# ---- block 1 ----
==> config.mk <==
export PLATFORM = sky130hd
export DESIGN_NAME = key_led_stretch
export DESIGN_NICKNAME = d
export VERILOG_FILES = /design/src/rtl/key_led_pkg.sv /design/src/rtl/key_led_ch.sv /design/src/rtl/key_led_stretch.sv
export SDC_FILE = /design/constraint.sdc
export NUM_CORES = 1
export LEC_CHECK = 0
export CAP_MARGIN = 20
export CORE_MARGIN = 3
export CORE_UTILIZATION = 52
export CTS_BUF_LIST = sky130_fd_sc_hd__clkbuf_8
export CTS_CLUSTER_SIZE = 16
export DETAILED_ROUTE_END_ITERATION = 8
export PLACE_DENSITY = 0.69
export SYNTH_ARGS = -nofsm -noshare
export SYNTH_HDL_FRONTEND = slang
export SYNTH_SLANG_ARGS = --single-unit
==> constraint.sdc <==
create_clock -name clk -period 7.25 [get_ports clk]
set_input_delay 1.45 -clock clk [delete_from_list [all_inputs] [get_ports clk]]
set_output_delay 1.45 -clock clk [all_outputs]
set_load 0.01 [all_outputs]
==> src/rtl/key_led_pkg.sv <==
// Shared definitions for the key-indicator LED stretcher: channel state
// encoding, channel count and default timing constants.
package key_led_pkg;

  typedef enum logic [1:0] {
    IDLE = 2'd0,
    ON   = 2'd1,
    GAP  = 2'd2
  } state_t;

  localparam int unsigned NUM_KEYS = 3;

  // 100 ms flash and 50 ms forced dark gap at 50 MHz
  localparam int unsigned DEF_HOLD_CYCLES = 5_000_000;
  localparam int unsigned DEF_GAP_CYCLES  = 2_500_000;
  localparam int unsigned DEF_CNT_W       = 23;

endpackage : key_led_pkg

==> src/rtl/key_led_ch.sv <==
// One LED stretcher channel: IDLE/ON/GAP FSM, down-counter and a
// single-entry press queue.
// Optional feature macro: RETRIGGER_EN (a press during ON extends the flash).
module key_led_ch
  import key_led_pkg::*;
#(
  parameter int unsigned HOLD_CYCLES = DEF_HOLD_CYCLES,
  parameter int unsigned GAP_CYCLES  = DEF_GAP_CYCLES,
  parameter int unsigned CNT_W       = DEF_CNT_W
) (
  input  logic clk,
  input  logic rst,
  input  logic key_pulse,
  output logic led_n,
  output logic busy,
  output logic drop
);

  localparam logic [CNT_W-1:0] HOLD_RELOAD = CNT_W'(HOLD_CYCLES - 1);
  localparam logic [CNT_W-1:0] GAP_RELOAD  = CNT_W'(GAP_CYCLES - 1);

  state_t           state_q, state_d;
  logic [CNT_W-1:0] cnt_q, cnt_d;
  logic             pending_q, pending_d;
  logic             led_n_q, led_n_d;
  logic             drop_q, drop_d;

  logic             cnt_zero;

  assign cnt_zero = (cnt_q == '0);

  // State, counter, queue slot and registered outputs
  always_ff @(posedge clk or posedge rst) begin
    if (rst) begin
      state_q   <= IDLE;
      cnt_q     <= '0;
      pending_q <= 1'b0;
      led_n_q   <= 1'b1;
      drop_q    <= 1'b0;
    end else begin
      state_q   <= state_d;
      cnt_q     <= cnt_d;
      pending_q <= pending_d;
      led_n_q   <= led_n_d;
      drop_q    <= drop_d;
    end
  end

  // Next-state, counter and press-queue logic
  always_comb begin
    state_d   = state_q;
    cnt_d     = cnt_q;
    pending_d = pending_q;
    drop_d    = 1'b0;

    unique case (state_q)
      IDLE: begin
        if (key_pulse) begin
          state_d = ON;
          cnt_d   = HOLD_RELOAD;
        end
      end

      ON: begin
`ifdef RETRIGGER_EN
        if (key_pulse) begin
          cnt_d = HOLD_RELOAD;
        end else if (cnt_zero) begin
          state_d = GAP;
          cnt_d   = GAP_RELOAD;
        end else begin
          cnt_d = cnt_q - CNT_W'(1);
        end
`else
        if (key_pulse) begin
          if (pending_q) begin
            drop_d = 1'b1;
          end else begin
            pending_d = 1'b1;
          end
        end
        if (cnt_zero) begin
          state_d = GAP;
          cnt_d   = GAP_RELOAD;
        end else begin
          cnt_d = cnt_q - CNT_W'(1);
        end
`endif
      end

      GAP: begin
        if (cnt_zero) begin
          if (pending_q || key_pulse) begin
            state_d   = ON;
            cnt_d     = HOLD_RELOAD;
            // Queued press is consumed; a press arriving on this same edge
            // refills the slot instead of being dropped.
            pending_d = pending_q & key_pulse;
          end else begin
            state_d = IDLE;
          end
        end else begin
          cnt_d = cnt_q - CNT_W'(1);
          if (key_pulse) begin
            if (pending_q) begin
              drop_d = 1'b1;
            end else begin
              pending_d = 1'b1;
            end
          end
        end
      end

      default: begin
        state_d   = IDLE;
        cnt_d     = '0;
        pending_d = 1'b0;
      end
    endcase

    // LED follows the upcoming state so it lights on the pulse's own edge
    led_n_d = (state_d != ON);
  end

  assign led_n = led_n_q;
  assign busy  = (state_q != IDLE);
  assign drop  = drop_q;

endmodule : key_led_ch

==> src/rtl/key_led_stretch.sv <==
// Key-indicator LED stretcher: turns one-cycle debounced key pulses into
// fixed-length active-low LED flashes separated by a fixed dark gap.
// Optional feature macro: RETRIGGER_EN (a press during ON extends the flash).
module key_led_stretch
  import key_led_pkg::*;
#(
  parameter int unsigned HOLD_CYCLES = DEF_HOLD_CYCLES,
  parameter int unsigned GAP_CYCLES  = DEF_GAP_CYCLES,
  parameter int unsigned CNT_W       = DEF_CNT_W
) (
  input  logic                clk,
  input  logic                rst,
  input  logic [NUM_KEYS-1:0] key_pulse,
  output logic [NUM_KEYS-1:0] led_n,
  output logic [NUM_KEYS-1:0] busy,
  output logic [NUM_KEYS-1:0] drop
);

  for (genvar i = 0; i < NUM_KEYS; i++) begin : g_ch
    key_led_ch #(
      .HOLD_CYCLES(HOLD_CYCLES),
      .GAP_CYCLES (GAP_CYCLES),
      .CNT_W      (CNT_W)
    ) u_ch (
      .clk      (clk),
      .rst      (rst),
      .key_pulse(key_pulse[i]),
      .led_n    (led_n[i]),
      .busy     (busy[i]),
      .drop     (drop[i])
    );
  end

endmodule : key_led_stretch

block_1/final_congestion.png
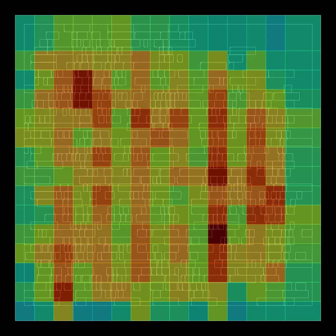
GR Util met1: 32.13%
Core Util, Final: 56.54%
Most Crowded Layer GR: met2
met2 Use GR: 38.77%
GRT Util Overall: 23.67%

block_1/density.png
Scale bar: 20 um. The die is cut into 11 by 11 equal tiles; black is low, pale yellow is high, 0 to 100% covered.
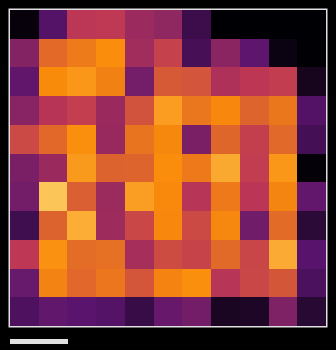
- fullest tile: 87%
- densest ninth of the die: middle
- mean over tiles: 48%
- emptiest ninth of the die: top right
- tiles over 75% full: 12%
FP Util: 53.51%
core region area: 0.01037 mm^2

## power groups by stage
stage / combinational (mW) / clock, mW / sequential [mW]
after floorplan: 0.562 / 0 / 0.677
after global placement: 0.663 / 0 / 0.714
after detailed placement: 0.679 / 0 / 0.721
after CTS: 0.682 / 0.304 / 0.713
after global routing: 0.772 / 0.325 / 0.736
final: 0.685 / 0.294 / 0.716
## synth_stat cells, types with 6 or more instances
cell type / number
nand3_1: 26
dfrtp_1: 81
o21ai_0: 45
nor4_1: 12
o22a_1: 6
buf_2: 7
nand2_1: 67
xor2_1: 9
nor2_1: 64
o41ai_1: 6
a31oi_1: 11
nand2b_1: 7
nor2b_1: 6
a211oi_1: 6
buf_4: 10
or3_1: 15
inv_1: 25
ha_1: 18
a21oi_1: 52
or4_1: 9
o21ai_1: 7
a21o_1: 6
xnor2_1: 14
clkbuf_1: 14
o31ai_1: 11
nor3_1: 26
## final cells by class
class / count / area [um^2] / share of cell area (%)
sequential: 84 / 2106 / 35.92
clock buffer: 9 / 123.9 / 2.113
timing repair buffer: 17 / 180.2 / 3.073
clock inverter: 7 / 36.28 / 0.6189
multi-input combinational: 509 / 3152 / 53.76
tap: 136 / 170.2 / 2.902
inverter: 25 / 95.09 / 1.622
==> results.yml <==
# generated from flow reports
route:
  wl_met3_um: 607
  route.met2.wl_mm: 6.406
  drtIter0Drc: 422
logic_synthesis:
  xor_share_pct: 3.630
  yosysUniqueCellTypes: 69
  syn_inst: 654
clocking:
  cts_buffer_depth: 2
  hold_buffers: 0
  clk_pin_slew_ps: 90
power:
  pwr-share-clk_pct: 17.3
  vdd_ir_drop_max_uv: 209.8
hold_path:
  worstHoldEndpoint: "g_ch[0].u_ch.cnt_q[10]"
  hold_path.class: "reg -> reg"
floorplanning:
  fp-row-count: 37
  pin_count: 14
  die_h_um: 109.3
global_route:
  overflow: 0
  grt_pass1_vias: 4708
sta:
  finalCritPeriodShare_pct: 50.37
cells_and_area:
  drive_above_1_share_pct: 6.452
critical_path:
  slowest_stage: "o21bai_1"
  crit_fanout: 13
run_status:
  status: "complete, no violations"

# ---- block 2 ----
===== src/rtl/sipo_word_receiver.sv =====
// sipo_word_receiver
//   Serial-in/parallel-out receiver for an MSB-first bit stream. Bits are
//   taken only on cycles with sin_en=1. A frame_start pulse marks the first
//   bit of a word. Each completed word goes into a one-entry valid/ready
//   output buffer. If the buffer is full, the word is dropped and a sticky
//   overrun flag is set.
//
//   Optional feature macro: SIPO_PARITY_EN
//     defined   : each word carries one extra even-parity bit after the N data
//                 bits. parity_err is loaded together with pout.
//     undefined : words are N bits and parity_err is tied to 0.
//
//   The FSM state is visible on the busy output (1 = SHIFT).
//
//   Handshake: pout is consumed at a posedge where pout_valid & pout_ready.
//   pout_valid never drops without such a consume, except on reset.
//
// Ports
//   clk          clock, all state updates on posedge
//   clear_n      asynchronous active-low reset
//   sin          serial data bit
//   sin_en       bit strobe qualifying sin
//   frame_start  one-cycle pulse marking the first bit of a word
//   pout         received word, MSB = first bit received
//   pout_valid   pout holds an unconsumed word
//   pout_ready   consumer accepts pout
//   overrun      sticky: a completed word was dropped (buffer full)
//   clr_ovr      synchronous clear of overrun (a new overrun wins)
//   busy         1 while the FSM is in SHIFT
//   parity_err   parity result for the word in pout
module sipo_word_receiver #(
    parameter int N    = 4,
    parameter bit CONT = 1'b0
) (
    input  logic         clk,
    input  logic         clear_n,
    input  logic         sin,
    input  logic         sin_en,
    input  logic         frame_start,
    output logic [N-1:0] pout,
    output logic         pout_valid,
    input  logic         pout_ready,
    output logic         overrun,
    input  logic         clr_ovr,
    output logic         busy,
    output logic         parity_err
);

`ifdef SIPO_PARITY_EN
    localparam int W = N + 1;
`else
    localparam int W = N;
`endif
    localparam int CW = $clog2(W + 1);

    typedef enum logic {
        IDLE  = 1'b0,
        SHIFT = 1'b1
    } state_t;

    state_t         state, state_nx;
    // Only the first W-1 bits are stored. The final bit is taken straight
    // from sin on the completing strobe.
    logic [W-2:0]   sreg, sreg_nx;
    logic [CW-1:0]  cnt, cnt_nx;
    logic [W-1:0]   word;
    logic           offer;
    logic [N-1:0]   data;
    logic           load;
    logic           drop;

    always_comb begin
        state_nx = state;
        sreg_nx  = sreg;
        cnt_nx   = cnt;
        offer    = 1'b0;
        word     = {sreg, sin};
        case (state)
            IDLE: begin
                if (frame_start) begin
                    state_nx = SHIFT;
                    sreg_nx  = '0;
                    cnt_nx   = '0;
                    if (sin_en) begin
                        sreg_nx = {{(W-2){1'b0}}, sin};
                        cnt_nx  = CW'(1);
                    end
                end
            end
            SHIFT: begin
                if (sin_en && cnt == CW'(W - 1)) begin
                    // The completing strobe wins over a coincident frame_start.
                    // The word is delivered, then the counter restarts empty.
                    offer    = 1'b1;
                    cnt_nx   = '0;
                    sreg_nx  = '0;
                    state_nx = (CONT || frame_start) ? SHIFT : IDLE;
                end else if (frame_start) begin
                    // Discard the partial word. A coincident bit becomes bit 1.
                    sreg_nx = '0;
                    cnt_nx  = '0;
                    if (sin_en) begin
                        sreg_nx = {{(W-2){1'b0}}, sin};
                        cnt_nx  = CW'(1);
                    end
                end else if (sin_en) begin
                    sreg_nx = word[W-2:0];
                    cnt_nx  = cnt + CW'(1);
                end
            end
            default: state_nx = IDLE;
        endcase
    end

`ifdef SIPO_PARITY_EN
    assign data = word[W-1:1];
`else
    assign data = word;
`endif

    // A word is accepted if the buffer is empty, or if it is being drained
    // on this same edge.
    assign load = offer && (!pout_valid || pout_ready);
    assign drop = offer && pout_valid && !pout_ready;
    assign busy = (state == SHIFT);

    always_ff @(posedge clk or negedge clear_n) begin
        if (!clear_n) begin
            state      <= IDLE;
            sreg       <= '0;
            cnt        <= '0;
            pout       <= '0;
            pout_valid <= 1'b0;
            overrun    <= 1'b0;
        end else begin
            state <= state_nx;
            sreg  <= sreg_nx;
            cnt   <= cnt_nx;
            if (load) begin
                pout       <= data;
                pout_valid <= 1'b1;
            end else if (pout_valid && pout_ready) begin
                pout_valid <= 1'b0;
            end
            if (drop) begin
                overrun <= 1'b1;
            end else if (clr_ovr) begin
                overrun <= 1'b0;
            end
        end
    end

`ifdef SIPO_PARITY_EN
    // Even parity over the data bits plus the parity bit. A result of 1
    // means an error. The word is delivered either way.
    always_ff @(posedge clk or negedge clear_n) begin
        if (!clear_n) begin
            parity_err <= 1'b0;
        end else if (load) begin
            parity_err <= ^word;
        end
    end
`else
    assign parity_err = 1'b0;
`endif

endmodule


===== config.mk =====
export PLATFORM = sky130hd
export DESIGN_NAME = sipo_word_receiver
export DESIGN_NICKNAME = d
export VERILOG_FILES = /design/src/rtl/sipo_word_receiver.sv
export SDC_FILE = /design/constraint.sdc
export NUM_CORES = 1
export LEC_CHECK = 0
export CAP_MARGIN = 5
export CORE_MARGIN = 8
export CORE_UTILIZATION = 41
export DETAILED_ROUTE_END_ITERATION = 7
export PLACE_DENSITY_LB_ADDON = 0.12
export SLEW_MARGIN = 30
export SYNTH_ARGS = -nofsm -noshare
export SYNTH_HDL_FRONTEND = slang
export SYNTH_SLANG_ARGS = --single-unit

===== constraint.sdc =====
create_clock -name clk -period 1.5 [get_ports clk]
set_input_delay 0.375 -clock clk [delete_from_list [all_inputs] [get_ports clk]]
set_output_delay 0.375 -clock clk [all_outputs]
set_load 0.02 [all_outputs]

block_2/density.png
Scale bar: 20 um. The die is cut into 11 by 11 equal tiles; black is low, pale yellow is high, 0 to 100% covered.
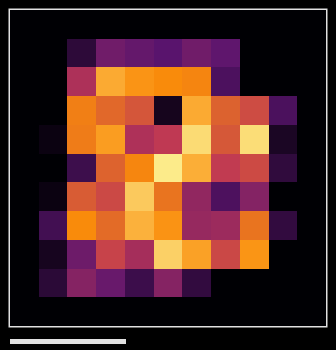
- mean over tiles: 28%
- fullest tile: 96%
- emptiest ninth of the die: top right
- densest ninth of the die: middle
FP Util: 42.17%
Core Util, Final: 57.92%
core region area: 0.001454 mm^2

block_2/port_nets.png
Scale bar: 20 um.
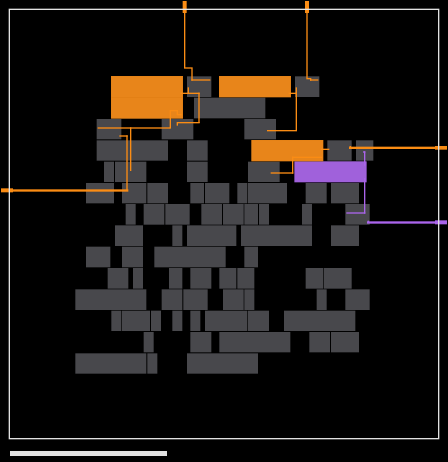
- purple: `pout_valid` (bits 1; direction output; end cells 1; buffers 1; wire 17.2 um)
- orange: `pout` (bits 4; direction output; end cells 4; buffers 4; wire 103 um)
# IOs: 15
IO buf count: 13

block_2/pdn.png
Scale bar: 20 um. Pins as bars on the die edge.
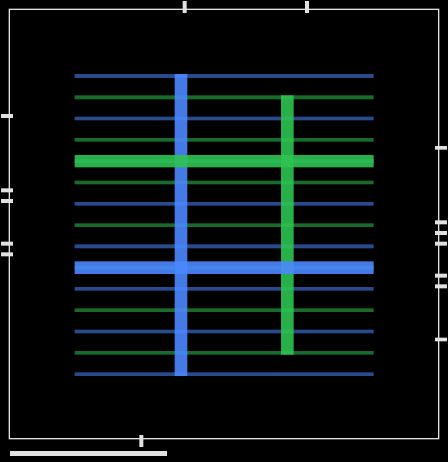
- blue: VSS
- green: VDD
- met5 straps: 2
- met1 rails: 15
IR drop worst, VDD: 595.9 uV
Die H: 54.67 um
DIE WIDTH: 54.67 um

==> results.yml <==
# generated from flow reports
critical_path:
  crit_fanout: 5
  startpoint_type: "input pin"
  critPathKind: "in -> reg"
  cp-startpoint: "sin_en"
global_route:
  top_usage_layer: "met2"
  grt_start_max_net_pins: 14
  use_met3_pct: 3.804
  grt_pass1_wl_mm: 2.042
route:
  vias: 475
  wl_met3_um: 107
  wl_per_cell_um: 13.06
  drt-total-wl_mm: 1.215
clocking:
  post_cts_buffers: 0
  hold_buffers: 0
  cts_tree: "built"
  clk_pin_slew_ps: 80
  insertion_delay_ps: 270
hold_path:
  hold_path.class: "in -> async"
run_status:
  status: "complete, no violations"
logic_synthesis:
  logic_family: "simple AND/OR/NAND/NOR gates"
  syn-cell-area_um2: 613.1
  compound_area_share_pct: 8.163
  xor_share_pct: 0
  synthMuxAreaShare_pct: 8.980
  avgSynthCellArea_um2: 11.15
  edf_count: 0
  synth_nets: 64
  area_leaders: "dfrtp_1 53%, mux2_2 7.3%, nand2_1 4.9%"
run:
  maxCapViolCount: 0
power:
  power_density_mw_per_mm2: 1077
cells_and_area:
  layout_top_cells: "13 x dfrtp_1, 9 x buf_4, 8 x nand2_1"
  nets: 87
  logic_area_um2: 274.0
  area_growth_pct: 37.35
sta:
  setup_viol: 0
  setup_slack_ps: 69.72
[per-stage QoR]
stage,instances,TNS (ps),hold slack (ps)
floorplan,55,0,79.41
global placement,89,-1046,496.0
detailed placement,89,-1172,501.0
CTS,93,0,406.1
global route,93,0,419.7
finish,93,0,401.0
[worst max-delay path: stages]
cell	delay, ps
clkdlybuf4s50_1	580
nand3_4	110
nor2b_4	170
mux2_2	350
[cell usage after synthesis, types with 2 or more instances]
| cell type | n |
|---|---|
| a21oi_1 | 3 |
| dfrtp_1 | 13 |
| ha_1 | 2 |
| inv_1 | 2 |
| mux2_2 | 4 |
| nand2_1 | 8 |
| nand4b_1 | 3 |
| nor2_1 | 3 |
| nor2b_1 | 2 |
[power by group]
part | switching, mW | total [mW] | internal (mW)
registers | 0.0262 | 0.429 | 0.403
clock network | 0.109 | 0.212 | 0.103
logic | 0.135 | 0.266 | 0.131
[sequential cells by signal (all words and copies together) (netlist names)]
signal      count
cnt             3
overrun         1
pout            4
pout_valid      1
sreg            3
busy            1
[layout make-up]
type,instances,area share [%]
well taps,16,2.377
repair buffers,22,22.44
inverters,2,0.8915
flip-flops and latches,13,38.63
clock buffers,4,3.120
multi-input cells,36,32.54

# ---- block 3 ----
<file path="src/rtl/x2050_pkg.sv">
// Shared definitions for the storage-store path: sequencer state encoding,
// byte-stat width and the BS-to-byte-lane mapping used by the BS register block.
package x2050_pkg;

    localparam int BS_W   = 4;
    localparam int BYTE_W = 8;
    localparam int WORD_W = BS_W * BYTE_W;

    localparam logic [BS_W-1:0] BS_FULL = '1;
    localparam logic [BS_W-1:0] BS_NONE = '0;

    typedef enum logic [1:0] {
        ST_IDLE = 2'd0,
        ST_RD   = 2'd1,
        ST_WR   = 2'd2,
        ST_DONE = 2'd3
    } store_state_t;

    // Mark bit (3-n) owns byte n, and byte 0 is the most significant byte.
    function automatic logic [WORD_W-1:0] bs_lane_mask(input logic [BS_W-1:0] bs);
        logic [WORD_W-1:0] m;
        m = '0;
        for (int n = 0; n < BS_W; n++)
            m[WORD_W-1-BYTE_W*n -: BYTE_W] = {BYTE_W{bs[BS_W-1-n]}};
        return m;
    endfunction

    // BS pattern for a single-byte store at storage byte address b.
    function automatic logic [BS_W-1:0] bs_for_byte(input logic [1:0] b);
        logic [BS_W-1:0] one_hot;
        one_hot = {1'b1, {(BS_W-1){1'b0}}};
        return one_hot >> b;
    endfunction

endpackage

</file>
<file path="src/rtl/x2050_byte_merge.sv">
// Byte-lane merge: each lane comes from new_word where its mark is set,
// otherwise from old_word.
module x2050_byte_merge
    import x2050_pkg::*;
(
    input  logic [WORD_W-1:0] new_word,
    input  logic [WORD_W-1:0] old_word,
    input  logic [BS_W-1:0]   marks,
    output logic [WORD_W-1:0] merged
);

    logic [WORD_W-1:0] lane_mask;

    assign lane_mask = bs_lane_mask(marks);
    assign merged    = (new_word & lane_mask) | (old_word & ~lane_mask);

endmodule

</file>
<file path="src/rtl/x2050_mark_store.sv">
// Storage-store sequencer: full marks write directly, partial marks do a
// read-modify-write, zero marks complete without a storage cycle.
module x2050_mark_store
    import x2050_pkg::*;
#(
    parameter int ADDR_W = 17
) (
    input  logic              i_clk,
    input  logic              i_reset,
    input  logic              i_store,
    input  logic [ADDR_W-1:0] i_addr,
    input  logic [WORD_W-1:0] i_data,
    input  logic [BS_W-1:0]   i_bs,
    output logic              o_busy,
    output logic              o_done,
    output logic              o_mem_req,
    output logic              o_mem_we,
    output logic [ADDR_W-1:0] o_mem_addr,
    output logic [WORD_W-1:0] o_mem_wdata,
    input  logic              i_mem_ack,
    input  logic [WORD_W-1:0] i_mem_rdata
);

    store_state_t      state, state_n;
    logic [WORD_W-1:0] data_q, data_n;
    logic [BS_W-1:0]   marks_q, marks_n;
    logic              busy_n, done_n, req_n, we_n;
    logic [ADDR_W-1:0] addr_n;
    logic [WORD_W-1:0] wdata_n;
    logic [WORD_W-1:0] merged;

    x2050_byte_merge u_merge (
        .new_word (data_q),
        .old_word (i_mem_rdata),
        .marks    (marks_q),
        .merged   (merged)
    );

    // Outputs are registered from the next-state values so req rises the
    // cycle after accept; o_done trails the DONE state by one cycle.
    always_comb begin
        state_n = state;
        data_n  = data_q;
        marks_n = marks_q;
        busy_n  = o_busy;
        done_n  = (state == ST_DONE);
        req_n   = 1'b0;
        we_n    = 1'b0;
        addr_n  = o_mem_addr;
        wdata_n = o_mem_wdata;

        if (o_done)
            busy_n = 1'b0;

        case (state)
            ST_IDLE: begin
                if (i_store && !o_busy) begin
                    data_n  = i_data;
                    marks_n = i_bs;
                    addr_n  = i_addr;
                    busy_n  = 1'b1;
                    if (i_bs == BS_FULL) begin
                        state_n = ST_WR;
                        req_n   = 1'b1;
                        we_n    = 1'b1;
                        wdata_n = i_data;
                    end else if (i_bs == BS_NONE) begin
                        state_n = ST_DONE;
                    end else begin
                        state_n = ST_RD;
                        req_n   = 1'b1;
                    end
                end
            end
            ST_RD: begin
                req_n = 1'b1;
                if (i_mem_ack) begin
                    state_n = ST_WR;
                    we_n    = 1'b1;
                    wdata_n = merged;
                end
            end
            ST_WR: begin
                if (i_mem_ack) begin
                    state_n = ST_DONE;
                end else begin
                    req_n = 1'b1;
                    we_n  = 1'b1;
                end
            end
            ST_DONE: state_n = ST_IDLE;
            default: state_n = ST_IDLE;
        endcase
    end

    always_ff @(posedge i_clk) begin
        if (i_reset) begin
            state       <= ST_IDLE;
            data_q      <= '0;
            marks_q     <= '0;
            o_busy      <= 1'b0;
            o_done      <= 1'b0;
            o_mem_req   <= 1'b0;
            o_mem_we    <= 1'b0;
            o_mem_addr  <= '0;
            o_mem_wdata <= '0;
        end else begin
            state       <= state_n;
            data_q      <= data_n;
            marks_q     <= marks_n;
            o_busy      <= busy_n;
            o_done      <= done_n;
            o_mem_req   <= req_n;
            o_mem_we    <= we_n;
            o_mem_addr  <= addr_n;
            o_mem_wdata <= wdata_n;
        end
    end

endmodule

</file>
<file path="config.mk">
export PLATFORM = sky130hd
export DESIGN_NAME = x2050_mark_store
export DESIGN_NICKNAME = d
export VERILOG_FILES = /design/src/rtl/x2050_pkg.sv /design/src/rtl/x2050_byte_merge.sv /design/src/rtl/x2050_mark_store.sv
export SDC_FILE = /design/constraint.sdc
export NUM_CORES = 1
export LEC_CHECK = 0
export CORE_MARGIN = 2
export CORE_UTILIZATION = 46
export CTS_CLUSTER_DIAMETER = 40
export DETAILED_ROUTE_END_ITERATION = 16
export PLACE_DENSITY = 0.81
export SYNTH_ARGS = -nofsm -noshare
export SYNTH_HDL_FRONTEND = slang
export SYNTH_SLANG_ARGS = --single-unit
</file>
<file path="constraint.sdc">
create_clock -name i_clk -period 2.35 [get_ports i_clk]
set_clock_uncertainty 0.2 [all_clocks]
set_input_delay 0.47 -clock i_clk [delete_from_list [all_inputs] [get_ports i_clk]]
set_output_delay 0.47 -clock i_clk [all_outputs]
set_load 0.01 [all_outputs]
</file>
block_3/pdn.png
Scale bar: 20 um. Pins as bars on the die edge.
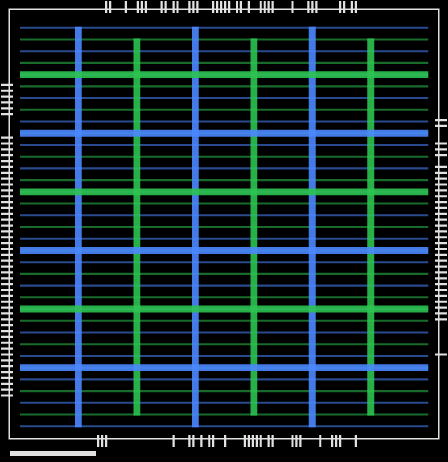
- green: VDD
- blue: VSS
- met5 straps: 6
- met1 rails: 35
- met4 straps: 6
- rows: 34
Die H: 99.32 um
IR drop worst, VDD: 549.8 uV
DIE WIDTH: 99.32 um
core region area: 0.008763 mm^2

==> results.yml <==
# generated from flow reports
cells_and_area:
  nNonClkBuffers: 157
  n_clock_buffer: 10
  logic_gates: 351
  numSequentialCells: 91
  layout_top_cells: "140 x clkdlybuf4s50_1, 138 x nand2_1, 91 x dfxtp_1"
  nFillCells: 724
global_route:
  top_usage_layer: "met2"
  grt.total_usage_pct: 22.80
  grt_use_met2_pct: 37.84
  antenna_found_initial: 0
place:
  io_buffers: 141
sta:
  finalCritPeriodShare_pct: 93.61
  slew_violations: 0
  rsz0062_at_grt: "false"
  setup_slack_ps: 150.2
  fin_crit_ps: 2200
logic_synthesis:
  ys.flop_type: "dfxtp_1"
  syn_inst: 491
power:
  internal_power_mw: 3.518
  power_switching_mw: 2.250
  power_density_mw_per_mm2: 1005
  pwr-share-clk_pct: 19.3
  p_leak_nw: 1.963
  p_seq_mw: 2.06
critical_path:
  endpoint_kind: "flop"
  critPathMaxStageDelay_ps: 800
  crit_chain: "inv_1 > ha_2 > mux2i_2 > o21ai_0 > a21oi_1"
  critPathKind: "reg -> reg"
clocking:
  clk_pin_slew_ps: 80
  hold_buffers: 0
  ctsHtreeMaxLevel: 3
  clock-sinks: 91
  insertion_delay_ps: 350
route:
  drc: 0
  wl_per_cell_um: 15.88
run_status:
  status: "complete, no violations"
[worst paths after layout]
path	startpoint	end	slack [ps]	cells after the start
worst max-delay path	state[0]	o_mem_wdata[28]	150	5
worst min-delay path	data_q[26]	data_q[26]	260	2
worst max register to register	state[0]	o_mem_wdata[28]	150	5
worst min register to register	data_q[26]	data_q[26]	260	2
[what timing repair did]
action,in CTS,in global routing
endpoints found under the hold margin,0,0
setup buffers,0,0
endpoints found under the setup margin,0,32
resized,0,1
[sequential cells by signal, summed over array words and instances (netlist names)]
register and count:
data_q 32, o_mem_wdata 32, o_mem_addr 17, marks_q 4, state 2, o_busy 1
o_done 1, o_mem_req 1, o_mem_we 1
[cell families (layout without fill, tap and decap cells)]
logic type / count (synthesis) / count (layout) / share of synthesized area [%]
AND/OR/NAND/NOR: 153 / 153 / 15.00
multiplexers: 35 / 36 / 8.802
buffers and inverters: 50 / 176 / 9.041
adder cells (fa/ha/maj): 4 / 4 / 1.198
AND-OR/OR-AND: 158 / 158 / 22.37
flip-flops: 91 / 91 / 43.59
[worst max-delay path: cells and delay by family (launching register included)]
family	cells	cell delay [ps]
compound gates	2	360
fa+ha+maj	1	350
buf+inv	1	100
flops	1	350
mux	1	800

# ---- block 4 ----
block_4/cell_classes.png
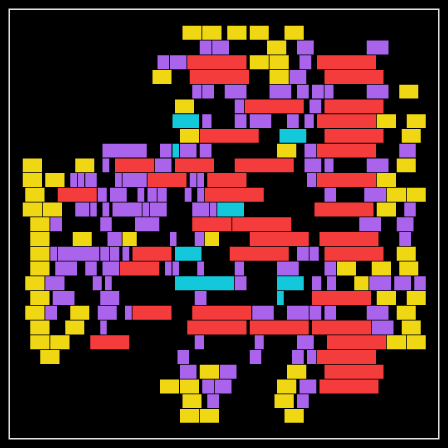
block_4/final_congestion.png
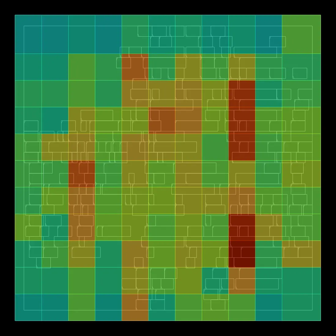
===== src/rtl/scr_pkg.sv =====
// Package: scr_pkg
// Shared definitions for the scrambler stream XOR block.
//   - Default widths of the LFSR state and of a data beat.
//   - Register bus addresses of the three seed words and the control word.
//   - Stream controller state enum.
//   - Helper that recognises a seed-word address.
// Optional feature macro used by the top: SCR_BEAT_CNT_EN (beat counter).
package scr_pkg;

  localparam int DEF_POLY_WIDTH = 86;
  localparam int DEF_DATA_WIDTH = 14;

  localparam logic [11:0] LFSR_W0 = 12'h0d4;
  localparam logic [11:0] LFSR_W1 = 12'h0d5;
  localparam logic [11:0] LFSR_W2 = 12'h0d6;
  localparam logic [11:0] CTRL    = 12'h0d7;

  typedef enum logic [1:0] {
    IDLE = 2'd0,
    RUN  = 2'd1,
    LOAD = 2'd2
  } scr_state_t;

  // Any of the three seed words counts as a seed reload.
  function automatic logic is_seed_addr(input logic [11:0] a);
    return (a == LFSR_W0) || (a == LFSR_W1) || (a == LFSR_W2);
  endfunction

endpackage


===== src/rtl/scr_skid_buf.sv =====
// Module: scr_skid_buf
// Two-entry FIFO skid buffer on the output side of the scrambler.
// Ports:
//   i_clk, i_rst   clock, synchronous active-high reset
//   i_push         write i_data this cycle (caller guarantees not full)
//   i_data         beat to store
//   i_out_ready    downstream ready; a pop happens on o_valid & i_out_ready
//   o_valid        buffer holds at least one beat
//   o_data         oldest beat
//   o_free_next    at least one entry will be free after this cycle
module scr_skid_buf
  import scr_pkg::*;
#(
  parameter int DATA_WIDTH = DEF_DATA_WIDTH
) (
  input  logic                  i_clk,
  input  logic                  i_rst,
  input  logic                  i_push,
  input  logic [DATA_WIDTH-1:0] i_data,
  input  logic                  i_out_ready,
  output logic                  o_valid,
  output logic [DATA_WIDTH-1:0] o_data,
  output logic                  o_free_next
);

  logic [DATA_WIDTH-1:0] r_mem [2];
  logic                  r_wr_ptr;
  logic                  r_rd_ptr;
  logic [1:0]            r_count;
  logic                  w_pop;
  logic [1:0]            w_count_next;

  assign o_valid     = (r_count != 2'd0);
  assign o_data      = r_mem[r_rd_ptr];
  assign w_pop       = o_valid && i_out_ready;
  assign o_free_next = (w_count_next != 2'd2);

  // Occupancy for the next cycle; a simultaneous push and pop leaves it unchanged.
  always_comb begin
    w_count_next = r_count;
    if (i_push && !w_pop) begin
      w_count_next = r_count + 2'd1;
    end else if (w_pop && !i_push) begin
      w_count_next = r_count - 2'd1;
    end
  end

  // Storage and pointers; entries are cleared on reset so o_data reads zero.
  always_ff @(posedge i_clk) begin
    if (i_rst) begin
      r_mem[0] <= '0;
      r_mem[1] <= '0;
      r_wr_ptr <= 1'b0;
      r_rd_ptr <= 1'b0;
      r_count  <= 2'd0;
    end else begin
      if (i_push) begin
        r_mem[r_wr_ptr] <= i_data;
        r_wr_ptr        <= ~r_wr_ptr;
      end
      if (w_pop) begin
        r_rd_ptr <= ~r_rd_ptr;
      end
      r_count <= w_count_next;
    end
  end

endmodule


===== src/rtl/scrambler_stream_xor.sv =====
// Module: scrambler_stream_xor
// Keystream consumer downstream of the 86-bit LFSR. Each accepted beat is XORed
// with the top DATA_WIDTH bits of the LFSR state (or passed through in bypass),
// and the LFSR is told to advance one block per scrambled beat. The stream is
// stalled while software reloads the seed over the register bus.
// Ports:
//   i_clk, i_rst              clock, synchronous active-high reset
//   i_write/i_addr/i_wdata    shared register bus (seed words 0x0d4..0x0d6, ctrl)
//   i_lfsr_dout               current LFSR state
//   o_lfsr_enable             advance the LFSR by DATA_WIDTH steps
//   i_in_valid/i_in_data/o_in_ready      plaintext stream
//   o_out_valid/o_out_data/i_out_ready   scrambled stream
//   o_beat_cnt                accepted-beat counter (only with SCR_BEAT_CNT_EN)
// Optional feature macro: SCR_BEAT_CNT_EN.
module scrambler_stream_xor
  import scr_pkg::*;
#(
  parameter int          POLY_WIDTH = DEF_POLY_WIDTH,
  parameter int          DATA_WIDTH = DEF_DATA_WIDTH,
  parameter logic [11:0] CTRL_ADDR  = CTRL
) (
  input  logic                  i_clk,
  input  logic                  i_rst,
  input  logic                  i_write,
  input  logic [11:0]           i_addr,
  input  logic [31:0]           i_wdata,
  input  logic [POLY_WIDTH-1:0] i_lfsr_dout,
  output logic                  o_lfsr_enable,
  input  logic                  i_in_valid,
  input  logic [DATA_WIDTH-1:0] i_in_data,
  output logic                  o_in_ready,
  output logic                  o_out_valid,
  output logic [DATA_WIDTH-1:0] o_out_data,
  input  logic                  i_out_ready
`ifdef SCR_BEAT_CNT_EN
  ,
  output logic [31:0]           o_beat_cnt
`endif
);

  scr_state_t            r_state;
  scr_state_t            w_state_next;
  logic [1:0]            r_ctrl;
  logic [1:0]            w_ctrl_next;
  logic                  r_in_ready;
  logic                  w_in_ready;
  logic                  w_accept;
  logic                  w_lfsr_en;
  logic                  w_seed_wr;
  logic                  w_ctrl_wr;
  logic                  w_free_next;
  logic [DATA_WIDTH-1:0] w_key;
  logic [DATA_WIDTH-1:0] w_result;
  logic                  w_unused_bits;

  assign w_seed_wr = i_write && is_seed_addr(i_addr);
  assign w_ctrl_wr = i_write && (i_addr == CTRL_ADDR);
  assign w_key     = i_lfsr_dout[POLY_WIDTH-1 -: DATA_WIDTH];

  assign w_unused_bits = ^{i_lfsr_dout[POLY_WIDTH-DATA_WIDTH-1:0], i_wdata[31:2]};

  assign o_in_ready    = w_in_ready;
  assign o_lfsr_enable = w_lfsr_en;

  // A ctrl write takes effect on the state decision in the same cycle, so a
  // ctrl write during LOAD steers where LOAD exits to.
  always_comb begin
    w_ctrl_next = r_ctrl;
    if (w_ctrl_wr) begin
      w_ctrl_next = i_wdata[1:0];
    end
  end

  // Control register: bit0 scrambling on, bit1 bypass.
  always_ff @(posedge i_clk) begin
    if (i_rst) begin
      r_ctrl <= 2'b00;
    end else if (w_ctrl_wr) begin
      r_ctrl <= i_wdata[1:0];
    end
  end

  // State register.
  always_ff @(posedge i_clk) begin
    if (i_rst) begin
      r_state <= IDLE;
    end else begin
      r_state <= w_state_next;
    end
  end

  // Next state and stream datapath. LOAD lasts one settling cycle after the last
  // seed write. The registered ready is additionally masked by a seed write in
  // the same cycle so that an advance can never coincide with a seed load.
  // Bypass wins when both ctrl bits are set.
  always_comb begin
    w_state_next = r_state;
    w_in_ready   = 1'b0;
    w_accept     = 1'b0;
    w_lfsr_en    = 1'b0;
    w_result     = i_in_data;
    case (r_state)
      IDLE, RUN, LOAD: begin
        if (w_seed_wr) begin
          w_state_next = LOAD;
        end else if (w_ctrl_next != 2'b00) begin
          w_state_next = RUN;
        end else begin
          w_state_next = IDLE;
        end
      end
      default: w_state_next = IDLE;
    endcase
    w_in_ready = r_in_ready && !w_seed_wr;
    w_accept   = i_in_valid && w_in_ready;
    w_lfsr_en  = w_accept && r_ctrl[0] && !r_ctrl[1];
    if (!r_ctrl[1]) begin
      w_result = i_in_data ^ w_key;
    end
  end

  // Ready is registered from the state and skid occupancy we will have next cycle.
  always_ff @(posedge i_clk) begin
    if (i_rst) begin
      r_in_ready <= 1'b0;
    end else begin
      r_in_ready <= (w_state_next == RUN) && w_free_next;
    end
  end

  scr_skid_buf #(
    .DATA_WIDTH (DATA_WIDTH)
  ) u_skid (
    .i_clk       (i_clk),
    .i_rst       (i_rst),
    .i_push      (w_accept),
    .i_data      (w_result),
    .i_out_ready (i_out_ready),
    .o_valid     (o_out_valid),
    .o_data      (o_out_data),
    .o_free_next (w_free_next)
  );

`ifdef SCR_BEAT_CNT_EN
  logic [31:0] r_beat_cnt;

  // Accepted-beat counter; wraps naturally and restarts on any seed reload.
  always_ff @(posedge i_clk) begin
    if (i_rst) begin
      r_beat_cnt <= '0;
    end else if (w_seed_wr) begin
      r_beat_cnt <= '0;
    end else if (w_accept) begin
      r_beat_cnt <= r_beat_cnt + 32'd1;
    end
  end

  assign o_beat_cnt = r_beat_cnt;
`endif

endmodule


===== config.mk =====
export PLATFORM = sky130hd
export DESIGN_NAME = scrambler_stream_xor
export DESIGN_NICKNAME = d
export VERILOG_FILES = /design/src/rtl/scr_pkg.sv /design/src/rtl/scr_skid_buf.sv /design/src/rtl/scrambler_stream_xor.sv
export SDC_FILE = /design/constraint.sdc
export NUM_CORES = 1
export LEC_CHECK = 0
export CAP_MARGIN = 20
export CORE_MARGIN = 2
export CORE_UTILIZATION = 35
export DETAILED_ROUTE_END_ITERATION = 12
export HOLD_SLACK_MARGIN = 0.1
export PLACE_DENSITY = 0.87
export SYNTH_ARGS = -nofsm -noshare
export SYNTH_HDL_FRONTEND = slang
export SYNTH_SLANG_ARGS = --single-unit

===== constraint.sdc =====
create_clock -name i_clk -period 5.9 [get_ports i_clk]
set_input_delay 1.475 -clock i_clk [delete_from_list [all_inputs] [get_ports i_clk]]
set_output_delay 1.475 -clock i_clk [all_outputs]
set_load 0.005 [all_outputs]

==> results.yml <==
# generated from flow reports
cells_and_area:
  logic_area_um2: 850.8
power:
  power_density_mw_per_mm2: 227.4
sta:
  worst_pin_slew_ps: 682.7
  hold_viol: 0
  fin_crit_ps: 4830
run_status:
  status: "complete, no violations"
clocking:
  cts_buffer_depth: 2
  cts_tree: "built"
  clk_pin_slew_ps: 70
global_route:
  grt_use_met1_pct: 15.24
place:
  place_inst: 297
hold_path:
  whs_path_depth: 1
floorplanning:
  pin_count: 166
  chipArea_mm2: 0.006239
  die_h_um: 78.99
logic_synthesis:
  top_area_cell: "edfxtp_1"
About block_4/cell_classes.png:
- purple: all other logic (cells 121; share of their area 33%)
- cyan: clock drivers and dummy loads (cells 8; share of their area 4.0%)
- yellow: other buffers and delay cells (cells 66; share of their area 24%)
- red: flops (cells 38; share of their area 39%)
Cell Rows: 27
sequential share of cell area: 37.72%
core region area: 0.005473 mm^2

About block_4/final_congestion.png:
GRT Util Overall: 13.83%
GR Util met3: 4.773%
met2 Use GR: 25.25%

layout by cell type (no fill, tap or decap), types with 2 or more instances in the layout:
cell / netlist / routed
nor4_1: 15 / 15
clkbuf_8: 0 / 5
mux2i_1: 2 / 2
xnor2_1: 17 / 17
buf_4: 1 / 3
dfxtp_1: 10 / 10
o21ai_1: 2 / 2
inv_1: 5 / 5
nor3_1: 18 / 18
nor2b_1: 15 / 15
nor2_1: 9 / 9
clkbuf_1: 8 / 2
clkdlybuf4s50_1: 0 / 63
edfxtp_1: 28 / 28
nand2_1: 8 / 8
mux2_2: 14 / 14
critical path, cell delays in order:
cell and delay (ps):
clkdlybuf4s50_1 450, or3b_4 400, nor4_4 330, or2_1 160, nor3b_1 50, clkdlybuf4s50_1 480
flip-flops by register name, summed over array words and instances, names as in the netlist, named ones only:
signal           count
u_skid.r_mem        28
u_skid.r_wr_ptr      1
r_in_ready           1
u_skid.r_rd_ptr      1
r_state              2
u_skid.r_count       2
r_ctrl               2
final cells by class:
class	count	share of cell area [%]
flip-flops and latches	38	37.72
multi-input cells	116	30.82
repair buffers	66	23.66
well taps	72	3.264
clock buffers	7	2.765
clock inverters	1	1.088
inverters	5	0.6800

# ---- block 5 ----
block_5/pdn.png
Scale bar: 20 um. Pins as bars on the die edge.
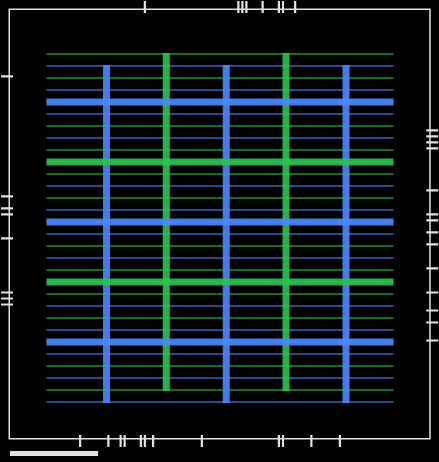
block_5/port_nets.png
Scale bar: 20 um.
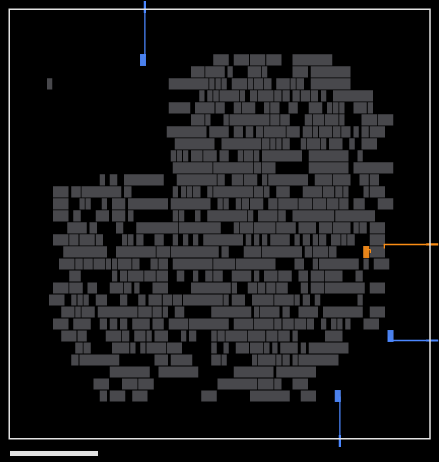
`src/rtl/platform_sprite.sv`:
```
// rtl/platform_sprite.sv - paddle position register and rectangle erase/paint scanner; PLATFORM_ERASE_EN enables the erase pass
module platform_sprite #(
  parameter int         PLAT_W    = 32,
  parameter int         PLAT_H    = 2,
  parameter int         PLAT_Y    = 110,
  parameter int         SCREEN_W  = 160,
  parameter int         INIT_X    = 64,
  parameter int         STEP      = 2,
  parameter logic [2:0] FG_COLOUR = 3'b100,
  parameter logic [2:0] BG_COLOUR = 3'b000
) (
  input  logic       clk,
  input  logic       resetn,
  input  logic       enable,
  input  logic       left,
  input  logic       right,
  input  logic       draw,
  output logic [9:0] x,
  output logic [9:0] y,
  output logic [2:0] colour,
  output logic       writeEn,
  output logic       busy,
  output logic       done,
  output logic [9:0] pos_x
);

  localparam logic [9:0] MAX_X  = 10'(SCREEN_W - PLAT_W);
  localparam logic [9:0] STEP_V = 10'(STEP);
  localparam logic [9:0] INIT_V = 10'(INIT_X);
  localparam logic [9:0] Y_TOP  = 10'(PLAT_Y);
  localparam logic [9:0] LAST_X = 10'(PLAT_W - 1);
  localparam logic [9:0] LAST_Y = 10'(PLAT_H - 1);

`ifdef PLATFORM_ERASE_EN
  typedef enum logic [1:0] {IDLE, ERASE, PAINT, DONE} state_t;
`else
  typedef enum logic [1:0] {IDLE, PAINT, DONE} state_t;
  logic [2:0] unused_bg;
  assign unused_bg = BG_COLOUR;
`endif

  state_t     state, state_d;
  logic [9:0] new_x, new_x_d, drawn_x, drawn_x_d;
  logic [9:0] qx, qx_d, qy, qy_d;
  logic [9:0] pos_up;
  logic       last_col, last_px;

  assign pos_up   = pos_x + STEP_V;
  assign last_col = (qx == LAST_X);
  assign last_px  = last_col && (qy == LAST_Y);

  // Movement runs every cycle regardless of the scan; in-flight draws use new_x.
  always_ff @(posedge clk or negedge resetn) begin
    if (!resetn) begin
      pos_x <= INIT_V;
    end else if (enable && left && !right) begin
      pos_x <= (pos_x < STEP_V) ? 10'd0 : pos_x - STEP_V;
    end else if (enable && right && !left) begin
      pos_x <= (pos_up > MAX_X) ? MAX_X : pos_up;
    end
  end

  always_ff @(posedge clk or negedge resetn) begin
    if (!resetn) begin
      state   <= IDLE;
      new_x   <= INIT_V;
      drawn_x <= INIT_V;
      qx      <= '0;
      qy      <= '0;
    end else begin
      state   <= state_d;
      new_x   <= new_x_d;
      drawn_x <= drawn_x_d;
      qx      <= qx_d;
      qy      <= qy_d;
    end
  end

  always_comb begin
    state_d   = state;
    new_x_d   = new_x;
    drawn_x_d = drawn_x;
    qx_d      = qx;
    qy_d      = qy;
    x         = drawn_x;
    y         = Y_TOP;
    colour    = FG_COLOUR;
    writeEn   = 1'b0;
    busy      = 1'b1;
    done      = 1'b0;
    // Raster advance shared by both scan passes; wraps to origin on the last pixel.
    if (state != IDLE && state != DONE) begin
      qx_d = last_col ? 10'd0 : qx + 10'd1;
      qy_d = last_px ? 10'd0 : (last_col ? qy + 10'd1 : qy);
    end
    case (state)
      IDLE: begin
        busy = 1'b0;
        if (draw) begin
          new_x_d = pos_x;
          qx_d    = '0;
          qy_d    = '0;
`ifdef PLATFORM_ERASE_EN
          state_d = ERASE;
`else
          state_d = PAINT;
`endif
        end
      end
`ifdef PLATFORM_ERASE_EN
      ERASE: begin
        x       = drawn_x + qx;
        y       = Y_TOP + qy;
        colour  = BG_COLOUR;
        writeEn = 1'b1;
        if (last_px) state_d = PAINT;
      end
`endif
      PAINT: begin
        x       = new_x + qx;
        y       = Y_TOP + qy;
        writeEn = 1'b1;
        if (last_px) begin
          drawn_x_d = new_x;
          state_d   = DONE;
        end
      end
      DONE: begin
        done    = 1'b1;
        state_d = IDLE;
      end
      default: state_d = IDLE;
    endcase
  end

endmodule

```
`config.mk`:
```
export PLATFORM = sky130hd
export DESIGN_NAME = platform_sprite
export DESIGN_NICKNAME = d
export VERILOG_FILES = /design/src/rtl/platform_sprite.sv
export SDC_FILE = /design/constraint.sdc
export NUM_CORES = 1
export LEC_CHECK = 0
export ABC_AREA = 0
export CORE_AREA = 8 8 87 89
export DETAILED_ROUTE_END_ITERATION = 6
export DIE_AREA = 0 0 95 97
export PLACE_DENSITY = 0.85
export SYNTH_ARGS = -nofsm -noshare
export SYNTH_HDL_FRONTEND = slang
export SYNTH_SLANG_ARGS = --single-unit
```
`constraint.sdc`:
```
create_clock -name clk -period 3.73 [get_ports clk]
set_input_delay 0.373 -clock clk [delete_from_list [all_inputs] [get_ports clk]]
set_output_delay 0.373 -clock clk [all_outputs]
set_load 0.01 [all_outputs]
```
==> results.yml <==
# generated from flow reports
run_status:
  status: "complete, no violations"
sta:
  hold_viol: 0
  skew_ps: 7.347
  fin_crit_ps: 3383
  fmax_ghz: 0.2956
  hold_slack_ps: 259.4
  relSlewSlack_pct: 28.87
place:
  dp_worst_setup_slack_ps: 717.0
  place_hpwl_mm: 5.487
critical_path:
  crit_fanout: 5
  critPathKind: "reg -> out"
  slowest_stage: "clkdlybuf4s50_1"
  r2r_start: "pos_x[2]"
global_route:
  grt_pass1_wl_mm: 12.84
  grt.total_usage_pct: 16.70
  antenna_found_initial: 0
clocking:
  post_cts_buffers: 0
  cts_buffer_depth: 2
  insertion_delay_ps: 310
logic_synthesis:
  ys_area_mm2: 0.003267
  synthArstFlopShare_pct: 100.0
  synthTopCellsByCount: "59 x nand2_1, 46 x dfrtp_1, 30 x nor2_1, 28 x o21ai_0"
  area_leaders: "dfrtp_1 35%, nand2_1 6.8%, ha_1 6.1%"
  edf_count: 0
  synth_flops: 49
power:
  power_density_mw_per_mm2: 379.2
  comb-power_uw: 336
  internal_power_uw: 953.0
  combPwrFrac_pct: 23.7
route:
  wl_per_cell_um: 15.74
  drc: 0
  vias: 2778
  vias_per_cell: 5.836
cells_and_area:
  drive_above_1_share_pct: 8.772
  final_area_mm2: 0.003730
  layout.cells.non_filler: 476
hold_path:
  hold_path.class: "in -> async"
Notes on block_5/pdn.png above:
- blue: VSS
- green: VDD
- met5 straps: 5
- rows: 29
- met4 straps: 5
DIE WIDTH: 95 um
IR drop worst, VDD: 292.6 uV
core region area: 0.006205 mm^2

Notes on block_5/port_nets.png above:
- orange: `busy` (bits 1; direction output; end cells 1; buffers 1; wire 11.6 um)
- blue: `colour` (bits 3; direction output; end cells 3; buffers 0; wire 28.6 um)
IO buf count: 37
# IOs: 42

==> how the worst max path moves through the flow <==
stage               startpoint  endpoint  slack [ps]
floorplan                qx[3]      x[9]        1360
global placement         qx[3]      x[9]         780
detailed placement       qx[3]      x[9]         720
CTS                      qx[3]      x[9]         350
global route             qx[3]      x[9]         170
finish                   qx[3]      x[9]         350
==> cell families (layout without fill, tap and decap cells) <==
family | Yosys count | in the layout | synth area share [%]
AND/OR/NAND/NOR | 155 | 155 | 23.52
AND-OR/OR-AND | 73 | 73 | 14.94
multiplexers | 12 | 12 | 4.060
other | 2 | 4 | 0.2299
buffers and inverters | 40 | 61 | 5.706
XOR/XNOR | 29 | 29 | 7.775
flip-flops | 49 | 49 | 37.65
adder cells (fa/ha/maj) | 16 | 16 | 6.128
==> cell type report <==
type                       instances  area, um^2
fill                             543        2475
multi-input combinational        289        1858
sequential                        49        1230
timing repair buffer              38       372.9
tap                               77       96.34
clock buffer                       7       86.33
inverter                          15       56.30
clock inverter                     1       30.03
==> metal layers <==
layer / up-vias / wire length [um] / track usage, %
met3: 12 / 372 / 3.091
li1: 1358 / - / -
met4: 0 / 140 / 6.490
met1: 1331 / 3286 / 20.24
met2: 77 / 3693 / 28.16
met5: - / 0 / 0

# ---- block 6 ----
### config.mk
export PLATFORM = sky130hd
export DESIGN_NAME = cdc_level_qualifier
export DESIGN_NICKNAME = d
export VERILOG_FILES = /design/src/rtl/cdc_level_qualifier.sv
export SDC_FILE = /design/constraint.sdc
export NUM_CORES = 1
export LEC_CHECK = 0
export CELL_PAD_IN_SITES_DETAIL_PLACEMENT = 1
export CELL_PAD_IN_SITES_GLOBAL_PLACEMENT = 2
export CORE_UTILIZATION = 30
export DETAILED_ROUTE_END_ITERATION = 10
export PLACE_DENSITY_LB_ADDON = 0.1
export SYNTH_ARGS = -nofsm -noshare
export SYNTH_HDL_FRONTEND = slang
export SYNTH_SLANG_ARGS = --single-unit
### constraint.sdc
create_clock -name clk_dest -period 2 [get_ports clk_dest]
set_clock_uncertainty 0.15 [all_clocks]
set_input_delay 0.4 -clock clk_dest [delete_from_list [all_inputs] [get_ports clk_dest]]
set_output_delay 0.4 -clock clk_dest [all_outputs]
set_load 0.01 [all_outputs]
### src/rtl/cdc_level_qualifier.sv
// -----------------------------------------------------------------------------
// cdc_level_qualifier
//
// Purpose:
//   Sits after a 2-flop synchronizer in the destination clock domain. It does
//   not synchronize anything itself. A change on sync_in is accepted only after
//   STABLE_CYCLES consecutive identical samples. Shorter excursions are counted
//   as glitches and dropped. Every accepted change produces a single-cycle rise
//   or fall strobe. Two debug counters track qualified rises (wrapping) and
//   aborted qualifications (saturating).
//
// Parameters:
//   STABLE_CYCLES  consecutive identical samples needed to accept a change (>=1)
//   CNT_W          qualification counter width; 2**CNT_W must exceed STABLE_CYCLES
//   EVT_W          width of rise_count / glitch_count
//
// Ports:
//   clk_dest      in   destination clock; all logic runs on its rising edge
//   rst_n         in   synchronous active-low reset
//   sync_in       in   already-synchronized level (the synchronizer's sync_out)
//   clr_counts    in   synchronous clear of both counters; wins over increment
//   level_out     out  qualified level
//   rise_pulse    out  one-cycle strobe when level_out goes 0->1
//   fall_pulse    out  one-cycle strobe when level_out goes 1->0
//   rise_count    out  qualified rises, wraps
//   glitch_count  out  aborted qualifications, saturates at all-ones
//   state_dbg     out  current FSM state, for checkers and debug
//
// Interface timing: there is no handshake. Every output is a registered level.
// rise_pulse and fall_pulse are strobes, and each is meaningful only in the
// cycle in which it is high. A consumer must sample them every cycle.
// -----------------------------------------------------------------------------
module cdc_level_qualifier #(
   parameter int STABLE_CYCLES = 4,
   parameter int CNT_W         = 4,
   parameter int EVT_W         = 8
) (
   input  logic             clk_dest,
   input  logic             rst_n,
   input  logic             sync_in,
   input  logic             clr_counts,
   output logic             level_out,
   output logic             rise_pulse,
   output logic             fall_pulse,
   output logic [EVT_W-1:0] rise_count,
   output logic [EVT_W-1:0] glitch_count,
   output logic [1:0]       state_dbg
);

   // The encoding is {qualified level, qualification in progress}. A debug
   // reader can therefore decode state_dbg without a lookup table.
   typedef enum logic [1:0] {
      STABLE_LO = 2'b00,
      QUAL_HI   = 2'b01,
      STABLE_HI = 2'b10,
      QUAL_LO   = 2'b11
   } state_t;

   // Counter value seen on the edge before the final confirming sample.
   localparam logic [CNT_W-1:0] CNT_LAST = CNT_W'(STABLE_CYCLES - 1);

   state_t             state, state_nxt;
   logic [CNT_W-1:0]   cnt, cnt_nxt;
   logic               rise_evt;
   logic               fall_evt;
   logic               glitch_evt;

   // Next-state and event decode.
   always_comb begin
      state_nxt  = state;
      cnt_nxt    = cnt;
      rise_evt   = 1'b0;
      fall_evt   = 1'b0;
      glitch_evt = 1'b0;

      case (state)
         STABLE_LO: begin
            if (sync_in) begin
               // With STABLE_CYCLES=1 the first differing sample is enough.
               if (STABLE_CYCLES == 1) begin
                  state_nxt = STABLE_HI;
                  cnt_nxt   = '0;
                  rise_evt  = 1'b1;
               end else begin
                  state_nxt = QUAL_HI;
                  cnt_nxt   = CNT_W'(1);
               end
            end
         end

         QUAL_HI: begin
            if (!sync_in) begin
               state_nxt  = STABLE_LO;
               cnt_nxt    = '0;
               glitch_evt = 1'b1;
            end else if (cnt == CNT_LAST) begin
               state_nxt = STABLE_HI;
               cnt_nxt   = '0;
               rise_evt  = 1'b1;
            end else begin
               cnt_nxt = cnt + 1'b1;
            end
         end

         STABLE_HI: begin
            if (!sync_in) begin
               if (STABLE_CYCLES == 1) begin
                  state_nxt = STABLE_LO;
                  cnt_nxt   = '0;
                  fall_evt  = 1'b1;
               end else begin
                  state_nxt = QUAL_LO;
                  cnt_nxt   = CNT_W'(1);
               end
            end
         end

         QUAL_LO: begin
            if (sync_in) begin
               state_nxt  = STABLE_HI;
               cnt_nxt    = '0;
               glitch_evt = 1'b1;
            end else if (cnt == CNT_LAST) begin
               state_nxt = STABLE_LO;
               cnt_nxt   = '0;
               fall_evt  = 1'b1;
            end else begin
               cnt_nxt = cnt + 1'b1;
            end
         end

         default: begin
            state_nxt = STABLE_LO;
            cnt_nxt   = '0;
         end
      endcase
   end

   // State register and registered outputs.
   always_ff @(posedge clk_dest) begin
      if (!rst_n) begin
         state        <= STABLE_LO;
         cnt          <= '0;
         level_out    <= 1'b0;
         rise_pulse   <= 1'b0;
         fall_pulse   <= 1'b0;
         rise_count   <= '0;
         glitch_count <= '0;
      end else begin
         state      <= state_nxt;
         cnt        <= cnt_nxt;
         rise_pulse <= rise_evt;
         fall_pulse <= fall_evt;

         // level_out moves only on a completed event. It holds its value
         // throughout qualification.
         if (rise_evt) begin
            level_out <= 1'b1;
         end else if (fall_evt) begin
            level_out <= 1'b0;
         end

         if (clr_counts) begin
            rise_count <= '0;
         end else if (rise_evt) begin
            rise_count <= rise_count + 1'b1;
         end

         if (clr_counts) begin
            glitch_count <= '0;
         end else if (glitch_evt && (glitch_count != '1)) begin
            glitch_count <= glitch_count + 1'b1;
         end
      end
   end

   assign state_dbg = state;

endmodule

block_6/density.png
Scale bar: 20 um. The die is cut into 7 by 7 equal tiles; black is low, pale yellow is high, 0 to 100% covered.
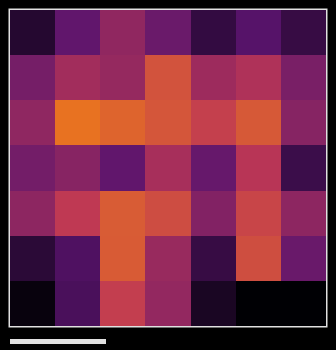
- nearly empty tiles: 4.1%
- mean over tiles: 36%
- fullest tile: 67%
Core Util, Final: 42.46%
core region area: 0.003799 mm^2

block_6/port_nets.png
Scale bar: 20 um.
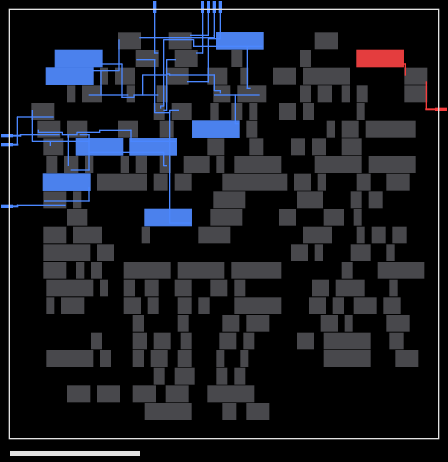
- blue: `rise_count` (bits 8; direction output; end cells 8; buffers 9; wire 295 um)
- red: `fall_pulse` (bits 1; direction output; end cells 1; buffers 1; wire 8.00 um)
# IOs: 25
IO buf count: 24

block_6/pdn.png
Scale bar: 20 um. Pins as bars on the die edge.
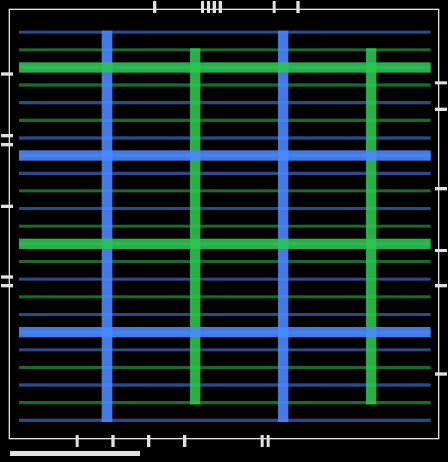
- green: VDD
- blue: VSS
- met5 straps: 4
- signal pins: 25
- rows: 22
- met4 straps: 4
DIE WIDTH: 65.97 um
IR drop worst, VDD: 244.0 uV
Die H: 65.97 um

layer usage:
metal	global-route usage [%]	share of wire, %	vias up
li1	-	-	538
met1	19.56	49	500
met2	25.26	47	17
met3	2.931	2.7	2
met4	3.989	0.76	0
met5	0	0	-
cell usage after synthesis, types with 2 or more instances:
cell type and number:
a21boi_0 2, a21oi_1 10, and2_1 3, buf_6 4, clkbuf_1 2, dfxtp_1 25
ha_1 3, inv_1 4, nand2_1 13, nand2b_1 2, nand3_1 11, nand4_1 2
nor2_1 9, nor3_1 2, o21ai_0 6, o22ai_1 2, o31ai_1 2, or3_1 4
or4_1 2, xnor2_1 3, xor2_1 6
cell families after synthesis:
kind of cell    count (synthesis)  synth area share (%)
mux                             1                0.8155
buf+inv                        11                 6.116
fa+ha+maj                       3                 3.058
simple gates                   59                 27.52
compound gates                 25                 13.05
flops                          25                 40.77
xor+xnor                       10                 8.665
sequential cells by signal (all words and copies together) (netlist names), named ones only:
signal	cells
state_dbg	1
rise_count	8
fall_pulse	1
level_out	1
cnt	4
glitch_count	8
rise_pulse	1
==> results.yml <==
# generated from flow reports
run_status:
  status: "complete, no violations"
route:
  ant_nets: 0
  vias_per_cell: 4.894
  drt-total-wl_mm: 2.884
power:
  combPwrFrac_pct: 7.4
  fin_total_pwr_uw: 878.2
  sw_frac_of_total_pct: 23.36
  power_switching_uw: 205.1
  internal_power_uw: 673.1
  p_seq_uw: 506
logic_synthesis:
  ys_area_mm2: 0.001227
  synth_flops: 25
  top_area_cell: "dfxtp_1"
  synth_nets: 141
  yosysTopAreaCellShare_pct: 40.77
  avgSynthCellArea_um2: 9.160
critical_path:
  crit_fanout: 9
  cp.depth: 6
clocking:
  hold_buffers: 0
  cts_buffer_depth: 2
  cts-root-buf: "clkbuf_8"
cells_and_area:
  final-nonclk-buf-share_pct: 20.95
  n_clock_buffer: 3
  inverters: 4
  area_growth_pct: 31.40
  largest_cell_class: "logic gates"
sta:
  worst_pin_slew_ps: 305.5
  setup_viol: 0
  finalCritPeriodShare_pct: 94.63
hold_path:
  hold_path.class: "reg -> reg"

# ---- block 7 ----
block_7/density.png
Scale bar: 50 um. The die is cut into 18 by 19 equal tiles; black is low, pale yellow is high, 0 to 100% covered.
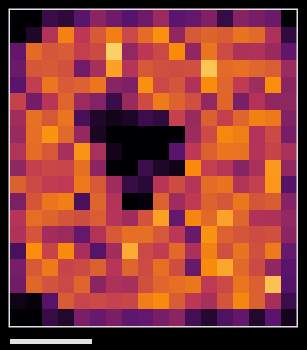
block_7/pdn.png
Scale bar: 50 um. Pins as bars on the die edge.
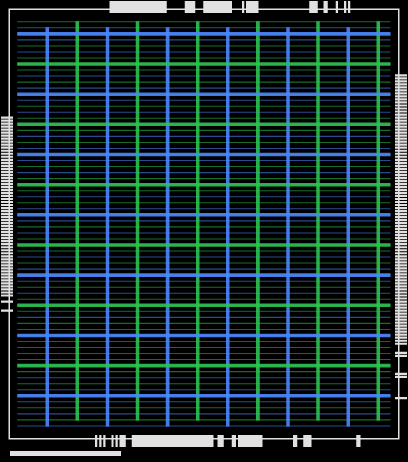
==> src/rtl/border_collision_ctrl.sv <==
// border_collision_ctrl
// Multi-ball border collision unit. For every ball channel it watches the
// border/ball drawing-request overlap, reflects the ball velocity (with
// optional damping) only when the ball is moving into the cushion it touches,
// and uses a per-ball contact FSM so a ball that keeps overlapping the
// cushion for many pixels/frames is reflected exactly once.
//
// Ports:
//   clk                 system clock
//   reset               asynchronous, active-high reset
//   frameStart          one-cycle pulse at the start of each frame
//   borderDR            border drawing request
//   ballDR              per-ball drawing request
//   ballTopLeftPosX/Y   packed signed positions, ball i at [i*POS_W +: POS_W]
//   ballVelX/Y          packed signed velocities, ball i at [i*VEL_W +: VEL_W]
//   clearCount          synchronous clear of hitCount
//   ballVelXOut/YOut    registered (possibly reflected) velocities
//   collisionOccurred   one-cycle pulse per accepted reflection, per ball
//   hitCount            saturating count of accepted reflections (all balls)
//   ballStateDbg        per-ball FSM state, ball i at [2*i +: 2]
//                       (0 = ARMED, 1 = CONTACT, 2 = COOLDOWN)
module border_collision_ctrl #(
  parameter int NUM_BALLS       = 4,
  parameter int POS_W           = 11,
  parameter int VEL_W           = 11,
  parameter int TOP_OFFSET      = 32,
  parameter int DOWN_OFFSET     = 440,
  parameter int LEFT_OFFSET     = 32,
  parameter int RIGHT_OFFSET    = 600,
  parameter int DAMP_SHIFT      = 3,
  parameter int COOLDOWN_FRAMES = 2
) (
  input  logic                         clk,
  input  logic                         reset,
  input  logic                         frameStart,
  input  logic                         borderDR,
  input  logic [NUM_BALLS-1:0]         ballDR,
  input  logic [NUM_BALLS*POS_W-1:0]   ballTopLeftPosX,
  input  logic [NUM_BALLS*POS_W-1:0]   ballTopLeftPosY,
  input  logic [NUM_BALLS*VEL_W-1:0]   ballVelX,
  input  logic [NUM_BALLS*VEL_W-1:0]   ballVelY,
  input  logic                         clearCount,
  output logic [NUM_BALLS*VEL_W-1:0]   ballVelXOut,
  output logic [NUM_BALLS*VEL_W-1:0]   ballVelYOut,
  output logic [NUM_BALLS-1:0]         collisionOccurred,
  output logic [7:0]                   hitCount,
  output logic [NUM_BALLS*2-1:0]       ballStateDbg
);

  typedef enum logic [1:0] {
    ARMED    = 2'd0,
    CONTACT  = 2'd1,
    COOLDOWN = 2'd2
  } state_t;

  localparam int CNT_W = (COOLDOWN_FRAMES > 0) ? $clog2(COOLDOWN_FRAMES + 1) : 1;

  localparam logic signed [POS_W-1:0] TOP_S   = POS_W'(TOP_OFFSET);
  localparam logic signed [POS_W-1:0] DOWN_S  = POS_W'(DOWN_OFFSET);
  localparam logic signed [POS_W-1:0] LEFT_S  = POS_W'(LEFT_OFFSET);
  localparam logic signed [POS_W-1:0] RIGHT_S = POS_W'(RIGHT_OFFSET);

  localparam logic [VEL_W-1:0] VEL_MAX = {1'b0, {(VEL_W-1){1'b1}}};
  localparam logic [VEL_W-1:0] VEL_MIN = {1'b1, {(VEL_W-1){1'b0}}};

  // Reverse direction and damp. The most-negative value has no positive
  // counterpart, so its magnitude saturates to the largest positive value.
  function automatic logic [VEL_W-1:0] reflect_vel(input logic [VEL_W-1:0] v);
    logic [VEL_W-1:0] mag;
    logic [VEL_W-1:0] damped;
    if (v[VEL_W-1]) begin
      mag = (v == VEL_MIN) ? VEL_MAX : (~v + 1'b1);
    end else begin
      mag = v;
    end
    if (DAMP_SHIFT == 0) begin
      damped = mag;
    end else begin
      damped = mag - (mag >> DAMP_SHIFT);
    end
    reflect_vel = v[VEL_W-1] ? damped : (~damped + 1'b1);
  endfunction

  logic [NUM_BALLS-1:0] accept_vec;

  for (genvar i = 0; i < NUM_BALLS; i++) begin : g_ball
    logic signed [POS_W-1:0] px;
    logic signed [POS_W-1:0] py;
    logic [VEL_W-1:0]        vx;
    logic [VEL_W-1:0]        vy;
    logic                    hit;
    logic                    frame_hit;
    logic                    flip_x;
    logic                    flip_y;
    logic                    accept;
    logic                    vx_neg, vx_pos, vy_neg, vy_pos;
    logic [VEL_W-1:0]        vx_d, vy_d;
    logic [VEL_W-1:0]        vx_q, vy_q;
    logic                    pulse_q;
    logic                    overlap_q;
    logic [CNT_W-1:0]        cnt_q, cnt_d;
    state_t                  state_q, state_d;

    assign px  = ballTopLeftPosX[i*POS_W +: POS_W];
    assign py  = ballTopLeftPosY[i*POS_W +: POS_W];
    assign vx  = ballVelX[i*VEL_W +: VEL_W];
    assign vy  = ballVelY[i*VEL_W +: VEL_W];
    assign hit = ballDR[i] & borderDR;

    // A hit in the frameStart cycle still belongs to the frame that is ending.
    assign frame_hit = overlap_q | hit;

    // State register
    always_ff @(posedge clk or posedge reset) begin
      if (reset) begin
        state_q   <= ARMED;
        cnt_q     <= '0;
        overlap_q <= 1'b0;
      end else begin
        state_q   <= state_d;
        cnt_q     <= cnt_d;
        overlap_q <= frameStart ? 1'b0 : frame_hit;
      end
    end

    // Next-state logic
    always_comb begin
      state_d = state_q;
      cnt_d   = cnt_q;
      case (state_q)
        ARMED: begin
          if (hit) state_d = CONTACT;
        end
        CONTACT: begin
          if (frameStart && !frame_hit) begin
            if (COOLDOWN_FRAMES == 0) begin
              state_d = ARMED;
            end else begin
              state_d = COOLDOWN;
              cnt_d   = CNT_W'(COOLDOWN_FRAMES);
            end
          end
        end
        COOLDOWN: begin
          // Touching the cushion again restarts the whole contact episode.
          if (hit) begin
            state_d = CONTACT;
          end else if (frameStart) begin
            cnt_d = cnt_q - 1'b1;
            if (cnt_q == CNT_W'(1)) state_d = ARMED;
          end
        end
        default: state_d = ARMED;
      endcase
    end

    // Output logic: reflection is only evaluated on an ARMED hit
    always_comb begin
      vx_neg = vx[VEL_W-1];
      vx_pos = !vx[VEL_W-1] && (vx != '0);
      vy_neg = vy[VEL_W-1];
      vy_pos = !vy[VEL_W-1] && (vy != '0);
      flip_x = ((px <= LEFT_S) && vx_neg) || ((px >= RIGHT_S) && vx_pos);
      flip_y = ((py <= TOP_S)  && vy_neg) || ((py >= DOWN_S)  && vy_pos);
      accept = (state_q == ARMED) && hit;
      vx_d   = vx;
      vy_d   = vy;
      if (accept && flip_x) vx_d = reflect_vel(vx);
      if (accept && flip_y) vy_d = reflect_vel(vy);
    end

    always_ff @(posedge clk or posedge reset) begin
      if (reset) begin
        vx_q    <= '0;
        vy_q    <= '0;
        pulse_q <= 1'b0;
      end else begin
        vx_q    <= vx_d;
        vy_q    <= vy_d;
        pulse_q <= accept;
      end
    end

    assign accept_vec[i]                  = accept;
    assign ballVelXOut[i*VEL_W +: VEL_W]  = vx_q;
    assign ballVelYOut[i*VEL_W +: VEL_W]  = vy_q;
    assign collisionOccurred[i]           = pulse_q;
    assign ballStateDbg[2*i +: 2]         = state_q;
  end

  // Hit counter: updated in the same cycle the pulses are registered.
  logic [8:0] n_acc;
  logic [8:0] sum;
  logic [7:0] count_d;
  logic [7:0] count_q;

  always_comb begin
    n_acc = '0;
    for (int k = 0; k < NUM_BALLS; k++) begin
      n_acc = n_acc + 9'(accept_vec[k]);
    end
    sum = {1'b0, count_q} + n_acc;
    if (clearCount) begin
      count_d = n_acc[8] ? 8'hFF : n_acc[7:0];
    end else begin
      count_d = sum[8] ? 8'hFF : sum[7:0];
    end
  end

  always_ff @(posedge clk or posedge reset) begin
    if (reset) count_q <= '0;
    else       count_q <= count_d;
  end

  assign hitCount = count_q;

endmodule

==> config.mk <==
export PLATFORM = sky130hd
export DESIGN_NAME = border_collision_ctrl
export DESIGN_NICKNAME = d
export VERILOG_FILES = /design/src/rtl/border_collision_ctrl.sv
export SDC_FILE = /design/constraint.sdc
export NUM_CORES = 1
export LEC_CHECK = 0
export CAP_MARGIN = 20
export CORE_AREA = 3 3 172 190
export CTS_CLUSTER_SIZE = 12
export DETAILED_ROUTE_END_ITERATION = 12
export DIE_AREA = 0 0 175 193
export GPL_TIMING_DRIVEN = 0
export PLACE_DENSITY = 0.64
export SYNTH_ARGS = -nofsm -noshare
export SYNTH_HDL_FRONTEND = slang
export SYNTH_SLANG_ARGS = --single-unit
==> constraint.sdc <==
create_clock -name clk -period 6.4 [get_ports clk]
set_input_delay 1.28 -clock clk [delete_from_list [all_inputs] [get_ports clk]]
set_output_delay 1.28 -clock clk [all_outputs]
set_load 0.05 [all_outputs]
==> results.yml <==
# generated from flow reports
critical_path:
  crit_fanout: 6
  critPathMaxStageDelay_ps: 580
  reg2reg_depth: 13
cells_and_area:
  logic_area_mm2: 0.008677
  clkCellAreaFrac_pct: 3.546
  n_clock_buffer: 17
  seq_share_pct: 18.42
  antennaDiodeCount: 1
  final_area_mm2: 0.01630
sta:
  fmax_ghz: 0.1742
  worst_pin_slew_ps: 1011
  setup_viol: 0
  rsz0062_at_grt: "false"
floorplanning:
  fp-row-count: 67
logic_synthesis:
  syn-cell-area_mm2: 0.01231
  avgSynthCellArea_um2: 7.594
  yosysUniqueCellTypes: 84
  xor_share_pct: 9.208
  synthMuxAreaShare_pct: 1.098
  synthAdderAreaFrac_pct: 10.67
  ys_warn_count: 0
  top_area_cell: "dfrtp_1"
  syn_inst: 1621
  synth_top_cell_by_count: "nand2_1"
  synthArstFlopShare_pct: 100.0
run:
  tool_warnings: 26
clocking:
  cts_tree: "built"
  ctsHtreeMaxLevel: 4
  insertion_delay_ps: 430
power:
  power_switching_mw: 1.523
route:
  drc: 0
  drtPass1Iterations: 5
  wl_per_cell_um: 15.92
  drt-total-wl_mm: 37.58
  ant_nets: 0
hold_path:
  worstHoldEndpoint: "g_ball[2].cnt_q[1]"
  holdCritStartpoint: "g_ball[2].cnt_q[1]"
global_route:
  grt.total_usage_pct: 21.70
run_status:
  status: "complete, no violations"
## Picture notes: block_7/density.png
- emptiest ninth of the die: middle
- mean over tiles: 47%
- tiles over 75% full: 5.0%
- nearly empty tiles: 5.6%
- fullest tile: 90%
Core Util, Final: 53.13%
FP Util: 40.12%
core region area: 0.03068 mm^2

## Picture notes: block_7/pdn.png
- green: VDD
- blue: VSS
- signal pins: 293
- rows: 67
DIE WIDTH: 175 um
Die H: 193 um
IR drop worst, VDD: 113.6 uV

[worst max path at each step]
stage                             from                 end  slack, ps  depth (start not counted)
after floorplan           ballVelY[12]  g_ball[1].vy_q[10]       1580                         17
after global placement           reset   g_ball[1].vx_q[7]       -130                          2
after detailed placement  ballVelY[11]  g_ball[1].vy_q[10]        230                         18
after CTS                 ballVelY[11]  g_ball[1].vy_q[10]        670                         18
after global routing       ballVelY[0]   g_ball[0].vy_q[9]        260                         19
final                     ballVelY[11]  g_ball[1].vy_q[10]        660                         18
[power groups by stage]
| stage | logic [mW] | registers [mW] | clock network, mW |
|---|---|---|---|
| after floorplan | 0.975 | 1.11 | 0 |
| after global placement | 1.70 | 0.893 | 0 |
| after detailed placement | 1.73 | 0.896 | 0 |
| after CTS | 1.74 | 0.883 | 0.999 |
| after global routing | 1.91 | 0.892 | 1.03 |
| final | 1.74 | 0.882 | 0.970 |
[metal layers]
metal	vias up	global-route usage, %
met5	-	0
met4	0	6.691
met2	387	37.92
li1	6525	-
met3	46	4.230
met1	6048	27.21

# ---- block 8 ----
block_8/pdn.png
Scale bar: 20 um. Pins as bars on the die edge.
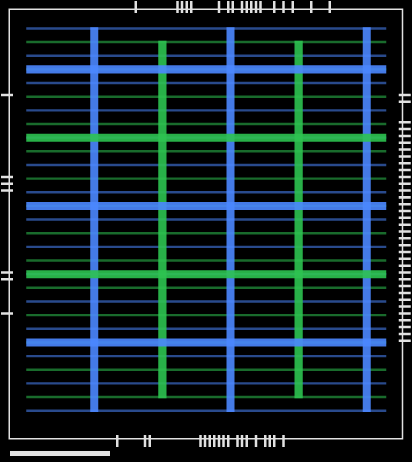
## config.mk

```make
export PLATFORM = sky130hd
export DESIGN_NAME = fpu_lane_loader
export DESIGN_NICKNAME = d
export VERILOG_FILES = /design/src/rtl/fpu_pkg.sv /design/src/rtl/fpu_lane_loader.sv
export SDC_FILE = /design/constraint.sdc
export NUM_CORES = 1
export LEC_CHECK = 0
export ABC_AREA = 1
export CAP_MARGIN = 20
export CORE_ASPECT_RATIO = 1.1
export CORE_MARGIN = 3
export CORE_UTILIZATION = 41
export CTS_CLUSTER_DIAMETER = 40
export DETAILED_ROUTE_END_ITERATION = 7
export GPL_ROUTABILITY_DRIVEN = 0
export PLACE_DENSITY = 0.83
export SYNTH_ARGS = -nofsm -noshare
export SYNTH_HDL_FRONTEND = slang
export SYNTH_SLANG_ARGS = --single-unit
```

## constraint.sdc

```tcl
create_clock -name clk -period 1.4 [get_ports clk]
set_input_delay 0.28 -clock clk [delete_from_list [all_inputs] [get_ports clk]]
set_output_delay 0.28 -clock clk [all_outputs]
set_load 0.02 [all_outputs]
```

## src/rtl/fpu_pkg.sv

```systemverilog
// Shared defaults and state encoding for the FP32 lane loader that feeds the
// 8-lane demux register bank.
package fpu_pkg;

    localparam int unsigned FPU_DATA_W = 32;
    localparam int unsigned FPU_LANES  = 8;
    localparam int unsigned FPU_SEL_W  = 3;

    typedef enum logic [1:0] {
        StFill   = 2'b00,
        StPad    = 2'b01,
        StSettle = 2'b10,
        StHold   = 2'b11
    } state_e;

endpackage

```

## src/rtl/fpu_lane_loader.sv

```systemverilog
// Streams words into the demux bank one lane per accept, zero-pads short vectors
// and hands the complete vector downstream with a valid/ready pair.
module fpu_lane_loader
    import fpu_pkg::*;
#(
    parameter int unsigned DATA_W = FPU_DATA_W,
    parameter int unsigned LANES  = FPU_LANES,
    parameter int unsigned SEL_W  = FPU_SEL_W
) (
    input  logic              clk,
    input  logic              rst,
    input  logic [DATA_W-1:0] in_data,
    input  logic              in_valid,
    input  logic              in_last,
    output logic              in_ready,
    output logic [DATA_W-1:0] mux_din,
    output logic [SEL_W-1:0]  mux_sel,
    output logic              vec_valid,
    input  logic              vec_ready,
    output logic [SEL_W:0]    vec_count
);

    localparam logic [SEL_W:0] LastLane = (SEL_W + 1)'(LANES - 1);
    localparam logic [SEL_W:0] One      = (SEL_W + 1)'(1);

    state_e            state_q, state_d;
    logic [SEL_W:0]    lane_idx_q, lane_idx_d;
    logic [SEL_W:0]    vec_count_q, vec_count_d;
    logic [DATA_W-1:0] mux_din_q, mux_din_d;
    logic [SEL_W-1:0]  mux_sel_q, mux_sel_d;
    logic              vec_valid_q, vec_valid_d;
    logic              accept;

    assign in_ready = (state_q == StFill);
    assign accept   = in_valid & in_ready;

    // The bank rewrites dout[sel] every cycle, so din/sel may only move on a lane write.
    always_comb begin
        state_d     = state_q;
        lane_idx_d  = lane_idx_q;
        vec_count_d = vec_count_q;
        mux_din_d   = mux_din_q;
        mux_sel_d   = mux_sel_q;
        vec_valid_d = vec_valid_q;
        case (state_q)
            StFill: begin
                if (accept) begin
                    mux_din_d   = in_data;
                    mux_sel_d   = lane_idx_q[SEL_W-1:0];
                    lane_idx_d  = lane_idx_q + One;
                    vec_count_d = vec_count_q + One;
                    if (lane_idx_q == LastLane) begin
                        state_d = StSettle;
                    end else if (in_last) begin
                        state_d = StPad;
                    end
                end
            end
            StPad: begin
                mux_din_d  = '0;
                mux_sel_d  = lane_idx_q[SEL_W-1:0];
                lane_idx_d = lane_idx_q + One;
                if (lane_idx_q == LastLane) begin
                    state_d = StSettle;
                end
            end
            StSettle: begin
                vec_valid_d = 1'b1;
                state_d     = StHold;
            end
            StHold: begin
                if (vec_ready) begin
                    vec_valid_d = 1'b0;
                    lane_idx_d  = '0;
                    vec_count_d = '0;
                    state_d     = StFill;
                end
            end
            default: begin
                state_d = StFill;
            end
        endcase
    end

    always_ff @(posedge clk) begin
        if (rst) begin
            state_q     <= StFill;
            lane_idx_q  <= '0;
            vec_count_q <= '0;
            mux_din_q   <= '0;
            mux_sel_q   <= '0;
            vec_valid_q <= 1'b0;
        end else begin
            state_q     <= state_d;
            lane_idx_q  <= lane_idx_d;
            vec_count_q <= vec_count_d;
            mux_din_q   <= mux_din_d;
            mux_sel_q   <= mux_sel_d;
            vec_valid_q <= vec_valid_d;
        end
    end

    assign mux_din   = mux_din_q;
    assign mux_sel   = mux_sel_q;
    assign vec_valid = vec_valid_q;
    assign vec_count = vec_count_q;

endmodule
```

==> results.yml <==
# generated from flow reports
global_route:
  grt_start_max_net_pins: 25
cells_and_area:
  layout_top_cells: "56 x nand2_1, 44 x dfxtp_1, 40 x dlygate4sd2_1"
  nets: 425
  seq_share_pct: 24.95
  nFillCells: 469
  nNonClkBuffers: 113
sta:
  relSlewSlack_pct: 74.23
  setup_slack_ps: -84.29
  setup_viol: 29
  rsz0062_at_grt: "true"
run_status:
  violations: "setup timing"
  status: "finished with violations"
clocking:
  cts_buffer_depth: 2
  insertion_delay_ps: 300
  cts_tree: "built"
floorplanning:
  initCoreUtil_pct: 42.86
critical_path:
  reg2reg_depth: 9
  cp-startpoint: "state_q[1]"
hold_path:
  whs_path_depth: 3
route:
  dr.max_layer_used: "met4"
logic_synthesis:
  yosysTopAreaCellShare_pct: 39.32
  xor_share_pct: 0
run:
  tool_warnings: 32
  maxCapViolCount: 0
place:
  place_hpwl_mm: 4.087
  dp_worst_setup_slack_ps: -164.9
About block_8/pdn.png:
- blue: VSS
- green: VDD
- met1 rails: 29
- rows: 28
- met5 straps: 5
- signal pins: 78
DIE WIDTH: 78.07 um
core region area: 0.005465 mm^2
Die H: 85.27 um

## critical path, stage by stage (launching register included)
cell and delay [ps]:
dfxtp_2 330, inv_2 80, buf_6 110, ha_4 130
inv_4 40, o21ai_4 200, buf_6 180, buf_12 140
nand3_4 80, a21oi_2 140
## what timing repair did
action                                  4_1_cts  5_1_grt
gates resized                                70       47
endpoints found under the setup margin       82       46
gates cloned                                  5        1
buffers inserted                             10        2
hold buffers                                  0        0
pin swaps                                     4       13
## synthesized netlist by cell type
cell / instances
a21oi_1: 11
a21oi_2: 28
buf_12: 3
buf_2: 1
buf_6: 4
clkbuf_8: 6
dfxtp_1: 46
ha_1: 7
inv_1: 25
inv_2: 1
nand2_1: 72
nand3_1: 9
nand3_2: 28
nand4_1: 2
nor2_1: 23
nor3_1: 1
o21ai_0: 7
o21ai_2: 1
## registers in the layout (all words and copies together) (netlist names)
signal      flops
mux_din        32
lane_idx_q      4
vec_count       4
mux_sel         3
state_q         2
vec_valid       1
## where the power goes
group | switching (mW) | internal (mW)
Sequential | 0.227 | 1.69
Combinational | 2.80 | 2.40
Clock | 0.442 | 0.535
Total | 3.46 | 4.62

# ---- block 9 ----
block_9/cell_classes.png
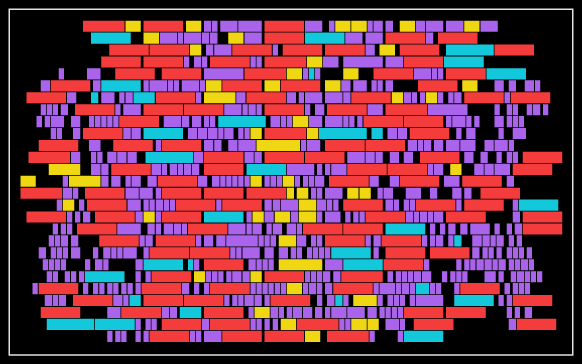
block_9/final_congestion.png
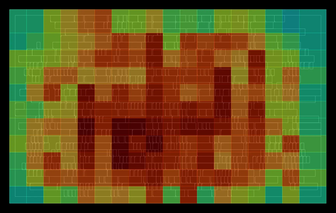
block_9/density.png
Scale bar: 50 um. The die is cut into 13 by 8 equal tiles; black is low, pale yellow is high, 0 to 100% covered.
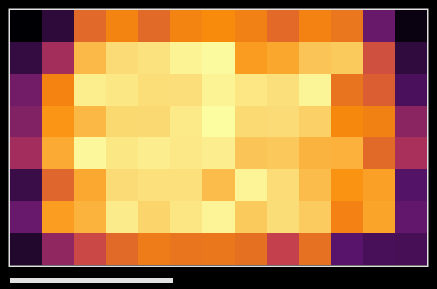
$ cat config.mk
export PLATFORM = sky130hd
export DESIGN_NAME = cus42_scroll_gen_flat
export DESIGN_NICKNAME = d
export VERILOG_FILES = /design/src/rtl/cus42_scroll_gen_if.sv /design/src/rtl/cus42_scroll_gen.sv /design/src/flat_wrapper.sv
export SDC_FILE = /design/constraint.sdc
export NUM_CORES = 1
export LEC_CHECK = 0
export ABC_AREA = 1
export CAP_MARGIN = 20
export CORE_ASPECT_RATIO = 0.6
export CORE_MARGIN = 2
export CORE_UTILIZATION = 63
export DETAILED_ROUTE_END_ITERATION = 10
export DONT_BUFFER_PORTS = 1
export PLACE_DENSITY = 0.91
export RECOVER_POWER = 25
export SETUP_SLACK_MARGIN = 0.2
export SLEW_MARGIN = 20
export SYNTH_ARGS = -nofsm -noshare
export SYNTH_HDL_FRONTEND = slang
export SYNTH_SLANG_ARGS = --single-unit
$ cat constraint.sdc
create_clock -name CLK_6M -period 1.6 [get_ports CLK_6M]
set_input_delay 0.16 -clock CLK_6M [delete_from_list [all_inputs] [get_ports CLK_6M]]
set_output_delay 0.16 -clock CLK_6M [all_outputs]
set_load 0.005 [all_outputs]
$ cat src/rtl/cus42_scroll_gen_if.sv
// CUS42 scroll generator bus bundle: CPU register window plus tilemap/PROM video path.
// master = CPU decode and video consumer side, slave = cus42_scroll_gen.
interface cus42_scroll_gen_if #(
  parameter int LAYERS = 2
);
  localparam int CA_W = 2 + $clog2(LAYERS);

  logic                    nLATCH;
  logic [CA_W-1:0]         CA;
  logic [7:0]              CD;
  logic [8*LAYERS-1:0]     RD;
  logic [12*LAYERS-1:0]    RA;
  logic [14*LAYERS-1:0]    GA;
  logic [LAYERS-1:0]       S3H;
  logic [3*LAYERS-1:0]     PRI;

  modport master (
    output nLATCH, CA, CD, RD,
    input  RA, GA, S3H, PRI
  );

  modport slave (
    input  nLATCH, CA, CD, RD,
    output RA, GA, S3H, PRI
  );
endinterface

$ cat src/rtl/cus42_scroll_gen.sv
// CUS42-class scroll/tile address generator for LAYERS tilemap layers.
// CPU scroll writes land in staging registers and are committed at the
// nVSYNC falling edge; per-layer H/V counters reload on nHSYNC falling edges.
// Optional screen flip is built when CUS42_FLIP_EN is defined.
// H_BITS and V_BITS are expected to be at least 9 (RA/GA use SH[8:0], SV[7:0]).
module cus42_scroll_gen #(
  parameter int                LAYERS      = 2,
  parameter int                H_BITS      = 9,
  parameter int                V_BITS      = 9,
  parameter logic [H_BITS-1:0] H_FLIP_BASE = 9'd383
) (
  input  logic               CLK_6M,
  input  logic               rst_n,
  input  logic               FLIP,
  input  logic               nHSYNC,
  input  logic               nVSYNC,
  cus42_scroll_gen_if.slave  bus
);

  localparam int CA_W = 2 + $clog2(LAYERS);

  logic [2:0]      latch_sync;
  logic [1:0]      hs_sync;
  logic [1:0]      vs_sync;
  logic            wr_pulse;
  logic            hs_fall;
  logic            vs_fall;
  logic [CA_W-1:0] ca_layer;
  logic            flip_line;
  logic            flip_load;

  // nLATCH two-flop synchroniser plus one history flop for edge detect;
  // syncs register once for edge detect. Reset high so no edge is seen at release.
  always_ff @(posedge CLK_6M or negedge rst_n) begin
    if (!rst_n) begin
      latch_sync <= '1;
      hs_sync    <= '1;
      vs_sync    <= '1;
    end else begin
      latch_sync <= {latch_sync[1:0], bus.nLATCH};
      hs_sync    <= {hs_sync[0], nHSYNC};
      vs_sync    <= {vs_sync[0], nVSYNC};
    end
  end

  assign wr_pulse = latch_sync[2] & ~latch_sync[1];
  assign hs_fall  = hs_sync[1] & ~hs_sync[0];
  assign vs_fall  = vs_sync[1] & ~vs_sync[0];
  assign ca_layer = bus.CA >> 2;

`ifdef CUS42_FLIP_EN
  // FLIP is captured once per line; the reload itself uses the live pin value
  // so the new line starts in the new direction.
  always_ff @(posedge CLK_6M or negedge rst_n) begin
    if (!rst_n) begin
      flip_line <= 1'b0;
    end else if (hs_fall) begin
      flip_line <= FLIP;
    end
  end
  assign flip_load = FLIP;
`else
  logic unused_flip;
  assign unused_flip = FLIP;
  assign flip_line   = 1'b0;
  assign flip_load   = 1'b0;
`endif

  for (genvar g = 0; g < LAYERS; g++) begin : g_layer
    logic [H_BITS-1:0] hs_stg, hs_stg_d, hs_act, hs_act_d, hcnt, sh;
    logic [V_BITS-1:0] vs_stg, vs_stg_d, vs_act, vs_act_d, vcnt, sv;
    logic [2:0]        pri_stg, pri_stg_d, pri_act, pri_act_d;
    logic [7:0]        tile;
    logic [1:0]        attr;
    logic              wr_sel;

    assign wr_sel = wr_pulse && (ca_layer == CA_W'(g));

    // Staging next-state: apply the CPU write addressed to this layer.
    always_comb begin
      hs_stg_d  = hs_stg;
      vs_stg_d  = vs_stg;
      pri_stg_d = pri_stg;
      if (wr_sel) begin
        case (bus.CA[1:0])
          2'd0: hs_stg_d[7:0] = bus.CD;
          2'd1: begin
            hs_stg_d[8] = bus.CD[0];
            pri_stg_d   = bus.CD[3:1];
          end
          2'd2: vs_stg_d[7:0] = bus.CD;
          default: vs_stg_d[8] = bus.CD[0];
        endcase
      end
    end

    // Commit takes the staging next-state so a write landing on the commit
    // cycle is not lost; the same value feeds a coincident counter reload.
    assign hs_act_d  = vs_fall ? hs_stg_d  : hs_act;
    assign vs_act_d  = vs_fall ? vs_stg_d  : vs_act;
    assign pri_act_d = vs_fall ? pri_stg_d : pri_act;

    // Scroll registers and per-layer H/V counters.
    always_ff @(posedge CLK_6M or negedge rst_n) begin
      if (!rst_n) begin
        hs_stg  <= '0;
        vs_stg  <= '0;
        pri_stg <= '0;
        hs_act  <= '0;
        vs_act  <= '0;
        pri_act <= '0;
        hcnt    <= '0;
        vcnt    <= '0;
      end else begin
        hs_stg  <= hs_stg_d;
        vs_stg  <= vs_stg_d;
        pri_stg <= pri_stg_d;
        hs_act  <= hs_act_d;
        vs_act  <= vs_act_d;
        pri_act <= pri_act_d;
        if (hs_fall) begin
          hcnt <= flip_load ? H_FLIP_BASE - hs_act_d : hs_act_d;
          if (vs_fall) begin
            vcnt <= flip_load ? ~vs_act_d : vs_act_d;
          end else begin
            vcnt <= vcnt + 1'b1;
          end
        end else begin
          hcnt <= flip_line ? hcnt - 1'b1 : hcnt + 1'b1;
        end
      end
    end

    assign sh = hcnt ^ {{(H_BITS-3){1'b0}}, {3{flip_line}}};
    assign sv = vcnt ^ {{(V_BITS-3){1'b0}}, {3{flip_line}}};

    // Tile code at SH phase 01, attribute at phase 11.
    always_ff @(posedge CLK_6M or negedge rst_n) begin
      if (!rst_n) begin
        tile <= '0;
        attr <= '0;
      end else if (sh[1:0] == 2'b01) begin
        tile <= bus.RD[8*g +: 8];
      end else if (sh[1:0] == 2'b11) begin
        attr <= bus.RD[8*g +: 2];
      end
    end

    assign bus.RA[12*g +: 12] = {sv[7:3], sh[8:3], sh[1]};
    assign bus.GA[14*g +: 14] = {attr, tile, sv[2:0], sh[2]};
    assign bus.S3H[g]         = &sh[1:0];
    assign bus.PRI[3*g +: 3]  = pri_act;
  end

endmodule

$ cat src/flat_wrapper.sv
// flat-port wrapper written by rule: the top's interface ports become plain ports
module cus42_scroll_gen_flat 
#(
  parameter int                LAYERS      = 2,
  parameter int                H_BITS      = 9,
  parameter int                V_BITS      = 9,
  parameter logic [H_BITS-1:0] H_FLIP_BASE = 9'd383
)
  (CLK_6M, rst_n, FLIP, nHSYNC, nVSYNC, bus_nLATCH, bus_CA, bus_CD, bus_RD, bus_RA, bus_GA, bus_S3H, bus_PRI);
  cus42_scroll_gen_if #(.LAYERS(LAYERS)) bus_i ();
  input  logic CLK_6M;
  input  logic rst_n;
  input  logic FLIP;
  input  logic nHSYNC;
  input  logic nVSYNC;
  input wire logic [$bits(bus_i.nLATCH)-1:0] bus_nLATCH;
  input wire logic [$bits(bus_i.CA)-1:0] bus_CA;
  input wire logic [$bits(bus_i.CD)-1:0] bus_CD;
  input wire logic [$bits(bus_i.RD)-1:0] bus_RD;
  output wire logic [$bits(bus_i.RA)-1:0] bus_RA;
  output wire logic [$bits(bus_i.GA)-1:0] bus_GA;
  output wire logic [$bits(bus_i.S3H)-1:0] bus_S3H;
  output wire logic [$bits(bus_i.PRI)-1:0] bus_PRI;
  assign bus_i.nLATCH = bus_nLATCH;
  assign bus_i.CA = bus_CA;
  assign bus_i.CD = bus_CD;
  assign bus_i.RD = bus_RD;
  assign bus_RA = bus_i.RA;
  assign bus_GA = bus_i.GA;
  assign bus_S3H = bus_i.S3H;
  assign bus_PRI = bus_i.PRI;
  cus42_scroll_gen #(.LAYERS(LAYERS), .H_BITS(H_BITS), .V_BITS(V_BITS), .H_FLIP_BASE(H_FLIP_BASE)) u_core (.CLK_6M(CLK_6M), .rst_n(rst_n), .FLIP(FLIP), .nHSYNC(nHSYNC), .nVSYNC(nVSYNC), .bus(bus_i));
endmodule
==> results.yml <==
# generated from flow reports
sta:
  hold_viol: 125
  rsz0062_at_grt: "true"
  setup_slack_ps: -20.61
  hold_slack_ps: -578.1
  setup_viol: 4
cells_and_area:
  antennaDiodeCount: 0
  final-nonclk-buf-share_pct: 7.423
  drive_above_1_share_pct: 25.00
logic_synthesis:
  compound_area_share_pct: 3.844
  ys_seq_share_pct: 53.83
  synth_nets: 720
  edf_count: 0
  xor_share_pct: 1.052
hold_path:
  hold_path.class: "in -> async"
critical_path:
  r2r_start: "u_core.latch_sync[1]"
  cp-startpoint: "u_core.latch_sync[1]"
power:
  fin_total_pwr_mw: 11.50
run_status:
  violations: "hold timing, setup timing"
  status: "finished with violations"
clocking:
  clock-sinks: 125
route:
  dr.max_layer_used: "met4"
Notes on block_9/cell_classes.png above:
- purple: all other logic (cells 520; share of their area 39%)
- red: flops (cells 125; share of their area 44%)
- yellow: other buffers and delay cells (cells 51; share of their area 7.6%)
- cyan: clock drivers and dummy loads (cells 32; share of their area 9.2%)
core region area: 0.009087 mm^2
Core Util, Final: 79.57%
Cell Rows: 27

Notes on block_9/final_congestion.png above:
Most Crowded Layer GR: met2
GR Util met1: 46.36%
met2 Use GR: 54.92%

Notes on block_9/density.png above:
- nearly empty tiles: 1.0%
- fullest tile: 99%
- tiles over 75% full: 54%
- densest ninth of the die: middle
- mean over tiles: 70%
FP Util: 64.12%

-- critical path, cell delays in order, from the launching register on --
cell and delay, ps:
dfstp_2 530, inv_1 90, nand3_2 160, clkinv_4 140
nand2_4 150, nand2_1 110, nand3_1 140, nand3_1 120
nand2_1 110
-- layout by cell type (no fill, tap or decap), types with 5 or more instances in the layout --
cell	n
buf_4	17
and2_1	16
dfstp_2	7
mux2_2	20
nand2_2	24
inv_1	34
or2_2	22
a21oi_1	13
nor2_2	7
nand2_1	219
nand3_2	10
dfrtp_1	115
o21ai_0	11
bufinv_16	5
clkbuf_16	17
nand3_1	49
dlygate4sd3_1	24
o21ai_1	12
nand2_4	8
nor2_1	37
-- per-stage QoR --
step,std cells,hold slack (ps)
global placement,773,-131.8
CTS,840,-582.4
floorplan,681,-135.6
finish,844,-578.1
detailed placement,773,-131.9
global route,844,-588.2
-- timing repair --
action                                  in CTS  in global routing
buffers inserted                             7                  4
endpoints found under the setup margin      57                 77
resized                                     39                 46
pin swaps                                    5                  5
hold endpoints to repair                   155                125
gates cloned                                 4                  0
-- where the power goes --
part           switching (mW)  internal, mW
registers               0.826          4.00
logic                    1.28          1.05
clock network            1.50          2.84

# ---- block 10 ----
block_10/pdn.png
Scale bar: 20 um. Pins as bars on the die edge.
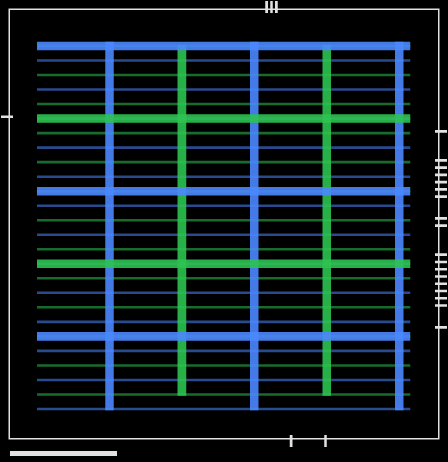
==> config.mk <==
export PLATFORM = sky130hd
export DESIGN_NAME = tx_stm_framer_flat
export DESIGN_NICKNAME = d
export VERILOG_FILES = /design/src/rtl/sdh_pkg.sv /design/src/rtl/tx_stm_framer_if.sv /design/src/rtl/tx_frame_pos_cnt.sv /design/src/rtl/tx_stm_framer.sv /design/src/flat_wrapper.sv
export SDC_FILE = /design/constraint.sdc
export NUM_CORES = 1
export LEC_CHECK = 0
export ABC_CLOCK_PERIOD_IN_PS = 3300
export CAP_MARGIN = 20
export CORE_MARGIN = 5
export CORE_UTILIZATION = 35
export CTS_BUF_LIST = sky130_fd_sc_hd__clkbuf_8
export DETAILED_ROUTE_END_ITERATION = 10
export GPL_ROUTABILITY_DRIVEN = 0
export MAX_ROUTING_LAYER = met4
export PLACE_DENSITY_LB_ADDON = 0.3
export SLEW_MARGIN = 20
export SYNTH_ARGS = -nofsm -noshare
export SYNTH_HDL_FRONTEND = slang
export SYNTH_SLANG_ARGS = --single-unit
==> constraint.sdc <==
create_clock -name sdh_clk -period 3.3 [get_ports sdh_clk]
set_input_delay 0.99 -clock sdh_clk [delete_from_list [all_inputs] [get_ports sdh_clk]]
set_output_delay 0.99 -clock sdh_clk [all_outputs]
set_load 0.05 [all_outputs]
==> src/rtl/sdh_pkg.sv <==
// rtl/sdh_pkg.sv - SDH overhead byte constants and frame geometry helpers
package sdh_pkg;

  localparam logic [7:0] SDH_A1 = 8'hF6;
  localparam logic [7:0] SDH_A2 = 8'h28;
  localparam logic [7:0] SDH_J0 = 8'h01;
  localparam logic [7:0] SDH_Z0 = 8'hCC;
  localparam logic [7:0] SDH_H1 = 8'h68;
  localparam logic [7:0] SDH_Y  = 8'h9B;
  localparam logic [7:0] SDH_H2 = 8'h00;
  localparam logic [7:0] SDH_H3 = 8'h00;

  function automatic int row_len(input int n);
    return 270 * n;
  endfunction

  function automatic int soh_cols(input int n);
    return 9 * n;
  endfunction

  // Row-0 RSOH framing bytes; only meaningful for col < soh_cols(n).
  function automatic logic [7:0] row0_byte(input int n, input int col);
    if (col < 3 * n)       return SDH_A1;
    else if (col < 6 * n)  return SDH_A2;
    else if (col == 6 * n) return SDH_J0;
    else                   return SDH_Z0;
  endfunction

  // Byte-interleaved AU-4 pointer row; the two 0xFF groups are the fixed Y-like fill.
  function automatic logic [7:0] ptr_byte(input int n, input int col);
    if (col < n)          return SDH_H1;
    else if (col < 3 * n) return SDH_Y;
    else if (col < 4 * n) return SDH_H2;
    else if (col < 6 * n) return 8'hFF;
    else                  return SDH_H3;
  endfunction

endpackage

==> src/rtl/tx_stm_framer_if.sv <==
// rtl/tx_stm_framer_if.sv - FIFO-side and scrambler-side signals of the STM-N framer
interface tx_stm_framer_if;
  logic       tx_en;
  logic       payload_empty;
  logic [7:0] payload_data;
  logic       payload_rd;
  logic [7:0] tx_no_scramble_data;
  logic       start_of_frame;
  logic       tx_scramb_en;
  logic       underflow;

  modport master (
    input  tx_en, payload_empty, payload_data,
    output payload_rd, tx_no_scramble_data, start_of_frame, tx_scramb_en, underflow
  );

  modport slave (
    output tx_en, payload_empty, payload_data,
    input  payload_rd, tx_no_scramble_data, start_of_frame, tx_scramb_en, underflow
  );
endinterface

==> src/rtl/tx_frame_pos_cnt.sv <==
// rtl/tx_frame_pos_cnt.sv - free-running row/col position counter with region flags
module tx_frame_pos_cnt
  import sdh_pkg::*;
#(
  parameter int N = 4,
  parameter int ROWS = 9,
  localparam int COL_W = $clog2(270 * N)
) (
  input  logic             clk,
  input  logic             rst,
  output logic [COL_W-1:0] col,
  output logic             is_soh_row0,
  output logic             is_ptr_row,
  output logic             is_payload,
  output logic             is_frame_start
);

  localparam int ROW_W = $clog2(ROWS);
  localparam logic [COL_W-1:0] COL_LAST = COL_W'(row_len(N) - 1);
  localparam logic [COL_W-1:0] SOH_COLS = COL_W'(soh_cols(N));
  localparam logic [ROW_W-1:0] ROW_LAST = ROW_W'(ROWS - 1);
  localparam logic [ROW_W-1:0] PTR_ROW  = ROW_W'(3);

  logic [ROW_W-1:0] row;

  always_ff @(posedge clk or posedge rst) begin
    if (rst) begin
      row <= '0;
      col <= '0;
    end else if (col == COL_LAST) begin
      col <= '0;
      row <= (row == ROW_LAST) ? '0 : row + 1'b1;
    end else begin
      col <= col + 1'b1;
    end
  end

  assign is_payload     = (col >= SOH_COLS);
  assign is_soh_row0    = (row == '0) && !is_payload;
  assign is_ptr_row     = (row == PTR_ROW);
  assign is_frame_start = (row == '0) && (col == '0);

endmodule

==> src/rtl/tx_stm_framer.sv <==
// rtl/tx_stm_framer.sv - byte-wide STM-N frame generator feeding the TX scrambler
module tx_stm_framer
  import sdh_pkg::*;
#(
  parameter int N = 4,
  parameter int ROWS = 9
) (
  input logic               sdh_clk,
  input logic               rst,
  tx_stm_framer_if.master   bus
);

  localparam int COL_W = $clog2(270 * N);

  logic [COL_W-1:0] col;
  logic             is_soh_row0;
  logic             is_ptr_row;
  logic             is_payload;
  logic             is_frame_start;

  tx_frame_pos_cnt #(.N(N), .ROWS(ROWS)) u_pos (
    .clk            (sdh_clk),
    .rst            (rst),
    .col            (col),
    .is_soh_row0    (is_soh_row0),
    .is_ptr_row     (is_ptr_row),
    .is_payload     (is_payload),
    .is_frame_start (is_frame_start)
  );

  // S0: overhead byte lookup and FIFO read strobe
  logic [7:0] s0_byte;
  logic       s0_rd;

  always_comb begin
    s0_byte = 8'h00;
    if (is_soh_row0)
      s0_byte = row0_byte(N, int'(col));
    else if (is_ptr_row && !is_payload)
      s0_byte = ptr_byte(N, int'(col));
  end

  assign s0_rd          = bus.tx_en & is_payload & ~bus.payload_empty;
  assign bus.payload_rd = s0_rd;

  // S1: FIFO data arrives this cycle, so the payload/overhead merge happens here
  logic [7:0] s1_byte;
  logic       s1_payload;
  logic       s1_rd;
  logic       s1_en;
  logic       s1_sof;
  logic       s1_scr;

  always_ff @(posedge sdh_clk or posedge rst) begin
    if (rst) begin
      s1_byte    <= 8'h00;
      s1_payload <= 1'b0;
      s1_rd      <= 1'b0;
      s1_en      <= 1'b0;
      s1_sof     <= 1'b0;
      s1_scr     <= 1'b0;
    end else begin
      s1_byte    <= s0_byte;
      s1_payload <= is_payload;
      s1_rd      <= s0_rd;
      s1_en      <= bus.tx_en;
      s1_sof     <= is_frame_start;
      s1_scr     <= ~is_soh_row0;
    end
  end

  logic [7:0] s1_data;
  logic       s1_unf;

  always_comb begin
    s1_data = 8'h00;
    s1_unf  = 1'b0;
    if (s1_en) begin
      if (!s1_payload)
        s1_data = s1_byte;
      else if (s1_rd)
        s1_data = bus.payload_data;
      else
        s1_unf = 1'b1;
    end
  end

  always_ff @(posedge sdh_clk or posedge rst) begin
    if (rst) begin
      bus.tx_no_scramble_data <= 8'h00;
      bus.start_of_frame      <= 1'b0;
      bus.tx_scramb_en        <= 1'b0;
      bus.underflow           <= 1'b0;
    end else begin
      bus.tx_no_scramble_data <= s1_data;
      bus.start_of_frame      <= s1_sof;
      bus.tx_scramb_en        <= s1_scr;
      bus.underflow           <= s1_unf;
    end
  end

endmodule

==> src/flat_wrapper.sv <==
// flat-port wrapper written by rule: the top's interface ports become plain ports
module tx_stm_framer_flat import sdh_pkg::*;
#(
  parameter int N = 4,
  parameter int ROWS = 9
)
  (sdh_clk, rst, bus_tx_en, bus_payload_empty, bus_payload_data, bus_payload_rd, bus_tx_no_scramble_data, bus_start_of_frame, bus_tx_scramb_en, bus_underflow);
  tx_stm_framer_if bus_i ();
  input logic sdh_clk;
  input logic rst;
  input wire logic [$bits(bus_i.tx_en)-1:0] bus_tx_en;
  input wire logic [$bits(bus_i.payload_empty)-1:0] bus_payload_empty;
  input wire logic [$bits(bus_i.payload_data)-1:0] bus_payload_data;
  output wire logic [$bits(bus_i.payload_rd)-1:0] bus_payload_rd;
  output wire logic [$bits(bus_i.tx_no_scramble_data)-1:0] bus_tx_no_scramble_data;
  output wire logic [$bits(bus_i.start_of_frame)-1:0] bus_start_of_frame;
  output wire logic [$bits(bus_i.tx_scramb_en)-1:0] bus_tx_scramb_en;
  output wire logic [$bits(bus_i.underflow)-1:0] bus_underflow;
  assign bus_i.tx_en = bus_tx_en;
  assign bus_i.payload_empty = bus_payload_empty;
  assign bus_i.payload_data = bus_payload_data;
  assign bus_payload_rd = bus_i.payload_rd;
  assign bus_tx_no_scramble_data = bus_i.tx_no_scramble_data;
  assign bus_start_of_frame = bus_i.start_of_frame;
  assign bus_tx_scramb_en = bus_i.tx_scramb_en;
  assign bus_underflow = bus_i.underflow;
  tx_stm_framer #(.N(N), .ROWS(ROWS)) u_core (.sdh_clk(sdh_clk), .rst(rst), .bus(bus_i));
endmodule
==> results.yml <==
# generated from flow reports
hold_path:
  holdCritStartpoint: "u_core.s1_scr"
  hold_path.class: "reg -> reg"
critical_path:
  rrSetupSlack_ps: 1240
  reg2reg_to: "u_core.u_pos.row[2]"
  worst_ep_required_time_ps: 2310
global_route:
  grt_pass1_wl_mm: 5.244
place:
  io_buffers: 23
  place_area_mm2: 0.002044
run_status:
  status: "complete, no violations"
logic_synthesis:
  ys_seq_share_pct: 55.15
  yosysTopAreaCellShare_pct: 55.15
route:
  wl_per_cell_um: 11.47
  ant_nets: 0
  drtIter0Drc: 49
run:
  maxCapViolCount: 0
sta:
  worst_pin_slew_ps: 896.6
  hold_slack_ps: 350.2
clocking:
  ctsHtreeMaxLevel: 2
  cts-root-buf: "clkbuf_8"
  cts_buffer_depth: 2
  clk_pin_slew_ps: 70
power:
  p_leak_nw: 0.9059
  p_seq_uw: 472
Notes on block_10/pdn.png above:
- green: VDD
- blue: VSS
- met1 rails: 26
- rows: 25
- met4 straps: 5
- met5 straps: 5
DIE WIDTH: 80.19 um
Die H: 80.19 um
core region area: 0.004755 mm^2
IR drop worst, VDD: 183.6 uV

## worst max-delay path: cells and delay by family
family | cells | cell delay (ps)
buffers and inverters | 2 | 670
and+or+nand+nor | 1 | 390
## worst max-delay path by stage
stage	to	slack, ps	startpoint
after CTS	bus_payload_rd	260	bus_tx_en
after global placement	bus_payload_rd	280	bus_tx_en
after global routing	bus_payload_rd	180	bus_tx_en
final	bus_payload_rd	270	bus_tx_en
after detailed placement	bus_payload_rd	260	bus_tx_en
after floorplan	bus_payload_rd	120	bus_payload_empty
## sequential cells by signal (all words and copies together) (netlist names), 4 cells and up
register                        count
u_core.u_pos.col                   11
u_core.bus.tx_no_scramble_data      8
u_core.s1_byte                      7
u_core.u_pos.row                    4
## metal layers
metal / track usage, % / routed length [um] / vias to the layer above
met2: 17.96 / 1485 / 26
met4: 3.041 / 14 / 0
met1: 12.18 / 1304 / 561
met5: - / 0 / -
met3: 3.027 / 179 / 2
li1: - / - / 618
## layout make-up
cell class                      count  area [um^2]
Clock buffer                        5        68.82
Clock inverter                      2        10.01
Fill cell                         456         2631
Inverter                           10        37.54
Multi-Input combinational cell    113        716.9
Sequential cell                    38        950.9
Tap cell                           67        83.83
Timing Repair Buffer               25        255.2

# ---- block 11 ----
==> config.mk <==
export PLATFORM = sky130hd
export DESIGN_NAME = uop_sequencer
export DESIGN_NICKNAME = d
export VERILOG_FILES = /design/src/rtl/uop_sequencer.sv
export SDC_FILE = /design/constraint.sdc
export NUM_CORES = 1
export LEC_CHECK = 0
export CORE_ASPECT_RATIO = 0.5
export CORE_MARGIN = 2
export CORE_UTILIZATION = 44
export CTS_CLUSTER_SIZE = 30
export DETAILED_ROUTE_END_ITERATION = 16
export MAX_ROUTING_LAYER = met4
export PLACE_DENSITY = 0.75
export SLEW_MARGIN = 25
export SYNTH_ARGS = -nofsm -noshare
export SYNTH_HDL_FRONTEND = slang
export SYNTH_SLANG_ARGS = --single-unit
==> constraint.sdc <==
create_clock -name CLK -period 1.99 [get_ports CLK]
set_input_delay 0.199 -clock CLK [delete_from_list [all_inputs] [get_ports CLK]]
set_output_delay 0.199 -clock CLK [all_outputs]
set_load 0.005 [all_outputs]
==> src/rtl/uop_sequencer.sv <==
// Micro-operation sequencer between the front-panel run/step controls and the controller ROM.
// Optional build macro UOP_SEQ_MICROSTEP_EN makes each step advance a single uOP instead of a whole instruction.
module uop_sequencer #(
   parameter int ICOUNT_W = 16,
   parameter int MAX_UOP  = 6
) (
   input  logic                CLK,
   input  logic                RESET,
   input  logic                RUN,
   input  logic                STEP,
   input  logic                RESET_uOP,
   input  logic                READ_FLAGS,
   input  logic                ZERO_IN,
   input  logic                COUT_IN,
   output logic [2:0]          uOP,
   output logic                ZERO_FLAG,
   output logic                COUT_FLAG,
   output logic                INSTR_DONE,
   output logic                HALTED,
   output logic                FAULT,
   output logic [ICOUNT_W-1:0] INSTR_COUNT
);

   localparam logic [2:0] UOP_FETCH  = 3'd0;
   localparam logic [2:0] UOP_DECODE = 3'd1;
   localparam logic [2:0] UOP_IDLE   = 3'd7;
   localparam logic [2:0] UOP_LAST   = 3'(MAX_UOP);

   typedef enum logic [1:0] {
      HALT,
      RUN_S,
      STEP_S
   } seq_state_t;

   seq_state_t state_q;
   seq_state_t state_d;
   logic       step_q;
   logic       step_rise;
   logic       adv;
   logic       retire;
   logic       wd_trip;
   logic [2:0] uop_d;

   // Next uOP: the idle slot always starts a fetch; fetch/decode cannot retire,
   // and running past the last legal slot trips the watchdog.
   always_comb begin
      adv       = (state_q == RUN_S) || (state_q == STEP_S);
      step_rise = STEP & ~step_q;
      retire    = 1'b0;
      wd_trip   = 1'b0;
      uop_d     = uOP;
      if (adv) begin
         if (uOP == UOP_IDLE) begin
            uop_d = UOP_FETCH;
         end else if (RESET_uOP && (uOP != UOP_FETCH) && (uOP != UOP_DECODE)) begin
            uop_d  = UOP_IDLE;
            retire = 1'b1;
         end else if (uOP >= UOP_LAST) begin
            uop_d   = UOP_IDLE;
            wd_trip = 1'b1;
         end else begin
            uop_d = uOP + 3'd1;
         end
      end
   end

   // Run control: halting only ever happens on the way into the idle slot,
   // so an instruction in flight always completes.
   always_comb begin
      state_d = state_q;
      case (state_q)
         HALT: begin
            if (RUN) begin
               state_d = RUN_S;
            end else if (step_rise) begin
               state_d = STEP_S;
            end
         end
         RUN_S: begin
            if (!RUN && (uop_d == UOP_IDLE)) begin
               state_d = HALT;
            end
         end
         STEP_S: begin
`ifdef UOP_SEQ_MICROSTEP_EN
            state_d = HALT;
`else
            if (uop_d == UOP_IDLE) begin
               state_d = HALT;
            end
`endif
         end
         default: state_d = HALT;
      endcase
   end

   always_ff @(posedge CLK) begin
      if (RESET) begin
         state_q     <= HALT;
         step_q      <= 1'b0;
         uOP         <= UOP_IDLE;
         ZERO_FLAG   <= 1'b0;
         COUT_FLAG   <= 1'b0;
         INSTR_DONE  <= 1'b0;
         FAULT       <= 1'b0;
         INSTR_COUNT <= '0;
      end else begin
         state_q    <= state_d;
         step_q     <= STEP;
         uOP        <= uop_d;
         INSTR_DONE <= retire;
         if (wd_trip) begin
            FAULT <= 1'b1;
         end
         if (retire) begin
            INSTR_COUNT <= INSTR_COUNT + ICOUNT_W'(1);
         end
         if (adv && READ_FLAGS) begin
            ZERO_FLAG <= ZERO_IN;
            COUT_FLAG <= COUT_IN;
         end
      end
   end

   assign HALTED = (state_q == HALT);

endmodule

block_11/met1.png
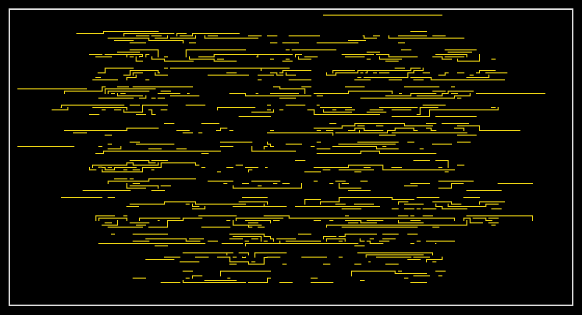
- main direction: horizontal
- nets with wire on the layer: 208
- share of all routed wire: 43%
- wire length on this layer: 1610 um
- longest straight run: 24.4 um
via count: 1367
GR Util met1: 18.59%
Routed WL: 3.724 mm

block_11/final_congestion.png
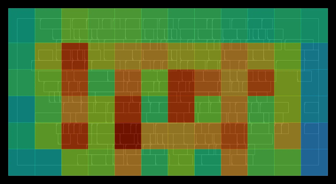
GR Util met3: 4.571%
GRT Util Overall: 16.74%
Most Crowded Layer GR: met2

block_11/port_nets.png
Scale bar: 20 um.
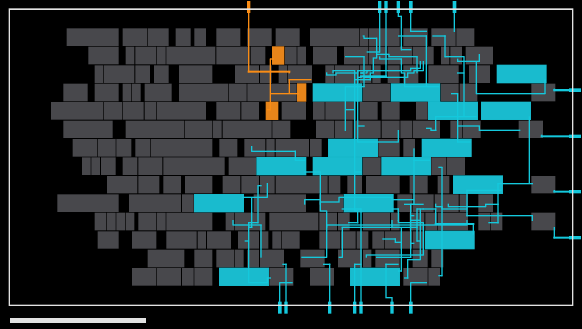
- cyan: `INSTR_COUNT` (bits 16; direction output; end cells 16; buffers 16; wire 598 um)
- orange: `READ_FLAGS` (bits 1; direction input; end cells 3; buffers 1; wire 32.8 um)
# IOs: 32
IO buf count: 31

==> results.yml <==
# generated from flow reports
sta:
  relSlewSlack_pct: 76.75
  skew_ps: 2.236
cells_and_area:
  nFillCells: 213
  n_clock_buffer: 4
  numSequentialCells: 26
  largest_cell_class: "logic gates"
  logic_area_um2: 864.6
power:
  top_power_group: "combinational logic"
  p_seq_share_pct: 33.6
  p_leak_nw: 0.7533
logic_synthesis:
  syn-cell-area_mm2: 0.001369
  yosysTopAreaCellShare_pct: 38.03
  edf_count: 0
  avgSynthCellArea_um2: 9.005
  ys_seq_share_pct: 38.03
floorplanning:
  core_mm2: 0.002978
global_route:
  antenna_found_initial: 0
run_status:
  status: "complete, no violations"
critical_path:
  cp_data_arrival_time_ps: 2200
  critPathMaxStageDelay_ps: 570
  critPathKind: "reg -> reg"
route:
  vias_per_cell: 5.512
place:
  place_hpwl_mm: 2.145
clocking:
  cts_resized: 1
  cts_buffers: 3
[logic make-up (layout without fill, tap and decap cells)]
group                    after synthesis  count (layout)  synth area share [%]
AND/OR/NAND/NOR                       61              62                 27.79
AND-OR/OR-AND                         39              39                 18.19
flip-flops                            26              26                 38.03
buffers and inverters                 15              70                 6.764
adder cells (fa/ha/maj)                8               8                 7.313
XOR/XNOR                               3               3                 1.920
[per-stage QoR]
stage / util [%] / std cells / hold WS (ps)
global placement: 58.61 / 226 / 443.4
finish: 69.75 / 248 / 463.8
floorplan: - / 152 / 327.2
detailed placement: 58.61 / 226 / 445.6
CTS: 60.63 / 230 / 459.1
global route: 69.75 / 248 / 489.4
[sequential cells by signal, summed over array words and instances, names as in the netlist]
signal       flops
COUT_FLAG        1
FAULT            1
INSTR_COUNT     16
INSTR_DONE       1
ZERO_FLAG        1
state_q          2
step_q           1
uOP              3
[per-layer routing]
| metal | wire [um] | global-route usage (%) |
|---|---|---|
| met1 | 1610 | 18.59 |
| met2 | 1922 | 31.29 |
| met3 | 174 | 4.571 |
| met4 | 17 | 2.951 |
| met5 | 0 | - |

# ---- block 12 ----
block_12/port_nets.png
Scale bar: 20 um.
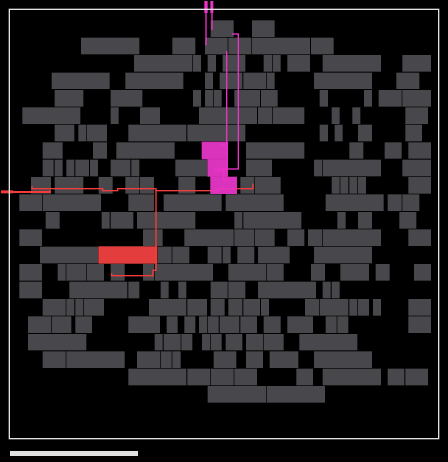
block_12/final_congestion.png
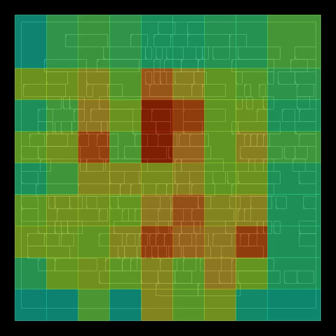
**src/rtl/piece_dropper.sv**
```systemverilog
// piece_dropper: move-execution stage ahead of victory_checker.
// A drop request is checked for legality. The requested column is then scanned
// upward from row 0 until an empty cell is found, and the player's piece is
// written into that cell. Next the stage starts victory_checker and waits for
// its verdict. Game-level results (winner, draw, game_over) stay latched until
// reset.
//
// Handshake: drop_req is a single-cycle request. It is accepted only while
// busy is low (IDLE). Every accepted request produces exactly one response
// pulse: drop_done or drop_invalid. check_start is a one-cycle pulse. The
// done_checking level is trusted only from the second cycle after that pulse,
// because the checker clears its previous done level one cycle late.
module piece_dropper #(
    parameter int ROWS = 6,
    parameter int COLS = 7
) (
    input  logic       clk,
    input  logic       rst_n,
    input  logic       drop_req,
    input  logic [2:0] drop_col,
    input  logic [1:0] player,
    output logic [2:0] row_read,
    output logic [2:0] col_read,
    input  logic [1:0] data_in,
    output logic       wr_en,
    output logic [2:0] wr_row,
    output logic [2:0] wr_col,
    output logic [1:0] wr_data,
    output logic       check_start,
    output logic [2:0] move_row,
    output logic [2:0] move_col,
    input  logic       done_checking,
    input  logic [1:0] winner_in,
    output logic       busy,
    output logic       drop_done,
    output logic       drop_invalid,
    output logic       game_over,
    output logic [1:0] winner,
    output logic       draw
);

    typedef enum logic [2:0] {
        IDLE  = 3'd0,
        SCAN  = 3'd1,
        WRITE = 3'd2,
        START = 3'd3,
        ARM   = 3'd4,
        WAIT  = 3'd5,
        REJ   = 3'd6
    } state_t;

    localparam logic [3:0] COLS_W   = 4'(COLS);
    localparam logic [2:0] ROW_LAST = 3'(ROWS - 1);
    localparam logic [6:0] CELLS    = 7'(ROWS * COLS);

    state_t     state;
    logic [2:0] scan_row;
    logic [2:0] col_q;
    logic [1:0] player_q;
    logic [6:0] move_cnt;

    // The board is read only while scanning; the address is parked at 0 otherwise.
    assign row_read = (state == SCAN) ? scan_row : 3'd0;
    assign col_read = (state == SCAN) ? col_q    : 3'd0;

    // Main controller: state, registered strobes, move bookkeeping and latched game result.
    always_ff @(posedge clk or negedge rst_n) begin
        if (!rst_n) begin
            state        <= IDLE;
            scan_row     <= 3'd0;
            col_q        <= 3'd0;
            player_q     <= 2'b00;
            move_cnt     <= 7'd0;
            wr_en        <= 1'b0;
            wr_row       <= 3'd0;
            wr_col       <= 3'd0;
            wr_data      <= 2'b00;
            check_start  <= 1'b0;
            move_row     <= 3'd0;
            move_col     <= 3'd0;
            busy         <= 1'b0;
            drop_done    <= 1'b0;
            drop_invalid <= 1'b0;
            game_over    <= 1'b0;
            winner       <= 2'b00;
            draw         <= 1'b0;
        end else begin
            wr_en        <= 1'b0;
            check_start  <= 1'b0;
            drop_done    <= 1'b0;
            drop_invalid <= 1'b0;
            case (state)
                IDLE: begin
                    if (drop_req) begin
                        col_q    <= drop_col;
                        player_q <= player;
                        scan_row <= 3'd0;
                        busy     <= 1'b1;
                        if (game_over || ({1'b0, drop_col} >= COLS_W) ||
                            (player == 2'b00) || (player == 2'b11)) begin
                            state        <= REJ;
                            drop_invalid <= 1'b1;
                        end else begin
                            state <= SCAN;
                        end
                    end
                end
                SCAN: begin
                    if (data_in == 2'b00) begin
                        // The write strobe and move coordinates become visible in WRITE.
                        state    <= WRITE;
                        wr_en    <= 1'b1;
                        wr_row   <= scan_row;
                        wr_col   <= col_q;
                        wr_data  <= player_q;
                        move_row <= scan_row;
                        move_col <= col_q;
                        if (move_cnt != CELLS) begin
                            move_cnt <= move_cnt + 7'd1;
                        end
                    end else if (scan_row == ROW_LAST) begin
                        state        <= REJ;
                        drop_invalid <= 1'b1;
                    end else begin
                        scan_row <= scan_row + 3'd1;
                    end
                end
                WRITE: begin
                    state       <= START;
                    check_start <= 1'b1;
                end
                START: begin
                    state <= ARM;
                end
                ARM: begin
                    // done_checking still shows the previous check here; skip it.
                    state <= WAIT;
                end
                WAIT: begin
                    if (done_checking) begin
                        state     <= IDLE;
                        busy      <= 1'b0;
                        drop_done <= 1'b1;
                        // When a win and a full board coincide, the win takes precedence.
                        if (winner_in != 2'b00) begin
                            winner    <= winner_in;
                            game_over <= 1'b1;
                        end else if (move_cnt == CELLS) begin
                            draw      <= 1'b1;
                            game_over <= 1'b1;
                        end
                    end
                end
                REJ: begin
                    state <= IDLE;
                    busy  <= 1'b0;
                end
                default: begin
                    state <= IDLE;
                    busy  <= 1'b0;
                end
            endcase
        end
    end

endmodule

```
**config.mk**
```make
export PLATFORM = sky130hd
export DESIGN_NAME = piece_dropper
export DESIGN_NICKNAME = d
export VERILOG_FILES = /design/src/rtl/piece_dropper.sv
export SDC_FILE = /design/constraint.sdc
export NUM_CORES = 1
export LEC_CHECK = 0
export CORE_UTILIZATION = 40
export CTS_CLUSTER_DIAMETER = 120
export DETAILED_ROUTE_END_ITERATION = 10
export GPL_ROUTABILITY_DRIVEN = 0
export PLACE_DENSITY = 0.67
export SYNTH_ARGS = -nofsm -noshare
export SYNTH_HDL_FRONTEND = slang
export SYNTH_SLANG_ARGS = --single-unit
```
**constraint.sdc**
```tcl
create_clock -name clk -period 1.8 [get_ports clk]
set_clock_uncertainty 0.05 [all_clocks]
set_input_delay 0.36 -clock clk [delete_from_list [all_inputs] [get_ports clk]]
set_output_delay 0.36 -clock clk [all_outputs]
set_load 0.03 [all_outputs]
```
==> results.yml <==
# generated from flow reports
run_status:
  status: "complete, no violations"
cells_and_area:
  final_util_pct: 55.53
  layout.cells.non_filler: 257
  nets: 223
critical_path:
  crit_chain: "clkdlybuf4s50_1"
  critPathKind: "reg -> out"
logic_synthesis:
  synthArstFlopShare_pct: 100.0
  synth_top_cell_by_count: "dfrtp_1"
floorplanning:
  initCoreUtil_pct: 41.71
  fp-row-count: 23
  core_mm2: 0.004029
clocking:
  post_cts_buffers: 1
  clock-sinks: 35
  cts-root-buf: "clkbuf_8"
  clk_pin_slew_ps: 70
  cts_resized: 1
Notes on block_12/port_nets.png above:
- red: `game_over` (bits 1; direction output; end cells 1; buffers 1; wire 63.3 um)
- magenta: `player` (bits 2; direction input; end cells 3; buffers 2; wire 58.0 um)
IO buf count: 41
# IOs: 42

Notes on block_12/final_congestion.png above:
GRT Util Overall: 18.14%
Avg WL per Cell: 13.82 um
GR Util met3: 5.308%
met2 Use GR: 30.93%
GR Util met1: 21.62%

[final cells by class]
cell class / instances / area, um^2
multi-input combinational: 106 / 698.2
sequential: 35 / 875.8
inverter: 4 / 16.27
fill: 367 / 1792
clock buffer: 7 / 76.32
tap: 50 / 62.56
clock inverter: 1 / 5.005
timing repair buffer: 54 / 503.0
[flip-flops by register name (all words and copies together) (netlist names), 2 cells and up]
register	cells
wr_data	2
scan_row	3
player_q	2
state	3
move_col	3
col_q	3
winner	2
move_row	3
move_cnt	7
[cell families after synthesis]
family          after synthesis
buf+inv                      16
mux                           5
fa+ha+maj                     4
flops                        35
xor+xnor                      7
simple gates                 66
compound gates               24
[worst paths after layout]
| path | start | end | cells past startpoint |
|---|---|---|---|
| max | move_col[2] | wr_col[2] | 1 |
| min | rst_n | move_row[0] | 2 |
| max reg2reg | state[0] | state[1] | 5 |
| min reg2reg | move_cnt[6] | move_cnt[6] | 1 |
| max in group asynchronous | rst_n | check_start | 2 |
| min in group clk | move_cnt[6] | move_cnt[6] | 1 |
[per-layer routing]
metal	GRT usage [%]	vias up	share of wire, %
met1	21.62	607	45
li1	-	629	-
met4	6.117	0	0.82
met5	0	-	0
met2	30.93	38	50
met3	5.308	3	4.2

# ---- block 13 ----
block_13/density.png
Scale bar: 50 um. The die is cut into 18 by 18 equal tiles; black is low, pale yellow is high, 0 to 100% covered.
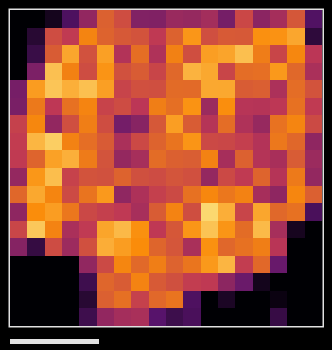
File: src/rtl/status_reg_bank.sv
// Addressable status register bank: registered read port, sticky W1C error latches,
// saturating per-error edge counters, coherent two-word timestamp read and masked irq.
module status_reg_bank #(
  parameter int NUM_CHAN = 5,
  parameter int NUM_ERR  = 8,
  parameter int BURST_W  = 23,
  parameter int TS_W     = 44,
  parameter int CNT_W    = 16
) (
  input  logic                         clk,
  input  logic                         reset,
  input  logic [23:0]                  fw_version,
  input  logic [NUM_ERR-1:0]           err_in,
  input  logic [TS_W-1:0]              trig_timestamp,
  input  logic [NUM_CHAN*BURST_W-1:0]  stored_bursts,
  input  logic                         rd_en,
  input  logic [7:0]                   rd_addr,
  output logic [31:0]                  rd_data,
  output logic                         rd_valid,
  input  logic                         wr_en,
  input  logic [7:0]                   wr_addr,
  input  logic [31:0]                  wr_data,
  output logic                         irq
);

  localparam int SHADOW_W = TS_W - 32;
  localparam logic [CNT_W-1:0] CNT_MAX = '1;

  logic [NUM_ERR-1:0]  sticky;
  logic [NUM_ERR-1:0]  mask;
  logic [NUM_ERR-1:0]  err_prev;
  logic [NUM_ERR-1:0]  err_rise;
  logic [NUM_ERR-1:0]  sticky_clr;
  logic [SHADOW_W-1:0] ts_shadow;
  logic [CNT_W-1:0]    err_cnt [NUM_ERR];
  logic [31:0]         rd_mux;
  logic                wr_sticky;
  logic                wr_mask;
  logic                unused_wr_bits;

  assign err_rise   = err_in & ~err_prev;
  assign wr_sticky  = wr_en && (wr_addr == 8'h02);
  assign wr_mask    = wr_en && (wr_addr == 8'h05);
  assign sticky_clr = wr_sticky ? wr_data[NUM_ERR-1:0] : {NUM_ERR{1'b0}};
  assign unused_wr_bits = ^wr_data[31:NUM_ERR];

  // NOTE: every combinational output gets a default first so no path can infer a latch.
  always_comb begin
    rd_mux = '0;
    case (rd_addr)
      8'h00:   rd_mux = {8'd0, fw_version};
      8'h01:   rd_mux = 32'(err_in);
      8'h02:   rd_mux = 32'(sticky);
      8'h03:   rd_mux = trig_timestamp[31:0];
      8'h04:   rd_mux = 32'(ts_shadow);
      8'h05:   rd_mux = 32'(mask);
      default: rd_mux = '0;
    endcase
    for (int i = 0; i < NUM_ERR; i++)
      if (rd_addr == 8'(8 + i)) rd_mux = 32'(err_cnt[i]);
    for (int c = 0; c < NUM_CHAN; c++)
      if (rd_addr == 8'(16 + c)) rd_mux = 32'(stored_bursts[c*BURST_W +: BURST_W]);
  end

  // NOTE: sequential state uses non-blocking assignments so every flop samples pre-edge values.
  always_ff @(posedge clk or posedge reset) begin
    if (reset) begin
      rd_data   <= '0;
      rd_valid  <= 1'b0;
      irq       <= 1'b0;
      sticky    <= '0;
      mask      <= '0;
      err_prev  <= '0;
      ts_shadow <= '0;
    end else begin
      rd_valid <= rd_en;
      // The mux reads current state, so a same-cycle write is seen only by later reads.
      if (rd_en) rd_data <= rd_mux;
      if (rd_en && (rd_addr == 8'h03)) ts_shadow <= trig_timestamp[TS_W-1:32];
      sticky   <= (sticky & ~sticky_clr) | err_in;
      if (wr_mask) mask <= wr_data[NUM_ERR-1:0];
      err_prev <= err_in;
      irq      <= |(sticky & mask);
    end
  end

  // NOTE: the counter array is a set of flops, not a RAM, so every entry is reset.
  always_ff @(posedge clk or posedge reset) begin
    if (reset) begin
      for (int i = 0; i < NUM_ERR; i++) err_cnt[i] <= '0;
    end else begin
      for (int i = 0; i < NUM_ERR; i++) begin
        if (wr_en && (wr_addr == 8'(8 + i)))
          err_cnt[i] <= CNT_W'(err_rise[i]);
        else if (err_rise[i] && (err_cnt[i] != CNT_MAX))
          err_cnt[i] <= err_cnt[i] + CNT_W'(1);
      end
    end
  end

endmodule
File: config.mk
export PLATFORM = sky130hd
export DESIGN_NAME = status_reg_bank
export DESIGN_NICKNAME = d
export VERILOG_FILES = /design/src/rtl/status_reg_bank.sv
export SDC_FILE = /design/constraint.sdc
export NUM_CORES = 1
export LEC_CHECK = 0
export CORE_AREA = 2 2 173 175
export CTS_CLUSTER_SIZE = 28
export DETAILED_ROUTE_END_ITERATION = 16
export DIE_AREA = 0 0 175 177
export MAX_ROUTING_LAYER = met4
export PLACE_DENSITY_LB_ADDON = 0.3
export SYNTH_ARGS = -nofsm -noshare
export SYNTH_HDL_FRONTEND = slang
export SYNTH_SLANG_ARGS = --single-unit
File: constraint.sdc
create_clock -name clk -period 6.3 [get_ports clk]
set_input_delay 0.945 -clock clk [delete_from_list [all_inputs] [get_ports clk]]
set_output_delay 0.945 -clock clk [all_outputs]
set_load 0.01 [all_outputs]
==> results.yml <==
# generated from flow reports
logic_synthesis:
  synthMuxAreaShare_pct: 6.797
  ys_sh_simple_pct: 22.25
  syn_inst: 1409
  ys_cells: 1409
  synth_flops: 198
  synthAdderAreaFrac_pct: 0.7892
  xor_share_pct: 7.251
  edf_count: 0
  compound_area_share_pct: 20.21
critical_path:
  rrSetupSlack_ps: 3830
  critPathKind: "in -> reg"
  reg2reg_depth: 7
  endpoint_kind: "flop"
route:
  route.met2.wl_mm: 21.01
  vias: 12500
  ant_nets: 0
  wl_per_cell_um: 23.10
  dr.max_layer_used: "met4"
run_status:
  status: "complete, no violations"
cells_and_area:
  n_clock_buffer: 18
  seq_share_pct: 30.78
  largest_cell_class: "logic gates"
  logic_gates: 1104
  clkCellAreaFrac_pct: 3.894
  seq_area_mm2: 0.004955
  top_register: "err_cnt"
clocking:
  post_cts_buffers: 0
  cts_buffers: 17
  cts_tree: "built"
  insertion_delay_ps: 450
power:
  vdd_ir_drop_max_uv: 160.3
  power_density_mw_per_mm2: 221.7
  p_seq_share_pct: 46.4
  internal_power_mw: 2.415
hold_path:
  whs_path_depth: 1
global_route:
  grt_use_met2_pct: 45.32
run:
  tool_warnings: 50
place:
  gp_congestion: 0.9979
sta:
  finalSetupTns_ps: 0
  hold_viol: 0
  fmax_ghz: 0.2535
About block_13/density.png:
- emptiest ninth of the die: bottom right
- densest ninth of the die: left middle
- fullest tile: 91%
- mean over tiles: 50%
- nearly empty tiles: 12%
FP Util: 43.37%
core region area: 0.02924 mm^2
Core Util, Final: 55.05%

[synthesized netlist by cell type, drive strengths merged, types with 24 or more instances]
cell type | number | area (um^2)
a21oi | 81 | 409.1
nand3 | 62 | 310.3
o22ai | 27 | 168.9
buf | 40 | 210.2
and3 | 24 | 150.1
nor2 | 193 | 731.9
nor3 | 29 | 161.4
clkbuf | 41 | 153.9
inv | 26 | 97.59
xnor2 | 48 | 420.4
dfrtp | 198 | 4955
nand2 | 124 | 468.0
xor2 | 57 | 499.2
mux2 | 31 | 386.6
nand4 | 40 | 250.2
o21ai | 67 | 335.3
[per-stage QoR]
step | cell area [um^2] | power, mW | std cells | util (%) | setup WS, ps
floorplan | 12690 | 2.002 | 1409 | - | 2795
global placement | 15470 | 2.351 | 1989 | 52.90 | 2215
CTS | 16100 | 3.563 | 2021 | 55.04 | 2521
global route | 16100 | 3.707 | 2021 | 55.04 | 2267
finish | 16100 | 3.569 | 2022 | 55.05 | 2355
detailed placement | 15470 | 2.372 | 1989 | 52.90 | 2074
[worst register-to-register path: stages (launching register included)]
cell	delay [ps]
dfrtp_1	480
ha_1	250
nand3_1	130
nor4_1	120
nor4_1	890
nand3_1	190
xnor2_1	190
nor2_1	60

# ---- block 14 ----
### src/rtl/move_pkg.sv
// rtl/move_pkg.sv - shared types, address width and collision address helper for player_move_ctrl
package move_pkg;

    localparam int ADDR_W = 19;

    typedef enum logic [1:0] {
        DOWN  = 2'd0,
        UP    = 2'd1,
        LEFT  = 2'd2,
        RIGHT = 2'd3
    } facing_t;

    typedef enum logic [2:0] {
        IDLE,
        CALC,
        PRB0,
        PRB1,
        PRB2,
        DRAIN,
        DECIDE
    } state_t;

    function automatic logic [ADDR_W-1:0] coll_addr(
        input logic [10:0] row,
        input logic [10:0] col,
        input logic [10:0] stride
    );
        return ADDR_W'(row) * ADDR_W'(stride) + ADDR_W'(col);
    endfunction

endpackage

### src/rtl/probe_gen.sv
// rtl/probe_gen.sv - leading-edge probe point to collision RAM address for a target footprint
import move_pkg::*;

module probe_gen #(
    parameter int MAP_W = 320,
    parameter int SPR_W = 16,
    parameter int SPR_H = 16
) (
    input  facing_t           dir,
    input  logic [10:0]       tgt_x,
    input  logic [10:0]       tgt_y,
    input  logic [1:0]        idx,
    output logic [ADDR_W-1:0] addr
);

    logic [10:0] col_l, col_r, col_m;
    logic [10:0] row_t, row_b, row_m;
    logic [10:0] row, col;

    assign col_l = tgt_x;
    assign col_r = tgt_x + 11'(SPR_W - 1);
    assign col_m = tgt_x + 11'(SPR_W / 2);
    assign row_t = tgt_y;
    assign row_b = tgt_y + 11'(SPR_H - 1);
    assign row_m = tgt_y + 11'(SPR_H / 2);

    // idx 0/1 are the two corners of the leading edge, idx 2 its midpoint
    always_comb begin
        row = row_t;
        col = col_l;
        if (dir == UP || dir == DOWN) begin
            row = (dir == UP) ? row_t : row_b;
            case (idx)
                2'd0:    col = col_l;
                2'd1:    col = col_r;
                default: col = col_m;
            endcase
        end else begin
            col = (dir == LEFT) ? col_l : col_r;
            case (idx)
                2'd0:    row = row_t;
                2'd1:    row = row_b;
                default: row = row_m;
            endcase
        end
    end

    assign addr = coll_addr(row, col, 11'(MAP_W));

endmodule

### src/rtl/player_move_ctrl.sv
// rtl/player_move_ctrl.sv - per-frame player move/collision FSM; COLL_MIDPOINT_EN adds a midpoint probe
import move_pkg::*;

module player_move_ctrl #(
    parameter int MAP_W   = 320,
    parameter int MAP_H   = 240,
    parameter int SPR_W   = 16,
    parameter int SPR_H   = 16,
    parameter int STEP    = 2,
    parameter int START_X = 152,
    parameter int START_Y = 112
) (
    input  logic              Clk,
    input  logic              Reset_n,
    input  logic              frame_tick,
    input  logic [3:0]        dir_keys,
    output logic [ADDR_W-1:0] coll_read_address,
    input  logic [3:0]        coll_data_In,
    output logic [8:0]        pos_x,
    output logic [7:0]        pos_y,
    output facing_t           facing,
    output logic              busy,
    output logic              blocked
);

    localparam logic [10:0] X_MAX = 11'(MAP_W - SPR_W);
    localparam logic [10:0] Y_MAX = 11'(MAP_H - SPR_H);

    state_t            state_q, state_d;
    facing_t           dir_q, dir_d;
    facing_t           facing_q, facing_d;
    logic [10:0]       tx_q, tx_d, ty_q, ty_d;
    logic [8:0]        pos_x_q, pos_x_d;
    logic [7:0]        pos_y_q, pos_y_d;
    logic [ADDR_W-1:0] addr_q, addr_d;
    logic              acc_q, acc_d;
    logic              blocked_q, blocked_d;

    logic [10:0]       tgt_x, tgt_y;
    logic              oob;
    logic [1:0]        prb_idx;
    logic [ADDR_W-1:0] probe_addr;
    facing_t           key_dir;

    // Target is two's complement in 11 bits so a step off the left/top edge shows as bit 10 set
    always_comb begin
        tgt_x = {2'b00, pos_x_q};
        tgt_y = {3'b000, pos_y_q};
        case (dir_q)
            UP:      tgt_y = {3'b000, pos_y_q} - 11'(STEP);
            DOWN:    tgt_y = {3'b000, pos_y_q} + 11'(STEP);
            LEFT:    tgt_x = {2'b00, pos_x_q} - 11'(STEP);
            default: tgt_x = {2'b00, pos_x_q} + 11'(STEP);
        endcase
        oob = tgt_x[10] || tgt_y[10] || (tgt_x > X_MAX) || (tgt_y > Y_MAX);
    end

    always_comb begin
        key_dir = RIGHT;
        if (dir_keys[3])      key_dir = UP;
        else if (dir_keys[2]) key_dir = DOWN;
        else if (dir_keys[1]) key_dir = LEFT;
    end

    // The address register is loaded one state early so it is valid throughout PRBk
    always_comb begin
        prb_idx = 2'd0;
        if (state_q == PRB0)      prb_idx = 2'd1;
        else if (state_q == PRB1) prb_idx = 2'd2;
    end

    probe_gen #(
        .MAP_W (MAP_W),
        .SPR_W (SPR_W),
        .SPR_H (SPR_H)
    ) u_probe_gen (
        .dir   (dir_q),
        .tgt_x ((state_q == CALC) ? tgt_x : tx_q),
        .tgt_y ((state_q == CALC) ? tgt_y : ty_q),
        .idx   (prb_idx),
        .addr  (probe_addr)
    );

    always_comb begin
        state_d   = state_q;
        dir_d     = dir_q;
        facing_d  = facing_q;
        tx_d      = tx_q;
        ty_d      = ty_q;
        pos_x_d   = pos_x_q;
        pos_y_d   = pos_y_q;
        addr_d    = addr_q;
        acc_d     = acc_q;
        blocked_d = 1'b0;
        case (state_q)
            IDLE: begin
                if (frame_tick && dir_keys != 4'd0) begin
                    dir_d   = key_dir;
                    state_d = CALC;
                end
            end
            CALC: begin
                tx_d     = tgt_x;
                ty_d     = tgt_y;
                facing_d = dir_q;
                acc_d    = oob;
                if (oob) begin
                    state_d = DECIDE;
                end else begin
                    addr_d  = probe_addr;
                    state_d = PRB0;
                end
            end
            PRB0: begin
                addr_d  = probe_addr;
                state_d = PRB1;
            end
            PRB1: begin
                acc_d = acc_q | (coll_data_In != 4'd0);
`ifdef COLL_MIDPOINT_EN
                addr_d  = probe_addr;
                state_d = PRB2;
`else
                state_d = DRAIN;
`endif
            end
            PRB2: begin
                acc_d   = acc_q | (coll_data_In != 4'd0);
                state_d = DRAIN;
            end
            DRAIN: begin
                acc_d   = acc_q | (coll_data_In != 4'd0);
                state_d = DECIDE;
            end
            DECIDE: begin
                if (acc_q) begin
                    blocked_d = 1'b1;
                end else begin
                    pos_x_d = tx_q[8:0];
                    pos_y_d = ty_q[7:0];
                end
                state_d = IDLE;
            end
            default: state_d = IDLE;
        endcase
    end

    always_ff @(posedge Clk or negedge Reset_n) begin
        if (!Reset_n) begin
            state_q   <= IDLE;
            dir_q     <= DOWN;
            facing_q  <= DOWN;
            tx_q      <= '0;
            ty_q      <= '0;
            pos_x_q   <= 9'(START_X);
            pos_y_q   <= 8'(START_Y);
            addr_q    <= '0;
            acc_q     <= 1'b0;
            blocked_q <= 1'b0;
        end else begin
            state_q   <= state_d;
            dir_q     <= dir_d;
            facing_q  <= facing_d;
            tx_q      <= tx_d;
            ty_q      <= ty_d;
            pos_x_q   <= pos_x_d;
            pos_y_q   <= pos_y_d;
            addr_q    <= addr_d;
            acc_q     <= acc_d;
            blocked_q <= blocked_d;
        end
    end

    assign coll_read_address = addr_q;
    assign pos_x             = pos_x_q;
    assign pos_y             = pos_y_q;
    assign facing            = facing_q;
    assign busy              = (state_q != IDLE);
    assign blocked           = blocked_q;

endmodule
### config.mk
export PLATFORM = sky130hd
export DESIGN_NAME = player_move_ctrl
export DESIGN_NICKNAME = d
export VERILOG_FILES = /design/src/rtl/move_pkg.sv /design/src/rtl/probe_gen.sv /design/src/rtl/player_move_ctrl.sv
export SDC_FILE = /design/constraint.sdc
export NUM_CORES = 1
export LEC_CHECK = 0
export ABC_AREA = 1
export CELL_PAD_IN_SITES_DETAIL_PLACEMENT = 1
export CELL_PAD_IN_SITES_GLOBAL_PLACEMENT = 2
export CORE_MARGIN = 4
export CORE_UTILIZATION = 36
export DETAILED_ROUTE_END_ITERATION = 16
export HOLD_SLACK_MARGIN = 0.15
export PLACE_DENSITY = 0.83
export SYNTH_ARGS = -nofsm -noshare
export SYNTH_HDL_FRONTEND = slang
export SYNTH_SLANG_ARGS = --single-unit
### constraint.sdc
create_clock -name Clk -period 7.3 [get_ports Clk]
set_input_delay 2.19 -clock Clk [delete_from_list [all_inputs] [get_ports Clk]]
set_output_delay 2.19 -clock Clk [all_outputs]
set_load 0.1 [all_outputs]
block_14/pdn.png
Scale bar: 50 um. Pins as bars on the die edge.
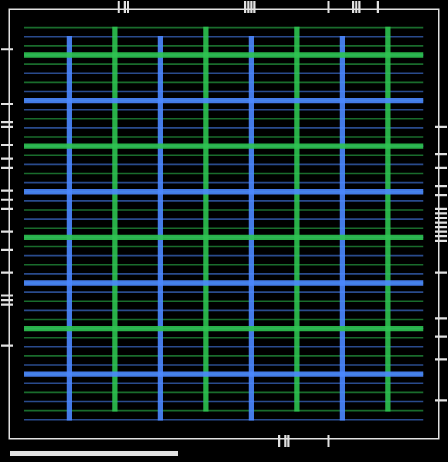
- blue: VSS
- green: VDD
- signal pins: 51
- rows: 43
Die H: 127.7 um

block_14/port_nets.png
Scale bar: 50 um.
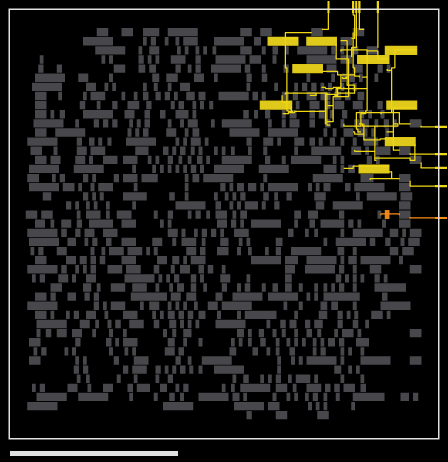
- orange: `busy` (bits 1; direction output; end cells 1; buffers 1; wire 14.4 um)
- yellow: `pos_x` (bits 9; direction output; end cells 9; buffers 9; wire 506 um)
IO buf count: 50
# IOs: 51

==> results.yml <==
# generated from flow reports
global_route:
  grt_pass1_wl_mm: 26.45
  grt.total_usage_pct: 20.37
  grt_start_max_net_pins: 68
  top_usage_layer: "met2"
cells_and_area:
  clkCellAreaFrac_pct: 5.355
  area_growth_pct: 19.23
  final_area_mm2: 0.006145
  drive_above_1_share_pct: 10.09
  final_util_pct: 44.10
  seq_share_pct: 27.41
route:
  drc: 0
  drtPass1Iterations: 4
  drt-total-wl_mm: 15.96
clocking:
  cts-root-buf: "clkbuf_16"
logic_synthesis:
  edf_count: 0
  synth_flops: 67
  xor_share_pct: 6.628
floorplanning:
  core_mm2: 0.01393
  initCoreUtil_pct: 36.98
  chipArea_mm2: 0.01629
sta:
  worst_pin_slew_ps: 1040
  skew_ps: 7.737
  hold_viol: 0
  relSlewSlack_pct: 30.50
critical_path:
  rrSetupSlack_ps: 1230
  slowest_stage: "nand2_1"
run_status:
  status: "complete, no violations"
place:
  place_inst: 927
==> cells in the final DEF, fill, tap and decap left out, drive strengths merged, types with 2 or more instances in the layout <==
| master | n |
|---|---|
| o22ai | 3 |
| xnor2 | 10 |
| o21bai | 2 |
| clkbuf | 12 |
| clkdlybuf4s50 | 49 |
| a21oi | 41 |
| nor2 | 81 |
| fa | 2 |
| inv | 90 |
| nor3 | 8 |
| nand3b | 3 |
| ha | 33 |
| nand3 | 55 |
| o21ai | 59 |
| dfrtp | 61 |
| nand4 | 11 |
| o221ai | 3 |
| xor2 | 29 |
| a32o | 2 |
| dfstp | 6 |
| bufinv | 2 |
| nand2 | 173 |
| or2 | 5 |
| buf | 5 |
| nor4 | 3 |
| mux2 | 2 |
==> per-layer routing <==
layer	vias up	wire (um)
li1	2414	-
met1	2283	7433
met2	84	7462
met3	27	693
met4	0	366
met5	-	0
==> flip-flops by register name, summed over array words and instances (netlist names) <==
| signal | cells |
|---|---|
| coll_read_address | 19 |
| blocked | 1 |
| state_q | 3 |
| pos_y | 8 |
| ty_q | 11 |
| facing | 2 |
| tx_q | 11 |
| acc_q | 1 |
| pos_x | 9 |
| dir_q | 2 |

# ---- block 15 ----
block_15/pdn.png
Scale bar: 50 um. Pins as bars on the die edge.
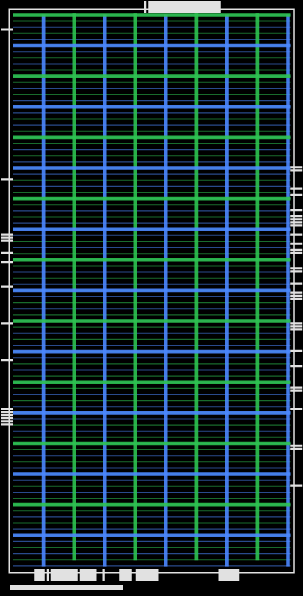
block_15/density.png
Scale bar: 50 um. The die is cut into 13 by 25 equal tiles; black is low, pale yellow is high, 0 to 100% covered.
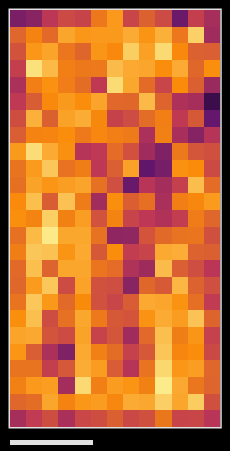
<file path="src/rtl/mul_div_unit.sv">
// Iterative 32-bit multiply/divide unit (MULT/MULTU/DIV/DIVU) with HI/LO result
// registers. One radix-2 step per cycle; signs are stripped on issue and
// re-applied in a final fix-up cycle.
module mul_div_unit #(
   parameter int WIDTH = 32
) (
   input  logic             clk,
   input  logic             rst,
   input  logic             start,
   input  logic [1:0]       op,
   input  logic [WIDTH-1:0] srcA,
   input  logic [WIDTH-1:0] srcB,
   input  logic             mthi,
   input  logic             mtlo,
   output logic             busy,
   output logic             done,
   output logic [WIDTH-1:0] hi,
   output logic [WIDTH-1:0] lo
);

   localparam int CNT_W = $clog2(WIDTH);

   typedef enum logic [1:0] {
      IDLE,
      CALC,
      FIX
   } stateType;

   stateType state, nextState;

   logic [1:0]         opReg;
   logic               signA, signB;
   logic [WIDTH-1:0]   magA, magB;
   logic [WIDTH-1:0]   rawA;
   logic [2*WIDTH-1:0] acc;
   logic [WIDTH-1:0]   rem;
   logic [CNT_W-1:0]   counter;
   logic [WIDTH-1:0]   hiReg, loReg;
   logic               doneReg;

   logic               isSigned, isDiv, inSigned;
   logic [WIDTH-1:0]   absA, absB;
   logic [WIDTH:0]     mulSum;
   logic [2*WIDTH-1:0] mulNextAcc;
   logic [WIDTH:0]     divShift;
   logic [WIDTH+1:0]   divDiff;
   logic [WIDTH-1:0]   divNextRem;
   logic [2*WIDTH-1:0] divNextAcc;
   logic [2*WIDTH-1:0] mulRes;
   logic [WIDTH-1:0]   quotRes, remRes;
   logic [WIDTH-1:0]   fixHi, fixLo;

   // Operand magnitudes at issue time (raw values for unsigned ops)
   always_comb begin
      inSigned = op[0];
      absA     = (inSigned && srcA[WIDTH-1]) ? -srcA : srcA;
      absB     = (inSigned && srcB[WIDTH-1]) ? -srcB : srcB;
   end

   // One shift-add multiply step and one restoring divide step
   always_comb begin
      isSigned   = opReg[0];
      isDiv      = opReg[1];
      // multiplier sits in acc[WIDTH-1:0] and shifts out as the product shifts in
      mulSum     = {1'b0, acc[2*WIDTH-1:WIDTH]} + (acc[0] ? {1'b0, magA} : '0);
      mulNextAcc = {mulSum, acc[WIDTH-1:1]};
      // dividend shifts out of acc[WIDTH-1] while quotient bits shift in at bit 0
      divShift   = {rem, acc[WIDTH-1]};
      divDiff    = {1'b0, divShift} - {2'b00, magB};
      divNextRem = divDiff[WIDTH+1] ? divShift[WIDTH-1:0] : divDiff[WIDTH-1:0];
      divNextAcc = {acc[2*WIDTH-1:WIDTH], acc[WIDTH-2:0], ~divDiff[WIDTH+1]};
   end

   // Sign fix-up and special-case selection for the final write to HI/LO
   always_comb begin
      mulRes  = (isSigned && (signA ^ signB)) ? -acc : acc;
      quotRes = (isSigned && (signA ^ signB)) ? -acc[WIDTH-1:0] : acc[WIDTH-1:0];
      remRes  = (isSigned && signA) ? -rem : rem;
      fixHi   = mulRes[2*WIDTH-1:WIDTH];
      fixLo   = mulRes[WIDTH-1:0];
      if (isDiv) begin
         if (magB == '0) begin
            fixHi = rawA;
            fixLo = '1;
         end else begin
            // 0x80000000 / -1 falls out naturally: |q| = 2^31 negates to itself
            fixHi = remRes;
            fixLo = quotRes;
         end
      end
   end

   // State register
   always_ff @(posedge clk) begin
      if (rst) begin
         state <= IDLE;
      end else begin
         state <= nextState;
      end
   end

   // Next-state logic and busy flag
   always_comb begin
      nextState = state;
      busy      = 1'b0;
      case (state)
         IDLE: begin
            if (start) begin
               nextState = CALC;
            end
         end
         CALC: begin
            busy = 1'b1;
            if (counter == CNT_W'(WIDTH - 1)) begin
               nextState = FIX;
            end
         end
         FIX: begin
            busy      = 1'b1;
            nextState = IDLE;
         end
         default: begin
            nextState = IDLE;
         end
      endcase
   end

   // Datapath: operand latch, iteration, result write and HI/LO moves
   always_ff @(posedge clk) begin
      if (rst) begin
         opReg   <= '0;
         signA   <= 1'b0;
         signB   <= 1'b0;
         magA    <= '0;
         magB    <= '0;
         rawA    <= '0;
         acc     <= '0;
         rem     <= '0;
         counter <= '0;
         hiReg   <= '0;
         loReg   <= '0;
         doneReg <= 1'b0;
      end else begin
         doneReg <= 1'b0;
         case (state)
            IDLE: begin
               if (start) begin
                  opReg   <= op;
                  signA   <= inSigned & srcA[WIDTH-1];
                  signB   <= inSigned & srcB[WIDTH-1];
                  magA    <= absA;
                  magB    <= absB;
                  rawA    <= srcA;
                  acc     <= op[1] ? {{WIDTH{1'b0}}, absA} : {{WIDTH{1'b0}}, absB};
                  rem     <= '0;
                  counter <= '0;
               end else begin
                  if (mthi) begin
                     hiReg <= srcA;
                  end
                  if (mtlo) begin
                     loReg <= srcA;
                  end
               end
            end
            CALC: begin
               counter <= counter + 1'b1;
               if (isDiv) begin
                  acc <= divNextAcc;
                  rem <= divNextRem;
               end else begin
                  acc <= mulNextAcc;
               end
            end
            FIX: begin
               hiReg   <= fixHi;
               loReg   <= fixLo;
               doneReg <= 1'b1;
            end
            default: begin
            end
         endcase
      end
   end

   assign hi   = hiReg;
   assign lo   = loReg;
   assign done = doneReg;

endmodule

</file>
<file path="config.mk">
export PLATFORM = sky130hd
export DESIGN_NAME = mul_div_unit
export DESIGN_NICKNAME = d
export VERILOG_FILES = /design/src/rtl/mul_div_unit.sv
export SDC_FILE = /design/constraint.sdc
export NUM_CORES = 1
export LEC_CHECK = 0
export ABC_AREA = 0
export CAP_MARGIN = 15
export CORE_ASPECT_RATIO = 2
export CORE_UTILIZATION = 60
export CTS_CLUSTER_SIZE = 8
export DETAILED_ROUTE_END_ITERATION = 8
export PLACE_DENSITY_LB_ADDON = 0.25
export SYNTH_ARGS = -nofsm -noshare
export SYNTH_HDL_FRONTEND = slang
export SYNTH_SLANG_ARGS = --single-unit
</file>
<file path="constraint.sdc">
create_clock -name clk -period 4.35 [get_ports clk]
set_input_delay 1.305 -clock clk [delete_from_list [all_inputs] [get_ports clk]]
set_output_delay 1.305 -clock clk [all_outputs]
set_load 0.005 [all_outputs]
</file>
==> results.yml <==
# generated from flow reports
run_status:
  status: "complete, no violations"
run:
  maxCapViolCount: 0
critical_path:
  critPathMaxStageDelay_ps: 670
  rrSetupSlack_ps: 170
  crit_chain: "buf_12 > and2_1 > ha_1 > nor2b_1 > o31a_1 > o41ai_1 > o21ai_1 > a2111o_1 > nand2_1 > o311ai_0 > o21ai_0 > o21ai_0 > a22o_1"
logic_synthesis:
  synth_flops: 267
  avgSynthCellArea_um2: 7.505
  yosysUniqueCellTypes: 79
  synthTopCellsByCount: "287 x nand2_1, 284 x nor2_1, 267 x dfxtp_1, 248 x a21oi_1, 145 x o21ai_0"
  ys_warn_count: 0
sta:
  rsz0062_at_grt: "false"
  relSlewSlack_pct: 35.96
  finalSetupTns_ps: 0
power:
  top_power_group: "registers"
  fin_total_pwr_mw: 7.027
cells_and_area:
  drive_above_1_share_pct: 7.707
route:
  dr.max_layer_used: "met5"
clocking:
  insertion_delay_ps: 540
  cts_tree: "built"
About block_15/pdn.png:
- green: VDD
- blue: VSS
- met1 rails: 91
- signal pins: 137
- met5 straps: 18
- met4 straps: 9
Die H: 249.7 um
core region area: 0.03018 mm^2
IR drop worst, VDD: 289.4 uV
DIE WIDTH: 125.9 um

About block_15/density.png:
- mean over tiles: 67%
- fullest tile: 96%
- tiles over 75% full: 35%
FP Util: 61.00%
Core Util, Final: 71.03%

## logic make-up (layout without fill, tap and decap cells)
family                     count (synthesis)  count (layout)  synth area share (%)
AOI/OAI and AO/OA                        770             770                 26.95
xor gates and xnor gates                 196             196                 9.324
adders and majority gates                 75              75                 5.179
buffers and inverters                    247             363                 5.654
DFF                                      267             267                 29.03
muxes                                     53              53                 2.990
other                                      0               2                     0
and+or+nand+nor                          845             845                 20.87
## metrics by stage
stage,hold WS [ps],setup slack (ps)
after floorplan,431.7,516.4
after global placement,431.3,6.504
after detailed placement,430.9,31.90
after CTS,437.7,271.3
after global routing,470.2,34.76
final,437.8,168.0
## cell type report
type | count | area, um^2 | area share, %
diodes | 2 | 5.005 | 0.02335
clock buffers | 42 | 1030 | 4.804
clock inverters | 1 | 7.507 | 0.03502
inverters | 73 | 274.0 | 1.278
multi-input cells | 1939 | 12050 | 56.22
flip-flops and latches | 267 | 5349 | 24.95
well taps | 368 | 460.4 | 2.148
repair buffers | 247 | 2258 | 10.54
## layer usage
layer | GRT usage, % | up-vias
li1 | - | 9018
met1 | 48.05 | 9466
met2 | 81.75 | 1178
met3 | 9.218 | 450
met4 | 50.02 | 4
met5 | 0 | -


==> screenshots <==
I/O nets highlighted.
picture 1
Scale bar: 50 um.
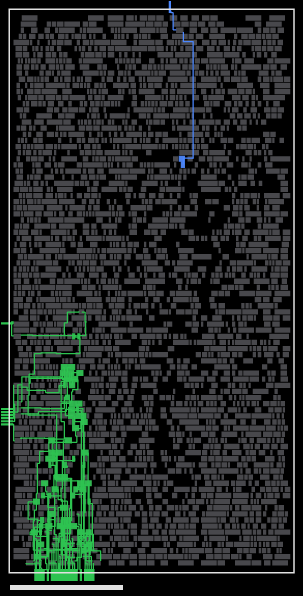
picture 2
Scale bar: 20 um.
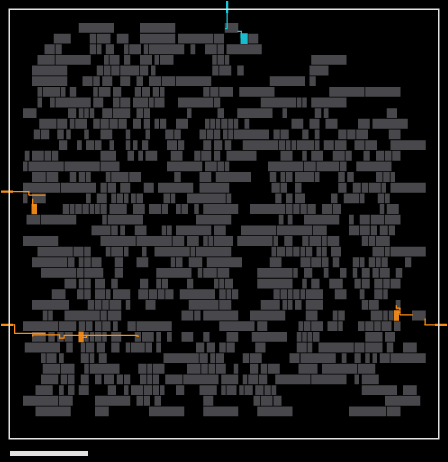
picture 3
Scale bar: 20 um.
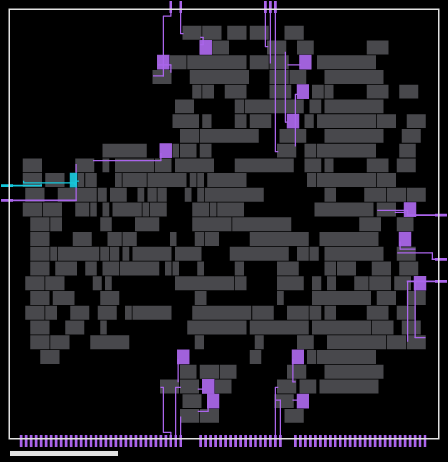
picture 4
Scale bar: 20 um.
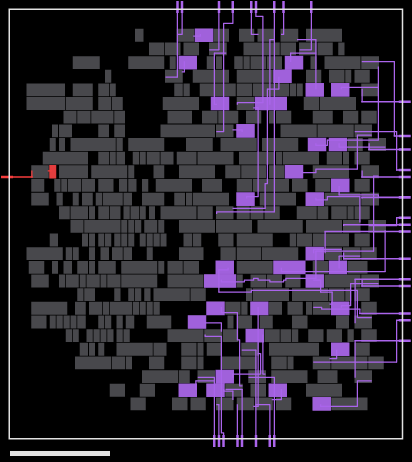
picture 5
Scale bar: 20 um.
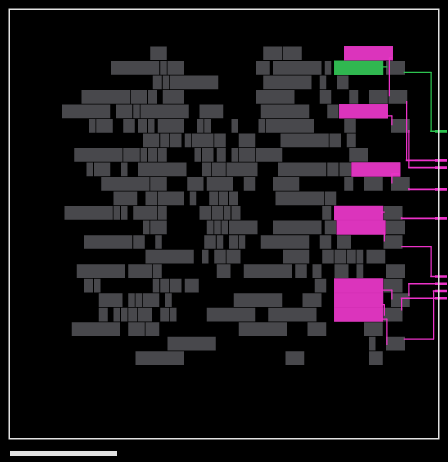
picture 6
Scale bar: 50 um.
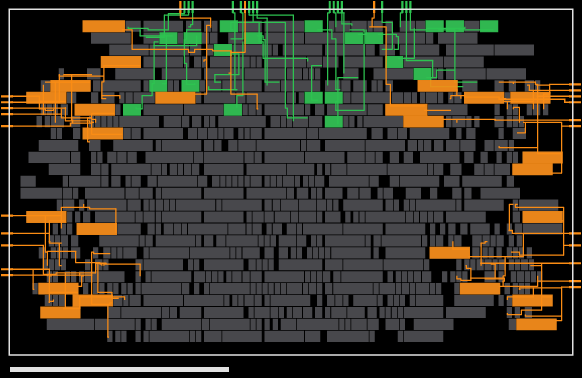
The one with the most cells is picture 1.
The one with the largest die is picture 1.
block 1 -> picture 2
block 8 -> picture 4
block 10 -> picture 5
block 15 -> picture 1
block 9 -> picture 6
block 4 -> picture 3


==> layout pictures side by side <==
Power grid.
Plate I
Scale bar: 20 um. Pins as bars on the die edge.
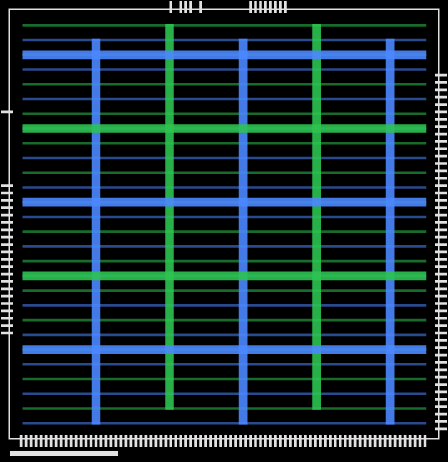
Plate II
Scale bar: 50 um. Pins as bars on the die edge.
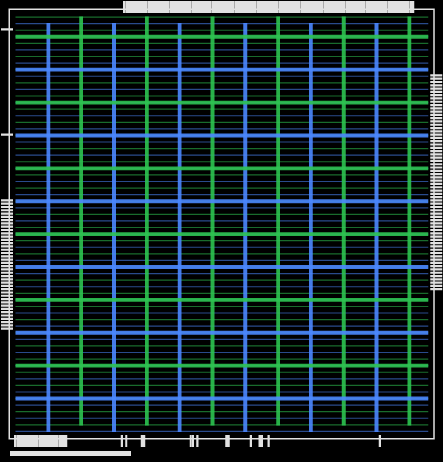
Plate III
Scale bar: 20 um. Pins as bars on the die edge.
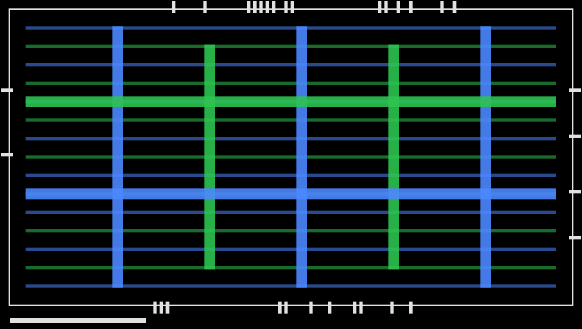
Plate IV
Scale bar: 20 um. Pins as bars on the die edge.
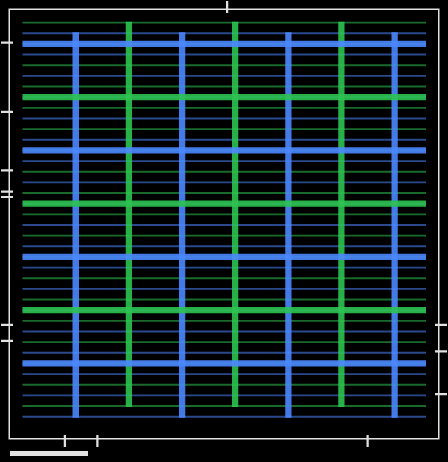
Plate V
Scale bar: 20 um. Pins as bars on the die edge.
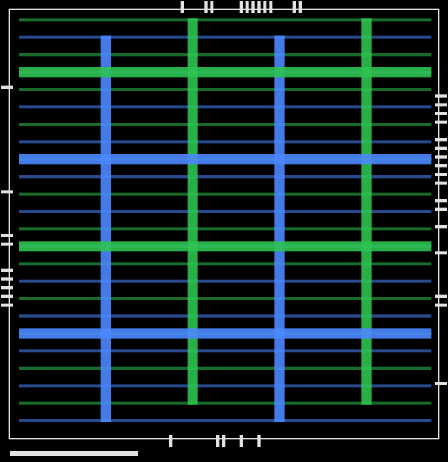
Plate VI
Scale bar: 50 um. Pins as bars on the die edge.
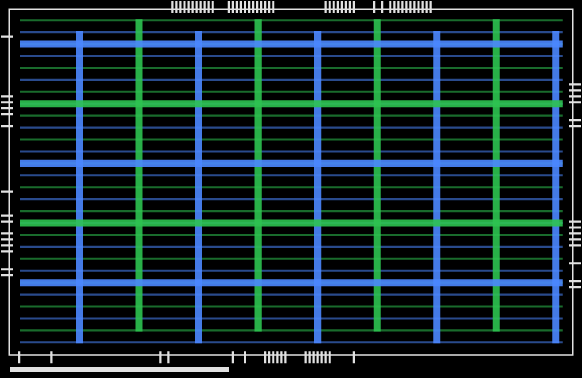
Of these, most pins: Plate II
Of these, fewest pins: Plate IV
Plate I is block 4.
Plate VI is block 9.
Plate II is block 13.
Plate IV is block 1.
Plate III is block 11.
Plate V is block 12.

Power figures rest on the tool's default switching activity, not on a simulated workload.
